=== uart_rx_fifo ===
### Placed cells, one color a class, uart_rx_fifo

(6 px per um)
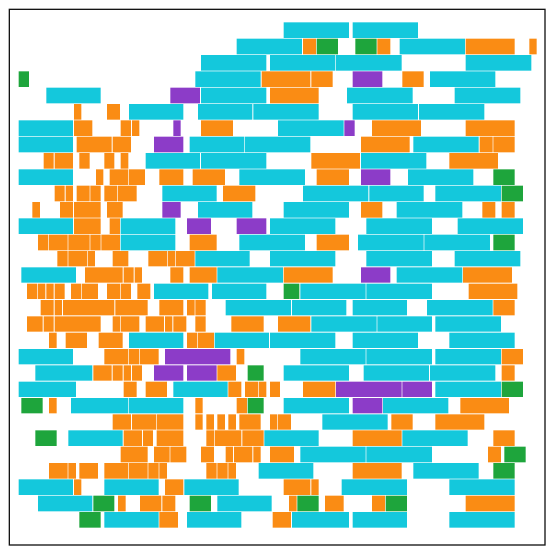
<file path="src/rtl/uart_rx_fifo.sv">
// uart_rx_fifo: UART receiver (8N1 frame decoder) feeding a first-word-fall-through receive FIFO.
// Optional macro UART_RX_PARITY_EN switches the frame to 8E1 and enables the sticky parity flag.
module uart_rx_fifo #(
   parameter int CLOCK_FREQUENCY_HZ = 50000000,
   parameter int BAUD_RATE          = 115200,
   parameter int FIFO_DEPTH         = 8
) (
   input  logic       clock,
   input  logic       reset_n,
   input  logic       uart_rx,
   input  logic       read_enable,
   output logic [7:0] read_data,
   output logic       data_valid,
   output logic       fifo_full,
   output logic       framing_error,
   output logic       overrun_error,
   output logic       parity_error,
   input  logic       clear_errors
);

   localparam int CYCLES_PER_BIT = CLOCK_FREQUENCY_HZ / BAUD_RATE;
   localparam int HALF           = CYCLES_PER_BIT / 2;
   localparam int CNT_W          = $clog2(CYCLES_PER_BIT) + 1;
   localparam int PTR_W          = $clog2(FIFO_DEPTH);
   localparam int BIT_LOAD_I     = CYCLES_PER_BIT - 1;
   localparam int HALF_LOAD_I    = HALF - 1;

   localparam logic [CNT_W-1:0] BIT_LOAD  = BIT_LOAD_I[CNT_W-1:0];
   localparam logic [CNT_W-1:0] HALF_LOAD = HALF_LOAD_I[CNT_W-1:0];
   localparam logic [CNT_W-1:0] CNT_ONE   = {{(CNT_W-1){1'b0}}, 1'b1};
   localparam logic [PTR_W-1:0] PTR_ONE   = {{(PTR_W-1){1'b0}}, 1'b1};
   localparam logic [PTR_W:0]   CNT1_ONE  = {{PTR_W{1'b0}}, 1'b1};
   localparam logic [PTR_W:0]   DEPTH_CNT = FIFO_DEPTH[PTR_W:0];

   typedef enum logic [2:0] {
      ST_IDLE   = 3'd0,
      ST_START  = 3'd1,
      ST_DATA   = 3'd2,
      ST_PARITY = 3'd3,
      ST_STOP   = 3'd4
   } state_t;

   logic             r_sync1;
   logic             r_sync2;
   logic             r_prev;
   state_t           r_state;
   logic [CNT_W-1:0] r_cnt;
   logic [2:0]       r_bit_idx;
   logic [7:0]       r_shift;
   logic [7:0]       r_mem [FIFO_DEPTH];
   logic [PTR_W-1:0] r_wr_ptr;
   logic [PTR_W-1:0] r_rd_ptr;
   logic [PTR_W:0]   r_count;
   logic             r_valid;
   logic             r_full;
   logic             r_framing_error;
   logic             r_overrun_error;

   logic             w_start_edge;
   logic             w_tick;
   logic             w_stop_sample;
   logic             w_frame_ok;
   logic             w_framing_set;
   logic             w_overrun_set;
   logic             w_push;
   logic             w_pop;
   logic [PTR_W:0]   w_count_nxt;

`ifdef UART_RX_PARITY_EN
   logic             r_par_bad;
   logic             r_parity_error;
   logic             w_parity_set;
`endif

   // Two-flop synchronizer plus a delayed copy used for start-edge detection.
   always_ff @(posedge clock or negedge reset_n) begin
      if (!reset_n) begin
         r_sync1 <= 1'b1;
         r_sync2 <= 1'b1;
         r_prev  <= 1'b1;
      end else begin
         r_sync1 <= uart_rx;
         r_sync2 <= r_sync1;
         r_prev  <= r_sync2;
      end
   end

   assign w_start_edge  = r_prev & ~r_sync2;
   assign w_tick        = (r_cnt == {CNT_W{1'b0}});
   assign w_stop_sample = (r_state == ST_STOP) & w_tick;
   assign w_framing_set = w_stop_sample & ~r_sync2;
`ifdef UART_RX_PARITY_EN
   assign w_frame_ok    = w_stop_sample & r_sync2 & ~r_par_bad;
   assign w_parity_set  = w_stop_sample & r_par_bad;
`else
   assign w_frame_ok    = w_stop_sample & r_sync2;
`endif

   // Frame decoder: counter reloads on every sample, so each state waits a full bit period.
   always_ff @(posedge clock or negedge reset_n) begin
      if (!reset_n) begin
         r_state   <= ST_IDLE;
         r_cnt     <= {CNT_W{1'b0}};
         r_bit_idx <= 3'd0;
         r_shift   <= 8'h00;
`ifdef UART_RX_PARITY_EN
         r_par_bad <= 1'b0;
`endif
      end else begin
         case (r_state)
            ST_IDLE: begin
               if (w_start_edge) begin
                  r_cnt   <= HALF_LOAD;
                  r_state <= ST_START;
               end
            end
            ST_START: begin
               if (w_tick) begin
                  if (r_sync2) begin
                     r_state <= ST_IDLE;
                  end else begin
                     r_cnt     <= BIT_LOAD;
                     r_bit_idx <= 3'd0;
                     r_state   <= ST_DATA;
                  end
               end else begin
                  r_cnt <= r_cnt - CNT_ONE;
               end
            end
            ST_DATA: begin
               if (w_tick) begin
                  r_shift <= {r_sync2, r_shift[7:1]};
                  r_cnt   <= BIT_LOAD;
                  if (r_bit_idx == 3'd7) begin
`ifdef UART_RX_PARITY_EN
                     r_state <= ST_PARITY;
`else
                     r_state <= ST_STOP;
`endif
                  end else begin
                     r_bit_idx <= r_bit_idx + 3'd1;
                  end
               end else begin
                  r_cnt <= r_cnt - CNT_ONE;
               end
            end
`ifdef UART_RX_PARITY_EN
            ST_PARITY: begin
               if (w_tick) begin
                  r_par_bad <= (^r_shift) ^ r_sync2;
                  r_cnt     <= BIT_LOAD;
                  r_state   <= ST_STOP;
               end else begin
                  r_cnt <= r_cnt - CNT_ONE;
               end
            end
`endif
            ST_STOP: begin
               if (w_tick) begin
                  r_state <= ST_IDLE;
               end else begin
                  r_cnt <= r_cnt - CNT_ONE;
               end
            end
            default: begin
               r_state <= ST_IDLE;
            end
         endcase
      end
   end

   // A pop frees the slot the same cycle, so a push into a full FIFO with a pop is accepted.
   assign w_pop         = read_enable & r_valid;
   assign w_push        = w_frame_ok & (~r_full | w_pop);
   assign w_overrun_set = w_frame_ok & r_full & ~w_pop;

   // Occupancy after this cycle's push/pop.
   always_comb begin
      w_count_nxt = r_count;
      case ({w_push, w_pop})
         2'b10:   w_count_nxt = r_count + CNT1_ONE;
         2'b01:   w_count_nxt = r_count - CNT1_ONE;
         default: w_count_nxt = r_count;
      endcase
   end

   // FIFO storage; contents need no reset because read_data is masked while empty.
   always_ff @(posedge clock) begin
      if (w_push) begin
         r_mem[r_wr_ptr] <= r_shift;
      end
   end

   // FIFO pointers, occupancy and registered status flags.
   always_ff @(posedge clock or negedge reset_n) begin
      if (!reset_n) begin
         r_wr_ptr <= {PTR_W{1'b0}};
         r_rd_ptr <= {PTR_W{1'b0}};
         r_count  <= {(PTR_W+1){1'b0}};
         r_valid  <= 1'b0;
         r_full   <= 1'b0;
      end else begin
         if (w_push) begin
            r_wr_ptr <= r_wr_ptr + PTR_ONE;
         end
         if (w_pop) begin
            r_rd_ptr <= r_rd_ptr + PTR_ONE;
         end
         r_count <= w_count_nxt;
         r_valid <= (w_count_nxt != {(PTR_W+1){1'b0}});
         r_full  <= (w_count_nxt == DEPTH_CNT);
      end
   end

   // Sticky error flags; a set in the same cycle wins over clear_errors.
   always_ff @(posedge clock or negedge reset_n) begin
      if (!reset_n) begin
         r_framing_error <= 1'b0;
         r_overrun_error <= 1'b0;
`ifdef UART_RX_PARITY_EN
         r_parity_error  <= 1'b0;
`endif
      end else begin
         if (w_framing_set) begin
            r_framing_error <= 1'b1;
         end else if (clear_errors) begin
            r_framing_error <= 1'b0;
         end
         if (w_overrun_set) begin
            r_overrun_error <= 1'b1;
         end else if (clear_errors) begin
            r_overrun_error <= 1'b0;
         end
`ifdef UART_RX_PARITY_EN
         if (w_parity_set) begin
            r_parity_error <= 1'b1;
         end else if (clear_errors) begin
            r_parity_error <= 1'b0;
         end
`endif
      end
   end

   // First-word fall-through head.
   always_comb begin
      if (r_valid) begin
         read_data = r_mem[r_rd_ptr];
      end else begin
         read_data = 8'h00;
      end
   end

   assign data_valid    = r_valid;
   assign fifo_full     = r_full;
   assign framing_error = r_framing_error;
   assign overrun_error = r_overrun_error;
`ifdef UART_RX_PARITY_EN
   assign parity_error  = r_parity_error;
`else
   assign parity_error  = 1'b0;
`endif

endmodule

</file>
<file path="config.mk">
export PLATFORM = sky130hd
export DESIGN_NAME = uart_rx_fifo
export DESIGN_NICKNAME = d
export VERILOG_FILES = /design/src/rtl/uart_rx_fifo.sv
export SDC_FILE = /design/constraint.sdc
export NUM_CORES = 1
export LEC_CHECK = 0
export CAP_MARGIN = 20
export CORE_MARGIN = 1
export CORE_UTILIZATION = 61
export DETAILED_ROUTE_END_ITERATION = 12
export PLACE_DENSITY = 0.8
export SLEW_MARGIN = 15
export SYNTH_ARGS = -nofsm -noshare
export SYNTH_HDL_FRONTEND = slang
export SYNTH_SLANG_ARGS = --single-unit
</file>
<file path="constraint.sdc">
create_clock -name clock -period 6.61 [get_ports clock]
set_input_delay 1.322 -clock clock [delete_from_list [all_inputs] [get_ports clock]]
set_output_delay 1.322 -clock clock [all_outputs]
set_load 0.05 [all_outputs]
</file>
==> git commit body <==
Log flow metrics for this revision

* Finish-stage setup viols: 0
* First-pass GRT wire length: 13.1 mm
- Inserted tap cell count: 99
- Cts hold-fix bufs: 0
- For reference, the top logic cell family by area is multiplexers.
- Per the TritonCTS log, the buffer count is 9.
* GRT Overall Usage: 23.5%
- Looking at the reg2reg group, the worst path starts from r_cnt[0]$_DFFE_PN0P_.
- WL/cell: between 15 and 20 um
* Antenna diode instance count: 0
- Final count of hold timing violations: 0
- The clock network takes up around 4.5% of total cell area after layout.
- For this run, the register share of the synthesized area comes to 63.8%.
- The biggest slice of the area belongs to flip-flops and latches.
* Dominant cells by area after synthesis: edfxtp_1 42%, dfrtp_1 21%, mux4_2 7.8%, mux2_4 2.6%, ha_1 2.4%
- Highest routing layer actually used: met4
- Looking at the max-slew report, the worst-margin pin has a slew of 1.11 ns.
- Together, buffers and inverters on the worst path number 1.
- The run finished with clean final reports.
- Hold Crit Endpoint: r_sync2$_DFF_PN1_
* Number of instances resized during post-cts repair: 0
* XORs/XNORs by Area: 2.08%
- The flow reports power dissipated in the clock network as 0.442 mW.
* Psw: ~0.36 mW
* Number of cells in the finished layout apart from fillers: 419
- Cells with a size suffix above 1 make up 20.6% of the layout.
* Routed length on met3: 137 um
- Area of the multi-input gates: 1570 um2
- Combinational cells account for 13.3% of the total power.
- Crit path depth: 4
* Synthesized-area fraction occupied by ao, oa, aoi and oai cells: 6.47%
- The worst hold path belongs to the class register to register.
- Highest clock frequency the design can meet: 250 MHz
* Internal power component: 1.03 mW
- Global routing put the most usage on met2.
- Clock latency on the worst-skew pair: 0.36 ns
- Counting flops with a built-in enable in the synthesized netlist gives ~64.
* Area share of and/or/nand/nor cells after synthesis: 9.34%
- Worst Skew: 0.00675 ns
Notes on 'Placed cells, one color a class' of uart_rx_fifo above:
| class | color | cells | share of their area |
|---|---|---|---|
| other buffers and delay cells | green | 19 | 3.6% |
| flops | cyan | 105 | 59% |
| clock drivers and dummy loads | purple | 16 | 4.6% |
| combinational and other logic | orange | 180 | 32% |

[synth_stat cells (2+ instances only)]
master and n:
a211oi_1 2, a21oi_1 10, a22o_1 3, a31oi_1 2, and3_1 2, buf_2 5, buf_4 2, buf_6 2
clkbuf_1 3, dfrtp_1 38, dfstp_2 3, edfxtp_1 64, ha_1 9, inv_1 9, mux2_2 4, mux2_4 8
mux2i_1 8, mux4_2 16, nand2_1 15, nand2b_1 3, nand3_1 3, nor2_1 11, nor2b_1 8, nor3_1 9
nor4_1 3, o21ai_0 5, o21ai_1 3, o22a_1 2, o2bb2ai_1 2, o32ai_1 2, or3_1 3, xnor2_1 8
xor2_1 3
[flip-flops by register name, summed over array words and instances (netlist names)]
signal and count:
r_sync1 1, r_cnt 10, framing_error 1, r_sync2 1, r_prev 1, overrun_error 1
r_rd_ptr 3, r_mem 64, fifo_full 1, r_bit_idx 3, r_wr_ptr 3, data_valid 1
r_count 4, r_state 3, r_shift 8
[through the flow]
step / worst slack, ns / util, % / cell area [um2]
floorplan: 3.00 / - / 4620
global placement: 2.43 / 66.7 / 4860
detailed placement: 2.36 / 66.7 / 4860
CTS: 2.16 / 69.8 / 5090
global route: 2.44 / 69.8 / 5090
finish: 2.60 / 69.8 / 5090

=== dac_frame_rx ===
### Placed cells, one color a class, dac_frame_rx

(6 px per um)
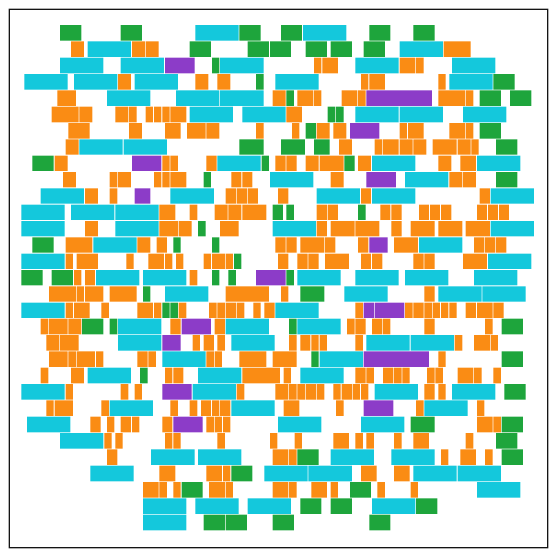
### M3 wires, dac_frame_rx

(4 px per um) Cells faint in the background.
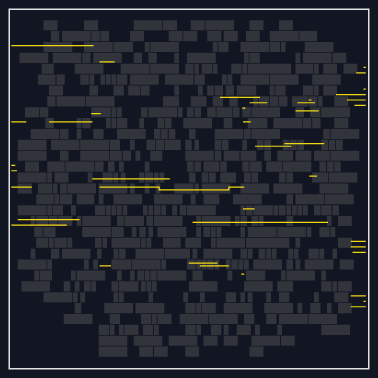
===== config.mk =====
export PLATFORM = sky130hd
export DESIGN_NAME = dac_frame_rx
export DESIGN_NICKNAME = d
export VERILOG_FILES = /design/src/rtl/dac_frame_rx.sv
export SDC_FILE = /design/constraint.sdc
export NUM_CORES = 1
export LEC_CHECK = 0
export CORE_MARGIN = 1.5
export CORE_UTILIZATION = 50
export CTS_CLUSTER_SIZE = 20
export DETAILED_ROUTE_END_ITERATION = 16
export GPL_TIMING_DRIVEN = 0
export PLACE_DENSITY = 0.69
export RECOVER_POWER = 25
export SETUP_SLACK_MARGIN = 0.1
export SYNTH_ARGS = -nofsm -noshare
export SYNTH_HDL_FRONTEND = slang
export SYNTH_SLANG_ARGS = --single-unit

===== constraint.sdc =====
create_clock -name clk -period 4.6 [get_ports clk]
set_input_delay 0.69 -clock clk [delete_from_list [all_inputs] [get_ports clk]]
set_output_delay 0.69 -clock clk [all_outputs]
set_load 0.03 [all_outputs]

===== src/rtl/dac_frame_rx.sv =====
// Receives 32-bit DAC command frames from an asynchronous SPI-style link and models the DAC register.
// Result pulses appear 4 clk after dac_cs is sampled high at the pin; the block never applies backpressure.
module dac_frame_rx #(
   parameter logic [3:0] CHANNEL = 4'h0
) (
   input  logic        clk,
   input  logic        rst,
   input  logic        spi_sck,
   input  logic        spi_mosi,
   input  logic        dac_cs,
   input  logic        dac_clr,
   output logic        frame_valid,
   output logic        frame_err,
   output logic [3:0]  cmd,
   output logic [3:0]  addr,
   output logic [11:0] data,
   output logic [11:0] dac_value,
   output logic        update
);

   typedef enum logic [1:0] {IDLE, WAIT_HIGH, RECV, DONE} state_t;

   state_t      state, state_nxt;
   logic [1:0]  sck_sync, mosi_sync, cs_sync, clr_sync;
   logic        sck_d, cs_d;
   logic        sck_rise_q, cs_rise_q, cs_fall_q, mosi_q;
   logic [1:0]  settle;
   logic [5:0]  count;
   logic [31:0] sr;
   logic [11:0] pending;
   logic        clr_frame, shift_en, done_ok, done_bad;
   logic        addr_hit;

   assign addr_hit = (sr[19:16] == CHANNEL) || (sr[19:16] == 4'hF);

   // Edge pulses are registered so every event lines up with the delayed mosi sample.
   always_ff @(posedge clk) begin
      if (!rst) begin
         sck_sync   <= 2'b11;
         mosi_sync  <= 2'b11;
         cs_sync    <= 2'b11;
         clr_sync   <= 2'b11;
         sck_d      <= 1'b1;
         cs_d       <= 1'b1;
         sck_rise_q <= 1'b0;
         cs_rise_q  <= 1'b0;
         cs_fall_q  <= 1'b0;
         mosi_q     <= 1'b0;
         settle     <= 2'd0;
      end else begin
         sck_sync   <= {sck_sync[0], spi_sck};
         mosi_sync  <= {mosi_sync[0], spi_mosi};
         cs_sync    <= {cs_sync[0], dac_cs};
         clr_sync   <= {clr_sync[0], dac_clr};
         sck_d      <= sck_sync[1];
         cs_d       <= cs_sync[1];
         sck_rise_q <= sck_sync[1] & ~sck_d;
         cs_rise_q  <= cs_sync[1] & ~cs_d;
         cs_fall_q  <= ~cs_sync[1] & cs_d;
         mosi_q     <= mosi_sync[1];
         if (settle != 2'd3) settle <= settle + 2'd1;
      end
   end

   always_ff @(posedge clk) begin
      if (!rst) state <= WAIT_HIGH;
      else      state <= state_nxt;
   end

   // WAIT_HIGH ignores the reset-forced synchronizer value until the pin level has propagated.
   always_comb begin
      state_nxt = state;
      clr_frame = 1'b0;
      shift_en  = 1'b0;
      done_ok   = 1'b0;
      done_bad  = 1'b0;
      case (state)
         IDLE: begin
            if (cs_fall_q) begin
               state_nxt = RECV;
               clr_frame = 1'b1;
            end
         end
         WAIT_HIGH: begin
            if (settle[1] && cs_sync[1]) state_nxt = IDLE;
         end
         RECV: begin
            shift_en = sck_rise_q;
            if (cs_rise_q) state_nxt = DONE;
         end
         DONE: begin
            state_nxt = IDLE;
            done_ok   = (count == 6'd32);
            done_bad  = (count != 6'd32);
         end
         default: state_nxt = IDLE;
      endcase
   end

   always_ff @(posedge clk) begin
      if (!rst) begin
         frame_valid <= 1'b0;
         frame_err   <= 1'b0;
         update      <= 1'b0;
         cmd         <= 4'h0;
         addr        <= 4'h0;
         data        <= 12'h000;
         dac_value   <= 12'h000;
         pending     <= 12'h000;
         count       <= 6'd0;
         sr          <= 32'h0;
      end else begin
         frame_valid <= done_ok;
         frame_err   <= done_bad;
         update      <= 1'b0;

         if (clr_frame) begin
            count <= 6'd0;
            sr    <= 32'h0;
         end else if (shift_en) begin
            sr <= (sr << 1) | {31'd0, mosi_q};
            if (count != 6'd33) count <= count + 6'd1;
         end

         if (done_ok) begin
            cmd  <= sr[23:20];
            addr <= sr[19:16];
            data <= sr[15:4];
         end

         // Clear wins over any command landing in the same cycle.
         if (!clr_sync[1]) begin
            pending   <= 12'h000;
            dac_value <= 12'h000;
         end else if (done_ok && addr_hit) begin
            case (sr[23:20])
               4'b0000: pending <= sr[15:4];
               4'b0001: begin
                  dac_value <= pending;
                  update    <= 1'b1;
               end
               4'b0011: begin
                  pending   <= sr[15:4];
                  dac_value <= sr[15:4];
                  update    <= 1'b1;
               end
               default: ;
            endcase
         end
      end
   end

endmodule


==> git commit body <==
Log flow metrics for this revision

- In this build the clock could be raised as far as between 300 and 400 MHz.
- The clock network burns 41.1% of the power.
* Critical path destination: data[8]$_SDFFE_PN0P_
- Adders+Majority by Area: 1.34%
* Relative contribution of sequential cells to total power: 55.9%
- Core region area: 7250 um2
- The global route stage reports its total congestion overflow as 0.
* Worst min-delay path category: register to register
- Synthesis handed over a netlist of 420 instances.
- Pleak: 1.58 nW
- The Yosys step of the flow raised 0 warnings.
* Synthesized-area fraction occupied by ao, oa, aoi and oai cells: between 10 and 15%
* Crit path kind: register to register
* Biggest fanout along the worst timing path: 10
* Power per standard cell area: 337 nW/um2
- Antenna diode instance count: 0
- The placed instances occupy a cell area of 4260 um2.
- Measured against its own limit, the worst slew margin works out to 5.03%.
- Per the STA report, the cell with the highest stage delay on the worst path is nor4b_1.
* Nature of the critical path startpoint: register
- Via total after detailed routing: 2998
- Per the run summary, max-cap violations total 0.
- Cycle use final: between 50% and 60%
* Setup repair after global routing missed its margin: no
* Clock tree from TritonCTS: done
* Fraction of synthesized cell area taken by the top area cell type: 50.9%
- Layout overhead on the synthesized area: 19.4%
- The report puts the cell count of the worst reg-to-reg path at 6.
- Share of total power consumed by net switching: 21.7%
- Transition time at the pin with the least slew margin: 1.40 ns
* Hold Crit Endpoint: sck_rise_q$_SDFF_PN0_
- After synthesis, the largest family of logic cells by area is simple AND/OR/NAND/NOR gates.
- Register-to-register setup slack: 1.88 ns
- Final #Nets: 481
- Clock sinks: 95
* Worst path setup slack after routing: about 1.9 ns
- First-pass GRT wire length: 13.5 mm
- Run status: finished, final reports clean
- DRT Wirelength: ~7.9 mm
- Looking at the gate-level netlist, the highest instance count belongs to nand2_1.
- I/O pins: a little over 40
- Cts hold-fix bufs: 0
- For this design, Yosys synthesis ends with a cell count of 420.
- The final weighted congestion recorded by global placement is 0.766.
- Launching point of the worst reg2reg path: count[3]$_SDFFE_PP0P_
* Post-Synthesis Net Count: around 430
* Fraction of layout cells with a size suffix above 1: 8.82%
Notes on 'Placed cells, one color a class' of dac_frame_rx above:
| class | color | cells | share of their area |
|---|---|---|---|
| other buffers and delay cells | green | 71 | 13% |
| combinational and other logic | orange | 294 | 38% |
| clock drivers and dummy loads | purple | 16 | 5.2% |
| flops | cyan | 95 | 44% |

Notes on 'M3 wires' of dac_frame_rx above:
main direction: horizontal
longest straight run: 33.6 um
share of all routed wire: 3.3%

[power by group through the flow]
stage	Clock (mW)	Sequential [mW]	Combinational (mW)
final	0.618	0.840	0.0457
after CTS	0.629	0.841	0.0472
after global routing	0.662	0.843	0.0513
after detailed placement	0	0.860	0.0470
after floorplan	0	0.857	0.0336
after global placement	0	0.859	0.0456
[metal layers]
| metal | part of all wire (%) | global-route usage (%) | vias to the layer above |
|---|---|---|---|
| met5 | 0 | 0 | - |
| met4 | 1.8 | 10.1 | 0 |
| met3 | 3.3 | 3.79 | 13 |
| met2 | 49 | 37.1 | 53 |
| met1 | 46 | 27.6 | 1412 |
| li1 | - | - | 1520 |
[through the flow]
stage | total power, mW | hold slack (ns)
2_1_floorplan | 0.891 | 0.367
3_3_place_gp | 0.905 | 0.374
3_5_place_dp | 0.907 | 0.373
4_1_cts | 1.52 | 0.401
5_1_grt | 1.56 | 0.416
6_report | 1.50 | 0.397
[area by class of cell]
cell class	instances	area, um2
buffer	31	154
inverter	5	18.8
tap	99	124
fill	670	2790
timing repair buffer	40	400
sequential	95	1900
multi-input combinational	289	1640
clock inverter	6	90.1
clock buffer	10	138

=== bus_strobe_sync ===
### Sizing map, bus_strobe_sync

(4 px per um)
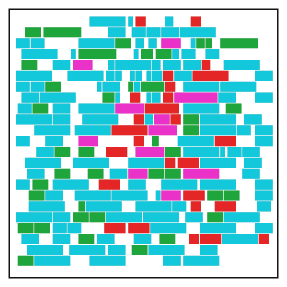
### M3 wires, bus_strobe_sync

(6 px per um) Cells faint in the background.
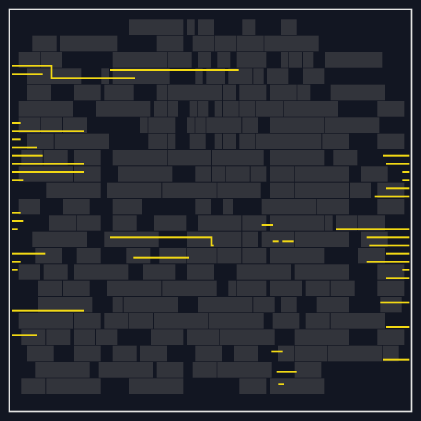
--- src/rtl/bus_strobe_sync.sv ---
// Host bus front end: synchronises chip select, filters glitches,
// captures bus fields and emits one strobe per accepted cycle.
module bus_strobe_sync #(
  parameter int SYNC_STAGES = 2,
  parameter int MIN_LOW     = 2
) (
  input  logic        clk,
  input  logic        reset_n_i,
  input  logic        bus_cs_n_i,
  input  logic        bus_rd_nwr_i,
  input  logic        bus_bytesel_i,
  input  logic [3:0]  bus_reg_num_i,
  input  logic [7:0]  bus_data_i,
  output logic        write_strobe_o,
  output logic        read_strobe_o,
  output logic [3:0]  reg_num_o,
  output logic        bytesel_o,
  output logic [7:0]  data_byte_o,
  output logic        word_strobe_o,
  output logic [15:0] word_o,
  output logic        busy_o
);

  typedef enum logic [1:0] {
    WAIT_REL = 2'd0,
    IDLE     = 2'd1,
    FILTER   = 2'd2,
    ACTIVE   = 2'd3
  } state_e;

  localparam logic [2:0] MIN_LOW_C = 3'(MIN_LOW);

  state_e state_q, state_d;
  logic [2:0] lowcnt_q, lowcnt_d;
  logic [SYNC_STAGES-1:0] sync_q;
  logic [SYNC_STAGES-1:0] fill_q;
  logic cs_s;
  logic synced;
  logic capture;

  logic        wr_stb_q;
  logic        rd_stb_q;
  logic        wd_stb_q;
  logic [3:0]  reg_q;
  logic        bsel_q;
  logic [7:0]  data_q;
  logic [7:0]  hi_q;
  logic [15:0] word_q;

  assign cs_s   = sync_q[SYNC_STAGES-1];
  // fill_q marks when cs_s holds a real sample rather than the reset value
  assign synced = fill_q[SYNC_STAGES-1];

  // Chip-select synchroniser plus fill tracker
  always_ff @(posedge clk or negedge reset_n_i) begin
    if (!reset_n_i) begin
      sync_q <= '1;
      fill_q <= '0;
    end else begin
      sync_q <= {sync_q[SYNC_STAGES-2:0], bus_cs_n_i};
      fill_q <= {fill_q[SYNC_STAGES-2:0], 1'b1};
    end
  end

  // State and low-count register
  always_ff @(posedge clk or negedge reset_n_i) begin
    if (!reset_n_i) begin
      state_q  <= WAIT_REL;
      lowcnt_q <= '0;
    end else begin
      state_q  <= state_d;
      lowcnt_q <= lowcnt_d;
    end
  end

  // Next state: the IDLE sample counts as the first low sample, so the
  // strobe lands SYNC_STAGES + MIN_LOW edges after cs_n falls
  always_comb begin
    state_d  = state_q;
    lowcnt_d = lowcnt_q;
    capture  = 1'b0;
    unique case (state_q)
      WAIT_REL: begin
        if (synced && cs_s) state_d = IDLE;
      end
      IDLE: begin
        if (!cs_s) begin
          if (MIN_LOW_C == 3'd1) begin
            capture = 1'b1;
            state_d = ACTIVE;
          end else begin
            lowcnt_d = 3'd1;
            state_d  = FILTER;
          end
        end
      end
      FILTER: begin
        if (cs_s) begin
          state_d = IDLE;
        end else if (lowcnt_q + 3'd1 == MIN_LOW_C) begin
          capture = 1'b1;
          state_d = ACTIVE;
        end else begin
          lowcnt_d = lowcnt_q + 3'd1;
        end
      end
      ACTIVE: begin
        if (cs_s) state_d = IDLE;
      end
      default: state_d = WAIT_REL;
    endcase
  end

  // Output decode from state
  always_comb begin
    busy_o = (state_q == FILTER) || (state_q == ACTIVE);
  end

  // Field capture, strobes and word assembly
  always_ff @(posedge clk or negedge reset_n_i) begin
    if (!reset_n_i) begin
      wr_stb_q <= 1'b0;
      rd_stb_q <= 1'b0;
      wd_stb_q <= 1'b0;
      reg_q    <= '0;
      bsel_q   <= 1'b0;
      data_q   <= '0;
      hi_q     <= '0;
      word_q   <= '0;
    end else begin
      wr_stb_q <= capture & ~bus_rd_nwr_i;
      rd_stb_q <= capture & bus_rd_nwr_i;
      wd_stb_q <= capture & ~bus_rd_nwr_i & bus_bytesel_i;
      if (capture) begin
        reg_q  <= bus_reg_num_i;
        bsel_q <= bus_bytesel_i;
        if (!bus_rd_nwr_i) begin
          data_q <= bus_data_i;
          if (!bus_bytesel_i) hi_q <= bus_data_i;
          else word_q <= {hi_q, bus_data_i};
        end
      end
    end
  end

  assign write_strobe_o = wr_stb_q;
  assign read_strobe_o  = rd_stb_q;
  assign word_strobe_o  = wd_stb_q;
  assign reg_num_o      = reg_q;
  assign bytesel_o      = bsel_q;
  assign data_byte_o    = data_q;
  assign word_o         = word_q;

endmodule
--- config.mk ---
export PLATFORM = sky130hd
export DESIGN_NAME = bus_strobe_sync
export DESIGN_NICKNAME = d
export VERILOG_FILES = /design/src/rtl/bus_strobe_sync.sv
export SDC_FILE = /design/constraint.sdc
export NUM_CORES = 1
export LEC_CHECK = 0
export CORE_UTILIZATION = 48
export DETAILED_ROUTE_END_ITERATION = 8
export GPL_TIMING_DRIVEN = 0
export PLACE_DENSITY_LB_ADDON = 0.1
export SETUP_SLACK_MARGIN = 0.2
export SKIP_CTS_REPAIR_TIMING = 1
export SLEW_MARGIN = 30
export SYNTH_ARGS = -nofsm -noshare
export SYNTH_HDL_FRONTEND = slang
export SYNTH_SLANG_ARGS = --single-unit
--- constraint.sdc ---
create_clock -name clk -period 2.2 [get_ports clk]
set_input_delay 0.66 -clock clk [delete_from_list [all_inputs] [get_ports clk]]
set_output_delay 0.66 -clock clk [all_outputs]
set_load 0.05 [all_outputs]
==> git commit body <==
Log flow metrics for this revision

- Counting every instance in the synthesized netlist gives 130.
- Die Y-Extent: approximately 67 um
* Clock buffer and inverter area fraction after layout: 3.66%
- The skew report gives the latency at the later pin of the worst-skew pair as roughly 0.3 ns.
- Remaining antenna violation count after routing: 0
- The core region is 4030 um2.
* Placer Congestion: 0.777
- Remaining routing DRC violations: 0
* Leading cell type by number of instances after synthesis: dfrtp_1
* Buffers on Ports: 49
- Launching point of the worst reg2reg path: lowcnt_q[1]$_DFFE_PN0P_
- Multi-input comb cells: 72
* Clkbuf count: 6
- For this run, the share of the core covered by cells in the final layout is 72.9%.
- Counting flops with an async set or reset pin after synthesis yields a share of 100%.
- Pleak: ~1.8 nW
* Worst slew margin relative to its limit: 60.0%
- The biggest area contributor in the post-synthesis netlist is dfrtp_1.
- Worst path setup slack after routing: 0.0873 ns
- Root Buffer Master: clkbuf_8
- The first global-routing pass estimated ~5.6 mm of wire.
- Tool warnings: 32
* Number of cells in the finished layout apart from fillers: 251
* Most congested layer reported by global routing: met2
- Pin count of the biggest net entering global routing: 50
- For reference, the post-synthesis area per instance comes to 15.5 um2.
- Distinct lib cells: 27
* Clock sinks: between 40 and 50
* Met1 Usage GRT: ~22%
- For reference, the top cells by area after synthesis are dfrtp_1 58%, mux2_2 16%, mux2_4 6.7%, ha_1 4.3%, dfstp_2 2.6%.
- In this run the critical register-to-register path is captured at word_o[9]$_DFFE_PN0P_.
- Buffers outside the clock tree occupy 25.0% of the routed design's cell area.
- Setup TNS: 0 ns
- Yosys cell count: 130
* Combined area of all synthesized cells: 2010 um2
* Routed length on met3: 229 um
- Worst endpoint data arrival time: 1.45 ns
- The final timing report derives a shortest allowable period of 2.11 ns.
- Fraction of area in multi-input gates: approximately a quarter
- The number of global-route vias before repair is 1182.
* Critical path destination: busy_o
* Nature of the critical path startpoint: register
- In this run the count of I/O pins placed on the die edge is 50.
- Run status: finished, final reports clean
* Filler instances: roughly 270
- Largest contributor to cell area by class: flip-flops and latches
- Ys Warns: 0
* Top library cells by usage in the layout, fill and taps aside: 46 x dfrtp_1, 32 x dlymetal6s2s_1, 29 x mux2_2
* Number of buffers created by CTS: 5
- Final #Nets: 224
- Global routing consumed, on the met3 layer, under 10% of the routing resources.
## Picture notes: 'Sizing map' of bus_strobe_sync
| size | color | cells | share | most used |
|---|---|---|---|---|
| _2 cells | green | 40 | 20% | mux2_2 |
| _0 and _1 cells | cyan | 124 | 62% | dfrtp_1 |
| _6 and larger | magenta | 11 | 5.5% | clkbuf_8 |
| _3 and _4 cells | red | 26 | 13% | buf_4 |

## Picture notes: 'M3 wires' of bus_strobe_sync
wire length on this layer: 229 um
longest straight run: 21.2 um

[sequential cells by signal, indices dropped and copies added, names as in the netlist]
| signal | flops |
|---|---|
| hi_q | 8 |
| read_strobe_o | 1 |
| word_o | 16 |
| reg_num_o | 4 |
| word_strobe_o | 1 |
| lowcnt_q | 3 |
| write_strobe_o | 1 |
| state_q | 2 |
| sync_q | 2 |
| data_byte_o | 8 |
| fill_q | 2 |
| bytesel_o | 1 |
[report_power, final]
| part | internal, mW | switching (mW) | leakage [nW] |
|---|---|---|---|
| registers | 1.23 | 0.175 | 0.625 |
| logic | 0.797 | 1.22 | 1.13 |
| clock network | 0.337 | 0.277 | 0.0552 |
| total | 2.37 | 1.67 | 1.81 |
[critical path, stage by stage, from the launching register on]
cell	delay, ns
dfrtp_2	0.45
ha_1	0.22
or2_2	0.28
buf_2	0.21
[logic make-up after synthesis]
family,Yosys count,share of synthesized area (%)
AOI/OAI and AO/OA,7,2.17
xor gates and xnor gates,1,0.435
adders and majority gates,7,4.35
buffers and inverters,9,2.48
DFF,49,61.0
muxes,40,23.9
other,1,0.186
and+or+nand+nor,16,5.47

=== fft_stage_seq_flat ===
### Wiring heat map, fft_stage_seq_flat

(3 px per um) 27 x 19 tiles, from dark purple (low) to yellow (high), scaled to the fullest tile. Values are wire area over tile area, all layers added.
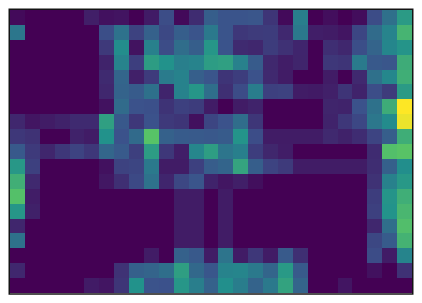
### Placed cells, one color a class, fft_stage_seq_flat

(4 px per um)
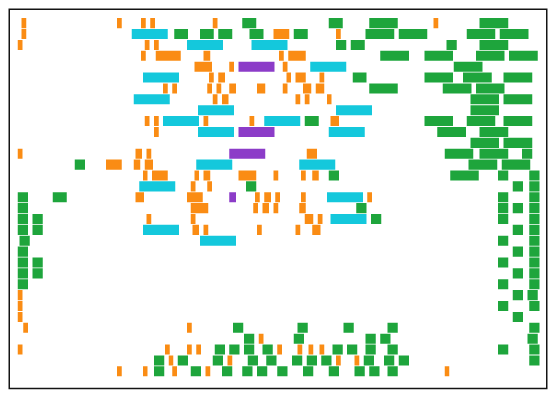
==> src/rtl/fft_pkg.sv <==
// Shared definitions for the FFT stage sequencer: default geometry of a
// block (lanes, points, chunks), the issue-to-CBFP pipeline latency and the
// sequencer state encoding.
package fft_pkg;

  localparam int DEF_NUM_PATHS  = 16;
  localparam int DEF_BLOCK_SIZE = 512;
  localparam int DEF_NUM_CHUNKS = DEF_BLOCK_SIZE / DEF_NUM_PATHS;
  localparam int DEF_PIPE_LAT   = 3;

  typedef enum logic [1:0] {
    IDLE  = 2'd0,
    RUN   = 2'd1,
    DRAIN = 2'd2
  } seq_state_t;

endpackage

==> src/rtl/fft_stage_seq_if.sv <==
// Bundle of the sequencer's request input and its issue/CBFP/status outputs.
// master: the sequencer side. slave: the consumer that raises di_en and
// watches the outputs.
// Optional macro FFT_SEQ_FRAME_CNT_EN adds the 16-bit frame_cnt signal.
interface fft_stage_seq_if
  import fft_pkg::*;
#(
  parameter int NUM_PATHS  = DEF_NUM_PATHS,
  parameter int BLOCK_SIZE = DEF_BLOCK_SIZE
);

  localparam int NUM_CHUNKS = BLOCK_SIZE / NUM_PATHS;
  localparam int CW         = $clog2(NUM_CHUNKS);
  localparam int AW         = $clog2(BLOCK_SIZE);

  logic                           di_en;
  logic                           issue_valid;
  logic [CW-1:0]                  chunk_idx;
  logic [NUM_PATHS-1:0][AW-1:0]   tw_addr;
  logic                           cbfp_en;
  logic [CW-1:0]                  cbfp_cnt;
  logic                           busy;
  logic                           done;
  logic                           err_abort;
`ifdef FFT_SEQ_FRAME_CNT_EN
  logic [15:0]                    frame_cnt;
`endif

  modport master (
    input  di_en,
    output issue_valid,
    output chunk_idx,
    output tw_addr,
    output cbfp_en,
    output cbfp_cnt,
    output busy,
    output done,
    output err_abort
`ifdef FFT_SEQ_FRAME_CNT_EN
    , output frame_cnt
`endif
  );

  modport slave (
    output di_en,
    input  issue_valid,
    input  chunk_idx,
    input  tw_addr,
    input  cbfp_en,
    input  cbfp_cnt,
    input  busy,
    input  done,
    input  err_abort
`ifdef FFT_SEQ_FRAME_CNT_EN
    , input frame_cnt
`endif
  );

endinterface

==> src/rtl/fft_en_delay.sv <==
// PIPE_LAT-deep 1-bit shift register carrying the issue strobe down to the
// CBFP input. A synchronous clear flushes everything in flight when a block
// is abandoned. en_next exposes the value the output tap takes at the next
// edge so that logic registered alongside dout can stay aligned with it.
module fft_en_delay
  import fft_pkg::*;
#(
  parameter int PIPE_LAT = DEF_PIPE_LAT
) (
  input  logic clk,
  input  logic rst,
  input  logic clr,
  input  logic din,
  output logic dout,
  output logic en_next,
  output logic any
);

  logic [PIPE_LAT-1:0] taps;
  logic [PIPE_LAT-1:0] taps_next;

  // Shift one place per cycle; the oldest bit falls off the top.
  always_comb begin
    taps_next = clr ? '0 : PIPE_LAT'({taps, din});
  end

  // Delay-line storage.
  always_ff @(posedge clk or posedge rst) begin
    if (rst) begin
      taps <= '0;
    end else begin
      taps <= taps_next;
    end
  end

  assign dout    = taps[PIPE_LAT-1];
  assign en_next = taps_next[PIPE_LAT-1];
  assign any     = |taps;

endmodule

==> src/rtl/fft_stage_seq.sv <==
// FFT stage sequencer: turns a level request (di_en) into a stream of chunk
// issues with per-lane twiddle ROM addresses, and re-times the issue strobe
// to the CBFP input with a chunk position counter and end-of-block pulse.
// Blocks run back to back while di_en stays high; dropping di_en mid-block
// aborts the block and flushes the pipeline.
// Optional macro FFT_SEQ_FRAME_CNT_EN adds a 16-bit count of completed blocks.
module fft_stage_seq
  import fft_pkg::*;
#(
  parameter int NUM_PATHS  = DEF_NUM_PATHS,
  parameter int BLOCK_SIZE = DEF_BLOCK_SIZE,
  parameter int PIPE_LAT   = DEF_PIPE_LAT
) (
  input  logic                   clk,
  input  logic                   rst,
  fft_stage_seq_if.master        bus
);

  localparam int NUM_CHUNKS = BLOCK_SIZE / NUM_PATHS;
  localparam int CW         = $clog2(NUM_CHUNKS);
  localparam int AW         = $clog2(BLOCK_SIZE);
  localparam logic [CW-1:0] LAST_CHUNK = CW'(NUM_CHUNKS - 1);

  seq_state_t                   state;
  logic                         issue_valid_r;
  logic [CW-1:0]                chunk_idx_r;
  logic [NUM_PATHS-1:0][AW-1:0] tw_addr_r;
  logic                         err_abort_r;

  logic                         issue_now;
  logic                         abort_now;
  logic [CW-1:0]                idx_next;

  logic                         cbfp_en;
  logic                         cbfp_en_next;
  logic                         line_any;
  logic [CW-1:0]                cbfp_cnt_r;
  logic [CW-1:0]                cbfp_cnt_next;
  logic                         done_r;
  logic                         done_next;

  // Decide whether a chunk is issued this edge and whether the block is
  // being abandoned (request dropped before the last chunk).
  always_comb begin
    issue_now = 1'b0;
    abort_now = 1'b0;
    idx_next  = chunk_idx_r;
    case (state)
      IDLE: begin
        if (bus.di_en) begin
          issue_now = 1'b1;
          idx_next  = '0;
        end
      end
      RUN: begin
        if (bus.di_en) begin
          issue_now = 1'b1;
          idx_next  = (chunk_idx_r == LAST_CHUNK) ? '0 : chunk_idx_r + CW'(1);
        end else begin
          abort_now = (chunk_idx_r != LAST_CHUNK);
        end
      end
      default: ;
    endcase
  end

  // Sequencer FSM with registered issue strobe, chunk index, twiddle
  // addresses and abort pulse. Index and addresses hold between issues.
  always_ff @(posedge clk or posedge rst) begin
    if (rst) begin
      state         <= IDLE;
      issue_valid_r <= 1'b0;
      chunk_idx_r   <= '0;
      tw_addr_r     <= '0;
      err_abort_r   <= 1'b0;
    end else begin
      issue_valid_r <= issue_now;
      err_abort_r   <= abort_now;
      if (issue_now) begin
        chunk_idx_r <= idx_next;
        for (int k = 0; k < NUM_PATHS; k++) begin
          tw_addr_r[k] <= AW'(idx_next) * AW'(NUM_PATHS) + AW'(k);
        end
      end
      case (state)
        IDLE:    if (bus.di_en) state <= RUN;
        RUN:     if (!bus.di_en) state <= DRAIN;
        DRAIN:   if (!line_any) state <= IDLE;
        default: state <= IDLE;
      endcase
    end
  end

  fft_en_delay #(
    .PIPE_LAT (PIPE_LAT)
  ) u_en_delay (
    .clk     (clk),
    .rst     (rst),
    .clr     (abort_now),
    .din     (issue_valid_r),
    .dout    (cbfp_en),
    .en_next (cbfp_en_next),
    .any     (line_any)
  );

  // Chunk position as seen by CBFP: restarts at 0 on each new run of
  // cbfp_en, wraps per block, and reads 0 whenever cbfp_en is low.
  always_comb begin
    cbfp_cnt_next = '0;
    if (cbfp_en_next && cbfp_en) begin
      cbfp_cnt_next = (cbfp_cnt_r == LAST_CHUNK) ? '0 : cbfp_cnt_r + CW'(1);
    end
    done_next = cbfp_en_next && (cbfp_cnt_next == LAST_CHUNK);
  end

  // CBFP counter and end-of-block pulse, registered in step with cbfp_en.
  always_ff @(posedge clk or posedge rst) begin
    if (rst) begin
      cbfp_cnt_r <= '0;
      done_r     <= 1'b0;
    end else begin
      cbfp_cnt_r <= cbfp_cnt_next;
      done_r     <= done_next;
    end
  end

`ifdef FFT_SEQ_FRAME_CNT_EN
  logic [15:0] frame_cnt_r;

  // Completed-block counter, wraps naturally at 16 bits.
  always_ff @(posedge clk or posedge rst) begin
    if (rst) begin
      frame_cnt_r <= '0;
    end else if (done_next) begin
      frame_cnt_r <= frame_cnt_r + 16'd1;
    end
  end

  assign bus.frame_cnt = frame_cnt_r;
`endif

  assign bus.issue_valid = issue_valid_r;
  assign bus.chunk_idx   = chunk_idx_r;
  assign bus.tw_addr     = tw_addr_r;
  assign bus.cbfp_en     = cbfp_en;
  assign bus.cbfp_cnt    = cbfp_cnt_r;
  assign bus.done        = done_r;
  assign bus.err_abort   = err_abort_r;
  assign bus.busy        = (state != IDLE) || line_any;

endmodule

==> src/flat_wrapper.sv <==
// flat-port wrapper written by rule: the top's interface ports become plain ports
module fft_stage_seq_flat import fft_pkg::*;
#(
  parameter int NUM_PATHS  = DEF_NUM_PATHS,
  parameter int BLOCK_SIZE = DEF_BLOCK_SIZE,
  parameter int PIPE_LAT   = DEF_PIPE_LAT
)
  (clk, rst, bus_di_en, bus_issue_valid, bus_chunk_idx, bus_tw_addr, bus_cbfp_en, bus_cbfp_cnt, bus_busy, bus_done, bus_err_abort);
  fft_stage_seq_if #(.NUM_PATHS(NUM_PATHS), .BLOCK_SIZE(BLOCK_SIZE)) bus_i ();
  input  logic clk;
  input  logic rst;
  input wire logic [$bits(bus_i.di_en)-1:0] bus_di_en;
  output wire logic [$bits(bus_i.issue_valid)-1:0] bus_issue_valid;
  output wire logic [$bits(bus_i.chunk_idx)-1:0] bus_chunk_idx;
  output wire logic [$bits(bus_i.tw_addr)-1:0] bus_tw_addr;
  output wire logic [$bits(bus_i.cbfp_en)-1:0] bus_cbfp_en;
  output wire logic [$bits(bus_i.cbfp_cnt)-1:0] bus_cbfp_cnt;
  output wire logic [$bits(bus_i.busy)-1:0] bus_busy;
  output wire logic [$bits(bus_i.done)-1:0] bus_done;
  output wire logic [$bits(bus_i.err_abort)-1:0] bus_err_abort;
  assign bus_i.di_en = bus_di_en;
  assign bus_issue_valid = bus_i.issue_valid;
  assign bus_chunk_idx = bus_i.chunk_idx;
  assign bus_tw_addr = bus_i.tw_addr;
  assign bus_cbfp_en = bus_i.cbfp_en;
  assign bus_cbfp_cnt = bus_i.cbfp_cnt;
  assign bus_busy = bus_i.busy;
  assign bus_done = bus_i.done;
  assign bus_err_abort = bus_i.err_abort;
  fft_stage_seq #(.NUM_PATHS(NUM_PATHS), .BLOCK_SIZE(BLOCK_SIZE), .PIPE_LAT(PIPE_LAT)) u_core (.clk(clk), .rst(rst), .bus(bus_i));
endmodule
==> config.mk <==
export PLATFORM = sky130hd
export DESIGN_NAME = fft_stage_seq_flat
export DESIGN_NICKNAME = d
export VERILOG_FILES = /design/src/rtl/fft_pkg.sv /design/src/rtl/fft_stage_seq_if.sv /design/src/rtl/fft_en_delay.sv /design/src/rtl/fft_stage_seq.sv /design/src/flat_wrapper.sv
export SDC_FILE = /design/constraint.sdc
export NUM_CORES = 1
export LEC_CHECK = 0
export ABC_AREA = 1
export CAP_MARGIN = 20
export CELL_PAD_IN_SITES_DETAIL_PLACEMENT = 1
export CELL_PAD_IN_SITES_GLOBAL_PLACEMENT = 2
export CORE_ASPECT_RATIO = 0.7
export CORE_UTILIZATION = 16
export DETAILED_ROUTE_END_ITERATION = 7
export PLACE_DENSITY_LB_ADDON = 0.3
export SLEW_MARGIN = 5
export SYNTH_ARGS = -nofsm -noshare
export SYNTH_HDL_FRONTEND = slang
export SYNTH_SLANG_ARGS = --single-unit
==> constraint.sdc <==
create_clock -name clk -period 2.5 [get_ports clk]
set_clock_uncertainty 0.2 [all_clocks]
set_input_delay 0.5 -clock clk [delete_from_list [all_inputs] [get_ports clk]]
set_output_delay 0.5 -clock clk [all_outputs]
set_load 0.05 [all_outputs]
==> git commit body <==
Log flow metrics for this revision

* Run status: finished, final reports clean
- Adders+Majority by Area: 2.56%
- Buffers on Ports: 129
- Leading cell type by number of instances after synthesis: buf_4
* Cell area reported after detailed placement: 2650 um2
* Routed length on met3: 476 um
- Post-placement worst setup slack: ~0.53 ns
- Clock latency on the worst-skew pair: 0.25 ns
- DRT Wirelength: 4.20 mm
- Routing resource usage on met3 recorded by global route was under 10%.
- Fraction of layout cells with a size suffix above 1: 53.2%
* Clock period minus final worst setup slack: 2.20 ns
- Post-synth EDFFs: 0
- The critical path in the final layout is reported with a setup slack of 0.302 ns.
* Tool warnings: 26
* Highest clock frequency the design can meet: 455 MHz
* Placer Congestion: 0.690
- Post-CTS setup-driven buffer insertion count: 0
- In the final routed layout, each cell accounts on average for 9.95 um.
- On the critical path the data arrives at roughly 1.5 ns.
- Clock slew at the register clock pins of the worst setup and hold paths: 0.06 ns
- The most critical hold endpoint after final layout shows a slack of 0.307 ns.
* Top cells by count, synth: 143 x buf_4, 19 x dfrtp_1, 16 x inv_1
About 'Wiring heat map' of fft_stage_seq_flat:
nearly empty tiles: 37%
tiles over half the peak: 8.0%
emptiest ninth of the die: lower left

About 'Placed cells, one color a class' of fft_stage_seq_flat:
| class | color | cells | share of their area |
|---|---|---|---|
| combinational and other logic | orange | 106 | 20% |
| other buffers and delay cells | green | 136 | 58% |
| clock drivers and dummy loads | purple | 4 | 3.2% |
| flops | cyan | 19 | 19% |

-- where the power goes --
group | total [mW] | internal [mW] | switching, mW
clock network | 0.335 | 0.215 | 0.121
registers | 0.410 | 0.366 | 0.0438
logic | 2.47 | 0.581 | 1.89
total | 3.21 | 1.16 | 2.05
-- cell type report --
cell class | instances | area (um2)
inverters | 18 | 67.6
fillers | 1375 | 9080
repair buffers | 136 | 1460
clock buffers | 3 | 75.1
well taps | 157 | 196
flip-flops and latches | 19 | 475
multi-input cells | 88 | 452
clock inverters | 1 | 5.00
-- final timing paths --
check / endpoint / slack [ns]
setup / recovery: bus_tw_addr[93] / 0.30
hold / removal: u_core.bus.cbfp_cnt[0]$_DFF_PP0_ / 0.31
setup reg to reg: u_core.bus.done$_DFF_PP0_ / 0.72
hold reg to reg: u_core.bus.cbfp_cnt[0]$_DFF_PP0_ / 0.31
max in group asynchronous: asynchronous set/reset pin / 1.52
min in group asynchronous: u_core.bus.cbfp_cnt[4]$_DFF_PP0_ / 0.37
-- worst max-delay path, cell delays in order, from the launching register on --
cell	delay, ns
dfrtp_1	0.73
buf_4	0.35
buf_12	0.17

=== noc_mmr_ctrl ===
### Placed cells, one color a class, noc_mmr_ctrl

(4 px per um)
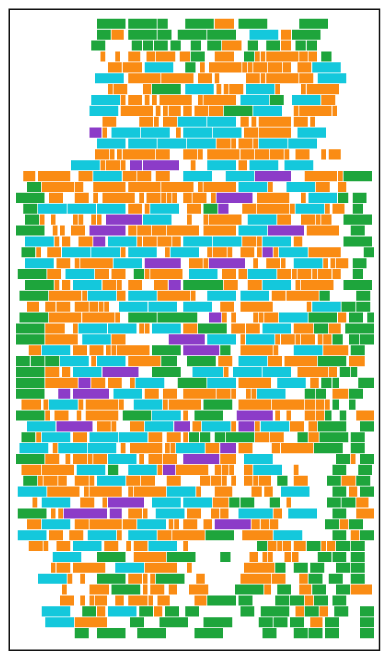
===== src/rtl/noc_mmr_ctrl.sv =====
// noc_mmr_ctrl: memory-mapped NoC transmit controller.
// Software fills a 4-word packet bank (PKT[0] header, PKT[1..3] payload)
// through MMR writes, then writes the ctrl word to launch a transfer.
// The controller serialises the bank as FLITS flits using valid/ready.
//
// Ports:
//   clk, reset           clock, synchronous active-high reset
//   mmr_we               MMR write strobe
//   mmr_location         MMR write address
//   loadnoc_data         MMR write data
//   mmr_rd_addr          readback address
//   mmr_rd_data          combinational readback data
//   noc_valid/noc_data   flit presented to the link
//   noc_ready            link accepts the flit this cycle
//   noc_busy             transfer in progress
//   noc_done             one-cycle pulse after the last flit is accepted
//   noc_err              sticky flag: PKT/ctrl write attempted while busy
module noc_mmr_ctrl #(
    parameter int          FLITS    = 4,
    parameter logic [31:0] MMR_BASE = 32'h0000_4000,
    parameter logic [31:0] MMR_CTRL = 32'h0000_4010
) (
    input  logic        clk,
    input  logic        reset,
    input  logic        mmr_we,
    input  logic [31:0] mmr_location,
    input  logic [31:0] loadnoc_data,
    input  logic [31:0] mmr_rd_addr,
    output logic [31:0] mmr_rd_data,
    output logic        noc_valid,
    output logic [31:0] noc_data,
    input  logic        noc_ready,
    output logic        noc_busy,
    output logic        noc_done,
    output logic        noc_err
);

    typedef enum logic {IDLE, SEND} state_t;

    state_t      state, state_n;
    logic [1:0]  cnt, cnt_n;
    logic [31:0] pkt [4];
    logic [31:0] pkt_n [4];
    logic        err_q, err_n;
    logic        done_q, done_n;
    logic        sticky_q, sticky_n;

    logic wr_pkt, wr_ctrl, last;

    // Address bits [1:0] are don't-care for word-wide registers.
    logic unused_addr_lsbs;
    assign unused_addr_lsbs = ^{mmr_location[1:0], mmr_rd_addr[1:0]};

    assign wr_pkt  = mmr_we && (mmr_location[31:4] == MMR_BASE[31:4]);
    assign wr_ctrl = mmr_we && (mmr_location[31:2] == MMR_CTRL[31:2]);
    assign last    = (cnt == 2'(FLITS - 1));

    always_ff @(posedge clk) begin
        if (reset) begin
            state    <= IDLE;
            cnt      <= '0;
            err_q    <= 1'b0;
            done_q   <= 1'b0;
            sticky_q <= 1'b0;
            for (int unsigned i = 0; i < 4; i++) pkt[i] <= '0;
        end else begin
            state    <= state_n;
            cnt      <= cnt_n;
            err_q    <= err_n;
            done_q   <= done_n;
            sticky_q <= sticky_n;
            for (int unsigned i = 0; i < 4; i++) pkt[i] <= pkt_n[i];
        end
    end

    always_comb begin
        state_n  = state;
        cnt_n    = cnt;
        pkt_n    = pkt;
        err_n    = err_q;
        done_n   = 1'b0;
        sticky_n = sticky_q;
        case (state)
            IDLE: begin
                if (wr_pkt) pkt_n[mmr_location[3:2]] = loadnoc_data;
                if (wr_ctrl) begin
                    if (loadnoc_data[1]) err_n = 1'b0;
                    if (loadnoc_data[0]) begin
                        state_n  = SEND;
                        cnt_n    = '0;
                        sticky_n = 1'b0;
                    end
                end
            end
            SEND: begin
                // Any bank/ctrl write while busy is dropped, including a
                // start on the final-acceptance edge.
                if (wr_pkt || wr_ctrl) err_n = 1'b1;
                if (noc_ready) begin
                    if (last) begin
                        state_n  = IDLE;
                        cnt_n    = '0;
                        done_n   = 1'b1;
                        sticky_n = 1'b1;
                    end else begin
                        cnt_n = cnt + 2'd1;
                    end
                end
            end
            default: state_n = IDLE;
        endcase
    end

    always_comb begin
        noc_valid = (state == SEND);
        noc_busy  = (state == SEND);
        noc_data  = (state == SEND) ? pkt[cnt] : '0;
        noc_done  = done_q;
        noc_err   = err_q;
        if (mmr_rd_addr[31:4] == MMR_BASE[31:4])
            mmr_rd_data = pkt[mmr_rd_addr[3:2]];
        else if (mmr_rd_addr[31:2] == MMR_CTRL[31:2])
            mmr_rd_data = {29'b0, err_q, sticky_q, noc_busy};
        else
            mmr_rd_data = '0;
    end

endmodule


===== config.mk =====
export PLATFORM = sky130hd
export DESIGN_NAME = noc_mmr_ctrl
export DESIGN_NICKNAME = d
export VERILOG_FILES = /design/src/rtl/noc_mmr_ctrl.sv
export SDC_FILE = /design/constraint.sdc
export NUM_CORES = 1
export LEC_CHECK = 0
export CAP_MARGIN = 0
export CORE_ASPECT_RATIO = 1.75
export CORE_UTILIZATION = 51
export DETAILED_ROUTE_END_ITERATION = 10
export GPL_ROUTABILITY_DRIVEN = 0
export PLACE_DENSITY = 0.81
export SLEW_MARGIN = 10
export SYNTH_ARGS = -nofsm -noshare
export SYNTH_HDL_FRONTEND = slang
export SYNTH_SLANG_ARGS = --single-unit

===== constraint.sdc =====
create_clock -name clk -period 2.5 [get_ports clk]
set_input_delay 0.375 -clock clk [delete_from_list [all_inputs] [get_ports clk]]
set_output_delay 0.375 -clock clk [all_outputs]
set_load 0.05 [all_outputs]

==> git commit body <==
Log flow metrics for this revision

- Run status: complete, but fails checks
* Failing checks: negative setup slack
* Clock Power Share: between 40% and 50%
* Leading cell type by number of instances after synthesis: nand2_1
- Setup repair after global routing could not meet its margin everywhere.
- Yosys mapped a number of flops with a built-in enable equal to 0.
- The worst setup path is captured at an output port.
- In this run the biggest area consumer among cell types represents 36.9% of the synthesized area.
- Worst path setup slack after routing: -0.0738 ns
- Dominant cells by area after synthesis: dfxtp_1 37%, mux4_2 20%, mux2i_1 18%, nand2_1 8.5%, and2_1 2.9%
- After synthesis, flip-flops and latches occupy 36.9% of the total area.
- Worst slew margin relative to its limit: a little under two thirds
* First-pass DRT Iterations: 5
* Met1 Usage GRT: approximately 30%
* Share of total power consumed by net switching: 24.2%
- Distinct lib cells: around 41
* Buffers on Ports: 163
- Finish-stage setup viols: 21
- Power group with the highest consumption: clock
- Clock tree from TritonCTS: done
- After floorplanning, the core was sized to cover 13900 um2.
- The synthesis run shows the most used standard cells to be 165 x nand2_1, 134 x dfxtp_1, 128 x mux2i_1.
* DRT met1 WL: 7.03 mm
- The floorplan report gives the top-level pin count as 168.
- The chip area line in the Yosys stat output reads 7260 um2.
- Post-Synthesis Net Count: 772
* Area of all placed cells without fillers: 10300 um2
* Internal power component: 3.73 mW
- Number of rows in the core area: 57
- Inverter tally of the final layout excluding the clock network: 1
- DRT Wirelength: 20.7 mm
* Worst Skew: 0.00739 ns
- Yosys reported a register bit count of approximately 130.
- The global routing report lists met3 layer usage as 6.57%.
* Chip width: slightly above 90 um
* Area share of and/or/nand/nor cells after synthesis: 19.8%
- Remaining antenna violation count after routing: 0
- STA puts the critical path data required time at 2.12 ns.
* Async set-reset flop share out of synthesis: 0%
- Post-placement worst setup slack: -0.248 ns
- 1st-iter DRT viols: 267
- XORs/XNORs by Area: 0%
- Via total after detailed routing: 6072
- Filler instances: ~890
- The initial utilization of the core area, before any placement, comes to 52.2%.
* Number of instances resized during post-cts repair: 31
- The register with the most flip-flops in the layout has between 100 and 150 of them.
- After clock tree synthesis, the setup repair step added 2 buffers.
* Most congested layer reported by global routing: met2
- Power per standard cell area: ~480 nW/um2
* Routed length on met3: 1.30 mm
* Dominant combinational family: multiplexers
- Per the post-run analysis, buffers plus inverters along the critical path come to 3.
- For the final routed database, the setup TNS stands at -1.10 ns.
About 'Placed cells, one color a class' of noc_mmr_ctrl:
| class | color | cells | share of their area |
|---|---|---|---|
| other buffers and delay cells | green | 194 | 24% |
| combinational and other logic | orange | 480 | 43% |
| flops | cyan | 134 | 27% |
| clock drivers and dummy loads | purple | 32 | 5.8% |

-- cells in the final DEF (no fill, tap or decap), drive strengths merged, types with 2 or more instances in the layout --
master         count
a22oi              5
clkdlybuf4s15      2
mux2i            128
inv               10
clkinv             3
dfxtp            134
mux4              64
nand3              4
clkdlybuf4s50     87
buf              102
and2              34
o22ai              2
clkbuf            20
nor4              10
nor2b             17
nand2            165
nor4b              3
and4               3
and2b             17
nand4              6
clkinvlp           2
or4                2
nor2               8
mux2               2
-- worst paths after layout --
kind | from | to | slack [ns] | depth (start not counted)
min | pkt[31]$_SDFFE_PP0P_ | pkt[31]$_SDFFE_PP0P_ | 0.47 | 2
max reg2reg | noc_busy$_SDFF_PP0_ | pkt[32]$_SDFFE_PP0P_ | 0.55 | 5
min reg2reg | pkt[31]$_SDFFE_PP0P_ | pkt[31]$_SDFFE_PP0P_ | 0.47 | 2
max | mmr_rd_addr[20] | mmr_rd_data[31] | -0.07 | 7
-- metrics by stage --
step | instances | power, mW | hold WS [ns]
CTS | 1018 | 4.93 | 0.472
floorplan | 671 | 2.30 | 0.441
global route | 1017 | 5.07 | 0.493
global placement | 981 | 2.51 | 0.449
detailed placement | 981 | 2.51 | 0.462
finish | 1017 | 4.92 | 0.470

=== fetch_unit ===
`src/rtl/fetch_unit.sv`:
```
// PC register and fetch stage feeding the IF/ID pipeline register.
// Handles stall, flush, branch/jump redirect and halts on a faulting fetch PC.
module fetch_unit #(
  parameter logic [31:0] RESET_PC   = 32'h0000_0000,
  parameter int unsigned IMEM_BYTES = 1024,
  parameter logic [31:0] NOP_INSTR  = 32'h0000_0000
) (
  input  logic        clk,
  input  logic        reset,
  input  logic        stall,
  input  logic        flush,
  input  logic        redirect_valid,
  input  logic [31:0] redirect_target,
  output logic [31:0] imem_addr,
  input  logic [31:0] imem_instr,
  output logic [31:0] pc,
  output logic        ifid_valid,
  output logic [31:0] ifid_instr,
  output logic [31:0] ifid_pc,
  output logic [31:0] ifid_pc_plus4,
  output logic        ifid_fault,
  output logic        halted
);

  localparam logic [0:0]  ST_RUN    = 1'b0;
  localparam logic [0:0]  ST_HALT   = 1'b1;
  localparam logic [31:0] LAST_ADDR = 32'(IMEM_BYTES - 4);

  logic [0:0]  state_q, state_d;
  logic [31:0] pc_q, pc_d;
  logic        valid_q, valid_d;
  logic [31:0] instr_q, instr_d;
  logic [31:0] ipc_q, ipc_d;
  logic [31:0] ipc4_q, ipc4_d;
  logic        fault_q, fault_d;

  logic        fault_now;
  logic        consume;
  logic [31:0] pc_plus4;

  assign pc_plus4  = pc_q + 32'd4;
  assign fault_now = (pc_q[1:0] != 2'b00) || (pc_q > LAST_ADDR);
  // The PC is only consumed (and may only fault) on a quiet RUN cycle.
  assign consume   = !redirect_valid && !stall && !flush && (state_q == ST_RUN);

  // PC and state next-state selection
  always_comb begin
    pc_d    = pc_q;
    state_d = state_q;
    if (redirect_valid) begin
      pc_d    = redirect_target;
      state_d = ST_RUN;
    end else if (stall) begin
      pc_d    = pc_q;
      state_d = state_q;
    end else if (state_q == ST_HALT) begin
      pc_d    = pc_q;
      state_d = ST_HALT;
    end else if (consume && fault_now) begin
      pc_d    = pc_q;
      state_d = ST_HALT;
    end else begin
      pc_d    = pc_plus4;
      state_d = ST_RUN;
    end
  end

  // IF/ID next-state selection; the memory word is dropped on a faulting PC
  always_comb begin
    valid_d = valid_q;
    instr_d = instr_q;
    ipc_d   = ipc_q;
    ipc4_d  = ipc4_q;
    fault_d = fault_q;
    if (redirect_valid || flush || (!stall && state_q == ST_HALT)) begin
      valid_d = 1'b0;
      instr_d = NOP_INSTR;
      ipc_d   = 32'h0000_0000;
      ipc4_d  = 32'h0000_0000;
      fault_d = 1'b0;
    end else if (stall) begin
      valid_d = valid_q;
      instr_d = instr_q;
      ipc_d   = ipc_q;
      ipc4_d  = ipc4_q;
      fault_d = fault_q;
    end else begin
      valid_d = 1'b1;
      instr_d = fault_now ? NOP_INSTR : imem_instr;
      ipc_d   = pc_q;
      ipc4_d  = pc_plus4;
      fault_d = fault_now;
    end
  end

  // State registers with synchronous reset
  always_ff @(posedge clk) begin
    if (reset) begin
      state_q <= ST_RUN;
      pc_q    <= RESET_PC;
      valid_q <= 1'b0;
      instr_q <= NOP_INSTR;
      ipc_q   <= 32'h0000_0000;
      ipc4_q  <= 32'h0000_0000;
      fault_q <= 1'b0;
    end else begin
      state_q <= state_d;
      pc_q    <= pc_d;
      valid_q <= valid_d;
      instr_q <= instr_d;
      ipc_q   <= ipc_d;
      ipc4_q  <= ipc4_d;
      fault_q <= fault_d;
    end
  end

  assign imem_addr     = pc_q;
  assign pc            = pc_q;
  assign ifid_valid    = valid_q;
  assign ifid_instr    = instr_q;
  assign ifid_pc       = ipc_q;
  assign ifid_pc_plus4 = ipc4_q;
  assign ifid_fault    = fault_q;
  assign halted        = (state_q == ST_HALT);

endmodule

```
`config.mk`:
```
export PLATFORM = sky130hd
export DESIGN_NAME = fetch_unit
export DESIGN_NICKNAME = d
export VERILOG_FILES = /design/src/rtl/fetch_unit.sv
export SDC_FILE = /design/constraint.sdc
export NUM_CORES = 1
export LEC_CHECK = 0
export ABC_AREA = 0
export CAP_MARGIN = 20
export CORE_MARGIN = 3
export CORE_UTILIZATION = 44
export CTS_CLUSTER_SIZE = 10
export DETAILED_ROUTE_END_ITERATION = 8
export GPL_TIMING_DRIVEN = 0
export PLACE_DENSITY = 0.77
export SLEW_MARGIN = 10
export SYNTH_ARGS = -nofsm -noshare
export SYNTH_HDL_FRONTEND = slang
export SYNTH_SLANG_ARGS = --single-unit
```
`constraint.sdc`:
```
create_clock -name clk -period 2.7 [get_ports clk]
set_input_delay 0.54 -clock clk [delete_from_list [all_inputs] [get_ports clk]]
set_output_delay 0.54 -clock clk [all_outputs]
set_load 0.01 [all_outputs]
```
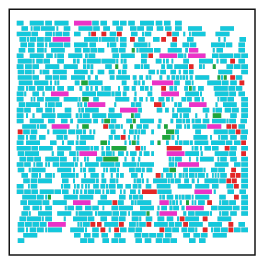
*Sizing map, fetch_unit*
(2 px per um)
| size | color | cells | share | most used |
|---|---|---|---|---|
| _3 and _4 cells | red | 49 | 5.3% | buf_4 |
| _6 and larger | magenta | 22 | 2.4% | clkbuf_16 |
| _2 cells | green | 26 | 2.8% | buf_2 |
| _0 and _1 cells | cyan | 827 | 90% | clkdlybuf4s50_1 |

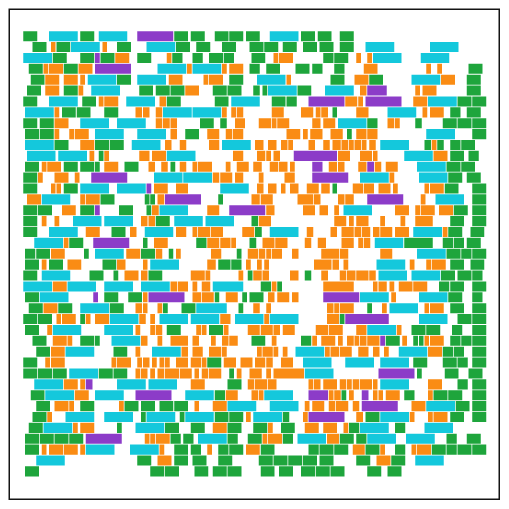
*Placed cells, one color a class, fetch_unit*
(4 px per um)
| class | color | cells | share of their area |
|---|---|---|---|
| combinational and other logic | orange | 444 | 32% |
| clock drivers and dummy loads | purple | 30 | 6.3% |
| flops | cyan | 129 | 29% |
| other buffers and delay cells | green | 321 | 32% |

==> git commit body <==
Log flow metrics for this revision

- The script computed the net switching share of total power as 24.5%.
- Counting every net in the synthesized netlist gives 734.
- Chip width: 122 um
- Area share of and/or/nand/nor cells after synthesis: 19.2%
- Before placement the cells fill 45.9% of the core.
* Internal power component: 3.73 mW
- The detail route stage leaves a number of antenna-violating nets equal to 0.
- The number of antenna violations at the first check in global routing was 0.
- Crit path kind: register to register
* Ys Warns: 0
- Synthesized-area fraction occupied by ao, oa, aoi and oai cells: under 10%
* Clock Path Buffers: 2
* Worst Skew: 0.00689 ns
- Summing the areas of all xor and xnor instances in the mapped netlist gives 4.28% of the synthesized area.
- The biggest area contributor in the post-synthesis netlist is dfxtp_1.
- Yosys cell count: 664
* GRT Overall Usage: 27.6%
* Total power: approximately 4.9 mW
- Combined area of all synthesized cells: 5940 um2
- Kind of end point of the critical path: register
- Cell area reported after detailed placement: 8450 um2
- Hold path cells: 2
- Multi-input comb cells: 432
- Dominant combinational family: simple AND/OR/NAND/NOR gates
- Max Cap Viol: 0
* Power per standard cell area: ~550 nW/um2
* I/O pins: 232
- Per the skew report, the later register of the worst-skew pair sees a clock latency of roughly 0.42 ns.
* Clock Power Share: about 45%
- Hold Startpoint: ifid_pc_plus4[13]$_SDFFE_PP0N_
- The critical path maximum fanout is 8.
- Core region area: 12900 um2
- First-pass DRT Iterations: 5
- Counting flops with a built-in enable in the synthesized netlist gives 0.
- Measured on the finished design, the core utilization comes to 69.9%.
- First-pass GRT wire length: 31.5 mm
- Antenna diode instance count: 0
* Largest contributor to cell area by class: non-clock buffers
* Area of all sequential standard cells: around 2600 um2
* 1st-iter DRT viols: around 450
- Most used flip-flop cell: dfxtp_1
- Multi-input logic gates represent a cell area share of 30.9%.
* Worst path setup slack after routing: 0.0865 ns
* Run status: finished, final reports clean
- Tool warnings: 26
- For this block, the routed nets add up to 20.6 mm of wire.
- Buffers inserted during clock tree synthesis total 17.
* Critical path required time: 3.03 ns
* Relative contribution of sequential cells to total power: between 40% and 50%
- Port buffering added ~230 buffers.
- Fraction of synthesized cell area taken by the top area cell type: 43.5%
- Setup TNS: 0 ns
- The layout has 24 clock buffers.
- Number of instances resized during post-cts repair: 3
- TritonRoute output was used to compute an average wire per cell of roughly 19 um.
- Remaining routing DRC violations: 0
* Clock buffer and inverter area fraction after layout: 6.13%
* Die footprint: 14900 um2
- The number of placed instances, taps included, is 1066.
* Destination of the worst register-to-register timing path: imem_addr[28]$_SDFFE_PP0P_
- Of all power groups, the one with the highest power is clock.
- Number of pins exceeding their max-slew limit in the final report: 0
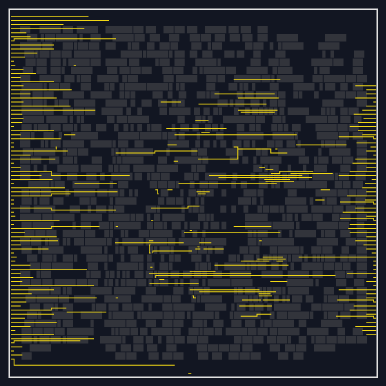
*M3 wires, fetch_unit*
(3 px per um) Cells faint in the background.
wire length on this layer: 2190 um
nets with wire on the layer: 196
main direction: horizontal
share of all routed wire: 11%
longest straight run: 59.8 um

## worst max-delay path, cell delays in order, from the launching register on
cell	delay, ns
dfxtp_1	0.63
nand4_4	0.20
or3_1	0.39
buf_2	0.17
or4_4	0.57
or3_1	0.32
a311oi_1	0.24
## cells by family (layout without fill, tap and decap cells)
kind of cell | after synthesis | count (layout)
xor gates and xnor gates | 29 | 29
muxes | 77 | 77
adders and majority gates | 1 | 1
DFF | 129 | 129
and+or+nand+nor | 236 | 236
buffers and inverters | 103 | 363
AOI/OAI and AO/OA | 89 | 89
## layer usage
| metal | global-route usage [%] | up-vias | wire, um |
|---|---|---|---|
| met4 | 9.31 | 0 | 386 |
| li1 | - | 2764 | - |
| met5 | 0 | - | 0 |
| met3 | 9.75 | 28 | 2190 |
| met2 | 46.3 | 293 | 9760 |
| met1 | 33.1 | 2773 | 8310 |
## registers in the layout, summed over array words and instances, names as in the netlist
| register | cells |
|---|---|
| ifid_instr | 32 |
| imem_addr | 32 |
| halted | 1 |
| ifid_pc_plus4 | 30 |
| ifid_pc | 32 |
| ifid_valid | 1 |
| ifid_fault | 1 |

=== pll_drp_reconfig ===
### M3 wires, pll_drp_reconfig

(3 px per um) Cells faint in the background.
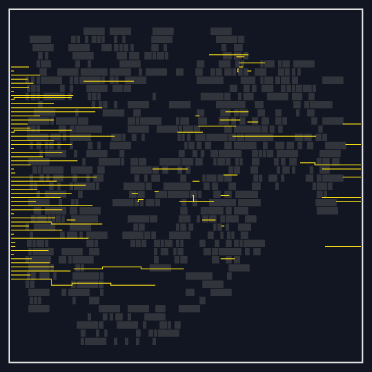
### Wiring heat map, pll_drp_reconfig

(3 px per um) 23 x 23 tiles, from dark purple (low) to yellow (high), scaled to the fullest tile. Values are wire area over tile area, all layers added.
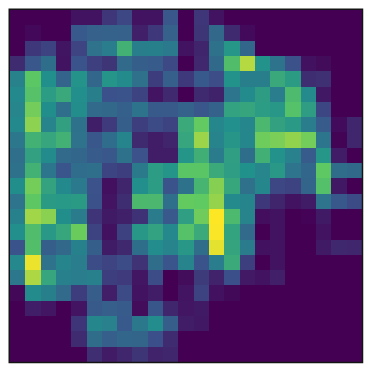
**config.mk**
```make
export PLATFORM = sky130hd
export DESIGN_NAME = pll_drp_reconfig
export DESIGN_NICKNAME = d
export VERILOG_FILES = /design/src/rtl/pll_drp_pkg.sv /design/src/rtl/drp_lock_sync.sv /design/src/rtl/pll_drp_reconfig.sv
export SDC_FILE = /design/constraint.sdc
export NUM_CORES = 1
export LEC_CHECK = 0
export CAP_MARGIN = 20
export CORE_MARGIN = 5
export CORE_UTILIZATION = 35
export DETAILED_ROUTE_END_ITERATION = 8
export DONT_BUFFER_PORTS = 1
export HOLD_SLACK_MARGIN = 0.06
export SETUP_SLACK_MARGIN = 0.2
export SLEW_MARGIN = 0
export SYNTH_ARGS = -nofsm -noshare
export SYNTH_HDL_FRONTEND = slang
export SYNTH_SLANG_ARGS = --single-unit
```
**constraint.sdc**
```tcl
create_clock -name dclk -period 2.6 [get_ports dclk]
set_input_delay 0.78 -clock dclk [delete_from_list [all_inputs] [get_ports dclk]]
set_output_delay 0.78 -clock dclk [all_outputs]
set_load 0.01 [all_outputs]
```
**src/rtl/pll_drp_pkg.sv**
```systemverilog
// Shared definitions for the pll DRP reconfiguration controller and the
// pll wrappers around it: DRP bus widths, LOCKED synchroniser depth,
// controller state encoding, error codes and the read-modify-write merge.
package pll_drp_pkg;

    localparam int DRP_AW          = 7;
    localparam int DRP_DW          = 16;
    localparam int LOCK_SYNC_DEPTH = 2;

    localparam logic [1:0] ERR_NONE   = 2'd0;
    localparam logic [1:0] ERR_DRDY   = 2'd1;
    localparam logic [1:0] ERR_LOCK   = 2'd2;
    localparam logic [1:0] ERR_VERIFY = 2'd3;

    typedef enum logic [3:0] {
        ST_IDLE    = 4'd0,
        ST_HOLD    = 4'd1,
        ST_ENTRY   = 4'd2,
        ST_RD      = 4'd3,
        ST_WRD     = 4'd4,
        ST_WR      = 4'd5,
        ST_WWR     = 4'd6,
        ST_RVFY    = 4'd7,
        ST_WRV     = 4'd8,
        ST_RELEASE = 4'd9,
        ST_WLOCK   = 4'd10,
        ST_ERROR   = 4'd11
    } state_e;

    // Keep the old register bit where mask is 1, take the new bit where mask is 0.
    function automatic logic [DRP_DW-1:0] rmw_merge(
        input logic [DRP_DW-1:0] old_v,
        input logic [DRP_DW-1:0] mask_v,
        input logic [DRP_DW-1:0] data_v
    );
        return (old_v & mask_v) | (data_v & ~mask_v);
    endfunction

endpackage

```
**src/rtl/drp_lock_sync.sv**
```systemverilog
// Multi-flop synchroniser for the asynchronous pll LOCKED status.
// Synchronous active-high reset clears the chain to 0.
module drp_lock_sync
    import pll_drp_pkg::*;
#(
    parameter int DEPTH = LOCK_SYNC_DEPTH
)
(
    input  logic clk,
    input  logic rst,
    input  logic async_in,
    output logic sync_out
);

    logic [DEPTH-1:0] sync_r;

    // Shift the asynchronous input through DEPTH flops.
    always_ff @(posedge clk) begin
        if (rst) begin
            sync_r <= {DEPTH{1'b0}};
        end else begin
            sync_r <= {sync_r[DEPTH-2:0], async_in};
        end
    end

    assign sync_out = sync_r[DEPTH-1];

endmodule

```
**src/rtl/pll_drp_reconfig.sv**
```systemverilog
// DRP reconfiguration controller for the pll core. On start it holds the
// pll in reset, read-modify-writes one DRP register per streamed config
// entry, then releases reset and waits for the synchronised LOCKED.
// Optional: define PLL_DRP_READBACK_EN to add a verify read after every
// write; a readback mismatch then ends in ERROR with code 3.
// The DRP read-data port is named drp_do because "do" is a keyword.
module pll_drp_reconfig
    import pll_drp_pkg::*;
#(
    parameter int DRDY_TIMEOUT = 64,
    parameter int LOCK_TIMEOUT = 65535,
    parameter int RST_HOLD     = 4
)
(
    input  logic              dclk,
    input  logic              rst,
    input  logic              start,
    input  logic              cfg_valid,
    output logic              cfg_ready,
    input  logic [DRP_AW-1:0] cfg_addr,
    input  logic [DRP_DW-1:0] cfg_mask,
    input  logic [DRP_DW-1:0] cfg_data,
    input  logic              cfg_last,
    output logic [DRP_AW-1:0] daddr,
    output logic [DRP_DW-1:0] di,
    output logic              den,
    output logic              dwe,
    input  logic [DRP_DW-1:0] drp_do,
    input  logic              drdy,
    input  logic              locked,
    output logic              pll_rst,
    output logic              busy,
    output logic              done,
    output logic              err,
    output logic [1:0]        err_code
);

    localparam int TMAX_A = (DRDY_TIMEOUT > LOCK_TIMEOUT) ? DRDY_TIMEOUT : LOCK_TIMEOUT;
    localparam int TMAX   = (TMAX_A > RST_HOLD) ? TMAX_A : RST_HOLD;
    localparam int CNT_W  = $clog2(TMAX + 1);

    // Counters start at 0 on state entry; the "last" value is the final
    // cycle in which the awaited event is still accepted.
    localparam logic [CNT_W-1:0] DRDY_LAST = CNT_W'(DRDY_TIMEOUT - 1);
    localparam logic [CNT_W-1:0] LOCK_LAST = CNT_W'(LOCK_TIMEOUT - 1);
    localparam logic [CNT_W-1:0] HOLD_LAST = CNT_W'(RST_HOLD - 1);

    state_e            state_r;
    logic [CNT_W-1:0]  cnt_r;
    logic [DRP_DW-1:0] mask_r;
    logic [DRP_DW-1:0] data_r;
    logic              last_r;
    logic              lock_s;

    drp_lock_sync #(.DEPTH(LOCK_SYNC_DEPTH)) u_lock_sync (
        .clk      (dclk),
        .rst      (rst),
        .async_in (locked),
        .sync_out (lock_s)
    );

    // Controller FSM; every output is a register updated on state transitions.
    always_ff @(posedge dclk) begin
        if (rst) begin
            state_r   <= ST_IDLE;
            cnt_r     <= {CNT_W{1'b0}};
            mask_r    <= {DRP_DW{1'b0}};
            data_r    <= {DRP_DW{1'b0}};
            last_r    <= 1'b0;
            cfg_ready <= 1'b0;
            daddr     <= {DRP_AW{1'b0}};
            di        <= {DRP_DW{1'b0}};
            den       <= 1'b0;
            dwe       <= 1'b0;
            pll_rst   <= 1'b0;
            busy      <= 1'b0;
            done      <= 1'b0;
            err       <= 1'b0;
            err_code  <= ERR_NONE;
        end else begin
            den  <= 1'b0;
            dwe  <= 1'b0;
            done <= 1'b0;
            case (state_r)
                ST_IDLE: begin
                    if (start) begin
                        state_r  <= ST_HOLD;
                        busy     <= 1'b1;
                        pll_rst  <= 1'b1;
                        err      <= 1'b0;
                        err_code <= ERR_NONE;
                    end
                end
                ST_HOLD: begin
                    state_r   <= ST_ENTRY;
                    cfg_ready <= 1'b1;
                end
                ST_ENTRY: begin
                    if (cfg_valid) begin
                        cfg_ready <= 1'b0;
                        daddr     <= cfg_addr;
                        mask_r    <= cfg_mask;
                        data_r    <= cfg_data;
                        last_r    <= cfg_last;
                        den       <= 1'b1;
                        state_r   <= ST_RD;
                    end
                end
                ST_RD: begin
                    state_r <= ST_WRD;
                    cnt_r   <= {CNT_W{1'b0}};
                end
                ST_WRD: begin
                    if (drdy) begin
                        di      <= rmw_merge(drp_do, mask_r, data_r);
                        den     <= 1'b1;
                        dwe     <= 1'b1;
                        state_r <= ST_WR;
                    end else if (cnt_r == DRDY_LAST) begin
                        state_r  <= ST_ERROR;
                        err      <= 1'b1;
                        err_code <= ERR_DRDY;
                        pll_rst  <= 1'b1;
                    end else begin
                        cnt_r <= cnt_r + CNT_W'(1);
                    end
                end
                ST_WR: begin
                    state_r <= ST_WWR;
                    cnt_r   <= {CNT_W{1'b0}};
                end
                ST_WWR: begin
                    if (drdy) begin
`ifdef PLL_DRP_READBACK_EN
                        den     <= 1'b1;
                        state_r <= ST_RVFY;
`else
                        if (last_r) begin
                            state_r <= ST_RELEASE;
                            cnt_r   <= {CNT_W{1'b0}};
                        end else begin
                            state_r   <= ST_ENTRY;
                            cfg_ready <= 1'b1;
                        end
`endif
                    end else if (cnt_r == DRDY_LAST) begin
                        state_r  <= ST_ERROR;
                        err      <= 1'b1;
                        err_code <= ERR_DRDY;
                        pll_rst  <= 1'b1;
                    end else begin
                        cnt_r <= cnt_r + CNT_W'(1);
                    end
                end
`ifdef PLL_DRP_READBACK_EN
                ST_RVFY: begin
                    state_r <= ST_WRV;
                    cnt_r   <= {CNT_W{1'b0}};
                end
                ST_WRV: begin
                    if (drdy) begin
                        if (drp_do != di) begin
                            state_r  <= ST_ERROR;
                            err      <= 1'b1;
                            err_code <= ERR_VERIFY;
                            pll_rst  <= 1'b1;
                        end else if (last_r) begin
                            state_r <= ST_RELEASE;
                            cnt_r   <= {CNT_W{1'b0}};
                        end else begin
                            state_r   <= ST_ENTRY;
                            cfg_ready <= 1'b1;
                        end
                    end else if (cnt_r == DRDY_LAST) begin
                        state_r  <= ST_ERROR;
                        err      <= 1'b1;
                        err_code <= ERR_DRDY;
                        pll_rst  <= 1'b1;
                    end else begin
                        cnt_r <= cnt_r + CNT_W'(1);
                    end
                end
`endif
                ST_RELEASE: begin
                    if (cnt_r == HOLD_LAST) begin
                        pll_rst <= 1'b0;
                        cnt_r   <= {CNT_W{1'b0}};
                        state_r <= ST_WLOCK;
                    end else begin
                        cnt_r <= cnt_r + CNT_W'(1);
                    end
                end
                ST_WLOCK: begin
                    if (lock_s) begin
                        done    <= 1'b1;
                        busy    <= 1'b0;
                        state_r <= ST_IDLE;
                    end else if (cnt_r == LOCK_LAST) begin
                        state_r  <= ST_ERROR;
                        err      <= 1'b1;
                        err_code <= ERR_LOCK;
                        pll_rst  <= 1'b1;
                    end else begin
                        cnt_r <= cnt_r + CNT_W'(1);
                    end
                end
                ST_ERROR: begin
                    if (start) begin
                        state_r  <= ST_HOLD;
                        err      <= 1'b0;
                        err_code <= ERR_NONE;
                        pll_rst  <= 1'b1;
                    end
                end
                default: begin
                    state_r   <= ST_IDLE;
                    cfg_ready <= 1'b0;
                    pll_rst   <= 1'b0;
                    busy      <= 1'b0;
                end
            endcase
        end
    end

endmodule
```
==> git commit body <==
Log flow metrics for this revision

* Run status: finished, final reports clean
- Placer Congestion: between 0.9 and 1
* Transition time at the pin with the least slew margin: 0.454 ns
- Following the worst setup path forward leads to its endpoint at cnt_r[6]$_SDFFE_PP0P_.
* Leading cell type by number of instances after synthesis: nand2_1
* Clock latency on the worst-skew pair: around 0.34 ns
- Distinct lib cells: 59
* Met3 layer usage reported by global route: 7.25%
- Most used flip-flop cell: dfxtp_1
- TritonCTS built the clock tree.
* Final #Nets: around 570
* Critical path required time: 2.84 ns
* Top cells by count, synth: 107 x nand2_1, 87 x dfxtp_1, 62 x a21oi_1
* Number of cells in the finished layout apart from fillers: 650
- Utilization after layout: 41.0%
- The longest clock path from root to sink contains 2 buffers.
* 1st-iter DRT viols: 226
- The critical path is of the register to register type.
- Startpoint of the most critical setup path: cnt_r[15]$_SDFFE_PP0P_
* Highest routing layer actually used: met4
- The largest individual stage delay along the critical path comes from the cell or4_4.
- Post-Synthesis Net Count: ~560
- Worst slew margin relative to its limit: 69.6%
- Finish-stage setup viols: 0
* H-Tree Depth: 3
- Summing the areas of all xor and xnor instances in the mapped netlist gives 0.435% of the synthesized area.
* Biggest fanout along the worst timing path: 4
- Remaining antenna violation count after routing: 0
- Chip area line of the yosys report: 4030 um2
- Worst min-delay path category: register to register
* Yosys cell count: 498
* Layout overhead on the synthesized area: 15.8%
* Total power: slightly above 4 mW
- Cell area reported after detailed placement: between 4000 and 5000 um2
- Via total after detailed routing: 3614
- Delay of the slowest cell on the worst path: 0.59 ns
Notes on 'M3 wires' of pll_drp_reconfig above:
wire length on this layer: 995 um
nets with wire on the layer: 76
share of all routed wire: 9.1%
main direction: horizontal
longest straight run: 34.3 um

Notes on 'Wiring heat map' of pll_drp_reconfig above:
emptiest ninth of the die: lower right
nearly empty tiles: 26%
mean over tiles: 0.13
densest ninth of the die: center
tiles over half the peak: 18%

==> critical path: cells and delay by family, from the launching register on <==
family	cells	cell delay, ns
and+or+nand+nor	2	1.17
AOI/OAI and AO/OA	3	0.58
DFF	1	0.33
buffers and inverters	1	0.18
==> cell type report <==
cell class	count	area (um2)	share of cell area, %
inverter	4	15.0	0.322
timing repair buffer	25	220	4.73
clock inverter	5	33.8	0.725
clock buffer	10	229	4.91
multi-input combinational	376	2240	48.0
tap	143	179	3.84
sequential	87	1750	37.5
==> state kept, by name (all words and copies together), names as in the netlist, 2 cells and up <==
register            cells
u_lock_sync.sync_r      2
err_code                2
data_r                 16
cnt_r                  16
mask_r                 16
di                     16
state_r                 4
daddr                   7
==> timing repair <==
item / 4_1_cts / 5_1_grt
setup endpoints to repair: 12 / 20
buffers inserted: 1 / 3
gates resized: 8 / 14
pin swaps: 1 / 5
==> power breakdown <==
group	switching, mW	internal, mW
sequential	0.154	1.48
combinational	0.743	0.580
clock	0.530	0.642
total	1.43	2.70

=== act_skew_feeder ===
<file path="config.mk">
export PLATFORM = sky130hd
export DESIGN_NAME = act_skew_feeder
export DESIGN_NICKNAME = d
export VERILOG_FILES = /design/src/rtl/act_skew_feeder.sv
export SDC_FILE = /design/constraint.sdc
export NUM_CORES = 1
export LEC_CHECK = 0
export CAP_MARGIN = 25
export CORE_ASPECT_RATIO = 0.8
export CORE_MARGIN = 2
export CORE_UTILIZATION = 32
export DETAILED_ROUTE_END_ITERATION = 12
export PLACE_DENSITY_LB_ADDON = 0.2
export SLEW_MARGIN = 20
export SYNTH_ARGS = -nofsm -noshare
export SYNTH_HDL_FRONTEND = slang
export SYNTH_SLANG_ARGS = --single-unit
</file>
<file path="constraint.sdc">
create_clock -name clk -period 1.9 [get_ports clk]
set_input_delay 0.57 -clock clk [delete_from_list [all_inputs] [get_ports clk]]
set_output_delay 0.57 -clock clk [all_outputs]
set_load 0.05 [all_outputs]
</file>
<file path="src/rtl/act_skew_feeder.sv">
// act_skew_feeder: skews activation vectors onto a systolic array left edge.
// Row r is delayed by r+1 registers; a zero drain flushes the array.
module act_skew_feeder #(
    parameter int DATA_WIDTH = 8,
    parameter int ROWS       = 4,
    parameter int COLS       = 4
) (
    input  logic                       clk,
    input  logic                       rst,
    input  logic                       start,
    input  logic                       s_valid,
    output logic                       s_ready,
    input  logic [ROWS*DATA_WIDTH-1:0] s_data,
    input  logic                       s_last,
    output logic [ROWS*DATA_WIDTH-1:0] act_out,
    output logic                       en_compute,
    output logic                       busy,
    output logic                       done,
    output logic [15:0]                vec_count
);

    localparam int DW   = DATA_WIDTH;
    localparam int DLEN = ROWS + COLS - 1;
    localparam int CW   = $clog2(DLEN + 1);
    localparam logic [CW-1:0] DRAIN_LEN = CW'(DLEN);
    localparam logic [CW-1:0] DRAIN_ONE = CW'(1);

    typedef enum logic [1:0] {
        IDLE,
        STREAM,
        DRAIN
    } state_t;

    state_t                 r_state;
    logic                   r_en;
    logic                   r_done;
    logic [15:0]            r_vcnt;
    logic [CW-1:0]          r_dcnt;

    logic                   w_accept;
    logic                   w_advance;
    logic                   w_clear;
    logic [ROWS*DW-1:0]     w_inj;

    assign s_ready    = (r_state == STREAM);
    assign busy       = (r_state != IDLE);
    assign en_compute = r_en;
    assign done       = r_done;
    assign vec_count  = r_vcnt;

    assign w_accept  = s_valid && s_ready;
    assign w_advance = w_accept || (r_state == DRAIN);
    assign w_clear   = (r_state == IDLE) && start;
    assign w_inj     = (r_state == DRAIN) ? '0 : s_data;

    // Control FSM: stream/drain sequencing with registered status outputs
    always_ff @(posedge clk) begin
        if (rst) begin
            r_state <= IDLE;
            r_en    <= 1'b0;
            r_done  <= 1'b0;
            r_vcnt  <= '0;
            r_dcnt  <= '0;
        end else begin
            r_en   <= w_advance;
            r_done <= 1'b0;
            unique case (r_state)
                IDLE: begin
                    if (start) begin
                        r_state <= STREAM;
                        r_vcnt  <= '0;
                    end
                end
                STREAM: begin
                    if (w_accept) begin
                        if (r_vcnt != 16'hFFFF) begin
                            r_vcnt <= r_vcnt + 16'd1;
                        end
                        if (s_last) begin
                            r_state <= DRAIN;
                            r_dcnt  <= DRAIN_LEN;
                        end
                    end
                end
                DRAIN: begin
                    r_dcnt <= r_dcnt - DRAIN_ONE;
                    if (r_dcnt == DRAIN_ONE) begin
                        r_state <= IDLE;
                        r_done  <= 1'b1;
                    end
                end
                default: begin
                    r_state <= IDLE;
                end
            endcase
        end
    end

    for (genvar r = 0; r < ROWS; r++) begin : g_row
        logic [(r+1)*DW-1:0] r_pipe;

        if (r == 0) begin : g_first
            // Row 0: single register, loads the injected element on advance
            always_ff @(posedge clk) begin
                if (rst || w_clear) begin
                    r_pipe <= '0;
                end else if (w_advance) begin
                    r_pipe <= w_inj[0 +: DW];
                end
            end
        end else begin : g_rest
            // Row r: r+1 stage shift chain, newest at the bottom slot
            always_ff @(posedge clk) begin
                if (rst || w_clear) begin
                    r_pipe <= '0;
                end else if (w_advance) begin
                    r_pipe <= {r_pipe[r*DW-1:0], w_inj[r*DW +: DW]};
                end
            end
        end

        assign act_out[r*DW +: DW] = r_pipe[r*DW +: DW];
    end

endmodule

</file>
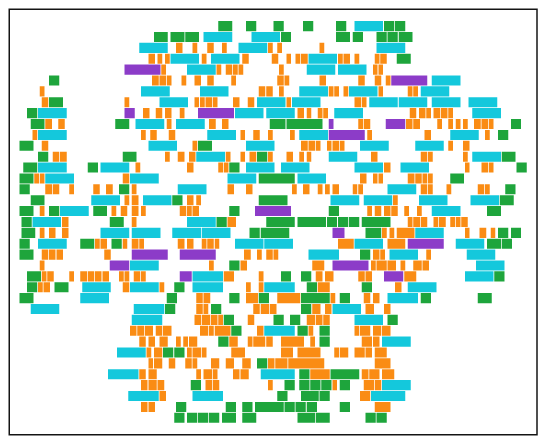
*Placed cells, one color a class, act_skew_feeder*
(4 px per um)
| class | color | cells | share of their area |
|---|---|---|---|
| clock drivers and dummy loads | purple | 16 | 5.4% |
| flops | cyan | 103 | 38% |
| combinational and other logic | orange | 368 | 34% |
| other buffers and delay cells | green | 136 | 23% |

==> git commit body <==
Log flow metrics for this revision

* Peak supply drop: 0.443 mV
- Number of cells in the finished layout apart from fillers: around 800
* GRT Overall Usage: between 15 and 20%
* Highest clock frequency the design can meet: roughly 550 MHz
* Top cell excl fill/tap: nand2_1
- Launching point of the worst reg2reg path: vec_count[0]$_SDFFE_PP0P_
- 89 I/O pins were placed.
- Timing analysis after detailed placement gives a worst setup slack of -0.374 ns.
- The flow ran to the end, and the final reports show no timing, DRC or antenna violations.
* Critical path required time: roughly 1.3 ns
- Finish-stage setup viols: 0
- The floorplan step records an initial core utilization of between 30% and 40%.
- Power per standard cell area: 808 nW/um2
- Of the total synthesized cell area, the portion taken by AND, OR, NAND and NOR gates is between 20 and 25%.
* H-Tree Depth: 3
* Crit path kind: register to output port
* Buffers on Ports: 88
- Most used flip-flop cell: dfxtp_1
* Critical path destination: busy
- The root buffer cell chosen for the clock tree is clkbuf_16.
* Post-Synthesis Net Count: 570
- Global routing consumed, on the met3 layer, 5.39% of the routing resources.
- The floorplan step defined a die boundary enclosing around 14000 um2.
- Half-perimeter wire length of the detailed placement result: 7.48 mm
- The clock drives 103 sinks.
- Worst slew margin relative to its limit: 79.6%
- Filler instances: 1273
* Pleak: 2.04 nW
- After synthesis, the largest family of logic cells by area is simple AND/OR/NAND/NOR gates.
- Setup TNS: 0 ns
- The placement stage leaves a total instance area of 5220 um2.
- Number of cell instances on the worst register-to-register path: 7
- Per STA, the startpoint of the critical path is r_state[1]$_SDFFE_PP0P_.
- Core region area: 12800 um2
- Global routing consumed, on the met1 layer, 20.8% of the routing resources.
- The first global-routing pass estimated between 15 and 20 mm of wire.
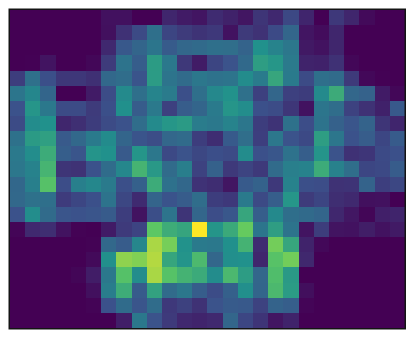
*Wiring heat map, act_skew_feeder*
(3 px per um) 26 x 21 tiles, from dark purple (low) to yellow (high), scaled to the fullest tile. Values are wire area over tile area, all layers added.
mean over tiles: 0.13
nearly empty tiles: 22%
emptiest ninth of the die: lower right
densest ninth of the die: bottom center

==> cell families after synthesis <==
| family | after synthesis |
|---|---|
| AND-OR/OR-AND | 129 |
| XOR/XNOR | 1 |
| adder cells (fa/ha/maj) | 3 |
| buffers and inverters | 66 |
| flip-flops | 103 |
| multiplexers | 1 |
| AND/OR/NAND/NOR | 227 |
==> layer usage <==
layer  part of all wire, %  wire length (um)  vias to the layer above
met1                    46              5190                     1769
met5                     0                 0                        -
met4                  0.98               110                        0
met2                    46              5180                      107
li1                      -                 -                     1954
met3                   6.5               730                        6
==> report_power, final <==
part	switching, mW	total (mW)	internal [mW]
sequential	0.0210	2.21	2.19
combinational	0.326	0.591	0.265
clock	0.801	1.81	1.00
total	1.15	4.61	3.46
==> worst max-delay path, stage by stage, from the launching register on <==
cell and delay, ns:
dfxtp_1 0.32, buf_4 0.16, nor2_1 0.17, inv_1 0.10
buf_12 0.15
==> area by class of cell <==
class | count | area share [%]
multi-input cells | 362 | 31.9
flip-flops and latches | 103 | 36.6
clock buffers | 13 | 4.74
inverters | 6 | 0.395
well taps | 175 | 3.84
repair buffers | 136 | 22.1
clock inverters | 3 | 0.439

=== exe_stage ===
### M3 wires, exe_stage

(2 px per um) Cells faint in the background.
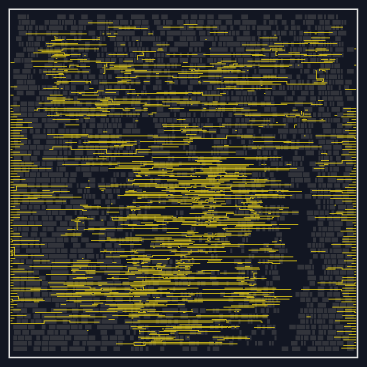
--- src/rtl/exe_pkg.sv ---
// Shared constants for the ARM-subset execute stage:
// ALU opcodes, shift types, status-register bit positions.
package exe_pkg;

  localparam logic [3:0] EXE_MOV = 4'b0001;
  localparam logic [3:0] EXE_MVN = 4'b1001;
  localparam logic [3:0] EXE_ADD = 4'b0010;
  localparam logic [3:0] EXE_ADC = 4'b0011;
  localparam logic [3:0] EXE_SUB = 4'b0100;
  localparam logic [3:0] EXE_SBC = 4'b0101;
  localparam logic [3:0] EXE_AND = 4'b0110;
  localparam logic [3:0] EXE_ORR = 4'b0111;
  localparam logic [3:0] EXE_EOR = 4'b1000;

  localparam logic [1:0] SH_LSL = 2'b00;
  localparam logic [1:0] SH_LSR = 2'b01;
  localparam logic [1:0] SH_ASR = 2'b10;
  localparam logic [1:0] SH_ROR = 2'b11;

  localparam int SR_N = 3;
  localparam int SR_Z = 2;
  localparam int SR_C = 1;
  localparam int SR_V = 0;

  // rotate right; doubling the word keeps amt==0 well defined
  function automatic logic [31:0] ror32(
    input logic [31:0] v,
    input logic [4:0]  amt
  );
    logic [63:0] w;
    w = {v, v} >> amt;
    return w[31:0];
  endfunction

endpackage

--- src/rtl/exe_stage_val2_generator.sv ---
// Second-operand generator: memory offset, rotated
// immediate, or shifted register.
module val2_generator
  import exe_pkg::*;
(
  input  logic [31:0] val_rm,
  input  logic [11:0] shift_operand,
  input  logic        imm,
  input  logic        mem_en,
  output logic [31:0] val2
);

  logic [4:0]  w_sh_amt;
  logic [1:0]  w_sh_typ;
  logic [4:0]  w_rot;
  logic [31:0] w_imm8;

  assign w_sh_amt = shift_operand[11:7];
  assign w_sh_typ = shift_operand[6:5];
  assign w_rot    = {shift_operand[11:8], 1'b0};
  assign w_imm8   = {24'b0, shift_operand[7:0]};

  // priority: memory offset, then immediate, then shifter
  always_comb begin
    val2 = val_rm;
    if (mem_en) begin
      val2 = {20'b0, shift_operand};
    end else if (imm) begin
      val2 = ror32(w_imm8, w_rot);
    end else begin
      case (w_sh_typ)
        SH_LSL:  val2 = val_rm << w_sh_amt;
        SH_LSR:  val2 = val_rm >> w_sh_amt;
        SH_ASR:  val2 = $signed(val_rm) >>> w_sh_amt;
        default: val2 = ror32(val_rm, w_sh_amt);
      endcase
    end
  end

endmodule

--- src/rtl/exe_stage.sv ---
// Execute stage: Val2, ALU, status register, branch target,
// EXE/MEM register. EXE_FWD_EN adds the operand forwarding mux.
module exe_stage
  import exe_pkg::*;
#(
  parameter int DATA_W = 32,
  parameter int REG_AW = 4
) (
  input  logic              clk,
  input  logic              rst,
  input  logic              freeze,
  input  logic              wb_en_in,
  input  logic              mem_r_en_in,
  input  logic              mem_w_en_in,
  input  logic              b_in,
  input  logic              s_in,
  input  logic [3:0]        exe_cmd_in,
  input  logic [DATA_W-1:0] pc_in,
  input  logic [DATA_W-1:0] val_rn_in,
  input  logic [DATA_W-1:0] val_rm_in,
  input  logic              imm_in,
  input  logic [11:0]       shift_operand_in,
  input  logic [23:0]       signed_imm_24_in,
  input  logic [REG_AW-1:0] dest_in,
`ifdef EXE_FWD_EN
  input  logic [1:0]        sel_src1,
  input  logic [1:0]        sel_src2,
  input  logic [DATA_W-1:0] mem_fwd_val,
  input  logic [DATA_W-1:0] wb_fwd_val,
`endif
  output logic              branch_taken,
  output logic [DATA_W-1:0] branch_addr,
  output logic [3:0]        sr,
  output logic              wb_en,
  output logic              mem_r_en,
  output logic              mem_w_en,
  output logic [DATA_W-1:0] alu_res,
  output logic [DATA_W-1:0] val_rm,
  output logic [REG_AW-1:0] dest
);

  logic [31:0] w_rn;
  logic [31:0] w_rm;
  logic [31:0] w_val2;
  logic [31:0] w_res;
  logic [32:0] w_wide;
  logic        w_c;
  logic        w_v;
  logic        w_known;
  logic [3:0]  w_sr_nxt;

  logic [3:0]        r_sr;
  logic              r_wb_en;
  logic              r_mem_r_en;
  logic              r_mem_w_en;
  logic [31:0]       r_alu_res;
  logic [31:0]       r_val_rm;
  logic [REG_AW-1:0] r_dest;

`ifdef EXE_FWD_EN
  // operand forwarding from MEM and WB
  always_comb begin
    case (sel_src1)
      2'b01:   w_rn = mem_fwd_val;
      2'b10:   w_rn = wb_fwd_val;
      default: w_rn = val_rn_in;
    endcase
    case (sel_src2)
      2'b01:   w_rm = mem_fwd_val;
      2'b10:   w_rm = wb_fwd_val;
      default: w_rm = val_rm_in;
    endcase
  end
`else
  assign w_rn = val_rn_in;
  assign w_rm = val_rm_in;
`endif

  val2_generator u_val2 (
    .val_rm        (w_rm),
    .shift_operand (shift_operand_in),
    .imm           (imm_in),
    .mem_en        (mem_r_en_in | mem_w_en_in),
    .val2          (w_val2)
  );

  assign branch_taken = b_in;
  assign branch_addr  = pc_in +
    {{6{signed_imm_24_in[23]}}, signed_imm_24_in, 2'b00};

  // ALU: result plus C/V; logical ops keep C/V from sr
  always_comb begin
    w_res   = 32'b0;
    w_wide  = 33'b0;
    w_c     = r_sr[SR_C];
    w_v     = r_sr[SR_V];
    w_known = 1'b1;
    case (exe_cmd_in)
      EXE_MOV: w_res = w_val2;
      EXE_MVN: w_res = ~w_val2;
      EXE_ADD, EXE_ADC: begin
        w_wide = {1'b0, w_rn} + {1'b0, w_val2} +
          {32'b0, (exe_cmd_in == EXE_ADC) & r_sr[SR_C]};
        w_res = w_wide[31:0];
        w_c   = w_wide[32];
        w_v   = (w_rn[31] == w_val2[31]) &
                (w_res[31] != w_rn[31]);
      end
      EXE_SUB, EXE_SBC: begin
        w_wide = {1'b0, w_rn} - {1'b0, w_val2} -
          {32'b0, (exe_cmd_in == EXE_SBC) & ~r_sr[SR_C]};
        w_res = w_wide[31:0];
        w_c   = ~w_wide[32];
        w_v   = (w_rn[31] != w_val2[31]) &
                (w_res[31] != w_rn[31]);
      end
      EXE_AND: w_res = w_rn & w_val2;
      EXE_ORR: w_res = w_rn | w_val2;
      EXE_EOR: w_res = w_rn ^ w_val2;
      default: w_known = 1'b0;
    endcase
  end

  // undefined opcodes leave every flag untouched
  always_comb begin
    w_sr_nxt = r_sr;
    if (w_known) begin
      w_sr_nxt[SR_N] = w_res[31];
      w_sr_nxt[SR_Z] = (w_res == 32'b0);
      w_sr_nxt[SR_C] = w_c;
      w_sr_nxt[SR_V] = w_v;
    end
  end

  // status register: reset, then freeze, then S bit
  always_ff @(posedge clk) begin
    if (!rst) begin
      r_sr <= 4'b0;
    end else if (!freeze && s_in) begin
      r_sr <= w_sr_nxt;
    end
  end

  // EXE/MEM pipeline register
  always_ff @(posedge clk) begin
    if (!rst) begin
      r_wb_en    <= 1'b0;
      r_mem_r_en <= 1'b0;
      r_mem_w_en <= 1'b0;
      r_alu_res  <= 32'b0;
      r_val_rm   <= 32'b0;
      r_dest     <= '0;
    end else if (!freeze) begin
      r_wb_en    <= wb_en_in;
      r_mem_r_en <= mem_r_en_in;
      r_mem_w_en <= mem_w_en_in;
      r_alu_res  <= w_res;
      r_val_rm   <= w_rm;
      r_dest     <= dest_in;
    end
  end

  assign sr       = r_sr;
  assign wb_en    = r_wb_en;
  assign mem_r_en = r_mem_r_en;
  assign mem_w_en = r_mem_w_en;
  assign alu_res  = r_alu_res;
  assign val_rm   = r_val_rm;
  assign dest     = r_dest;

endmodule

--- config.mk ---
export PLATFORM = sky130hd
export DESIGN_NAME = exe_stage
export DESIGN_NICKNAME = d
export VERILOG_FILES = /design/src/rtl/exe_pkg.sv /design/src/rtl/exe_stage_val2_generator.sv /design/src/rtl/exe_stage.sv
export SDC_FILE = /design/constraint.sdc
export NUM_CORES = 1
export LEC_CHECK = 0
export CORE_UTILIZATION = 55
export DETAILED_ROUTE_END_ITERATION = 8
export PLACE_DENSITY_LB_ADDON = 0.05
export SLEW_MARGIN = 20
export SYNTH_ARGS = -nofsm -noshare
export SYNTH_HDL_FRONTEND = slang
export SYNTH_SLANG_ARGS = --single-unit
--- constraint.sdc ---
create_clock -name clk -period 18 [get_ports clk]
set_input_delay 3.6 -clock clk [delete_from_list [all_inputs] [get_ports clk]]
set_output_delay 3.6 -clock clk [all_outputs]
set_load 0.01 [all_outputs]
==> git commit body <==
Log flow metrics for this revision

* Post-placement worst setup slack: 6.21 ns
- I/O pins: 257
- Chip area line of the yosys report: 16200 um2
- Pin count of the biggest net entering global routing: 80
- Hold Crit Endpoint: alu_res[28]$_SDFFE_PN0N_
* Power group with the highest consumption: combinational cells
* Number of rows in the core area: 62
- Critical path required time: 18.30 ns
- Per the breakdown, switching nets consume 45.2% of all power.
- Post-Route Hold Slack: between 0.4 and 0.5 ns
- Hold analysis shows the worst path with a depth of 1.
- In the synthesized netlist the dominant register cell turns out to be dfxtp_1.
* Finish-stage setup viols: 0
* Mean instance size in the synthesized netlist: approximately 7.5 um2
* Number of instances resized during post-cts repair: 0
- Chip width: approximately 170 um
- The clock H-tree reported by CTS has 3 levels.
* Remaining antenna violation count after routing: 0
- After clock tree synthesis, the clock-pin slew on the worst setup and hold paths is 0.07 ns.
- After layout, the buffer instance count without clock buffers stands at 282.
- Crit path kind: input port to register
* Biggest fanout along the worst timing path: 49
* First-pass DRT Iterations: 7
- Leading cell type by number of instances after synthesis: nand2_1
- The worst setup path is launched from an input port.
- Combined area of all synthesized cells: 16200 um2
* Cts hold-fix bufs: 0
- Final #Nets: 2601
* Transition time at the pin with the least slew margin: around 1.2 ns
- ha_1 takes more of the synthesized area than any other cell.
- The launch point of the worst register-to-register path is recorded as sr[1]$_SDFFE_PN0P_.
- Power attributed to combinational cells is 0.635 mW.
- The flow ran to the end, and the final reports show no timing, DRC or antenna violations.
* Root Buffer Master: clkbuf_16
- For the finished layout, the period the worst path requires is between 10 and 15 ns.
* Clock latency on the worst-skew pair: 0.36 ns
- Yosys reg bits: 75
* Psw: 0.459 mW
- Logic depth along the worst register-to-register path is recorded as 20.
Notes on 'M3 wires' of exe_stage above:
longest straight run: 93.8 um
share of all routed wire: 14%
nets with wire on the layer: 548
main direction: horizontal

## registers in the layout, summed over array words and instances, names as in the netlist
signal and count:
alu_res 32, val_rm 32, mem_w_en 1, mem_r_en 1
dest 4, wb_en 1, sr 4
## cells in the final DEF, fill, tap and decap left out, types with 54 or more instances in the layout
cell type / instances
inv_1: 134
xnor2_1: 60
ha_1: 151
a21oi_1: 164
o21ai_0: 128
mux4_2: 54
nand3_1: 55
nor2b_1: 64
dfxtp_1: 75
clkdlybuf4s50_1: 241
nand2_1: 180
mux2i_1: 117
nor2_1: 160
## cell families (layout without fill, tap and decap cells)
family	Yosys count	count (layout)	share of synthesized area, %
compound gates	691	691	29.0
simple gates	656	656	19.8
buf+inv	287	434	7.41
mux	212	212	18.0
fa+ha+maj	155	155	12.2
xor+xnor	79	79	4.28
flops	75	75	9.29
## critical path, delay by kind of cell
kind                       cells  cell delay [ns]
adders and majority gates      1             0.47
and+or+nand+nor                6             1.66
muxes                          3             1.23
buffers and inverters          3             1.57
AOI/OAI and AO/OA             10             3.51
## metal layers
metal	GRT usage, %	wire length (um)	vias to the layer above
li1	-	-	8331
met1	57.8	26100	8754
met2	65.5	28500	1496
met3	14.1	9950	314
met4	24.3	4180	0
met5	0	0	-

=== i2s_tdm_tx_flat ===
### The clock network, i2s_tdm_tx_flat

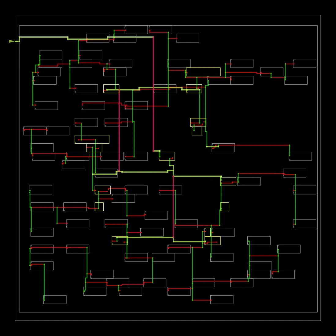
### Wiring heat map, i2s_tdm_tx_flat

(4 px per um) 20 x 20 tiles, from dark purple (low) to yellow (high), scaled to the fullest tile. Values are wire area over tile area, all layers added.
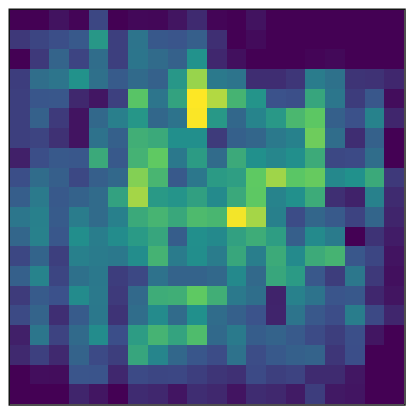
### Sizing map, i2s_tdm_tx_flat

(3 px per um)
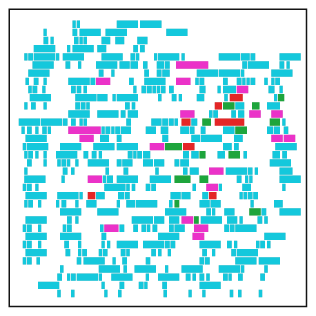
### config.mk
export PLATFORM = sky130hd
export DESIGN_NAME = i2s_tdm_tx_flat
export DESIGN_NICKNAME = d
export VERILOG_FILES = /design/src/rtl/i2s_pkg.sv /design/src/rtl/i2s_tdm_tx_if.sv /design/src/rtl/i2s_tdm_tx_sclk_gen.sv /design/src/rtl/i2s_tdm_tx.sv /design/src/flat_wrapper.sv
export SDC_FILE = /design/constraint.sdc
export NUM_CORES = 1
export LEC_CHECK = 0
export CAP_MARGIN = 25
export CELL_PAD_IN_SITES_DETAIL_PLACEMENT = 0
export CELL_PAD_IN_SITES_GLOBAL_PLACEMENT = 2
export CORE_UTILIZATION = 37
export DETAILED_ROUTE_END_ITERATION = 10
export DONT_BUFFER_PORTS = 1
export GPL_ROUTABILITY_DRIVEN = 0
export GPL_TIMING_DRIVEN = 0
export HOLD_SLACK_MARGIN = 0.02
export PLACE_DENSITY = 0.8
export SYNTH_ARGS = -nofsm -noshare
export SYNTH_HDL_FRONTEND = slang
export SYNTH_SLANG_ARGS = --single-unit
### constraint.sdc
create_clock -name Clk -period 3.5 [get_ports Clk]
set_input_delay 1.05 -clock Clk [delete_from_list [all_inputs] [get_ports Clk]]
set_output_delay 1.05 -clock Clk [all_outputs]
set_load 0.005 [all_outputs]
### src/rtl/i2s_pkg.sv
// Shared definitions for the I2S/TDM transmitter and the blocks built around it.
//   i2s_mode_e  : framing mode (MODE_I2S = data one Sclk after Ws edge, MODE_LJ = no delay)
//   cnt_w()     : counter width able to hold 0..n-1 (minimum 1 bit)
//   frame_bits(): bit clocks per frame for a given channel count and slot width
package i2s_pkg;

  typedef enum logic {MODE_I2S = 1'b0, MODE_LJ = 1'b1} i2s_mode_e;

  function automatic int cnt_w(input int n);
    return (n <= 1) ? 1 : $clog2(n);
  endfunction

  function automatic int frame_bits(input int num_ch, input int slot_w);
    return num_ch * slot_w;
  endfunction

endpackage

### src/rtl/i2s_tdm_tx_if.sv
// Frame handshake between the DSP (master) and the transmitter (slave).
//   Frame_In  : NUM_CH*DATA_W bits, channel 0 in the MSBs
//   Valid_In  : Frame_In is valid
//   Ready_Out : transmitter holding register is empty
interface i2s_tdm_tx_if #(
  parameter int DATA_W = 16,
  parameter int NUM_CH = 2
);
  logic [NUM_CH*DATA_W-1:0] Frame_In;
  logic                     Valid_In;
  logic                     Ready_Out;

  modport master (output Frame_In, output Valid_In, input Ready_Out);
  modport slave  (input Frame_In, input Valid_In, output Ready_Out);
endinterface

### src/rtl/i2s_tdm_tx_sclk_gen.sv
// Bit-clock divider. Sclk_Out toggles every SCLK_DIV Clk cycles (50 % duty).
//   Clk, Rst  : system clock, synchronous active-high reset
//   Sclk_Out  : divided bit clock, low in reset
//   Fall_Stb  : high in the Clk cycle whose edge takes Sclk_Out 1->0
//   Rise_Stb  : high in the Clk cycle whose edge takes Sclk_Out 0->1
// The strobes are combinational so a client flop updated on Fall_Stb changes
// on the same Clk edge as the Sclk_Out falling edge.
module sclk_gen
  import i2s_pkg::*;
#(
  parameter int SCLK_DIV = 4
) (
  input  logic Clk,
  input  logic Rst,
  output logic Sclk_Out,
  output logic Fall_Stb,
  output logic Rise_Stb
);
  localparam int            CW  = cnt_w(SCLK_DIV);
  localparam logic [CW-1:0] TOP = CW'(SCLK_DIV - 1);

  logic [CW-1:0] cnt_q, cnt_d;
  logic          sclk_q, sclk_d;
  logic          wrap;

  assign wrap = (cnt_q == TOP);

  always_comb begin
    cnt_d  = wrap ? '0 : cnt_q + 1'b1;
    sclk_d = wrap ? ~sclk_q : sclk_q;
  end

  always_ff @(posedge Clk) begin
    if (Rst) begin
      cnt_q  <= '0;
      sclk_q <= 1'b0;
    end else begin
      cnt_q  <= cnt_d;
      sclk_q <= sclk_d;
    end
  end

  assign Sclk_Out = sclk_q;
  assign Fall_Stb = wrap & sclk_q;
  assign Rise_Stb = wrap & ~sclk_q;
endmodule

### src/rtl/i2s_tdm_tx.sv
// I2S / left-justified / TDM serial transmitter in the system clock domain.
//   Clk, Rst    : system clock, synchronous active-high reset
//   bus         : frame handshake (slave side), one holding register deep
//   Sclk_Out    : bit clock, period 2*SCLK_DIV Clk
//   Ws_Out      : word select, low for channels 0..NUM_CH/2-1
//   Sdata_Out   : serial data, MSB first, zero padded to SLOT_W
//   Frame_Start : 1-Clk pulse on the Sclk fall that starts a frame
//   Underrun    : 1-Clk pulse with Frame_Start when no frame was waiting
// All serial outputs are registered and only update on the Sclk fall strobe.
module i2s_tdm_tx
  import i2s_pkg::*;
#(
  parameter int        DATA_W   = 16,
  parameter int        NUM_CH   = 2,
  parameter int        SLOT_W   = 16,
  parameter int        SCLK_DIV = 4,
  parameter i2s_mode_e MODE     = MODE_I2S
) (
  input  logic        Clk,
  input  logic        Rst,
  i2s_tdm_tx_if.slave bus,
  output logic        Sclk_Out,
  output logic        Ws_Out,
  output logic        Sdata_Out,
  output logic        Frame_Start,
  output logic        Underrun
);
  localparam int            FB   = frame_bits(NUM_CH, SLOT_W);
  localparam int            BW   = cnt_w(FB);
  localparam int            FW   = NUM_CH * DATA_W;
  localparam logic [BW-1:0] LAST = BW'(FB - 1);

  logic fall_stb;
  logic sclk_rise_unused;

  sclk_gen #(.SCLK_DIV(SCLK_DIV)) u_sclk (
    .Clk      (Clk),
    .Rst      (Rst),
    .Sclk_Out (Sclk_Out),
    .Fall_Stb (fall_stb),
    .Rise_Stb (sclk_rise_unused)
  );

  logic [BW-1:0] bit_cnt_q, bit_cnt_d;
  logic [FW-1:0] hold_q, hold_d, shift_q, shift_d;
  logic          hold_full_q, hold_full_d;
  logic          ws_q, ws_d, sdata_q, sdata_d;
  logic          fstart_q, fstart_d, under_q, under_d;
  logic          boundary, accept;
  logic [FW-1:0] src, sh;
  int            p, slot, k;

  assign boundary = fall_stb && (bit_cnt_q == LAST);
  assign accept   = bus.Valid_In && !hold_full_q;

  always_comb begin
    bit_cnt_d   = bit_cnt_q;
    shift_d     = shift_q;
    hold_d      = hold_q;
    hold_full_d = hold_full_q;
    ws_d        = ws_q;
    sdata_d     = sdata_q;
    fstart_d    = 1'b0;
    under_d     = 1'b0;
    p           = 0;
    slot        = 0;
    k           = 0;
    src         = shift_q;
    sh          = '0;

    // accept and a loading boundary are exclusive: accept needs an empty holder
    if (accept) begin
      hold_d      = bus.Frame_In;
      hold_full_d = 1'b1;
    end

    if (fall_stb) begin
      bit_cnt_d = boundary ? '0 : bit_cnt_q + 1'b1;
      if (boundary) begin
        fstart_d = 1'b1;
        if (hold_full_q) begin
          shift_d     = hold_q;
          hold_full_d = 1'b0;
        end else begin
          shift_d = '0;
          under_d = 1'b1;
        end
      end

      // Ws follows the raw bit counter; data follows p, which lags by one
      // Sclk in I2S mode so the Ws edge leads each MSB.
      ws_d = (int'(bit_cnt_d) / SLOT_W) >= (NUM_CH / 2);
      if (MODE == MODE_LJ) p = int'(bit_cnt_d);
      else                 p = (bit_cnt_d == '0) ? FB - 1 : int'(bit_cnt_d) - 1;
      slot = p / SLOT_W;
      k    = p % SLOT_W;

      // In I2S mode, position 0 carries the last bit of the frame just
      // finished, which is still in shift_q during the loading cycle.
      src     = (MODE == MODE_I2S && bit_cnt_d == '0) ? shift_q : shift_d;
      sh      = src >> ((NUM_CH - 1 - slot) * DATA_W + DATA_W - 1 - k);
      sdata_d = (k < DATA_W) && sh[0];
    end
  end

  always_ff @(posedge Clk) begin
    if (Rst) begin
      bit_cnt_q   <= LAST;
      hold_q      <= '0;
      shift_q     <= '0;
      hold_full_q <= 1'b0;
      ws_q        <= 1'b0;
      sdata_q     <= 1'b0;
      fstart_q    <= 1'b0;
      under_q     <= 1'b0;
    end else begin
      bit_cnt_q   <= bit_cnt_d;
      hold_q      <= hold_d;
      shift_q     <= shift_d;
      hold_full_q <= hold_full_d;
      ws_q        <= ws_d;
      sdata_q     <= sdata_d;
      fstart_q    <= fstart_d;
      under_q     <= under_d;
    end
  end

  assign bus.Ready_Out = !hold_full_q;
  assign Ws_Out        = ws_q;
  assign Sdata_Out     = sdata_q;
  assign Frame_Start   = fstart_q;
  assign Underrun      = under_q;
endmodule

### src/flat_wrapper.sv
// flat-port wrapper written by rule: the top's interface ports become plain ports
module i2s_tdm_tx_flat import i2s_pkg::*;
#(
  parameter int        DATA_W   = 16,
  parameter int        NUM_CH   = 2,
  parameter int        SLOT_W   = 16,
  parameter int        SCLK_DIV = 4,
  parameter i2s_mode_e MODE     = MODE_I2S
)
  (Clk, Rst, Sclk_Out, Ws_Out, Sdata_Out, Frame_Start, Underrun, bus_Frame_In, bus_Valid_In, bus_Ready_Out);
  i2s_tdm_tx_if #(.DATA_W(DATA_W), .NUM_CH(NUM_CH)) bus_i ();
  input  logic Clk;
  input  logic Rst;
  output logic Sclk_Out;
  output logic Ws_Out;
  output logic Sdata_Out;
  output logic Frame_Start;
  output logic Underrun;
  input wire logic [$bits(bus_i.Frame_In)-1:0] bus_Frame_In;
  input wire logic [$bits(bus_i.Valid_In)-1:0] bus_Valid_In;
  output wire logic [$bits(bus_i.Ready_Out)-1:0] bus_Ready_Out;
  assign bus_i.Frame_In = bus_Frame_In;
  assign bus_i.Valid_In = bus_Valid_In;
  assign bus_Ready_Out = bus_i.Ready_Out;
  i2s_tdm_tx #(.DATA_W(DATA_W), .NUM_CH(NUM_CH), .SLOT_W(SLOT_W), .SCLK_DIV(SCLK_DIV), .MODE(MODE)) u_core (.Clk(Clk), .Rst(Rst), .bus(bus_i), .Sclk_Out(Sclk_Out), .Ws_Out(Ws_Out), .Sdata_Out(Sdata_Out), .Frame_Start(Frame_Start), .Underrun(Underrun));
endmodule
==> git commit body <==
Log flow metrics for this revision

* Number of cells in the finished layout apart from fillers: 540
- The multi-input combinational cells in the finished layout cover a total of about 1700 um2.
- Distinct lib cells: 54
* Die Y-Extent: 98.6 um
- Setup repair after global routing left no endpoint under its margin.
- The fraction of cell area in sequential cells is reported as about 41%.
* Fraction of synthesized cell area taken by the top area cell type: 44.7%
* Relative contribution of sequential cells to total power: roughly half
- Worst slew margin relative to its limit: 46.3%
- Clock period minus final worst setup slack: 2.79 ns
* Total power: ~1.8 mW
* Top library cells by usage in the layout, fill and taps aside: 97 x nand2_1, 77 x dfxtp_1, 74 x a21oi_1
- The synthesized design spends more area on one cell type than any other, namely dfxtp_1.
* Hold Crit Endpoint: u_core.u_sclk.cnt_q[0]$_SDFF_PP0_
- Biggest fanout along the worst timing path: 10
* GRT Overall Usage: between 20 and 25%
* Async set-reset flop share out of synthesis: 0%
- Max Cap Viol: 0
* Final-layout non-clock buffer area share: 4.97%
- Hold Startpoint: u_core.u_sclk.cnt_q[0]$_SDFF_PP0_
* Worst path setup slack after routing: 0.713 ns
- Mux cell area share: 5.58%
- DRT met1 WL: 4.47 mm
* Top cell excl fill/tap: nand2_1
- Antenna violations before repair: 0
- For this run, the final setup violation count is recorded as 0.
* First-pass DRT Iterations: 6
- The first routing iteration left 156 violations.
* Largest contributor to cell area by class: multi-input combinational cells
* Post-Route Hold Slack: between 0.4 and 0.5 ns
* Dominant combinational family: AND-OR/OR-AND gates
- Number of buffers outside the clock class in the layout: 33
- The finished layout reports a core utilization of 42.7%.
* Remaining antenna violation count after routing: 0
* I/O pins: 41
- Looking at the setup timing report, the critical path kind is register to register.
- At floorplan, the net count of the design was reported as 455.
* Half-perimeter wire length of the detailed placement result: 6.67 mm
* H-Tree Depth: 3
- Psw: ~0.45 mW
- Run status: finished, final reports clean
- In this run the most used layer during global routing was met2.
* Met2 Resource Use GR: 32.6%
- In this run the clock root is driven by a clkbuf_8.
* Setup TNS: 0 ns
- Per the detail_route log, met3 wirelength is around 500 um.
- Number of instances resized during post-cts repair: 0
- The routed design uses 4.17 mm of met2 wire.
* Number of cell instances on the worst register-to-register path: 11
* Clock Path Buffers: 2
- STA classifies the critical path endpoint as a register.
- The worst hold path belongs to the class register to register.
- As logged by OpenROAD, the buffers inserted on ports number 0.
- Worst Skew: 0.0129 ns
- Via total after detailed routing: 2926
* Pin count of the biggest net entering global routing: 14
- Delay of the slowest cell on the worst path: ~0.36 ns
* Pleak: around 1.4 nW
- Nature of the critical path startpoint: register
- Area of all sequential standard cells: 1540 um2
- The commonest cells after synthesis are 97 x nand2_1, 77 x dfxtp_1, 74 x a21oi_1.
* Worst path bufs/invs: 1
* Highest clock frequency the design can meet: 359 MHz
* Tool warnings: 26
- In this run the cell area of the synthesized design comes to 3450 um2.
- List of cells traversed by the critical path: ha_1 > buf_6 > and3_2 > ha_1 > nand2b_1 > o41ai_4 > nor2_1 > mux2i_1 > o311ai_1 > a32oi_1 > o21ai_1
Notes on 'The clock network' of i2s_tdm_tx_flat above:
clock sinks: 77
clkbuf count: 9
number of buffers created by CTS: 9
number of flip-flops and latches: 77
clock network power consumption: 0.745 mW

Notes on 'Wiring heat map' of i2s_tdm_tx_flat above:
densest ninth of the die: center
tiles over half the peak: 18%
nearly empty tiles: 11%
mean over tiles: 0.15
fullest tile: 0.48

Notes on 'Sizing map' of i2s_tdm_tx_flat above:
| size | color | cells | share |
|---|---|---|---|
| _0 and _1 cells | cyan | 392 | 91% |
| _6 and larger | magenta | 19 | 4.4% |
| _3 and _4 cells | red | 7 | 1.6% |
| _2 cells | green | 14 | 3.2% |

==> state kept, by name, indices dropped and copies added, names as in the netlist <==
register and flops:
u_core.u_sclk.cnt_q 2, u_core.Frame_Start 1, u_core.bit_cnt_q 5, u_core.u_sclk.Sclk_Out 1
u_core.hold_full_q 1, u_core.shift_q 32, u_core.Sdata_Out 1, u_core.Ws_Out 1
u_core.Underrun 1, u_core.hold_q 32
==> power groups by stage <==
stage	registers, mW	clock network, mW	logic (mW)
after floorplan	0.937	0	0.0972
after global placement	0.944	0	0.130
after detailed placement	0.945	0	0.131
after CTS	0.924	0.763	0.131
after global routing	0.929	0.814	0.146
final	0.924	0.745	0.128
==> worst max-delay path by stage <==
stage / end / slack [ns] / cells after the start
global placement: u_core.Sdata_Out$_SDFFE_PP0P_ / 0.68 / 11
detailed placement: u_core.Sdata_Out$_SDFFE_PP0P_ / 0.70 / 11
finish: u_core.Sdata_Out$_SDFFE_PP0P_ / 0.71 / 11
CTS: u_core.Sdata_Out$_SDFFE_PP0P_ / 0.69 / 11
global route: u_core.Sdata_Out$_SDFFE_PP0P_ / 0.43 / 11
floorplan: u_core.Sdata_Out$_SDFFE_PP0P_ / 1.04 / 13

=== c2h_pkt_framer ===
### Placed cells, one color a class, c2h_pkt_framer

(1 px per um)
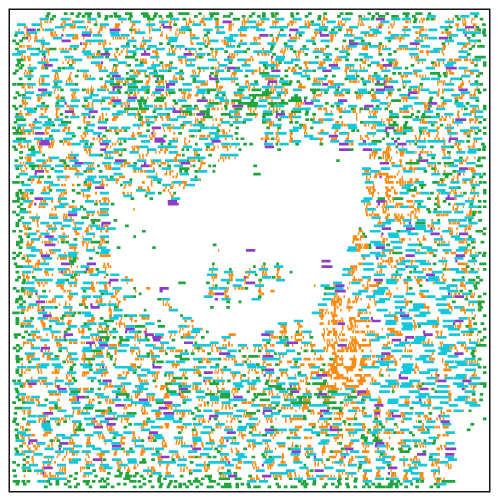
### Wiring heat map, c2h_pkt_framer

24 x 24 tiles, from dark purple (low) to yellow (high), scaled to the fullest tile. Values are wire area over tile area, all layers added.
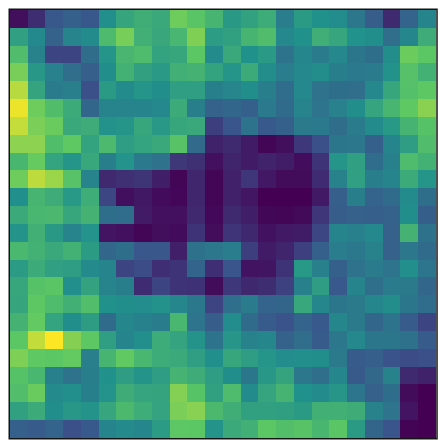
===== src/rtl/c2h_pkg.sv =====
// Shared constants and the completion entry type for the C2H packet framer.
package c2h_pkg;

    localparam logic [111:0] EXP_HDR_DEFAULT = 112'h665544332211_665544332211_2121;
    localparam int MIN_PKT_BYTES = 64;

    typedef struct packed {
        logic [15:0] len;
        logic [15:0] pkt_id;
    } cmpt_entry_t;

endpackage


===== src/rtl/c2h_cmpt_fifo.sv =====
// Register-based completion FIFO; head is visible whenever count is non-zero.
module c2h_cmpt_fifo
    import c2h_pkg::*;
#(
    parameter int DEPTH = 4,
    parameter int CW = $clog2(DEPTH) + 1
) (
    input  logic          clk,
    input  logic          rst,
    input  logic          push,
    input  cmpt_entry_t   push_data,
    input  logic          pop,
    output cmpt_entry_t   head,
    output logic [CW-1:0] count
);
    localparam int AW = $clog2(DEPTH);

    cmpt_entry_t mem [DEPTH];
    logic [AW-1:0] wr_ptr;
    logic [AW-1:0] rd_ptr;
    logic push_ok;
    logic pop_ok;

    // Requests against a full or empty FIFO are ignored rather than corrupting it.
    assign push_ok = push && (count != CW'(DEPTH));
    assign pop_ok  = pop && (count != '0);
    assign head    = mem[rd_ptr];

    always_ff @(posedge clk or posedge rst) begin
        if (rst) begin
            wr_ptr <= '0;
            rd_ptr <= '0;
            count  <= '0;
        end else begin
            if (push_ok) wr_ptr <= wr_ptr + AW'(1);
            if (pop_ok) rd_ptr <= rd_ptr + AW'(1);
            if (push_ok && !pop_ok) count <= count + CW'(1);
            else if (pop_ok && !push_ok) count <= count - CW'(1);
        end
    end

    always_ff @(posedge clk) begin
        if (push_ok) mem[wr_ptr] <= push_data;
    end

endmodule


===== src/rtl/c2h_pkt_framer.sv =====
// Upstream-to-QDMA C2H framer: 2-entry skid buffer, per-packet length/ID
// completions, header check and sticky statistics.
module c2h_pkt_framer
    import c2h_pkg::*;
#(
    parameter int RX_LEN = 512,
    parameter int RX_BEN = RX_LEN / 8,
    parameter int CMPT_DEPTH = 4,
    parameter logic [111:0] EXP_HDR = EXP_HDR_DEFAULT
) (
    input  logic              axi_aclk,
    input  logic              axi_areset,
    input  logic              rx_valid,
    output logic              rx_ready,
    input  logic [RX_LEN-1:0] rx_data,
    input  logic [RX_BEN-1:0] rx_ben,
    input  logic              rx_last,
    output logic              c2h_tvalid,
    input  logic              c2h_tready,
    output logic [RX_LEN-1:0] c2h_tdata,
    output logic [RX_BEN-1:0] c2h_tkeep,
    output logic              c2h_tlast,
    output logic              cmpt_valid,
    input  logic              cmpt_ready,
    output logic [15:0]       cmpt_len,
    output logic [15:0]       cmpt_pkt_id,
    input  logic              clr,
    output logic [31:0]       pkt_cnt,
    output logic              err_hdr,
    output logic              err_short,
    output logic              err_len
);
    localparam int CW = $clog2(CMPT_DEPTH) + 1;

    // Handshake: a transfer occurs on a rising edge where valid and ready are both high;
    // valid, once high, holds with its payload until that edge, and never depends on ready.
    logic              out_valid;
    logic              skid_valid;
    logic [RX_LEN-1:0] skid_data;
    logic [RX_BEN-1:0] skid_ben;
    logic              skid_last;
    logic              out_valid_n, skid_valid_n, load_out, out_from_skid, load_skid;
    logic              in_fire, out_fire, fifo_full, push;
    logic [CW-1:0]     cmpt_count;
    cmpt_entry_t       cmpt_head, push_entry;
    logic [15:0]       len_acc, pkt_id, len_sat;
    logic [16:0]       beat_bytes, len_sum;
    logic              sop;

    assign in_fire    = rx_valid && rx_ready;
    assign fifo_full  = (cmpt_count == CW'(CMPT_DEPTH));
    // A packet-ending beat waits until its completion has somewhere to go.
    assign c2h_tvalid = out_valid && !(c2h_tlast && fifo_full);
    assign out_fire   = c2h_tvalid && c2h_tready;

    always_comb begin
        out_valid_n   = out_valid;
        skid_valid_n  = skid_valid;
        load_out      = 1'b0;
        out_from_skid = 1'b0;
        load_skid     = 1'b0;
        if (!out_valid || out_fire) begin
            if (skid_valid) begin
                load_out      = 1'b1;
                out_from_skid = 1'b1;
                out_valid_n   = 1'b1;
                skid_valid_n  = in_fire;
                load_skid     = in_fire;
            end else begin
                out_valid_n = in_fire;
                load_out    = in_fire;
            end
        end else if (in_fire) begin
            skid_valid_n = 1'b1;
            load_skid    = 1'b1;
        end
    end

    always_ff @(posedge axi_aclk or posedge axi_areset) begin
        if (axi_areset) begin
            out_valid  <= 1'b0;
            skid_valid <= 1'b0;
            rx_ready   <= 1'b0;
            c2h_tdata  <= '0;
            c2h_tkeep  <= '0;
            c2h_tlast  <= 1'b0;
            skid_data  <= '0;
            skid_ben   <= '0;
            skid_last  <= 1'b0;
        end else begin
            out_valid  <= out_valid_n;
            skid_valid <= skid_valid_n;
            rx_ready   <= !(out_valid_n && skid_valid_n);
            if (load_out) begin
                c2h_tdata <= out_from_skid ? skid_data : rx_data;
                c2h_tkeep <= out_from_skid ? skid_ben : rx_ben;
                c2h_tlast <= out_from_skid ? skid_last : rx_last;
            end
            if (load_skid) begin
                skid_data <= rx_data;
                skid_ben  <= rx_ben;
                skid_last <= rx_last;
            end
        end
    end

    always_comb begin
        beat_bytes = '0;
        for (int i = 0; i < RX_BEN; i++) beat_bytes += 17'(c2h_tkeep[i]);
    end

    assign len_sum    = {1'b0, len_acc} + beat_bytes;
    assign len_sat    = len_sum[16] ? 16'hFFFF : len_sum[15:0];
    assign push       = out_fire && c2h_tlast;
    assign push_entry = {len_sat, pkt_id};

    always_ff @(posedge axi_aclk or posedge axi_areset) begin
        if (axi_areset) begin
            len_acc   <= '0;
            pkt_id    <= '0;
            pkt_cnt   <= '0;
            sop       <= 1'b1;
            err_hdr   <= 1'b0;
            err_short <= 1'b0;
            err_len   <= 1'b0;
        end else begin
            if (out_fire) begin
                sop <= c2h_tlast;
                if (c2h_tlast) begin
                    len_acc <= '0;
                    pkt_id  <= pkt_id + 16'd1;
                end else begin
                    len_acc <= len_sat;
                end
            end
            // Clear takes priority over any flag or count update in the same cycle.
            if (clr) begin
                pkt_cnt   <= '0;
                err_hdr   <= 1'b0;
                err_short <= 1'b0;
                err_len   <= 1'b0;
            end else begin
                if (push) pkt_cnt <= pkt_cnt + 32'd1;
                if (out_fire && sop && (c2h_tdata[111:0] != EXP_HDR)) err_hdr <= 1'b1;
                if (out_fire && len_sum[16]) err_len <= 1'b1;
                if (push && (len_sat < 16'(MIN_PKT_BYTES))) err_short <= 1'b1;
            end
        end
    end

    c2h_cmpt_fifo #(.DEPTH(CMPT_DEPTH), .CW(CW)) u_cmpt_fifo (
        .clk       (axi_aclk),
        .rst       (axi_areset),
        .push      (push),
        .push_data (push_entry),
        .pop       (cmpt_valid && cmpt_ready),
        .head      (cmpt_head),
        .count     (cmpt_count)
    );

    assign cmpt_valid  = (cmpt_count != '0);
    assign cmpt_len    = cmpt_head.len;
    assign cmpt_pkt_id = cmpt_head.pkt_id;

endmodule


===== config.mk =====
export PLATFORM = sky130hd
export DESIGN_NAME = c2h_pkt_framer
export DESIGN_NICKNAME = d
export VERILOG_FILES = /design/src/rtl/c2h_pkg.sv /design/src/rtl/c2h_cmpt_fifo.sv /design/src/rtl/c2h_pkt_framer.sv
export SDC_FILE = /design/constraint.sdc
export NUM_CORES = 2
export LEC_CHECK = 0
export ABC_AREA = 1
export CAP_MARGIN = 25
export CORE_AREA = 2 2 477 479
export CTS_BUF_LIST = sky130_fd_sc_hd__clkbuf_16
export CTS_CLUSTER_SIZE = 24
export DETAILED_ROUTE_END_ITERATION = 10
export DIE_AREA = 0 0 479 481
export GPL_TIMING_DRIVEN = 1
export HOLD_SLACK_MARGIN = 0.1
export PLACE_DENSITY_LB_ADDON = 0.08
export SKIP_CTS_REPAIR_TIMING = 1
export SYNTH_ARGS = -nofsm -noshare
export SYNTH_HDL_FRONTEND = slang
export SYNTH_SLANG_ARGS = --single-unit

===== constraint.sdc =====
create_clock -name axi_aclk -period 100.7 [get_ports axi_aclk]
set_clock_uncertainty 0.1 [all_clocks]
set_input_delay 10.07 -clock axi_aclk [delete_from_list [all_inputs] [get_ports axi_aclk]]
set_output_delay 10.07 -clock axi_aclk [all_outputs]
set_load 0.1 [all_outputs]

==> git commit body <==
Log flow metrics for this revision

- Chip width: around 480 um
- Mux cell area share: 0%
* Core region area: 226000 um2
- Adders+Majority by Area: 2.63%
* Cycle use final: between 10% and 20%
- Final #Nets: 8530
- In this run the vertical extent of the chip is 481 um.
- The report counts max-capacitance violations totalling 0.
- Summing all placed instances gives a cell area of 76700 um2.
* Remaining routing DRC violations: 0
- The global router reports that the layer with the highest usage is met2.
- The flow ran to the end, and the final reports show no timing, DRC or antenna violations.
- I/O pins: approximately 1200
* Met2 Resource Use GR: around 36%
* Clock period minus final worst setup slack: 16.08 ns
- Number of global-route vias before repair: 51659
- Nets still carrying antenna violations after routing amount to 0.
- Across all setup checks in the final design, the least slack found is 84.62 ns.
- The tightest min-delay check is of the register to register type.
- Leaving out filler cells and counting taps, the final layout contains 11052.
- Overflow after GRT: 0
* Final count of hold timing violations: 0
- The congestion estimate from routability-driven global placement came to roughly 0.83.
- Tool warnings: 58
- List of cells traversed by the critical path: clkdlybuf4s50_1 > nand2_2 > nand2_8 > inv_2 > a21oi_4 > buf_12 > buf_4 > buf_4 > buf_4 > buf_4 > o21ai_0 > o21ai_1
* Post-Route Hold Slack: 0.363 ns
* Cell count after placement: 10688
- For this configuration, the core starts out at a cell density of 26.4%.
* Filler instances: 23015
- Setup repair after global routing missed its margin: no
- Top library cells by usage in the layout, fill and taps aside: 2283 x nand2_1, 1229 x dfrtp_1, 1164 x clkdlybuf4s50_1
- The global routing report lists met1 layer usage as 27.9%.
* Area of all sequential standard cells: roughly 35000 um2
- Fraction of layout cells with a size suffix above 1: 6.09%
- Among the non-sequential cells, simple AND/OR/NAND/NOR gates take the most area.
- For this run, the number of Yosys warnings is 0.
* Clock latency on the worst-skew pair: 0.83 ns
- Area of the multi-input gates: 21600 um2
* XORs/XNORs by Area: 0.368%
* Yosys cell count: ~6700
- The worst setup path is captured at a register.
Notes on 'Placed cells, one color a class' of c2h_pkt_framer above:
| class | color | cells | share of their area |
|---|---|---|---|
| flops | cyan | 1360 | 44% |
| combinational and other logic | orange | 4920 | 29% |
| other buffers and delay cells | green | 1405 | 20% |
| clock drivers and dummy loads | purple | 310 | 6.7% |

Notes on 'Wiring heat map' of c2h_pkt_framer above:
fullest tile: 0.45
tiles over half the peak: 40%
emptiest ninth of the die: center
mean over tiles: 0.20

==> cell type report <==
cell class / count / share of cell area, %
diodes: 48 / 0.146
clock buffers: 172 / 5.23
clock inverters: 138 / 1.15
inverters: 336 / 1.57
multi-input cells: 4584 / 26.2
flip-flops and latches: 1360 / 42.2
well taps: 3009 / 4.58
repair buffers: 1405 / 19.0
==> cell usage after synthesis (all sizes together) <==
master / n / area, um2
xnor2: 10 / 87.6
o22ai: 35 / 219
nand4: 29 / 181
clkinv: 1 / 3.75
o211ai: 90 / 676
nor2: 148 / 563
nor3: 28 / 140
fa: 57 / 1140
edfxtp: 128 / 3840
clkbuf: 220 / 826
ha: 34 / 425
nor4: 24 / 150
dfstp: 1 / 26.3
o41ai: 1 / 8.76
nand3: 46 / 235
nand2: 2286 / 8590
nand3b: 1 / 7.51
and3: 1 / 6.26
a22o: 3 / 26.3
a21boi: 1 / 7.51
a21oi: 519 / 2610
xor2: 15 / 131
a31oi: 1 / 6.26
o31ai: 3 / 22.5
inv: 335 / 1260
buf: 245 / 1290
o21ai: 1249 / 6250
or2: 3 / 18.8
dfrtp: 1231 / 30800

=== delay_frame_tx ===
File: src/rtl/delay_link_pkg.sv
// Shared definitions for the AWG delay-load link (host TX and future RX checker).
// Holds frame constants, field widths, the request record, frame packer and TX FSM states.
package delay_link_pkg;

  localparam logic [7:0]  OPCODE     = 8'h02;
  localparam logic [11:0] TAG        = 12'h002;
  localparam int          ADDR_W     = 11;
  localparam int          DELAY_W    = 24;
  localparam int          GA_W       = 4;
  localparam int          PORT_W     = 4;
  localparam int          REQ_PORT_W = 2;
  localparam int          REQ_W      = REQ_PORT_W + ADDR_W + DELAY_W;

  typedef struct packed {
    logic [REQ_PORT_W-1:0] port;
    logic [ADDR_W-1:0]     addr;
    logic [DELAY_W-1:0]    delay;
  } delay_req_t;

  typedef enum logic [2:0] {
    ST_IDLE,
    ST_LOAD,
    ST_WAIT_BUSY,
    ST_WAIT_DONE,
    ST_GAP
  } tx_state_e;

  // Port index 0..3 travels on the wire as 1..4.
  function automatic logic [63:0] pack_frame(
    input delay_req_t      req,
    input logic [GA_W-1:0] ga
  );
    logic [PORT_W-1:0] code;
    code = {2'b00, req.port} + 4'd1;
    return {OPCODE, TAG, 1'b0, req.addr, ga, code, req.delay};
  endfunction

endpackage

File: src/rtl/delay_cmd_fifo.sv
// Synchronous request FIFO, DEPTH x REQ_W ({port, addr, delay}).
// Ports: clk, rst_n, wr_en/wr_data, rd_en/rd_data, full, empty, level.
module delay_cmd_fifo
  import delay_link_pkg::*;
#(
  parameter int DEPTH = 8
) (
  input  logic                   clk,
  input  logic                   rst_n,
  input  logic                   wr_en,
  input  logic [REQ_W-1:0]       wr_data,
  input  logic                   rd_en,
  output logic [REQ_W-1:0]       rd_data,
  output logic                   full,
  output logic                   empty,
  output logic [$clog2(DEPTH):0] level
);

  localparam int AW = $clog2(DEPTH);
  localparam int LW = AW + 1;

  logic [REQ_W-1:0] mem_q [DEPTH];
  logic [AW-1:0]    wr_ptr_q, wr_ptr_d;
  logic [AW-1:0]    rd_ptr_q, rd_ptr_d;
  logic [LW-1:0]    level_q, level_d;
  logic             do_wr, do_rd;

  assign full    = (level_q == LW'(DEPTH));
  assign empty   = (level_q == '0);
  assign do_wr   = wr_en & ~full;
  assign do_rd   = rd_en & ~empty;
  assign rd_data = mem_q[rd_ptr_q];
  assign level   = level_q;

  // Pointers wrap naturally because DEPTH is a power of two.
  always_comb begin
    wr_ptr_d = wr_ptr_q + AW'(do_wr);
    rd_ptr_d = rd_ptr_q + AW'(do_rd);
    level_d  = level_q + LW'(do_wr) - LW'(do_rd);
  end

  always_ff @(posedge clk or negedge rst_n) begin
    if (!rst_n) begin
      wr_ptr_q <= '0;
      rd_ptr_q <= '0;
      level_q  <= '0;
    end else begin
      wr_ptr_q <= wr_ptr_d;
      rd_ptr_q <= rd_ptr_d;
      level_q  <= level_d;
    end
  end

  always_ff @(posedge clk) begin
    if (do_wr) mem_q[wr_ptr_q] <= wr_data;
  end

endmodule

File: src/rtl/delay_frame_tx.sv
// Host-side delay-frame encoder: buffers delay-write requests and hands
// 64-bit frames one at a time to UART_TX_DATA.
// Ports: I_clk_10M, I_rst_n, I_GA, I_req_* / O_req_ready (request side),
// O_data / O_data_valid / I_tx_ready (UART side), O_busy, O_fifo_level,
// O_frame_cnt, O_err_timeout.
// Optional watchdog on the UART handshake: define DELAY_TX_TIMEOUT_EN.
module delay_frame_tx
  import delay_link_pkg::*;
#(
  parameter int FIFO_DEPTH     = 8,
  parameter int GAP_CYCLES     = 4,
  parameter int TIMEOUT_CYCLES = 2048
) (
  input  logic                        I_clk_10M,
  input  logic                        I_rst_n,
  input  logic [3:0]                  I_GA,
  input  logic                        I_req_valid,
  output logic                        O_req_ready,
  input  logic [1:0]                  I_req_port,
  input  logic [10:0]                 I_req_addr,
  input  logic [23:0]                 I_req_delay,
  output logic [63:0]                 O_data,
  output logic                        O_data_valid,
  input  logic                        I_tx_ready,
  output logic                        O_busy,
  output logic [$clog2(FIFO_DEPTH):0] O_fifo_level,
  output logic [15:0]                 O_frame_cnt,
  output logic                        O_err_timeout
);

  localparam int GW       = 16;
  localparam int GAP_LAST = (GAP_CYCLES > 0) ? GAP_CYCLES - 1 : 0;
  localparam tx_state_e AFTER_WAIT =
    (GAP_CYCLES == 0) ? ST_IDLE : ST_GAP;

  tx_state_e        state_q, state_d;
  logic [GW-1:0]    gap_cnt_q, gap_cnt_d;
  logic [63:0]      data_q, data_d;
  logic             valid_q, valid_d;
  logic [15:0]      frame_cnt_q, frame_cnt_d;
  logic             rdy_en_q;
  logic             fifo_pop;
  logic             fifo_full, fifo_empty;
  logic [REQ_W-1:0] fifo_head;
  delay_req_t       wr_req;

  assign wr_req = '{port: I_req_port, addr: I_req_addr, delay: I_req_delay};

  // rdy_en_q keeps the request side closed while in reset and
  // opens it on the first clock after release.
  assign O_req_ready = rdy_en_q & ~fifo_full;

  delay_cmd_fifo #(
    .DEPTH (FIFO_DEPTH)
  ) u_fifo (
    .clk     (I_clk_10M),
    .rst_n   (I_rst_n),
    .wr_en   (I_req_valid & O_req_ready),
    .wr_data (wr_req),
    .rd_en   (fifo_pop),
    .rd_data (fifo_head),
    .full    (fifo_full),
    .empty   (fifo_empty),
    .level   (O_fifo_level)
  );

`ifdef DELAY_TX_TIMEOUT_EN
  localparam int TW = $clog2(TIMEOUT_CYCLES + 1);
  localparam logic [TW-1:0] TMO_LAST = TW'(TIMEOUT_CYCLES - 1);
  logic [TW-1:0] tmo_cnt_q, tmo_cnt_d;
  logic          err_q, err_d;
  assign O_err_timeout = err_q;
`else
  assign O_err_timeout = 1'b0;
`endif

  // The frame is registered on the IDLE->LOAD edge so O_data_valid
  // is high exactly during LOAD; the head entry is popped in LOAD.
  always_comb begin
    state_d     = state_q;
    gap_cnt_d   = gap_cnt_q;
    data_d      = data_q;
    valid_d     = 1'b0;
    frame_cnt_d = frame_cnt_q;
    fifo_pop    = 1'b0;
    unique case (state_q)
      ST_IDLE: begin
        if (!fifo_empty && I_tx_ready) begin
          state_d     = ST_LOAD;
          data_d      = pack_frame(delay_req_t'(fifo_head), I_GA);
          valid_d     = 1'b1;
          frame_cnt_d = frame_cnt_q + 16'd1;
        end
      end
      ST_LOAD: begin
        fifo_pop = 1'b1;
        state_d  = ST_WAIT_BUSY;
      end
      ST_WAIT_BUSY: begin
        if (!I_tx_ready) state_d = ST_WAIT_DONE;
      end
      ST_WAIT_DONE: begin
        if (I_tx_ready) begin
          state_d   = AFTER_WAIT;
          gap_cnt_d = '0;
        end
      end
      ST_GAP: begin
        if (gap_cnt_q == GW'(GAP_LAST)) state_d = ST_IDLE;
        else gap_cnt_d = gap_cnt_q + 1'b1;
      end
      default: state_d = ST_IDLE;
    endcase

`ifdef DELAY_TX_TIMEOUT_EN
    // One counter spans both wait states; expiry abandons the frame.
    tmo_cnt_d = '0;
    err_d     = err_q;
    if (state_q == ST_WAIT_BUSY || state_q == ST_WAIT_DONE) begin
      tmo_cnt_d = tmo_cnt_q + 1'b1;
      if (tmo_cnt_q == TMO_LAST) begin
        state_d   = AFTER_WAIT;
        gap_cnt_d = '0;
        err_d     = 1'b1;
      end
    end
`endif
  end

  always_ff @(posedge I_clk_10M or negedge I_rst_n) begin
    if (!I_rst_n) begin
      state_q     <= ST_IDLE;
      gap_cnt_q   <= '0;
      data_q      <= '0;
      valid_q     <= 1'b0;
      frame_cnt_q <= '0;
      rdy_en_q    <= 1'b0;
    end else begin
      state_q     <= state_d;
      gap_cnt_q   <= gap_cnt_d;
      data_q      <= data_d;
      valid_q     <= valid_d;
      frame_cnt_q <= frame_cnt_d;
      rdy_en_q    <= 1'b1;
    end
  end

`ifdef DELAY_TX_TIMEOUT_EN
  always_ff @(posedge I_clk_10M or negedge I_rst_n) begin
    if (!I_rst_n) begin
      tmo_cnt_q <= '0;
      err_q     <= 1'b0;
    end else begin
      tmo_cnt_q <= tmo_cnt_d;
      err_q     <= err_d;
    end
  end
`endif

  assign O_data       = data_q;
  assign O_data_valid = valid_q;
  assign O_frame_cnt  = frame_cnt_q;
  assign O_busy       = ~fifo_empty | (state_q != ST_IDLE);

endmodule

File: config.mk
export PLATFORM = sky130hd
export DESIGN_NAME = delay_frame_tx
export DESIGN_NICKNAME = d
export VERILOG_FILES = /design/src/rtl/delay_link_pkg.sv /design/src/rtl/delay_cmd_fifo.sv /design/src/rtl/delay_frame_tx.sv
export SDC_FILE = /design/constraint.sdc
export NUM_CORES = 1
export LEC_CHECK = 0
export CAP_MARGIN = 25
export CORE_ASPECT_RATIO = 0.5
export CORE_MARGIN = 1
export CORE_UTILIZATION = 45
export CTS_CLUSTER_DIAMETER = 120
export DETAILED_ROUTE_END_ITERATION = 8
export PLACE_DENSITY = 0.69
export SETUP_SLACK_MARGIN = 0.2
export SLEW_MARGIN = 20
export SYNTH_ARGS = -nofsm -noshare
export SYNTH_HDL_FRONTEND = slang
export SYNTH_HIERARCHICAL = 1
export SYNTH_SLANG_ARGS = --single-unit
File: constraint.sdc
create_clock -name I_clk_10M -period 12.2 [get_ports I_clk_10M]
set_clock_uncertainty 0.05 [all_clocks]
set_input_delay 2.44 -clock I_clk_10M [delete_from_list [all_inputs] [get_ports I_clk_10M]]
set_output_delay 2.44 -clock I_clk_10M [all_outputs]
set_load 0.005 [all_outputs]
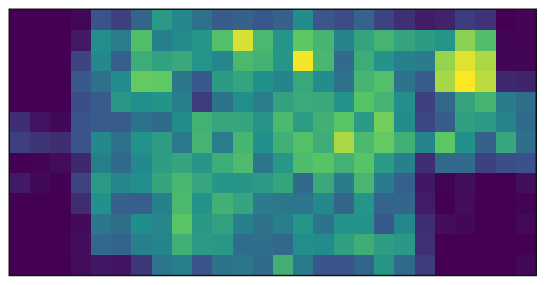
*Wiring heat map, delay_frame_tx*
(2 px per um) 26 x 13 tiles, from dark purple (low) to yellow (high), scaled to the fullest tile. Values are wire area over tile area, all layers added.
densest ninth of the die: center
mean over tiles: 0.14
fullest tile: 0.37

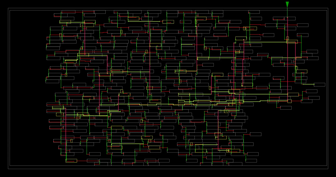
*The clock network, delay_frame_tx*
number of flip-flops and latches: 386
clock network power consumption: 1.07 mW
clkbuf count: 47

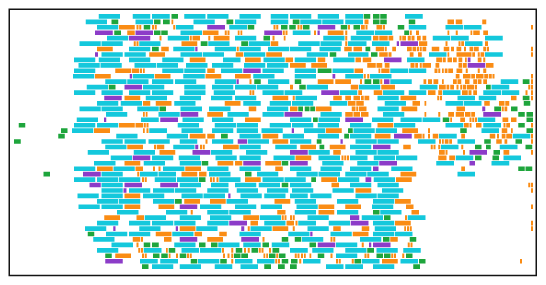
*Placed cells, one color a class, delay_frame_tx*
(2 px per um)
| class | color | cells | share of their area |
|---|---|---|---|
| clock drivers and dummy loads | purple | 65 | 6.4% |
| flops | cyan | 386 | 64% |
| combinational and other logic | orange | 446 | 23% |
| other buffers and delay cells | green | 124 | 7.0% |

==> git commit body <==
Log flow metrics for this revision

* Critical path destination: O_req_ready
- Layout overhead on the synthesized area: 17.5%
- Chip width: 263 um
- Summing internal, switching and leakage power gives 3.89 mW.
- Post-synth EDFFs: 296
- TritonCTS built the clock tree.
- Utilization after layout: 54.0%
* Worst path bufs/invs: 3
* Setup repair after global routing missed its margin: no
- Per the STA report, the cell with the highest stage delay on the worst path is or3b_2.
* Cell area reported after detailed placement: 16900 um2
- For reference, the final report shows the max-slew violation count at 0.
- Across the VDD grid, the largest voltage drop is around 0.10 mV.
* Combined area of all synthesized cells: around 15000 um2
- Clock Path Buffers: 3
- Power per standard cell area: 216 nW/um2
- Fraction of synthesized cell area taken by the top area cell type: slightly below 60%
* Startpoint of the most critical setup path: u_fifo/level[2]$_DFF_PN0_
- First-pass GRT wire length: ~48 mm
* Register area share after synthesis: 72.8%
- Biggest fanout along the worst timing path: 4
* Cell count after placement: between 1000 and 1500
- Nature of the critical path startpoint: register
- The share of the core area taken by cells at floorplan is between 40% and 50%.
- Tool warnings: 27
* Finish-stage setup viols: 0
- Top Family by Delay on Critical Path: buffers and inverters
- Inserted tap cell count: 441
* Hold Startpoint: O_frame_cnt[15]$_DFFE_PN0P_
* Run status: finished, final reports clean
- Cell repeated most along the worst path: inv_1
- Transition time at the pin with the least slew margin: around 1 ns
* Critical path required time: 9.71 ns
- Hold Crit Endpoint: O_frame_cnt[15]$_DFFE_PN0P_
- Global routing consumed, over all layers together, 18.0% of the routing resources.
- Leaving out the clock tree, the finished layout contains an inverter count of 19.
- Overflow after GRT: 0
* 1st-iter DRT viols: approximately 530
- H-Tree Depth: 2
-- cells by family after synthesis --
kind of cell    count (synthesis)  synth area share (%)
mux                           115                  13.9
xor+xnor                       19                  1.09
buf+inv                        73                  2.73
fa+ha+maj                      14                  1.19
flops                         386                  72.8
compound gates                 30                  1.37
other cells                     2                0.0491
simple gates                  227                  6.88
-- metal layers --
layer,part of all wire (%),track usage (%),vias up
met4,1.9,4.87,0
li1,-,-,3518
met2,50,30.6,215
met5,0,0,-
met1,44,24.2,4087
met3,4.9,3.19,48
-- worst reg2reg max path: stages (launching register included) --
cell and delay [ns]:
dfrtp_4 0.87, buf_4 0.83, mux4_2 0.62, mux2_2 0.32, ha_1 0.30, nand2_1 0.07
nand2_1 0.06
-- sequential cells by signal, indices dropped and copies added, names as in the netlist --
register / count
u_fifo/mem_q: 296
O_data: 43
O_frame_cnt: 16
gap_cnt_q: 16
u_fifo/level: 4
state_q: 3
u_fifo/rd_ptr_q: 3
u_fifo/wr_ptr_q: 3
O_data_valid: 1
rdy_en_q: 1
-- power breakdown --
part	switching, mW	leakage (nW)	internal, mW
combinational	0.465	2.02	0.567
clock	0.478	0.554	0.596
sequential	0.175	3.81	1.61

=== reg_i8_i8_b ===
### src/rtl/reg_i8_i8_b.sv
// 8-bit clock-enabled register with synchronous reset to 8'd3.
// Each bit is a separate flop: set-type where the init bit is 1, reset-type where it is 0.
module reg_i8_i8_b (
    input  logic       clock,
    input  logic       reset,
    input  logic [7:0] a,
    input  logic       en,
    output logic [7:0] y
);

    localparam int         WIDTH = 8;
    localparam logic [7:0] INIT  = 8'd3;

    genvar gi;
    generate
        for (gi = 0; gi < WIDTH; gi = gi + 1) begin : g_bit
            // The declaration initialiser gives the power-up value of the flop.
            logic q_reg = INIT[gi];

            if (INIT[gi]) begin : g_set
                always_ff @(posedge clock) begin
                    if (reset)
                        q_reg <= 1'b1;
                    else if (en)
                        q_reg <= a[gi];
                end
            end else begin : g_rst
                always_ff @(posedge clock) begin
                    if (reset)
                        q_reg <= 1'b0;
                    else if (en)
                        q_reg <= a[gi];
                end
            end

            assign y[gi] = q_reg;
        end
    endgenerate

endmodule

### config.mk
export PLATFORM = sky130hd
export DESIGN_NAME = reg_i8_i8_b
export DESIGN_NICKNAME = d
export VERILOG_FILES = /design/src/rtl/reg_i8_i8_b.sv
export SDC_FILE = /design/constraint.sdc
export NUM_CORES = 1
export LEC_CHECK = 0
export ABC_CLOCK_PERIOD_IN_PS = 850
export CAP_MARGIN = 20
export CELL_PAD_IN_SITES_DETAIL_PLACEMENT = 0
export CELL_PAD_IN_SITES_GLOBAL_PLACEMENT = 1
export CORE_MARGIN = 4
export CORE_UTILIZATION = 23
export DETAILED_ROUTE_END_ITERATION = 16
export GPL_TIMING_DRIVEN = 0
export PLACE_DENSITY = 0.81
export SYNTH_ARGS = -nofsm -noshare
export SYNTH_HDL_FRONTEND = slang
export SYNTH_SLANG_ARGS = --single-unit
### constraint.sdc
create_clock -name clock -period 0.85 [get_ports clock]
set_clock_uncertainty 0.1 [all_clocks]
set_input_delay 0.085 -clock clock [delete_from_list [all_inputs] [get_ports clock]]
set_output_delay 0.085 -clock clock [all_outputs]
set_load 0.05 [all_outputs]
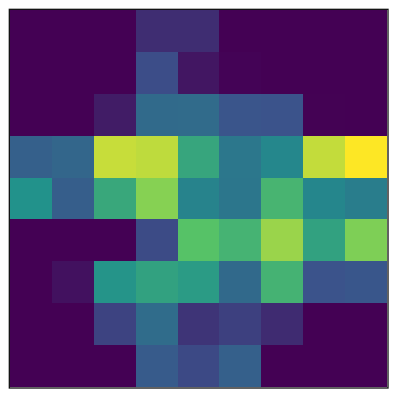
*Wiring heat map, reg_i8_i8_b*
(8 px per um) 9 x 9 tiles, from dark purple (low) to yellow (high), scaled to the fullest tile. Values are wire area over tile area, all layers added.
densest ninth of the die: middle right
nearly empty tiles: 40%
mean over tiles: 0.050
emptiest ninth of the die: upper left
tiles over half the peak: 22%
fullest tile: 0.19

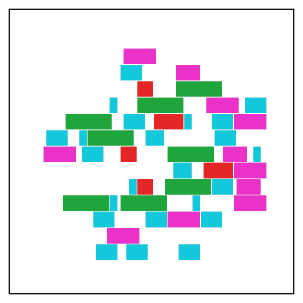
*Sizing map, reg_i8_i8_b*
(6 px per um)
| size | color | cells | share | most used |
|---|---|---|---|---|
| _3 and _4 cells | red | 5 | 11% | clkbuf_4 |
| _2 cells | green | 8 | 17% | dfxtp_2 |
| _6 and larger | magenta | 11 | 23% | buf_8 |
| _0 and _1 cells | cyan | 23 | 49% | clkdlybuf4s50_1 |

==> git commit body <==
Log flow metrics for this revision

* Run status: complete, but fails checks
- Failing checks: negative setup slack
- Number of global-route vias before repair: 273
* 1st-iter DRT viols: 1
- In the floorplan report the effective utilization is around a quarter.
* Half-perimeter wire length of the detailed placement result: 513 um
- The sequential cells in the finished layout cover a total of 170 um2.
- Clock period minus final worst setup slack: about 0.99 ns
* Met1 Usage GRT: 7.73%
- Number of buffers created by CTS: 3
- Clock sinks: 8
- Cts hold-fix bufs: 0
* Inverter tally of the final layout excluding the clock network: 0
* Hold Startpoint: en
- Synthesized-area fraction occupied by ao, oa, aoi and oai cells: 4.96%
* Via density per instance: 4.21
- The clock network takes up between 3 and 4% of total cell area after layout.
* Ys Warns: 0
- Of the total standard cell area in the layout, the sequential portion is 29.5%.
- Cycle use final: 117%
- Filler instances: 142
- Ranked by instance count, the synthesized netlist is headed by 8 x buf_4, 8 x dfxtp_1, 6 x mux2i_1, 6 x nor2_1.
* Fraction of layout cells with a size suffix above 1: about half
- After detailed routing, the total wire length is 644 um.
* Number of instances resized during post-cts repair: 74
- The repair_antennas step left the layout with diodes totalling 0.
- Clock latency on the worst-skew pair: roughly 0.24 ns
- Across all stage logs, warnings added up to 28.
- In this run, synthesis inferred 0 flip-flops with an integrated enable.
- The leakage power in the latest report is 0.264 nW.
- Yosys reg bits: 8
- The script reports the combined buffer and inverter count of the critical path as 2.
* Critical-path top delay cell: dfxtp_2
* GRT Overall Usage: under 10%
* WL/cell: 10.4 um
- After its last routability iteration, the placer logged a weighted congestion of 0.617.
* Worst slew margin relative to its limit: 77.7%
- met3 track demand over resource after global routing is 4.21%.
- According to the timing report, the data required time at the worst endpoint equals 0.66 ns.
- Number of pins exceeding their max-slew limit in the final report: 0
- First-pass DRT Iterations: 2
* Die Y-Extent: 47.2 um
- Clock buffers in the final layout number 3.
* Via total after detailed routing: 261
* Dominant combinational family: buffers and inverters
- Across all hold checks on the routed design, the worst slack comes to 0.0448 ns.
* Final #Nets: 60
* Worst min-delay path category: input port to register
* Mux cell area share: around 17%
* Worst path setup slack after routing: -0.141 ns
* Combined area of all synthesized cells: 353 um2
- Finish-stage setup viols: 10
- Setup total negative slack on the finished layout was measured at -0.680 ns.
- Instance count of the mapped netlist: 34
* Multi-input comb cells: 16
- Cell area reported after detailed placement: 532 um2
* Overflow after GRT: 0
- Antenna violations before repair: 0
- The critical path maximum fanout is 2.
- Cell count after placement: about 65
- Most used flip-flop cell: dfxtp_1
* Mean instance size in the synthesized netlist: approximately 10 um2
* Power per standard cell area: 1670 nW/um2
- Number of buffers outside the clock class in the layout: 20
- Post-CTS setup-driven buffer insertion count: 0
- In this run the core area contains 13 standard-cell rows.
## worst max-delay path by stage
| stage | from | end | slack, ns | cells past startpoint |
|---|---|---|---|---|
| after floorplan | g_bit[0].q_reg$_SDFFE_PP1P_ | g_bit[0].q_reg$_SDFFE_PP1P_ | 0.009 | 2 |
| after global placement | g_bit[3].q_reg$_SDFFE_PP0P_ | y[3] | -0.53 | 2 |
| after detailed placement | g_bit[6].q_reg$_SDFFE_PP0P_ | y[6] | -0.55 | 2 |
| after CTS | g_bit[0].q_reg$_SDFFE_PP1P_ | y[0] | -0.14 | 2 |
| after global routing | g_bit[0].q_reg$_SDFFE_PP1P_ | y[0] | -0.17 | 2 |
| final | g_bit[1].q_reg$_SDFFE_PP1P_ | y[1] | -0.14 | 2 |
## report_power, final
group / internal, mW / switching [mW] / leakage, nW
Sequential: 0.405 / 0.0180 / 0.0678
Combinational: 0.140 / 0.128 / 0.183
Clock: 0.161 / 0.114 / 0.0138
Total: 0.705 / 0.259 / 0.264
## per-layer routing
layer  vias to the layer above  wire, um
li1                        130         -
met2                        12       274
met4                         0         4
met3                         2        93
met1                       117       271
met5                         -         0

=== riscv_tag_wb_stage ===
### The clock network, riscv_tag_wb_stage

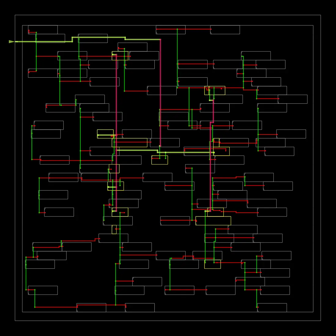
### Wiring heat map, riscv_tag_wb_stage

(4 px per um) 19 x 19 tiles, from dark purple (low) to yellow (high), scaled to the fullest tile. Values are wire area over tile area, all layers added.
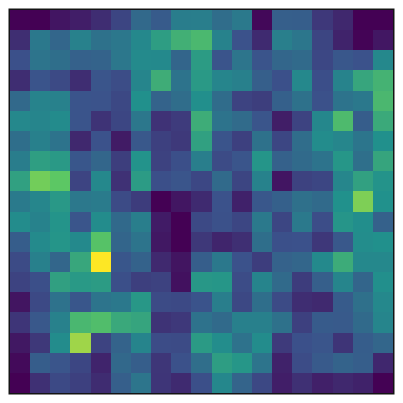
===== config.mk =====
export PLATFORM = sky130hd
export DESIGN_NAME = riscv_tag_wb_stage
export DESIGN_NICKNAME = d
export VERILOG_FILES = /design/src/rtl/riscv_tag_wb_stage.sv
export SDC_FILE = /design/constraint.sdc
export NUM_CORES = 1
export LEC_CHECK = 0
export CAP_MARGIN = 20
export CORE_MARGIN = 2
export CORE_UTILIZATION = 44
export CTS_CLUSTER_SIZE = 20
export DETAILED_ROUTE_END_ITERATION = 10
export PLACE_DENSITY_LB_ADDON = 0.05
export SLEW_MARGIN = 10
export SYNTH_ARGS = -nofsm -noshare
export SYNTH_HDL_FRONTEND = slang
export SYNTH_SLANG_ARGS = --single-unit

===== constraint.sdc =====
create_clock -name clk -period 5.3 [get_ports clk]
set_input_delay 0.53 -clock clk [delete_from_list [all_inputs] [get_ports clk]]
set_output_delay 0.53 -clock clk [all_outputs]
set_load 0.05 [all_outputs]

===== src/rtl/riscv_tag_wb_stage.sv =====
// Load writeback stage with DIFT tag propagation.
// Takes a load from EX, waits for LSU read data and its memory tag, and
// merges that tag with the load-address tag under the policy chosen at
// handoff. It then writes data and tag to the register file for one cycle.
// EX tag-check violations become a held trap request towards the
// controller, and a saturating counter records every violation.
module riscv_tag_wb_stage (
    input  logic        clk,
    input  logic        rst,
    input  logic        ex_valid_i,
    input  logic        ex_load_i,
    input  logic [4:0]  ex_waddr_i,
    input  logic        ex_addr_tag_i,
    input  logic        ex_exception_tag_i,
    input  logic [31:0] ex_pc_i,
    input  logic [1:0]  load_mode_i,
    input  logic        flush_i,
    output logic        wb_ready_o,
    input  logic        lsu_rvalid_i,
    input  logic [31:0] lsu_rdata_i,
    input  logic        lsu_rdata_tag_i,
    output logic        rf_we_o,
    output logic [4:0]  rf_waddr_o,
    output logic [31:0] rf_wdata_o,
    output logic        rf_wdata_tag_o,
    output logic        tag_trap_o,
    output logic [31:0] tag_trap_pc_o,
    input  logic        tag_trap_ack_i,
    output logic [15:0] tag_viol_cnt_o
);

    localparam logic [1:0] ST_IDLE  = 2'd0;
    localparam logic [1:0] ST_WAIT  = 2'd1;
    localparam logic [1:0] ST_WRITE = 2'd2;

    // Load tag policies
    localparam logic [1:0] MODE_MEM = 2'd0;
    localparam logic [1:0] MODE_OR  = 2'd1;
    localparam logic [1:0] MODE_AND = 2'd2;

    logic [1:0]  state_reg, state_next;
    logic        accept;
    logic        data_arrive;
    logic        viol_event;
    logic        tag_next;

    logic        rf_we_reg;
    logic [4:0]  waddr_reg;
    logic        addr_tag_reg;
    logic [1:0]  mode_reg;
    logic [31:0] wdata_reg;
    logic        wtag_reg;
    logic        trap_reg;
    logic [31:0] trap_pc_reg;
    logic [15:0] viol_cnt_reg;

    // Only WAIT blocks a handoff. WRITE can accept, so back-to-back loads work.
    assign wb_ready_o  = (state_reg != ST_WAIT);
    assign accept      = ex_valid_i & ex_load_i & wb_ready_o & ~flush_i;
    // Read data counts only for a live, unflushed load.
    assign data_arrive = (state_reg == ST_WAIT) & lsu_rvalid_i & ~flush_i;
    assign viol_event  = ex_valid_i & ex_exception_tag_i;

    // Next-state decode for the load sequencer
    always_comb begin
        state_next = ST_IDLE;
        case (state_reg)
            ST_IDLE:  state_next = accept ? ST_WAIT : ST_IDLE;
            ST_WAIT: begin
                if (flush_i)
                    state_next = ST_IDLE;
                else if (lsu_rvalid_i)
                    state_next = ST_WRITE;
                else
                    state_next = ST_WAIT;
            end
            ST_WRITE: state_next = accept ? ST_WAIT : ST_IDLE;
            default:  state_next = ST_IDLE;
        endcase
    end

    // Merge the memory tag with the latched address tag under the load policy
    always_comb begin
        tag_next = 1'b0;
        case (mode_reg)
            MODE_MEM: tag_next = lsu_rdata_tag_i;
            MODE_OR:  tag_next = lsu_rdata_tag_i | addr_tag_reg;
            MODE_AND: tag_next = lsu_rdata_tag_i & addr_tag_reg;
            default:  tag_next = 1'b0;
        endcase
    end

    // State register and write strobe. rf_we is high exactly in WRITE.
    always_ff @(posedge clk or posedge rst) begin
        if (rst) begin
            state_reg <= ST_IDLE;
            rf_we_reg <= 1'b0;
        end else begin
            state_reg <= state_next;
            rf_we_reg <= data_arrive;
        end
    end

    // Capture the load context at handoff
    always_ff @(posedge clk or posedge rst) begin
        if (rst) begin
            waddr_reg    <= 5'd0;
            addr_tag_reg <= 1'b0;
            mode_reg     <= 2'd0;
        end else if (accept) begin
            waddr_reg    <= ex_waddr_i;
            addr_tag_reg <= ex_addr_tag_i;
            mode_reg     <= load_mode_i;
        end
    end

    // Capture read data and its propagated tag when the LSU answers
    always_ff @(posedge clk or posedge rst) begin
        if (rst) begin
            wdata_reg <= 32'd0;
            wtag_reg  <= 1'b0;
        end else if (data_arrive) begin
            wdata_reg <= lsu_rdata_i;
            wtag_reg  <= tag_next;
        end
    end

    // Trap request: the first event arms it. Later events are dropped until
    // acknowledged. An ack together with a new event re-arms it with the new PC.
    always_ff @(posedge clk or posedge rst) begin
        if (rst) begin
            trap_reg    <= 1'b0;
            trap_pc_reg <= 32'd0;
        end else if (!trap_reg) begin
            if (viol_event) begin
                trap_reg    <= 1'b1;
                trap_pc_reg <= ex_pc_i;
            end
        end else if (tag_trap_ack_i) begin
            if (viol_event)
                trap_pc_reg <= ex_pc_i;
            else
                trap_reg    <= 1'b0;
        end
    end

    // Violation counter: counts every event, including dropped ones, and sticks at all-ones
    always_ff @(posedge clk or posedge rst) begin
        if (rst)
            viol_cnt_reg <= 16'd0;
        else if (viol_event && (viol_cnt_reg != 16'hFFFF))
            viol_cnt_reg <= viol_cnt_reg + 16'd1;
    end

    assign rf_we_o        = rf_we_reg;
    assign rf_waddr_o     = waddr_reg;
    assign rf_wdata_o     = wdata_reg;
    assign rf_wdata_tag_o = wtag_reg;
    assign tag_trap_o     = trap_reg;
    assign tag_trap_pc_o  = trap_pc_reg;
    assign tag_viol_cnt_o = viol_cnt_reg;

endmodule


==> git commit body <==
Log flow metrics for this revision

- Power group with the highest consumption: combinational cells
* Number of cell instances on the worst register-to-register path: 2
- The timing report gives the biggest stage delay along the critical path as 0.83 ns.
- The vertical die dimension reported for this design is 95.7 um.
* Root Buffer Master: clkbuf_8
- Post-Route Hold Slack: 0.494 ns
- Across the whole layout, storage elements account for 2330 um2.
- Hold Crit Endpoint: tag_viol_cnt_o[12]$_DFFE_PP0P_
- Looking at the clock tree report, the H-tree level count equals 3.
- The timing report lists the critical path depth as 2 cells.
* Antenna violations before repair: 0
- Crit path kind: register to output port
- Clock tree from TritonCTS: done
* GRT Overall Usage: a little under a fifth
- The first global-routing pass estimated roughly 13 mm of wire.
- Worst slew margin relative to its limit: between 30% and 40%
* Cts hold-fix bufs: 0
- Chip width: 95.7 um
- The final report gives the core utilization as 70.2%.
- Top Family by Delay on Critical Path: buffers and inverters
- Dominant cells by area after synthesis: dfrtp_1 63%, mux2_2 22%, xor2_1 2.8%, nand2_1 0.91%, nor3_1 0.81%
* Fraction of layout cells with a size suffix above 1: 23.9%
* Cycle use final: 42.2%
- Critical path destination: wb_ready_o
* Clock period minus final worst setup slack: 2.24 ns
- Met2 Resource Use GR: 29.7%
- Instance count of the mapped netlist: 246
- The run finished with clean final reports.
- Hold path cells: 1
* Core region area: 8180 um2
* Power per standard cell area: 449 nW/um2
- Looking at the reg2reg group, the worst path starts from tag_trap_o$_DFF_PP0_.
* Highest routing layer actually used: met4
- Worst min-delay path category: register to register
- The top cell type in the final layout, fill and taps aside, is clkdlybuf4s50_1.
* Number of global-route vias before repair: about 2500
- Antenna diode instance count: 0
- The share of the Yosys chip area taken by registers is 62.9%.
- Based on the critical path, the design can be clocked at up to 447 MHz.
- Library cell occupying the most area in the post-synthesis netlist: dfrtp_1
- Hold Startpoint: tag_viol_cnt_o[12]$_DFFE_PP0P_
* Cell area reported after detailed placement: 5510 um2
- Starting utilization of the core area: 45.3%
- The power report lists the combinational group at 1.12 mW.
- Number of instances resized during post-cts repair: 0
* Internal power component: between 1.5 and 2 mW
- STA puts the critical path data required time at 4.77 ns.
- In this run the remaining antenna-violating nets after routing total 0.
* Fraction of synthesized cell area taken by the top area cell type: 62.9%
- The final layout contains routed wiring with a total length of ~8.3 mm.
- Per the timing report, the most critical flop-to-flop path finishes at tag_trap_pc_o[3]$_DFFE_PP0P_.
* 1st-iter DRT viols: 64
- Overflow after GRT: 0
- Relative contribution of sequential cells to total power: between 30% and 40%
* Transition time at the pin with the least slew margin: roughly 1 ns
- Setup repair after global routing left no endpoint under its margin.
* Total power: between 2 and 3 mW
- First-pass DRT Iterations: 5
- The worst register-to-register path has a setup slack of 3.52 ns.
* Clock network power consumption: approximately 0.5 mW
* Number of rows in the core area: 33
- After detailed placement, the design holds a cell count of about 500.
- Part of the power in combinational logic: between 40% and 50%
## Picture notes: 'The clock network' of riscv_tag_wb_stage
number of flip-flops and latches: 93
Worst Skew: 0.0143 ns
clock sinks: 93

## Picture notes: 'Wiring heat map' of riscv_tag_wb_stage
nearly empty tiles: 2.8%
tiles over half the peak: 14%
emptiest ninth of the die: center
mean over tiles: 0.15

## worst register-to-register path: stages (launching register included)
cell     delay (ns)
dfrtp_1        0.43
a21oi_4        0.81
mux2_2         0.43
## area by class of cell
type                    count  share of cell area (%)
clock inverters             4                    1.29
clock buffers              11                    2.29
inverters                   3                   0.218
multi-input cells         143                    23.2
flip-flops and latches     93                    40.6
well taps                 105                    2.29
repair buffers            172                    30.1
## logic make-up after synthesis
| family | count (synthesis) | synth area share, % |
|---|---|---|
| flip-flops | 93 | 62.9 |
| AND/OR/NAND/NOR | 44 | 7.94 |
| XOR/XNOR | 13 | 3.08 |
| adder cells (fa/ha/maj) | 1 | 0.338 |
| AND-OR/OR-AND | 12 | 2.03 |
| buffers and inverters | 10 | 1.45 |
| multiplexers | 73 | 22.3 |
## synthesized netlist by cell type, drive strengths merged
cell type	n
and3	3
xor2	12
dfrtp	93
a21oi	5
o211ai	1
xnor2	1
mux2	73
nor2	4
nand4	3
inv	3
nor3b	3
nand2b	2
nor4b	2
nor3	6
o22a	1
buf	7
or2	2
o21ai	2
a31oi	2
a21o	1
and2	1
nand2	9
nor4	4
ha	1
nand3	5

=== fifo_stream_reader ===
### src/rtl/fifo_stream_reader_pkg.sv
// Shared types and constants for the FIFO stream reader.
package fifo_stream_reader_pkg;
  localparam int BEAT_TOTAL_W = 16;

  typedef enum logic [1:0] {
    IDLE  = 2'd0,
    RUN   = 2'd1,
    DRAIN = 2'd2
  } rd_state_e;
endpackage

### src/rtl/skid_buf2.sv
// Two-entry in-order skid buffer; entry 0 is always the head.
module skid_buf2 #(
  parameter type DTYPE = int
) (
  input  logic       clk,
  input  logic       rstn,
  input  logic       push,
  input  DTYPE       push_data,
  input  logic       pop,
  output DTYPE       head,
  output logic [1:0] occ
);
  DTYPE mem0, mem1;

  always_ff @(posedge clk or negedge rstn) begin
    if (!rstn) begin
      occ  <= 2'd0;
      mem0 <= '0;
      mem1 <= '0;
    end else begin
      case ({push, pop})
        2'b10: begin
          if (occ == 2'd0) mem0 <= push_data;
          else             mem1 <= push_data;
          occ <= occ + 2'd1;
        end
        2'b01: begin
          mem0 <= mem1;
          occ  <= occ - 2'd1;
        end
        // Pop and push together: head advances, new beat lands behind it.
        2'b11: begin
          if (occ == 2'd1) mem0 <= push_data;
          else begin
            mem0 <= mem1;
            mem1 <= push_data;
          end
        end
        default: ;
      endcase
    end
  end

  assign head = mem0;

  a_occ_range:  assert property (@(posedge clk) disable iff (!rstn) occ <= 2'd2);
  a_no_ovf:     assert property (@(posedge clk) disable iff (!rstn) !(push && !pop && occ == 2'd2));
  a_no_undflow: assert property (@(posedge clk) disable iff (!rstn) !(pop && occ == 2'd0));
endmodule

### src/rtl/fifo_stream_reader.sv
// Pulls words from a sync FIFO (1-cycle read latency) and streams them out
// as valid/ready beats, with packet framing and a running beat count.
module fifo_stream_reader
  import fifo_stream_reader_pkg::*;
#(
  parameter type DTYPE   = int,
  parameter int  PKT_LEN = 8
) (
  input  logic                    clk,
  input  logic                    rstn,
  input  logic                    en,
  input  logic                    fifo_empty,
  input  DTYPE                    fifo_dout,
  output logic                    fifo_rreq,
  output logic                    m_valid,
  input  logic                    m_ready,
  output DTYPE                    m_data,
  output logic                    m_last,
  output logic                    busy,
  output logic [BEAT_TOTAL_W-1:0] beat_total
);
  localparam int              CNT_W   = (PKT_LEN > 1) ? $clog2(PKT_LEN) : 1;
  localparam logic [CNT_W-1:0] PKT_MAX = CNT_W'(PKT_LEN - 1);

  rd_state_e        state;
  logic             inflight;
  logic [1:0]       occ;
  logic [2:0]       credit;
  logic             pop;
  logic [CNT_W-1:0] pkt_cnt;

  // Credit counts buffered plus requested beats so a read is only issued
  // when its data is guaranteed a slot one cycle later.
  assign credit    = {1'b0, occ} + {2'b00, inflight};
  assign pop       = m_valid & m_ready;
  assign fifo_rreq = (state == RUN) & !fifo_empty &
                     ((credit < 3'd2) | ((credit == 3'd2) & pop));
  assign m_valid   = (occ != 2'd0);
  assign m_last    = m_valid & (pkt_cnt == PKT_MAX);
  assign busy      = (state != IDLE);

  skid_buf2 #(.DTYPE(DTYPE)) u_skid (
    .clk       (clk),
    .rstn      (rstn),
    .push      (inflight),
    .push_data (fifo_dout),
    .pop       (pop),
    .head      (m_data),
    .occ       (occ)
  );

  always_ff @(posedge clk or negedge rstn) begin
    if (!rstn) begin
      state    <= IDLE;
      inflight <= 1'b0;
    end else begin
      inflight <= fifo_rreq;
      case (state)
        IDLE:    if (en) state <= RUN;
        RUN:     if (!en) state <= DRAIN;
        DRAIN: begin
          if (en)                             state <= RUN;
          else if (!inflight && occ == 2'd0)  state <= IDLE;
        end
        default: state <= IDLE;
      endcase
    end
  end

  always_ff @(posedge clk or negedge rstn) begin
    if (!rstn) begin
      pkt_cnt    <= '0;
      beat_total <= '0;
    end else if (pop) begin
      pkt_cnt    <= (pkt_cnt == PKT_MAX) ? '0 : pkt_cnt + CNT_W'(1);
      beat_total <= beat_total + BEAT_TOTAL_W'(1);
    end
  end
endmodule

### config.mk
export PLATFORM = sky130hd
export DESIGN_NAME = fifo_stream_reader
export DESIGN_NICKNAME = d
export VERILOG_FILES = /design/src/rtl/fifo_stream_reader_pkg.sv /design/src/rtl/skid_buf2.sv /design/src/rtl/fifo_stream_reader.sv
export SDC_FILE = /design/constraint.sdc
export NUM_CORES = 1
export LEC_CHECK = 0
export ABC_AREA = 1
export CORE_ASPECT_RATIO = 1.4
export CORE_MARGIN = 5
export CORE_UTILIZATION = 35
export CTS_CLUSTER_DIAMETER = 200
export DETAILED_ROUTE_END_ITERATION = 16
export PLACE_DENSITY_LB_ADDON = 0.3
export SYNTH_ARGS = -nofsm -noshare
export SYNTH_HDL_FRONTEND = slang
export SYNTH_SLANG_ARGS = --single-unit
### constraint.sdc
create_clock -name clk -period 2.27 [get_ports clk]
set_input_delay 0.227 -clock clk [delete_from_list [all_inputs] [get_ports clk]]
set_output_delay 0.227 -clock clk [all_outputs]
set_load 0.02 [all_outputs]
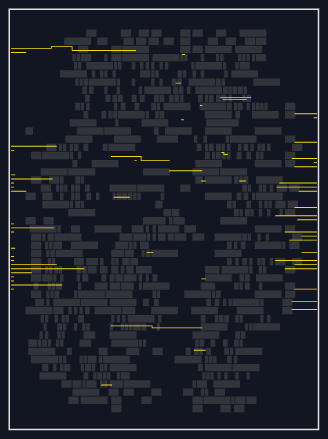
*M3 wires, fifo_stream_reader*
(3 px per um) Cells faint in the background.
nets with wire on the layer: 55
wire length on this layer: 444 um
share of all routed wire: 4.5%

==> git commit body <==
Log flow metrics for this revision

- The worst VDD IR drop from the latest analysis is roughly 0.44 mV.
- Buffers inserted to repair hold after CTS numbered 0.
- The count of nets left with antenna violations once routing finished came out at 0.
* Crit path kind: register to output port
- Cycle use final: roughly 96%
- Post-synth EDFFs: 0
* Clock Path Buffers: 2
* Number of pins exceeding their max-slew limit in the final report: 0
* Destination of the worst register-to-register timing path: u_skid.head[1]$_DFFE_PN0P_
- Utilization after layout: between 40% and 50%
* Final #Nets: 648
- DRT Wirelength: 9.84 mm
* Buffers on Ports: between 80 and 90
* Worst path bufs/invs: 4
- Detailed placement finished with a half-perimeter wire length of 7.02 mm.
- TritonCTS built the clock tree.
- The number of global-route vias before repair is around 3600.
- Number of buffers created by CTS: 9
* Core region area: 11800 um2
* Most used flip-flop cell: dfrtp_1
* Chip area line of the yosys report: 4200 um2
* Via total after detailed routing: 3471
- In the routed layout, each cell is associated on average with a via count of 4.62.
- Per the CTS log, the root buffer master is clkbuf_16.
* Post-placement worst setup slack: ~0.0057 ns
- Per the final timing report, the hold violations number 30.
- I/O pins: 89
- The run finished, with violations left.
- Fraction of layout cells with a size suffix above 1: 7.27%
- Post-Synthesis Net Count: 557
- Failing checks: negative hold slack
- Post-Route Hold Slack: -0.0232 ns
- Worst min-delay path category: input port to asynchronous set/reset pin
* Ys Warns: 0
- The critical path maximum fanout is 4.
- Clock slew at the register clock pins of the worst setup and hold paths: 0.06 ns
* GRT Overall Usage: roughly 15%
* Critical path required time: between 2 and 2.5 ns
- First-pass DRT Iterations: 4
- Power per standard cell area: 1270 nW/um2
* 1st-iter DRT viols: 120
* Critical-path top delay cell: clkdlybuf4s50_1
- Remaining routing DRC violations: 0
- Per the skew report, the later register of the worst-skew pair sees a clock latency of 0.33 ns.
- The worst register-to-register path depth is 14.
* Layout overhead on the synthesized area: 33.0%
- After clock tree synthesis, the setup repair step added 0 buffers.
- In this design, the critical path's most frequently occurring cell is buf_4.
- Kind of end point of the critical path: output port
- For reference, the critical path is launched at u_skid.occ[0]$_DFFE_PN0P_.
- The synthesis run shows the most used standard cells to be 177 x nand2_1, 88 x dfrtp_1, 58 x inv_1.
* Starting utilization of the core area: 35.5%
- Library cell occupying the most area in the post-synthesis netlist: dfrtp_1
* Clock sinks: 88
- Register area share after synthesis: 52.4%
- Per the OpenROAD timing report, the critical path contains 6 cells.
- Transition time at the pin with the least slew margin: 0.776 ns
* First-pass GRT wire length: 16.9 mm
==> power breakdown <==
group,internal [mW],switching [mW]
registers,2.19,0.361
clock network,0.910,0.577
logic,1.31,1.71
==> sequential cells by signal, indices dropped and copies added (netlist names) <==
signal       flops
u_skid.head     32
u_skid.mem1     32
beat_total      16
pkt_cnt          3
state            2
u_skid.occ       2
inflight         1
==> layer usage <==
layer | wire length (um) | GRT usage [%]
met5 | 0 | 0
met4 | 132 | 4.63
met3 | 444 | 3.25
met2 | 5060 | 25.1
met1 | 4200 | 18.1
==> kinds of logic after synthesis <==
| kind of cell | synth area share, % |
|---|---|
| buffers and inverters | 8.79 |
| flip-flops | 52.4 |
| adder cells (fa/ha/maj) | 3.28 |
| XOR/XNOR | 2.29 |
| AND-OR/OR-AND | 9.03 |
| AND/OR/NAND/NOR | 24.2 |
==> final cells by class <==
| type | count | area [um2] |
|---|---|---|
| Clock buffer | 13 | 260 |
| Multi-Input combinational cell | 337 | 1650 |
| Inverter | 61 | 229 |
| Tap cell | 147 | 184 |
| Clock inverter | 3 | 40.0 |
| Timing Repair Buffer | 103 | 1030 |
| Sequential cell | 88 | 2200 |
| Fill cell | 1170 | 6230 |

=== if_stage_bpred_flat ===
### M3 wires, if_stage_bpred_flat

(1 px per um) Cells faint in the background.
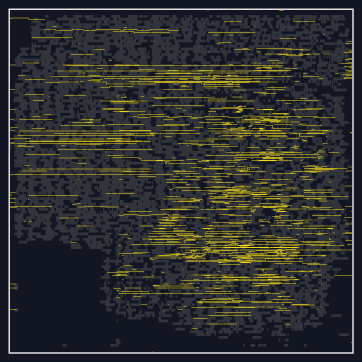
### The clock network, if_stage_bpred_flat

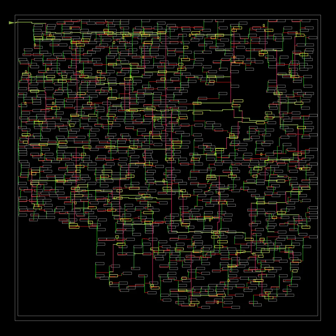
$ cat config.mk
export PLATFORM = sky130hd
export DESIGN_NAME = if_stage_bpred_flat
export DESIGN_NICKNAME = d
export VERILOG_FILES = /design/src/rtl/rv32i_pkg.sv /design/src/rtl/if_stage_bpred_if.sv /design/src/rtl/if_stage_bpred_btb_bht.sv /design/src/rtl/if_stage_bpred.sv /design/src/flat_wrapper.sv
export SDC_FILE = /design/constraint.sdc
export NUM_CORES = 2
export LEC_CHECK = 0
export CAP_MARGIN = 20
export CELL_PAD_IN_SITES_DETAIL_PLACEMENT = 0
export CELL_PAD_IN_SITES_GLOBAL_PLACEMENT = 2
export CORE_MARGIN = 3
export CORE_UTILIZATION = 48
export CTS_CLUSTER_SIZE = 28
export DETAILED_ROUTE_END_ITERATION = 10
export GPL_TIMING_DRIVEN = 0
export PLACE_DENSITY = 0.9
export SLEW_MARGIN = 0
export SYNTH_ARGS = -nofsm -noshare
export SYNTH_HDL_FRONTEND = slang
export SYNTH_SLANG_ARGS = --single-unit
$ cat constraint.sdc
create_clock -name i_clk -period 5.4 [get_ports i_clk]
set_input_delay 1.08 -clock i_clk [delete_from_list [all_inputs] [get_ports i_clk]]
set_output_delay 1.08 -clock i_clk [all_outputs]
set_load 0.02 [all_outputs]
$ cat src/rtl/rv32i_pkg.sv
`default_nettype none
`timescale 1ns/1ps
// ============================================================================
// Module      : rv32i_pkg
// Description : Shared RV32I constants and the 2-bit direction counter helper
//               used by the fetch stage and its branch predictor.
// Revision    : 1.0  initial release
// ============================================================================
package rv32i_pkg;

  localparam int          XLEN      = 32;
  localparam logic [31:0] NOP_INSTR = 32'h0000_0013;  // addi x0, x0, 0

  localparam logic [6:0]  OP_JAL    = 7'b1101111;
  localparam logic [6:0]  OP_BRANCH = 7'b1100011;

  // Direction counter encodings; bit 1 is the predicted direction.
  typedef enum logic [1:0] {
    SNT = 2'b00,
    WNT = 2'b01,
    WT  = 2'b10,
    ST  = 2'b11
  } ctr_e;

  // Saturating up/down step of a direction counter.
  function automatic logic [1:0] ctr_update(input logic [1:0] ctr, input logic taken);
    logic [1:0] nxt;
    nxt = ctr;
    if (taken) begin
      if (ctr != ST) nxt = ctr + 2'd1;
    end else begin
      if (ctr != SNT) nxt = ctr - 2'd1;
    end
    return nxt;
  endfunction

endpackage
`default_nettype wire

$ cat src/rtl/if_stage_bpred_if.sv
`default_nettype none
`timescale 1ns/1ps
// ============================================================================
// Module      : if_stage_bpred_if
// Description : Bundle of the fetch stage's instruction-memory port, EX
//               resolution/redirect feedback, stall and IF/ID outputs.
// Revision    : 1.0  initial release
// ============================================================================
interface if_stage_bpred_if #(
  parameter int XLEN = rv32i_pkg::XLEN
) ();

  logic            i_stall;
  logic [XLEN-1:0] o_imem_addr;
  logic [31:0]     i_imem_rdata;

  logic            i_ex_valid;
  logic            i_ex_is_cti;
  logic            i_ex_is_jal;
  logic [XLEN-1:0] i_ex_pc;
  logic            i_ex_taken;
  logic [XLEN-1:0] i_ex_target;
  logic            i_ex_redirect;
  logic [XLEN-1:0] i_ex_redirect_pc;

  logic            o_id_valid;
  logic [31:0]     o_id_instr;
  logic [XLEN-1:0] o_id_pc;
  logic            o_id_pred_taken;
  logic [XLEN-1:0] o_id_pred_target;

  // Fetch stage side.
  modport master (
    input  i_stall,
    output o_imem_addr,
    input  i_imem_rdata,
    input  i_ex_valid, i_ex_is_cti, i_ex_is_jal, i_ex_pc, i_ex_taken,
    input  i_ex_target, i_ex_redirect, i_ex_redirect_pc,
    output o_id_valid, o_id_instr, o_id_pc, o_id_pred_taken, o_id_pred_target
  );

  // Surrounding pipeline / memory side.
  modport slave (
    output i_stall,
    input  o_imem_addr,
    output i_imem_rdata,
    output i_ex_valid, i_ex_is_cti, i_ex_is_jal, i_ex_pc, i_ex_taken,
    output i_ex_target, i_ex_redirect, i_ex_redirect_pc,
    input  o_id_valid, o_id_instr, o_id_pc, o_id_pred_taken, o_id_pred_target
  );

endinterface
`default_nettype wire

$ cat src/rtl/if_stage_bpred_btb_bht.sv
`default_nettype none
`timescale 1ns/1ps
// ============================================================================
// Module      : btb_bht
// Description : Direct-mapped branch target buffer with per-entry 2-bit
//               direction counter and jal flag. Combinational lookup port,
//               one synchronous training port. Lookup never sees a same-cycle
//               update.
// Revision    : 1.0  initial release
// ============================================================================
module btb_bht #(
  parameter int XLEN        = 32,
  parameter int BTB_ENTRIES = 16
) (
  input  wire logic            i_clk,
  input  wire logic            i_rst_n,
  // lookup
  input  wire logic [XLEN-1:2] i_rd_pc,
  output logic                 o_rd_taken,
  output logic [XLEN-1:0]      o_rd_target,
  // training
  input  wire logic            i_wr_en,
  input  wire logic [XLEN-1:2] i_wr_pc,
  input  wire logic            i_wr_taken,
  input  wire logic [XLEN-1:0] i_wr_target,
  input  wire logic            i_wr_jal
);
  import rv32i_pkg::*;

  localparam int IDX   = $clog2(BTB_ENTRIES);
  localparam int TAG_W = XLEN - IDX - 2;

  logic             r_valid  [BTB_ENTRIES];
  logic [TAG_W-1:0] r_tag    [BTB_ENTRIES];
  logic [XLEN-1:0]  r_target [BTB_ENTRIES];
  logic [1:0]       r_ctr    [BTB_ENTRIES];
  logic             r_jal    [BTB_ENTRIES];

  logic [IDX-1:0]   w_rd_idx;
  logic [TAG_W-1:0] w_rd_tag;
  logic             w_rd_hit;
  logic [IDX-1:0]   w_wr_idx;
  logic [TAG_W-1:0] w_wr_tag;
  logic             w_wr_hit;

  assign w_rd_idx = i_rd_pc[IDX+1:2];
  assign w_rd_tag = i_rd_pc[XLEN-1:IDX+2];
  assign w_wr_idx = i_wr_pc[IDX+1:2];
  assign w_wr_tag = i_wr_pc[XLEN-1:IDX+2];

  // Lookup: a jal entry is always taken, a branch follows its counter MSB.
  always_comb begin
    w_rd_hit    = r_valid[w_rd_idx] && (r_tag[w_rd_idx] == w_rd_tag);
    o_rd_taken  = w_rd_hit && (r_jal[w_rd_idx] || r_ctr[w_rd_idx][1]);
    o_rd_target = r_target[w_rd_idx];
    w_wr_hit    = r_valid[w_wr_idx] && (r_tag[w_wr_idx] == w_wr_tag);
  end

  // Training: update a hit entry, allocate on a taken miss, ignore a not-taken miss.
  always_ff @(posedge i_clk or negedge i_rst_n) begin
    if (!i_rst_n) begin
      for (int i = 0; i < BTB_ENTRIES; i++) begin
        r_valid[i]  <= 1'b0;
        r_tag[i]    <= '0;
        r_target[i] <= '0;
        r_ctr[i]    <= WNT;
        r_jal[i]    <= 1'b0;
      end
    end else if (i_wr_en) begin
      if (w_wr_hit) begin
        r_ctr[w_wr_idx] <= ctr_update(r_ctr[w_wr_idx], i_wr_taken);
        if (i_wr_taken) begin
          r_target[w_wr_idx] <= i_wr_target;
          r_jal[w_wr_idx]    <= i_wr_jal;
        end
      end else if (i_wr_taken) begin
        r_valid[w_wr_idx]  <= 1'b1;
        r_tag[w_wr_idx]    <= w_wr_tag;
        r_target[w_wr_idx] <= i_wr_target;
        r_ctr[w_wr_idx]    <= WT;
        r_jal[w_wr_idx]    <= i_wr_jal;
      end
    end
  end

endmodule
`default_nettype wire

$ cat src/rtl/if_stage_bpred.sv
`default_nettype none
`timescale 1ns/1ps
// ============================================================================
// Module      : if_stage_bpred
// Description : Instruction fetch stage. Holds the PC, predicts the next PC
//               from the BTB, and registers the fetched instruction with its
//               prediction into IF/ID. EX redirects fetch and trains the BTB.
// Revision    : 1.0  initial release
// ============================================================================
module if_stage_bpred #(
  parameter int              XLEN        = 32,
  parameter int              BTB_ENTRIES = 16,
  parameter logic [XLEN-1:0] RESET_PC    = 32'h0000_0000
) (
  input  wire logic          i_clk,
  input  wire logic          i_rst_n,
  if_stage_bpred_if.master   bus
);
  import rv32i_pkg::*;

  localparam logic [XLEN-1:0] C_RESET_PC = {RESET_PC[XLEN-1:2], 2'b00};

  logic [XLEN-1:0] r_pc;
  logic            r_id_valid;
  logic [31:0]     r_id_instr;
  logic [XLEN-1:0] r_id_pc;
  logic            r_id_pred_taken;
  logic [XLEN-1:0] r_id_pred_target;

  logic            w_pred_taken;
  logic [XLEN-1:0] w_btb_target;
  logic [XLEN-1:0] w_pc_plus4;
  logic [XLEN-1:0] w_pred_next;
  logic            w_train;
  logic            w_unused_bits;

  btb_bht #(
    .XLEN        (XLEN),
    .BTB_ENTRIES (BTB_ENTRIES)
  ) u_btb_bht (
    .i_clk       (i_clk),
    .i_rst_n     (i_rst_n),
    .i_rd_pc     (r_pc[XLEN-1:2]),
    .o_rd_taken  (w_pred_taken),
    .o_rd_target (w_btb_target),
    .i_wr_en     (w_train),
    .i_wr_pc     (bus.i_ex_pc[XLEN-1:2]),
    .i_wr_taken  (bus.i_ex_taken),
    .i_wr_target (bus.i_ex_target),
    .i_wr_jal    (bus.i_ex_is_jal)
  );

  assign w_train     = bus.i_ex_valid && bus.i_ex_is_cti;
  assign w_pc_plus4  = r_pc + XLEN'(4);
  // Predicted targets are word-aligned so the fetch address never carries low bits.
  assign w_pred_next = w_pred_taken ? {w_btb_target[XLEN-1:2], 2'b00} : w_pc_plus4;

  assign w_unused_bits = ^{w_btb_target[1:0], bus.i_ex_pc[1:0], bus.i_ex_redirect_pc[1:0]};

  assign bus.o_imem_addr      = r_pc;
  assign bus.o_id_valid       = r_id_valid;
  assign bus.o_id_instr       = r_id_instr;
  assign bus.o_id_pc          = r_id_pc;
  assign bus.o_id_pred_taken  = r_id_pred_taken;
  assign bus.o_id_pred_target = r_id_pred_target;

  // PC and IF/ID: redirect beats stall, stall holds, otherwise follow the prediction.
  always_ff @(posedge i_clk or negedge i_rst_n) begin
    if (!i_rst_n) begin
      r_pc             <= C_RESET_PC;
      r_id_valid       <= 1'b0;
      r_id_instr       <= NOP_INSTR;
      r_id_pc          <= '0;
      r_id_pred_taken  <= 1'b0;
      r_id_pred_target <= '0;
    end else if (bus.i_ex_redirect) begin
      r_pc             <= {bus.i_ex_redirect_pc[XLEN-1:2], 2'b00};
      r_id_valid       <= 1'b0;
      r_id_instr       <= NOP_INSTR;
      r_id_pred_taken  <= 1'b0;
      r_id_pred_target <= '0;
    end else if (!bus.i_stall) begin
      r_pc             <= w_pred_next;
      r_id_valid       <= 1'b1;
      r_id_instr       <= bus.i_imem_rdata;
      r_id_pc          <= r_pc;
      r_id_pred_taken  <= w_pred_taken;
      r_id_pred_target <= w_pred_next;
    end
  end

endmodule
`default_nettype wire

$ cat src/flat_wrapper.sv
// flat-port wrapper written by rule: the top's interface ports become plain ports
module if_stage_bpred_flat import rv32i_pkg::*;
#(
  parameter int              XLEN        = 32,
  parameter int              BTB_ENTRIES = 16,
  parameter logic [XLEN-1:0] RESET_PC    = 32'h0000_0000
)
  (i_clk, i_rst_n, bus_i_stall, bus_o_imem_addr, bus_i_imem_rdata, bus_i_ex_valid, bus_i_ex_is_cti, bus_i_ex_is_jal, bus_i_ex_pc, bus_i_ex_taken, bus_i_ex_target, bus_i_ex_redirect, bus_i_ex_redirect_pc, bus_o_id_valid, bus_o_id_instr, bus_o_id_pc, bus_o_id_pred_taken, bus_o_id_pred_target);
  if_stage_bpred_if #(.XLEN(XLEN)) bus_i ();
  input  wire logic i_clk;
  input  wire logic i_rst_n;
  input wire logic [$bits(bus_i.i_stall)-1:0] bus_i_stall;
  output wire logic [$bits(bus_i.o_imem_addr)-1:0] bus_o_imem_addr;
  input wire logic [$bits(bus_i.i_imem_rdata)-1:0] bus_i_imem_rdata;
  input wire logic [$bits(bus_i.i_ex_valid)-1:0] bus_i_ex_valid;
  input wire logic [$bits(bus_i.i_ex_is_cti)-1:0] bus_i_ex_is_cti;
  input wire logic [$bits(bus_i.i_ex_is_jal)-1:0] bus_i_ex_is_jal;
  input wire logic [$bits(bus_i.i_ex_pc)-1:0] bus_i_ex_pc;
  input wire logic [$bits(bus_i.i_ex_taken)-1:0] bus_i_ex_taken;
  input wire logic [$bits(bus_i.i_ex_target)-1:0] bus_i_ex_target;
  input wire logic [$bits(bus_i.i_ex_redirect)-1:0] bus_i_ex_redirect;
  input wire logic [$bits(bus_i.i_ex_redirect_pc)-1:0] bus_i_ex_redirect_pc;
  output wire logic [$bits(bus_i.o_id_valid)-1:0] bus_o_id_valid;
  output wire logic [$bits(bus_i.o_id_instr)-1:0] bus_o_id_instr;
  output wire logic [$bits(bus_i.o_id_pc)-1:0] bus_o_id_pc;
  output wire logic [$bits(bus_i.o_id_pred_taken)-1:0] bus_o_id_pred_taken;
  output wire logic [$bits(bus_i.o_id_pred_target)-1:0] bus_o_id_pred_target;
  assign bus_i.i_stall = bus_i_stall;
  assign bus_o_imem_addr = bus_i.o_imem_addr;
  assign bus_i.i_imem_rdata = bus_i_imem_rdata;
  assign bus_i.i_ex_valid = bus_i_ex_valid;
  assign bus_i.i_ex_is_cti = bus_i_ex_is_cti;
  assign bus_i.i_ex_is_jal = bus_i_ex_is_jal;
  assign bus_i.i_ex_pc = bus_i_ex_pc;
  assign bus_i.i_ex_taken = bus_i_ex_taken;
  assign bus_i.i_ex_target = bus_i_ex_target;
  assign bus_i.i_ex_redirect = bus_i_ex_redirect;
  assign bus_i.i_ex_redirect_pc = bus_i_ex_redirect_pc;
  assign bus_o_id_valid = bus_i.o_id_valid;
  assign bus_o_id_instr = bus_i.o_id_instr;
  assign bus_o_id_pc = bus_i.o_id_pc;
  assign bus_o_id_pred_taken = bus_i.o_id_pred_taken;
  assign bus_o_id_pred_target = bus_i.o_id_pred_target;
  if_stage_bpred #(.XLEN(XLEN), .BTB_ENTRIES(BTB_ENTRIES), .RESET_PC(RESET_PC)) u_core (.i_clk(i_clk), .i_rst_n(i_rst_n), .bus(bus_i));
endmodule
==> git commit body <==
Log flow metrics for this revision

* Launching point of the worst reg2reg path: u_core.bus.o_imem_addr[5]$_DFFE_PN0P_
* Transition time at the pin with the least slew margin: 1.21 ns
- The last timing report of the flow puts the setup violation total at 0.
- The longest clock path from root to sink contains 3 buffers.
- Power per standard cell area: between 300 and 400 nW/um2
* Fraction of layout cells with a size suffix above 1: 34.6%
* Chip area line of the yosys report: roughly 54000 um2
- Final #Nets: 4307
- The most used flip-flop cell after synthesis is dfrtp_1.
- Net switching is 29.0% of the power.
- Post-placement worst setup slack: -1.29 ns
- Between the synthesized netlist and the finished layout, the area growth was recorded as 16.0%.
- The critical path is of the input port to register type.
* Critical-path top delay cell: buf_2
* Library cell occupying the most area in the post-synthesis netlist: dfrtp_1
- Via density per instance: 6.33
* Dominant combinational family: multiplexers
* Register-to-register setup slack: 0.08 ns
- The floorplan has between 100 and 150 rows.
- Counting the buffers created by CTS gives 115.
- The most common logic cells in the final layout are 1064 x dfrtp_1, 733 x mux2_2, 353 x mux4_2.
- Remaining routing DRC violations: 0
- After the first detailed-routing iteration, the DRC count stood at about 3700.
- Fraction of synthesized cell area taken by the top area cell type: 49.1%
* Clock tree from TritonCTS: done
- The flow ran to the end, and the final reports show no timing, DRC or antenna violations.
- Adders+Majority by Area: 0.0599%
* List of cells traversed by the critical path: clkdlybuf4s50_1 > buf_6 > buf_6 > buf_6 > inv_2 > buf_2 > mux2i_2 > o32ai_1 > nor3_1 > a31oi_1 > nor4_2 > o2111ai_4 > buf_12 > nand2_4 > buf_4 > mux2_2
- The clock drives 1084 sinks.
* Clock period minus final worst setup slack: 5.35 ns
- Cell area reported after detailed placement: roughly 60000 um2
* Clock Power Share: 36.2%
- Area of the multi-input gates: about 25000 um2
* Number of global-route vias before repair: 36886
- I/O pins: 266
- Buffers on Ports: 228
* Remaining antenna violation count after routing: 0
* Biggest fanout along the worst timing path: 10
* Via total after detailed routing: around 36000
- Nature of the critical path startpoint: input port
- Synthesis produced a netlist whose cell count is roughly 3800.
- Register name with the most flops: u_core.u_btb_bht.r_target
- Number of cell instances on the worst register-to-register path: 12
- Mean instance size in the synthesized netlist: 14.3 um2
- Dominant cells by area after synthesis: dfrtp_1 49%, mux2_2 15%, mux4_2 15%, mux2_1 3.9%, mux2i_1 2.8%
- For this design the static power due to leakage is about 28 nW.
- After filler insertion, the fill cell instance count of the layout stands at 9090.
- Worst slew margin relative to its limit: 18.8%
- In the log, the iteration count for the first detailed-route pass is 7.
- For the worst setup path, the data arrival time is 5.96 ns.
- The first global-routing pass estimated 265 mm of wire.
- The synthesized netlist occupies a cell area of around 54000 um2.
- Distinct lib cells: 81
* Utilization after layout: ~57%
* Biggest registers after layout: u_core.u_btb_bht.r_target (480), u_core.u_btb_bht.r_tag (416)
- Destination of the worst register-to-register timing path: u_core.bus.o_imem_addr[12]$_DFFE_PN0P_
- Peak supply drop: around 0.29 mV
* Yosys cell count: 3800
- Half-perimeter wire length of the detailed placement result: roughly 130 mm
- In this run, synthesis inferred 0 flip-flops with an integrated enable.
- Ys Warns: 0
- Top cell excl fill/tap: dfrtp_1
* WL/cell: roughly 32 um
## Picture notes: 'M3 wires' of if_stage_bpred_flat
wire length on this layer: 15300 um
longest straight run: 241 um
share of all routed wire: 8.3%

## Picture notes: 'The clock network' of if_stage_bpred_flat
clock latency on the worst-skew pair: 0.74 ns
clkbuf count: 174
number of flip-flops and latches: 1084

## final cells by class
class / count / share of cell area (%)
diodes: 11 / 0.0437
plain buffers: 354 / 2.99
clock buffers: 174 / 5.41
clock inverters: 34 / 0.842
inverters: 21 / 0.129
multi-input cells: 2345 / 40.3
flip-flops and latches: 1084 / 43.1
well taps: 1488 / 2.96
repair buffers: 249 / 4.25
## routing by layer
metal  global-route usage, %  routed length [um]
met1                    42.3               73200
met2                    48.3               85600
met3                    7.41               15300
met4                    14.9                9770
met5                       0                  34
## stage by stage
stage          total power [mW]  hold WS (ns)  cells  setup TNS, ns
6_report                   22.8         0.357   5760              0
5_1_grt                    23.6         0.425   5754         -0.571
4_1_cts                    22.8         0.410   5746              0
3_5_place_dp               14.6         0.463   5537        -594.59
3_3_place_gp               14.5         0.460   5521              -
2_1_floorplan              12.6         0.435   3805              0
## what timing repair did
item                                    CTS  global route
hold buffers                              0             0
setup buffers                             1             0
gates resized                            36            15
endpoints found under the setup margin  521           353
pin swaps                                 1             0
## worst max-delay path, delay by kind of cell
kind / cells / cell delay (ns)
AOI/OAI and AO/OA: 3 / 0.50
muxes: 2 / 0.85
and+or+nand+nor: 3 / 0.86
buffers and inverters: 8 / 2.58

=== common_dffram_1wnr ===
$ cat src/rtl/common_dffram_1wnr.sv
`default_nettype none
// ---------------------------------------------------------------------------
// common_dffram_1wnr : flop-based RAM, 1 lane-masked write port, N read ports
// Revision: 1.0
// ---------------------------------------------------------------------------
module common_dffram_1wnr #(
  parameter int RAM_DATA_WIDTH   = 8,
  parameter int RAM_ADDR_WIDTH   = 2,
  parameter int RAM_LANE_WIDTH   = 4,
  parameter int RAM_READ_PORTS   = 2,
  parameter int RAM_READ_LATENCY = 0,
  parameter int RAM_BYPASS       = 1,
  parameter logic [RAM_DATA_WIDTH-1:0] RAM_RESET_VALUE = '0
) (
  input  logic                                     clk,
  input  logic                                     reset,
  input  logic                                     we,
  input  logic [RAM_ADDR_WIDTH-1:0]                waddr,
  input  logic [RAM_DATA_WIDTH/RAM_LANE_WIDTH-1:0] wmask,
  input  logic [RAM_DATA_WIDTH-1:0]                din,
  input  logic                                     clear,
  input  logic [RAM_READ_PORTS-1:0]                re,
  input  logic [RAM_READ_PORTS*RAM_ADDR_WIDTH-1:0] raddr,
  output logic [RAM_READ_PORTS*RAM_DATA_WIDTH-1:0] dout,
  output logic [RAM_READ_PORTS-1:0]                dvalid
);

  localparam int DEPTH = 1 << RAM_ADDR_WIDTH;
  localparam int LANES = RAM_DATA_WIDTH / RAM_LANE_WIDTH;

  logic [RAM_DATA_WIDTH-1:0] mem [DEPTH];
  logic [DEPTH-1:0]          valid;
  logic [RAM_DATA_WIDTH-1:0] bit_mask;

  generate
    for (genvar k = 0; k < LANES; k++) begin : g_lane
      assign bit_mask[k*RAM_LANE_WIDTH +: RAM_LANE_WIDTH] = {RAM_LANE_WIDTH{wmask[k]}};
    end
  endgenerate

  // The per-bit write of valid[waddr] follows the clear so the write wins.
  always_ff @(posedge clk) begin
    if (!reset) begin
      for (int i = 0; i < DEPTH; i++) begin
        mem[i] <= RAM_RESET_VALUE;
      end
      valid <= '0;
    end else begin
      if (clear) begin
        valid <= '0;
      end
      if (we) begin
        mem[waddr]   <= (mem[waddr] & ~bit_mask) | (din & bit_mask);
        valid[waddr] <= 1'b1;
      end
    end
  end

  generate
    for (genvar p = 0; p < RAM_READ_PORTS; p++) begin : g_read
      logic [RAM_ADDR_WIDTH-1:0] ra;
      logic                      hit;
      logic [RAM_DATA_WIDTH-1:0] rdata;
      logic                      rvalid;

      assign ra     = raddr[p*RAM_ADDR_WIDTH +: RAM_ADDR_WIDTH];
      assign hit    = (RAM_BYPASS != 0) && we && (waddr == ra);
      assign rdata  = hit ? ((mem[ra] & ~bit_mask) | (din & bit_mask)) : mem[ra];
      assign rvalid = hit | valid[ra];

      if (RAM_READ_LATENCY == 0) begin : g_comb
        logic unused_re;
        assign unused_re = re[p];
        assign dout[p*RAM_DATA_WIDTH +: RAM_DATA_WIDTH] = rdata;
        assign dvalid[p]                                = rvalid;
      end else begin : g_reg
        logic [RAM_DATA_WIDTH-1:0] dout_q;
        logic                      dvalid_q;

        always_ff @(posedge clk) begin
          if (!reset) begin
            dout_q   <= RAM_RESET_VALUE;
            dvalid_q <= 1'b0;
          end else if (re[p]) begin
            dout_q   <= rdata;
            dvalid_q <= rvalid;
          end
        end

        assign dout[p*RAM_DATA_WIDTH +: RAM_DATA_WIDTH] = dout_q;
        assign dvalid[p]                                = dvalid_q;
      end
    end
  endgenerate

endmodule
`default_nettype wire

$ cat config.mk
export PLATFORM = sky130hd
export DESIGN_NAME = common_dffram_1wnr
export DESIGN_NICKNAME = d
export VERILOG_FILES = /design/src/rtl/common_dffram_1wnr.sv
export SDC_FILE = /design/constraint.sdc
export NUM_CORES = 1
export LEC_CHECK = 0
export CAP_MARGIN = 0
export CORE_UTILIZATION = 45
export DETAILED_ROUTE_END_ITERATION = 8
export GPL_ROUTABILITY_DRIVEN = 0
export PLACE_DENSITY = 0.68
export SETUP_SLACK_MARGIN = 0.02
export SYNTH_ARGS = -nofsm -noshare
export SYNTH_HDL_FRONTEND = slang
export SYNTH_SLANG_ARGS = --single-unit
$ cat constraint.sdc
create_clock -name clk -period 1.62 [get_ports clk]
set_input_delay 0.324 -clock clk [delete_from_list [all_inputs] [get_ports clk]]
set_output_delay 0.324 -clock clk [all_outputs]
set_load 0.01 [all_outputs]
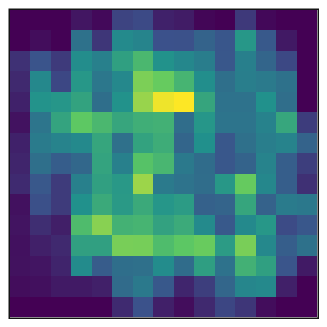
*Wiring heat map, common_dffram_1wnr*
(4 px per um) 15 x 15 tiles, from dark purple (low) to yellow (high), scaled to the fullest tile. Values are wire area over tile area, all layers added.
mean over tiles: 0.20
tiles over half the peak: 28%
fullest tile: 0.58
emptiest ninth of the die: lower left
nearly empty tiles: 9.3%

==> git commit body <==
Log flow metrics for this revision

- The number of buffers and inverters on the critical path is 1.
- On the critical path the largest part of the delay comes from multiplexers.
- Peak supply drop: 0.488 mV
* Finish-stage setup viols: 18
- Yosys reports that the leading cell type by area covers 38.1% of the netlist area.
* Async set-reset flop share out of synthesis: 0%
* Launching point of the worst reg2reg path: mem[1][6]$_SDFFCE_PN0P_
- Per the OpenROAD power report, leakage power amounts to 1.51 nW.
- 1st-iter DRT viols: between 100 and 150
- The number of antenna violations at the first check in global routing came to 0.
* Cts hold-fix bufs: 0
- Clock Path Buffers: 2
* Chip area line of the yosys report: approximately 2500 um2
- DRT met1 WL: 2.89 mm
- Yosys cell count: 188
- Routed length on met2: 4.00 mm
- Number of cell instances on the worst register-to-register path: 4
- Final count of hold timing violations: 0
* I/O pins: 40
- Crit path kind: register to output port
- Critical-path top delay cell: mux4_2
* Via density per instance: 5.80
- The routed layout has 2094 vias.
- Failing checks: negative setup slack
* Worst path setup slack after routing: -0.340 ns
* Post-placement worst setup slack: -1.07 ns
* Clock latency on the worst-skew pair: ~0.29 ns
- Transition time at the pin with the least slew margin: 0.426 ns
* Register area share after synthesis: 41.3%
- Top cell excl fill/tap: buf_4
- Core region area: 5240 um2
- Once the clock tree was built, the resizer swapped 143 gates to a different size.
* Remaining antenna violation count after routing: 0
- Hold path cells: 2
- Leading cell type by number of instances after synthesis: edfxtp_1
- Critical path required time: around 1.3 ns
- The gate-level netlist out of Yosys references 33 unique cell types.
- Summing all non-filler instances in the final layout gives an area of around 3700 um2.
* Yosys reg bits: 36
- Clock tree from TritonCTS: done
* Run status: complete, but fails checks
* Max Cap Viol: 0
- For this run, the number of Yosys warnings is 0.
* Top cells by count, synth: 32 x edfxtp_1, 22 x nor3_1, 18 x mux4_2
- Pin count of the biggest net entering global routing: 26
- The clock arrives with 0.00544 ns of skew.
- Number of global-route vias before repair: 2364
- Die footprint: just under 6000 um2
- Worst endpoint data arrival time: 1.64 ns
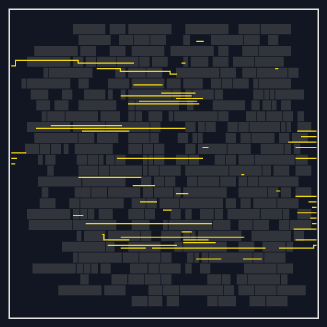
*M3 wires, common_dffram_1wnr*
(4 px per um) Cells faint in the background.
share of all routed wire: 6.1%
longest straight run: 37.0 um
wire length on this layer: 459 um
main direction: horizontal
nets with wire on the layer: 38

## cell type report
| type | count | area (um2) |
|---|---|---|
| Clock buffer | 8 | 100 |
| Sequential cell | 36 | 1040 |
| Tap cell | 70 | 87.6 |
| Fill cell | 356 | 1500 |
| Timing Repair Buffer | 108 | 990 |
| Multi-Input combinational cell | 135 | 1500 |
| Inverter | 4 | 15.0 |
## power breakdown
part	internal, mW	switching [mW]	leakage [nW]
Combinational	0.457	0.357	1.09
Sequential	1.07	0.0369	0.369
Clock	0.388	0.313	0.0515
## logic make-up after synthesis
kind of cell,count (synthesis),synth area share [%]
buffers and inverters,17,4.31
AOI/OAI and AO/OA,22,9.52
and+or+nand+nor,67,15.4
xor gates and xnor gates,4,2.58
DFF,36,41.3
muxes,42,26.9
## state kept, by name, summed over array words and instances (netlist names)
name   cells
valid      4
mem       32
## final timing paths
| path | endpoint | slack, ns |
|---|---|---|
| worst max-delay path | dout[13] | -0.34 |
| worst min-delay path | valid[0]$_SDFF_PN0_ | 0.47 |
| worst max register to register | mem[3][6]$_DFFE_PP_ | 0.02 |
| worst min register to register | valid[0]$_SDFF_PN0_ | 0.47 |

=== frame_reader ===
[config.mk]
export PLATFORM = sky130hd
export DESIGN_NAME = frame_reader
export DESIGN_NICKNAME = d
export VERILOG_FILES = /design/src/rtl/frame_reader_pkg.sv /design/src/rtl/sync_fifo.sv /design/src/rtl/frame_reader.sv
export SDC_FILE = /design/constraint.sdc
export NUM_CORES = 1
export LEC_CHECK = 0
export CORE_UTILIZATION = 45
export CTS_CLUSTER_SIZE = 25
export DETAILED_ROUTE_END_ITERATION = 12
export GPL_ROUTABILITY_DRIVEN = 0
export PLACE_DENSITY = 0.77
export RECOVER_POWER = 50
export SYNTH_ARGS = -nofsm -noshare
export SYNTH_HDL_FRONTEND = slang
export SYNTH_SLANG_ARGS = --single-unit
[constraint.sdc]
create_clock -name clk -period 16.4 [get_ports clk]
set_clock_uncertainty 0.1 [all_clocks]
set_input_delay 4.1 -clock clk [delete_from_list [all_inputs] [get_ports clk]]
set_output_delay 4.1 -clock clk [all_outputs]
set_load 0.03 [all_outputs]
[src/rtl/frame_reader_pkg.sv]
// frame_reader_pkg: shared frame geometry, coordinate types and reader FSM encoding
package frame_reader_pkg;
    localparam int FRAME_WIDTH  = 512;
    localparam int FRAME_HEIGHT = 384;
    localparam int ADDR_W       = 18;

    typedef logic [15:0]       screen_x_t;
    typedef logic [15:0]       screen_y_t;
    typedef logic [ADDR_W-1:0] pix_addr_t;

    typedef enum logic [1:0] {IDLE, ISSUE, DRAIN, DONE} reader_state_t;

    typedef struct packed {
        logic      valid;
        logic      last;
        screen_y_t y;
        screen_x_t x;
    } rd_tag_t;

    typedef struct packed {
        logic        last;
        screen_y_t   y;
        screen_x_t   x;
        logic [11:0] data;
    } pix_word_t;
endpackage

[src/rtl/sync_fifo.sv]
// sync_fifo: power-of-two synchronous FIFO with flush and occupancy count
module sync_fifo #(
    parameter int WIDTH = 8,
    parameter int DEPTH = 4
) (
    input  logic                   clk,
    input  logic                   rst_n,
    input  logic                   flush,
    input  logic                   push,
    input  logic                   pop,
    input  logic [WIDTH-1:0]       din,
    output logic [WIDTH-1:0]       dout,
    output logic                   full,
    output logic                   empty,
    output logic [$clog2(DEPTH):0] count
);
    localparam int AW = $clog2(DEPTH);

    logic [WIDTH-1:0] mem [DEPTH];
    logic [AW-1:0]    wr_ptr, rd_ptr;
    logic             do_push, do_pop;

    assign full    = count == (AW+1)'(DEPTH);
    assign empty   = count == '0;
    assign do_push = push && !full;
    assign do_pop  = pop && !empty;
    assign dout    = mem[rd_ptr];

    // pointers and occupancy; flush empties the buffer in one cycle
    always_ff @(posedge clk or negedge rst_n)
        if (!rst_n) begin
            wr_ptr <= '0;
            rd_ptr <= '0;
            count  <= '0;
        end else if (flush) begin
            wr_ptr <= '0;
            rd_ptr <= '0;
            count  <= '0;
        end else begin
            wr_ptr <= wr_ptr + AW'(do_push);
            rd_ptr <= rd_ptr + AW'(do_pop);
            count  <= count + (AW+1)'(do_push) - (AW+1)'(do_pop);
        end

    // storage array; contents only meaningful where count says so
    always_ff @(posedge clk)
        if (do_push) mem[wr_ptr] <= din;
endmodule

[src/rtl/frame_reader.sv]
// frame_reader: raster-scans a rectangular window out of pixel BRAM into a valid/ready stream
module frame_reader #(
    parameter int FRAME_WIDTH  = frame_reader_pkg::FRAME_WIDTH,
    parameter int FRAME_HEIGHT = frame_reader_pkg::FRAME_HEIGHT,
    parameter int READ_LATENCY = 2,
    parameter int FIFO_DEPTH   = 4
) (
    input  logic        clk,
    input  logic        rst_n,
    input  logic        start,
    input  logic        abort,
    input  logic [15:0] win_x0,
    input  logic [15:0] win_y0,
    input  logic [15:0] win_w,
    input  logic [15:0] win_h,
    output logic [17:0] bram_addr,
    output logic        bram_en,
    input  logic [15:0] bram_dout,
    output logic        pix_valid,
    input  logic        pix_ready,
    output logic [11:0] pix_data,
    output logic [15:0] pix_x,
    output logic [15:0] pix_y,
    output logic        pix_last,
    output logic        busy,
    output logic        err
);
    import frame_reader_pkg::*;

    reader_state_t               state, next_state;
    screen_x_t                   x, x0, x_end;
    screen_y_t                   y, y_end;
    rd_tag_t                     pipe [READ_LATENCY];
    pix_word_t                   head;
    logic [$clog2(FIFO_DEPTH):0] fifo_count;
    logic                        fifo_empty, fifo_full_unused;
    logic                        win_ok, issue, flush, push, pop, last_addr, idle_start;
    logic [3:0]                  unused_bits;
    int                          inflight;

    assign win_ok = win_w != 16'd0 && win_h != 16'd0 &&
                    32'(win_x0) + 32'(win_w) <= 32'(FRAME_WIDTH) &&
                    32'(win_y0) + 32'(win_h) <= 32'(FRAME_HEIGHT);
    assign idle_start  = state == IDLE && start;
    assign last_addr   = x == x_end && y == y_end;
    assign flush       = abort && (state == ISSUE || state == DRAIN);
    assign push        = pipe[READ_LATENCY-1].valid && !flush;
    assign pop         = !fifo_empty && pix_ready;
    assign unused_bits = bram_dout[15:12];

    // reads issued but not yet landed in the FIFO
    always_comb begin
        inflight = 0;
        for (int i = 0; i < READ_LATENCY; i++) inflight += int'(pipe[i].valid);
    end

    // state register
    always_ff @(posedge clk or negedge rst_n)
        if (!rst_n) state <= IDLE;
        else state <= next_state;

    // next-state logic; abort only matters while a window is in progress
    always_comb begin
        next_state = state;
        case (state)
            IDLE:    if (start && win_ok) next_state = ISSUE;
            ISSUE:   if (abort) next_state = IDLE;
                     else if (issue && last_addr) next_state = DRAIN;
            DRAIN:   if (abort) next_state = IDLE;
                     else if (fifo_empty && inflight == 0) next_state = DONE;
            default: next_state = IDLE;
        endcase
    end

    // FSM outputs; a read is issued only if the FIFO is guaranteed room for its return
    always_comb begin
        busy      = state != IDLE;
        issue     = state == ISSUE && !abort && int'(fifo_count) + inflight < FIFO_DEPTH;
        bram_en   = issue;
        bram_addr = issue ? pix_addr_t'(FRAME_WIDTH) * pix_addr_t'(y) + pix_addr_t'(x) : '0;
    end

    // window latch, raster counters and sticky error flag
    always_ff @(posedge clk or negedge rst_n)
        if (!rst_n) begin
            x     <= '0;
            y     <= '0;
            x0    <= '0;
            x_end <= '0;
            y_end <= '0;
            err   <= 1'b0;
        end else if (idle_start) begin
            err <= !win_ok;
            if (win_ok) begin
                x     <= win_x0;
                y     <= win_y0;
                x0    <= win_x0;
                x_end <= win_x0 + win_w - 16'd1;
                y_end <= win_y0 + win_h - 16'd1;
            end
        end else if (issue) begin
            x <= x == x_end ? x0 : x + 16'd1;
            y <= x == x_end ? y + 16'd1 : y;
        end

    // tags travel with each outstanding read so they meet bram_dout on its return cycle
    always_ff @(posedge clk or negedge rst_n)
        if (!rst_n) begin
            for (int i = 0; i < READ_LATENCY; i++) pipe[i] <= '0;
        end else begin
            pipe[0] <= {issue, last_addr, y, x};
            for (int i = 1; i < READ_LATENCY; i++) pipe[i] <= flush ? '0 : pipe[i-1];
        end

    sync_fifo #(
        .WIDTH($bits(pix_word_t)),
        .DEPTH(FIFO_DEPTH)
    ) u_fifo (
        .clk   (clk),
        .rst_n (rst_n),
        .flush (flush),
        .push  (push),
        .pop   (pop),
        .din   ({pipe[READ_LATENCY-1].last, pipe[READ_LATENCY-1].y, pipe[READ_LATENCY-1].x, bram_dout[11:0]}),
        .dout  (head),
        .full  (fifo_full_unused),
        .empty (fifo_empty),
        .count (fifo_count)
    );

    assign pix_valid = !fifo_empty;
    assign pix_data  = pix_valid ? head.data : '0;
    assign pix_x     = pix_valid ? head.x : '0;
    assign pix_y     = pix_valid ? head.y : '0;
    assign pix_last  = pix_valid && head.last;
endmodule

==> git commit body <==
Log flow metrics for this revision

* Critical path required time: 12.20 ns
- Peak supply drop: 0.0677 mV
* Crit path kind: input port to output port
* Worst path bufs/invs: 2
- The checks that failed: max-capacitance violations, max-slew violations.
- Register name with the most flops: u_fifo.mem
- Overflow after GRT: 0
* Nature of the critical path startpoint: input port
* Most congested layer reported by global routing: met2
- Die Y-Extent: approximately 200 um
* Via total after detailed routing: 11926
* Dominant combinational family: simple AND/OR/NAND/NOR gates
- Buffers on Ports: 147
- The area growth from synthesis to layout is 17.4%.
* XORs/XNORs by Area: 4.79%
- Chip width: approximately 200 um
- The worst register-to-register path ends at y[15]$_DFFE_PN0P_.
- Antenna diode instance count: 0
- Routed length on met2: 18.9 mm
* Run status: complete, but fails checks
- Critical path destination: bram_addr[1]
- Fraction of layout cells with a size suffix above 1: 8.09%
* Max Cap Viol: 2
- Clock tree from TritonCTS: done
* Number of global-route vias before repair: 11949
- The most critical setup path has its startpoint at abort.
* Highest clock frequency the design can meet: 86.8 MHz
- Setup TNS: 0 ns
- The cell-mix breakdown from Yosys lists the adder-cell area share as 8.43%.
- Clock latency on the worst-skew pair: 0.51 ns
* Post-CTS setup-driven buffer insertion count: 0
- Yosys mapped a number of flops with a built-in enable equal to 180.
- Per the final report, max-transition violations number ~160.
==> through the flow <==
stage / utilization (%) / worst slack [ns] / hold slack (ns) / instances / total power, mW
floorplan: - / 6.57 / 0.252 / 1529 / 1.82
global placement: 51.0 / 4.95 / 0.329 / 2149 / 2.17
CTS: 53.8 / 4.85 / 0.346 / 2211 / 2.96
detailed placement: 51.0 / 4.87 / 0.332 / 2149 / 2.20
global route: 53.8 / 4.40 / 0.359 / 2211 / 3.08
finish: 53.8 / 4.88 / 0.343 / 2211 / 2.92
==> power breakdown <==
group / internal, mW / switching (mW) / leakage [nW] / total (mW)
clock: 0.451 / 0.305 / 0.536 / 0.756
combinational: 0.468 / 0.586 / 4.38 / 1.05
sequential: 1.02 / 0.0971 / 3.70 / 1.11
==> cells in the mapped netlist (all sizes together) (42+ instances only) <==
master  instances
edfxtp        180
dfrtp         158
inv           152
nand2         128
ha            110
o21ai          93
nor2           66
xor2           57
nor2b          55
a21oi          52
mux4           45
and2           42
==> layout make-up <==
type	instances	area [um2]	share of cell area, %
clock inverters	7	66.3	0.318
clock buffers	55	1040	4.98
flip-flops and latches	338	9360	44.9
multi-input cells	983	7610	36.5
repair buffers	158	1540	7.41
well taps	518	648	3.11
inverters	152	571	2.74
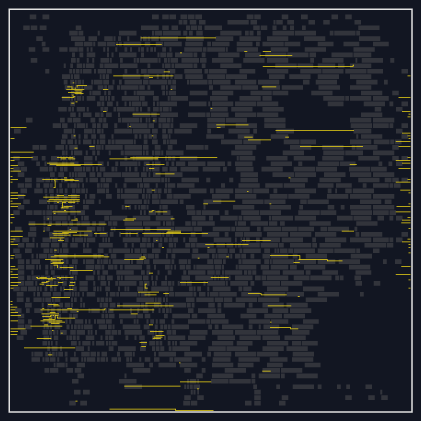
*M3 wires, frame_reader*
(2 px per um) Cells faint in the background.
longest straight run: 45.1 um
share of all routed wire: 4.6%


=== fetch_ctrl ===
`src/rtl/common.sv`:
```
// Shared fetch definitions: reset PC and the fetch FSM state encoding.
package common;
  localparam logic [63:0] PCINIT = 64'h8000_0000;

  typedef enum logic [1:0] {
    IDLE  = 2'd0,
    REQ   = 2'd1,
    HOLD  = 2'd2,
    FLUSH = 2'd3
  } fetch_state_t;
endpackage

```
`src/rtl/fetch_pc.sv`:
```
// Program counter register with load enable and async active-low reset to PC_INIT.
module fetch_pc #(
  parameter logic [63:0] PC_INIT = common::PCINIT
) (
  input  logic        clk,
  input  logic        rst_n,
  input  logic        ld_en,
  input  logic [63:0] pc_d,
  output logic [63:0] pc_q
);
  always_ff @(posedge clk or negedge rst_n) begin
    if (!rst_n)     pc_q <= PC_INIT;
    else if (ld_en) pc_q <= pc_d;
  end
endmodule

```
`src/rtl/fetch_ctrl.sv`:
```
// Instruction-fetch controller: sequences bus requests, holds the fetched
// instruction for decode and applies execute redirects without cancelling bus traffic.
module fetch_ctrl
  import common::*;
#(
  parameter logic [63:0] PC_INIT = PCINIT
) (
  input  logic        clk,
  input  logic        reset,
  output logic        ireq_valid,
  output logic [63:0] ireq_addr,
  input  logic        iresp_ok,
  input  logic [31:0] iresp_data,
  input  logic        stall,
  input  logic        redirect_valid,
  input  logic [63:0] redirect_pc,
  output logic [63:0] fetch_pc,
  output logic        inst_valid,
  output logic [31:0] inst,
  output logic [63:0] inst_pc
);
  fetch_state_t state_q, state_d;
  logic [63:0]  pending_q, pending_d;
  logic         inst_valid_q, inst_valid_d;
  logic [31:0]  inst_q, inst_d;
  logic [63:0]  inst_pc_q, inst_pc_d;
  logic         pc_ld;
  logic [63:0]  pc_nxt;
  logic [63:0]  pc_q;

  fetch_pc #(.PC_INIT(PC_INIT)) u_pc (
    .clk   (clk),
    .rst_n (reset),
    .ld_en (pc_ld),
    .pc_d  (pc_nxt),
    .pc_q  (pc_q)
  );

  always_comb begin
    state_d      = state_q;
    pending_d    = pending_q;
    inst_valid_d = inst_valid_q;
    inst_d       = inst_q;
    inst_pc_d    = inst_pc_q;
    pc_ld        = 1'b0;
    pc_nxt       = pc_q + 64'd4;
    case (state_q)
      IDLE: begin
        state_d = REQ;
        if (redirect_valid) begin
          pc_ld  = 1'b1;
          pc_nxt = redirect_pc;
        end
      end
      REQ: begin
        if (iresp_ok && !redirect_valid) begin
          inst_d       = iresp_data;
          inst_pc_d    = pc_q;
          inst_valid_d = 1'b1;
          state_d      = HOLD;
        end else if (iresp_ok) begin
          pc_ld   = 1'b1;
          pc_nxt  = redirect_pc;
          state_d = IDLE;
        end else if (redirect_valid) begin
          pending_d = redirect_pc;
          state_d   = FLUSH;
        end
      end
      // The bus cannot cancel, so the old request rides out and its data is dropped.
      FLUSH: begin
        if (iresp_ok) begin
          pc_ld   = 1'b1;
          pc_nxt  = redirect_valid ? redirect_pc : pending_q;
          state_d = IDLE;
        end else if (redirect_valid) begin
          pending_d = redirect_pc;
        end
      end
      HOLD: begin
        if (redirect_valid) begin
          pc_ld        = 1'b1;
          pc_nxt       = redirect_pc;
          inst_valid_d = 1'b0;
          state_d      = IDLE;
        end else if (!stall) begin
          pc_ld        = 1'b1;
          inst_valid_d = 1'b0;
          state_d      = REQ;
        end
      end
      default: state_d = IDLE;
    endcase
  end

  always_ff @(posedge clk or negedge reset) begin
    if (!reset) begin
      state_q      <= IDLE;
      pending_q    <= '0;
      inst_valid_q <= 1'b0;
      inst_q       <= '0;
      inst_pc_q    <= '0;
    end else begin
      state_q      <= state_d;
      pending_q    <= pending_d;
      inst_valid_q <= inst_valid_d;
      inst_q       <= inst_d;
      inst_pc_q    <= inst_pc_d;
    end
  end

  assign ireq_valid = (state_q == REQ) || (state_q == FLUSH);
  assign ireq_addr  = pc_q;
  assign fetch_pc   = pc_q;
  assign inst_valid = inst_valid_q;
  assign inst       = inst_q;
  assign inst_pc    = inst_pc_q;
endmodule
```
`config.mk`:
```
export PLATFORM = sky130hd
export DESIGN_NAME = fetch_ctrl
export DESIGN_NICKNAME = d
export VERILOG_FILES = /design/src/rtl/common.sv /design/src/rtl/fetch_pc.sv /design/src/rtl/fetch_ctrl.sv
export SDC_FILE = /design/constraint.sdc
export NUM_CORES = 1
export LEC_CHECK = 0
export CORE_MARGIN = 1
export CORE_UTILIZATION = 48
export CTS_CLUSTER_DIAMETER = 30
export CTS_CLUSTER_SIZE = 28
export DETAILED_ROUTE_END_ITERATION = 6
export PLACE_DENSITY = 0.81
export SLEW_MARGIN = 30
export SYNTH_ARGS = -nofsm -noshare
export SYNTH_HDL_FRONTEND = slang
export SYNTH_SLANG_ARGS = --single-unit
```
`constraint.sdc`:
```
create_clock -name clk -period 3.61 [get_ports clk]
set_input_delay 0.5415 -clock clk [delete_from_list [all_inputs] [get_ports clk]]
set_output_delay 0.5415 -clock clk [all_outputs]
set_load 0.1 [all_outputs]
```
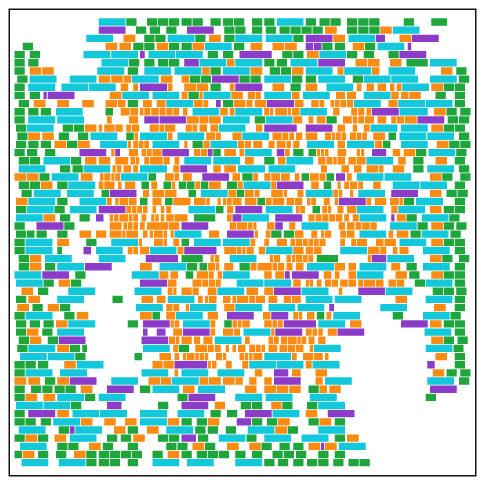
*Placed cells, one color a class, fetch_ctrl*
(3 px per um)
| class | color | cells | share of their area |
|---|---|---|---|
| other buffers and delay cells | green | 358 | 22% |
| flops | cyan | 227 | 36% |
| clock drivers and dummy loads | purple | 90 | 11% |
| combinational and other logic | orange | 641 | 31% |

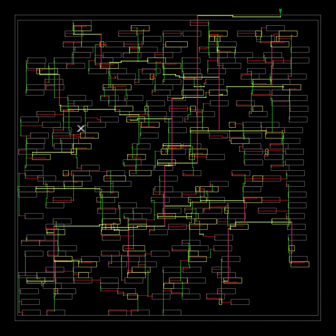
*The clock network, fetch_ctrl*
clock sinks: 227
number of flip-flops and latches: 227
clkbuf count: 64
number of buffers created by CTS: 51

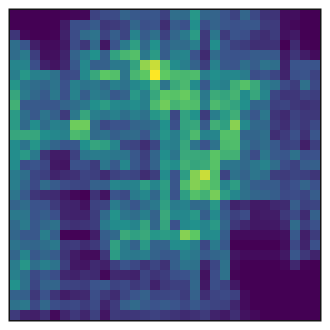
*Wiring heat map, fetch_ctrl*
(2 px per um) 31 x 31 tiles, from dark purple (low) to yellow (high), scaled to the fullest tile. Values are wire area over tile area, all layers added.
fullest tile: 0.82
tiles over half the peak: 14%
mean over tiles: 0.24
emptiest ninth of the die: lower right
nearly empty tiles: 8.1%

cells by family (layout without fill, tap and decap cells):
group / Yosys count / in the layout / synth area share (%)
flops: 227 / 227 / 50.6
xor+xnor: 21 / 21 / 1.64
compound gates: 173 / 173 / 10.9
buf+inv: 139 / 458 / 6.87
mux: 164 / 164 / 16.4
fa+ha+maj: 1 / 1 / 0.111
simple gates: 272 / 272 / 13.5
other cells: 0 / 4 / 0
cell usage in the layout (no fill, tap or decap), drive strengths merged, types with 27 or more instances in the layout:
cell type,instances
a22oi,44
buf,39
clkbuf,64
clkdlybuf4s50,319
dfrtp,226
mux2,160
nand2,51
nand3,56
nand4,31
nor2,27
o21ai,46
sequential cells by signal, indices dropped and copies added (netlist names):
| signal | cells |
|---|---|
| pending_q | 64 |
| inst_valid | 1 |
| inst_pc | 64 |
| state_q | 2 |
| u_pc.pc_q | 64 |
| inst | 32 |
==> git commit body <==
Log flow metrics for this revision

* Critical path destination: u_pc.pc_q[56]$_DFFE_PN0P_
* Worst Skew: 0.0210 ns
- The flow ran to the end, but the final reports show violations.
* 1st-iter DRT viols: between 900 and 1000
* Clock Path Buffers: 3
- Failing checks: design-rule violations
- As logged by OpenROAD, the buffers inserted on ports number 326.
- DRT Wirelength: ~35 mm
- The clock tree synthesis step divided the H-tree into 2 levels.
- Clock slew at the register clock pins of the worst setup and hold paths: 0.05 ns
- dfrtp_1 is the most common cell in the netlist.
- Routed length on met2: 17.0 mm
* Routed length on met3: 3.20 mm
- Remaining routing DRC violations: 5
* Setup repair after global routing missed its margin: no
- Combined area of all synthesized cells: 11200 um2
- Via total after detailed routing: 9728
- Counting tap cells, the placed design contains a total of 1539 instances.


==> notes/layouts.md <==
Pictures saved along the way, in no particular order.

Placed cells, one color a class.
image #1
(6 px per um)
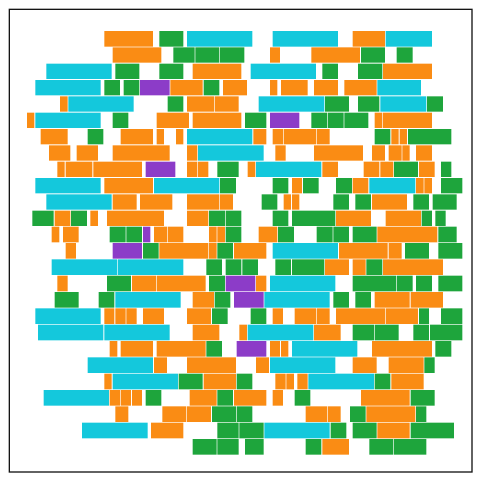
image #2
(10 px per um)
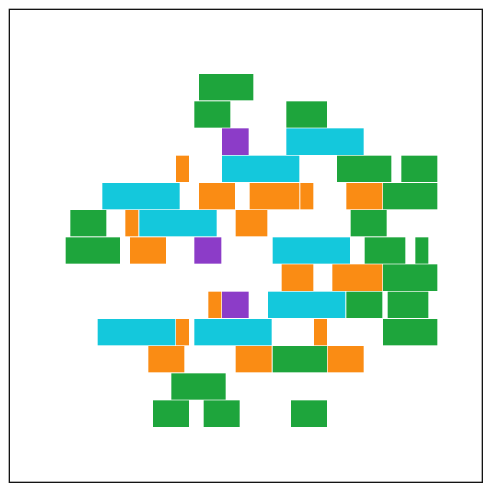
image #3
(8 px per um)
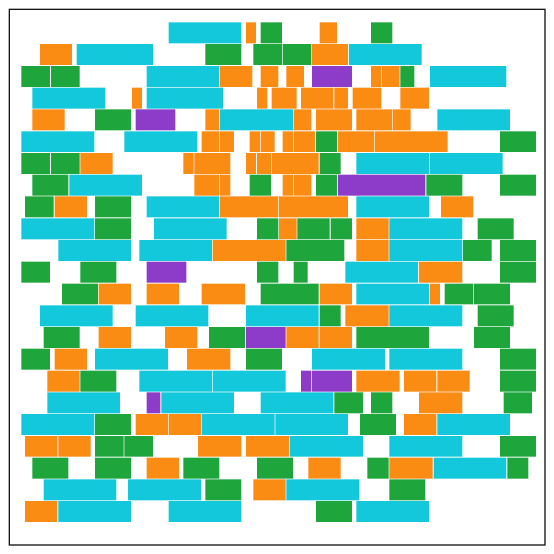
image #4
(3 px per um)
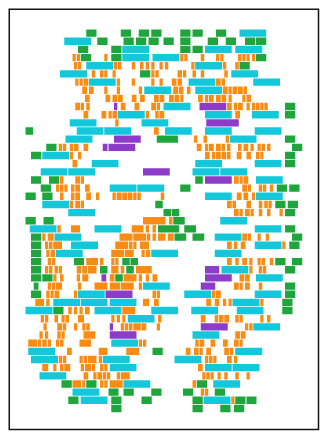
image #5
(4 px per um)
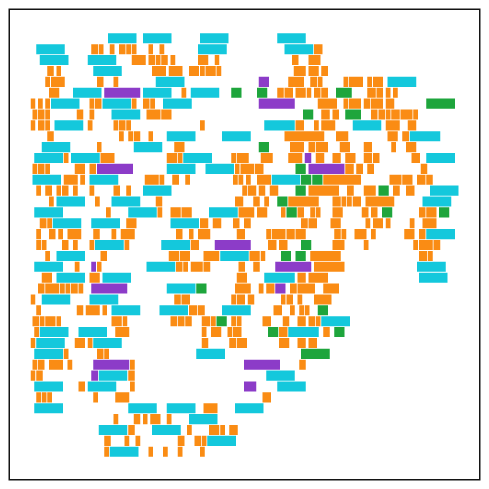
image #6
(4 px per um)
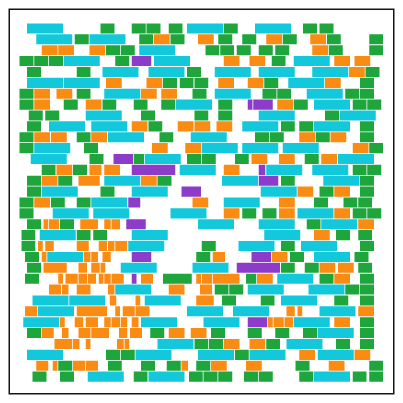
- fewest sequential cells: image #2
- fewest cells: image #2
For riscv_tag_wb_stage, see image #6.
For bus_strobe_sync, see image #3.
For fifo_stream_reader, see image #4.
For reg_i8_i8_b, see image #2.
For pll_drp_reconfig, see image #5.
For common_dffram_1wnr, see image #1.


==> screenshots <==
M3 wires.
Plate I
(4 px per um) Cells faint in the background.
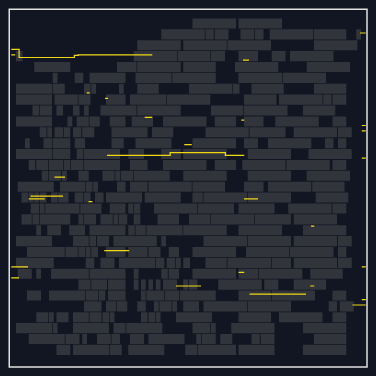
Plate II
(2 px per um) Cells faint in the background.
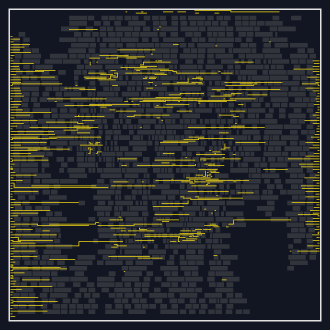
Plate III
(2 px per um) Cells faint in the background.
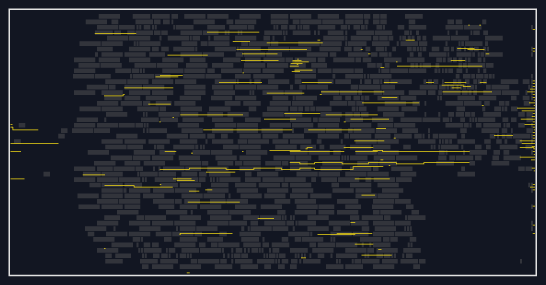
Plate IV
(1 px per um) Cells faint in the background.
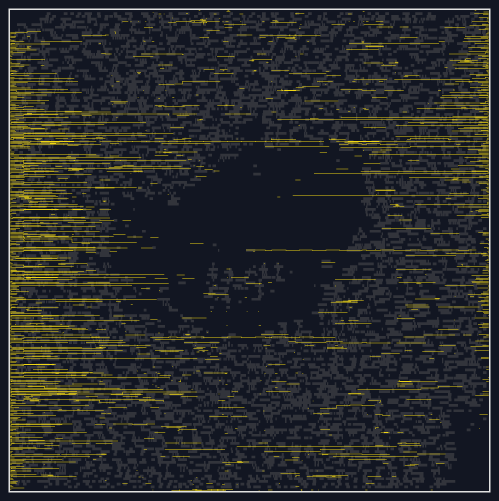
Plate V
(8 px per um) Cells faint in the background.
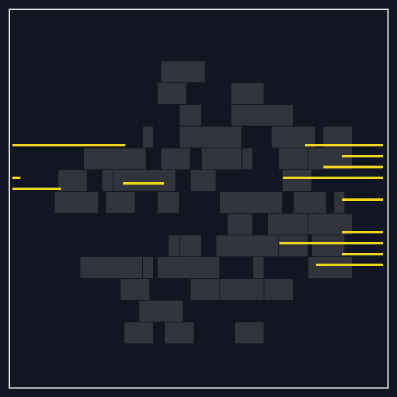
Plate VI
(4 px per um) Cells faint in the background.
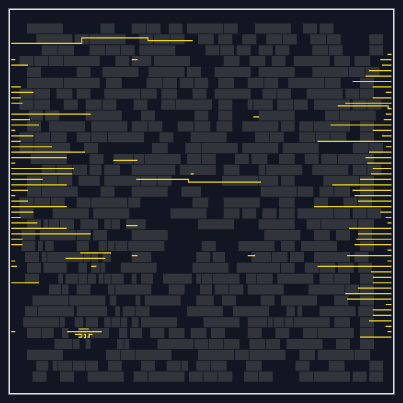
c2h_pkt_framer: Plate IV
fetch_ctrl: Plate II
delay_frame_tx: Plate III
reg_i8_i8_b: Plate V
uart_rx_fifo: Plate I
riscv_tag_wb_stage: Plate VI

Power and IR drop assume default switching activity.
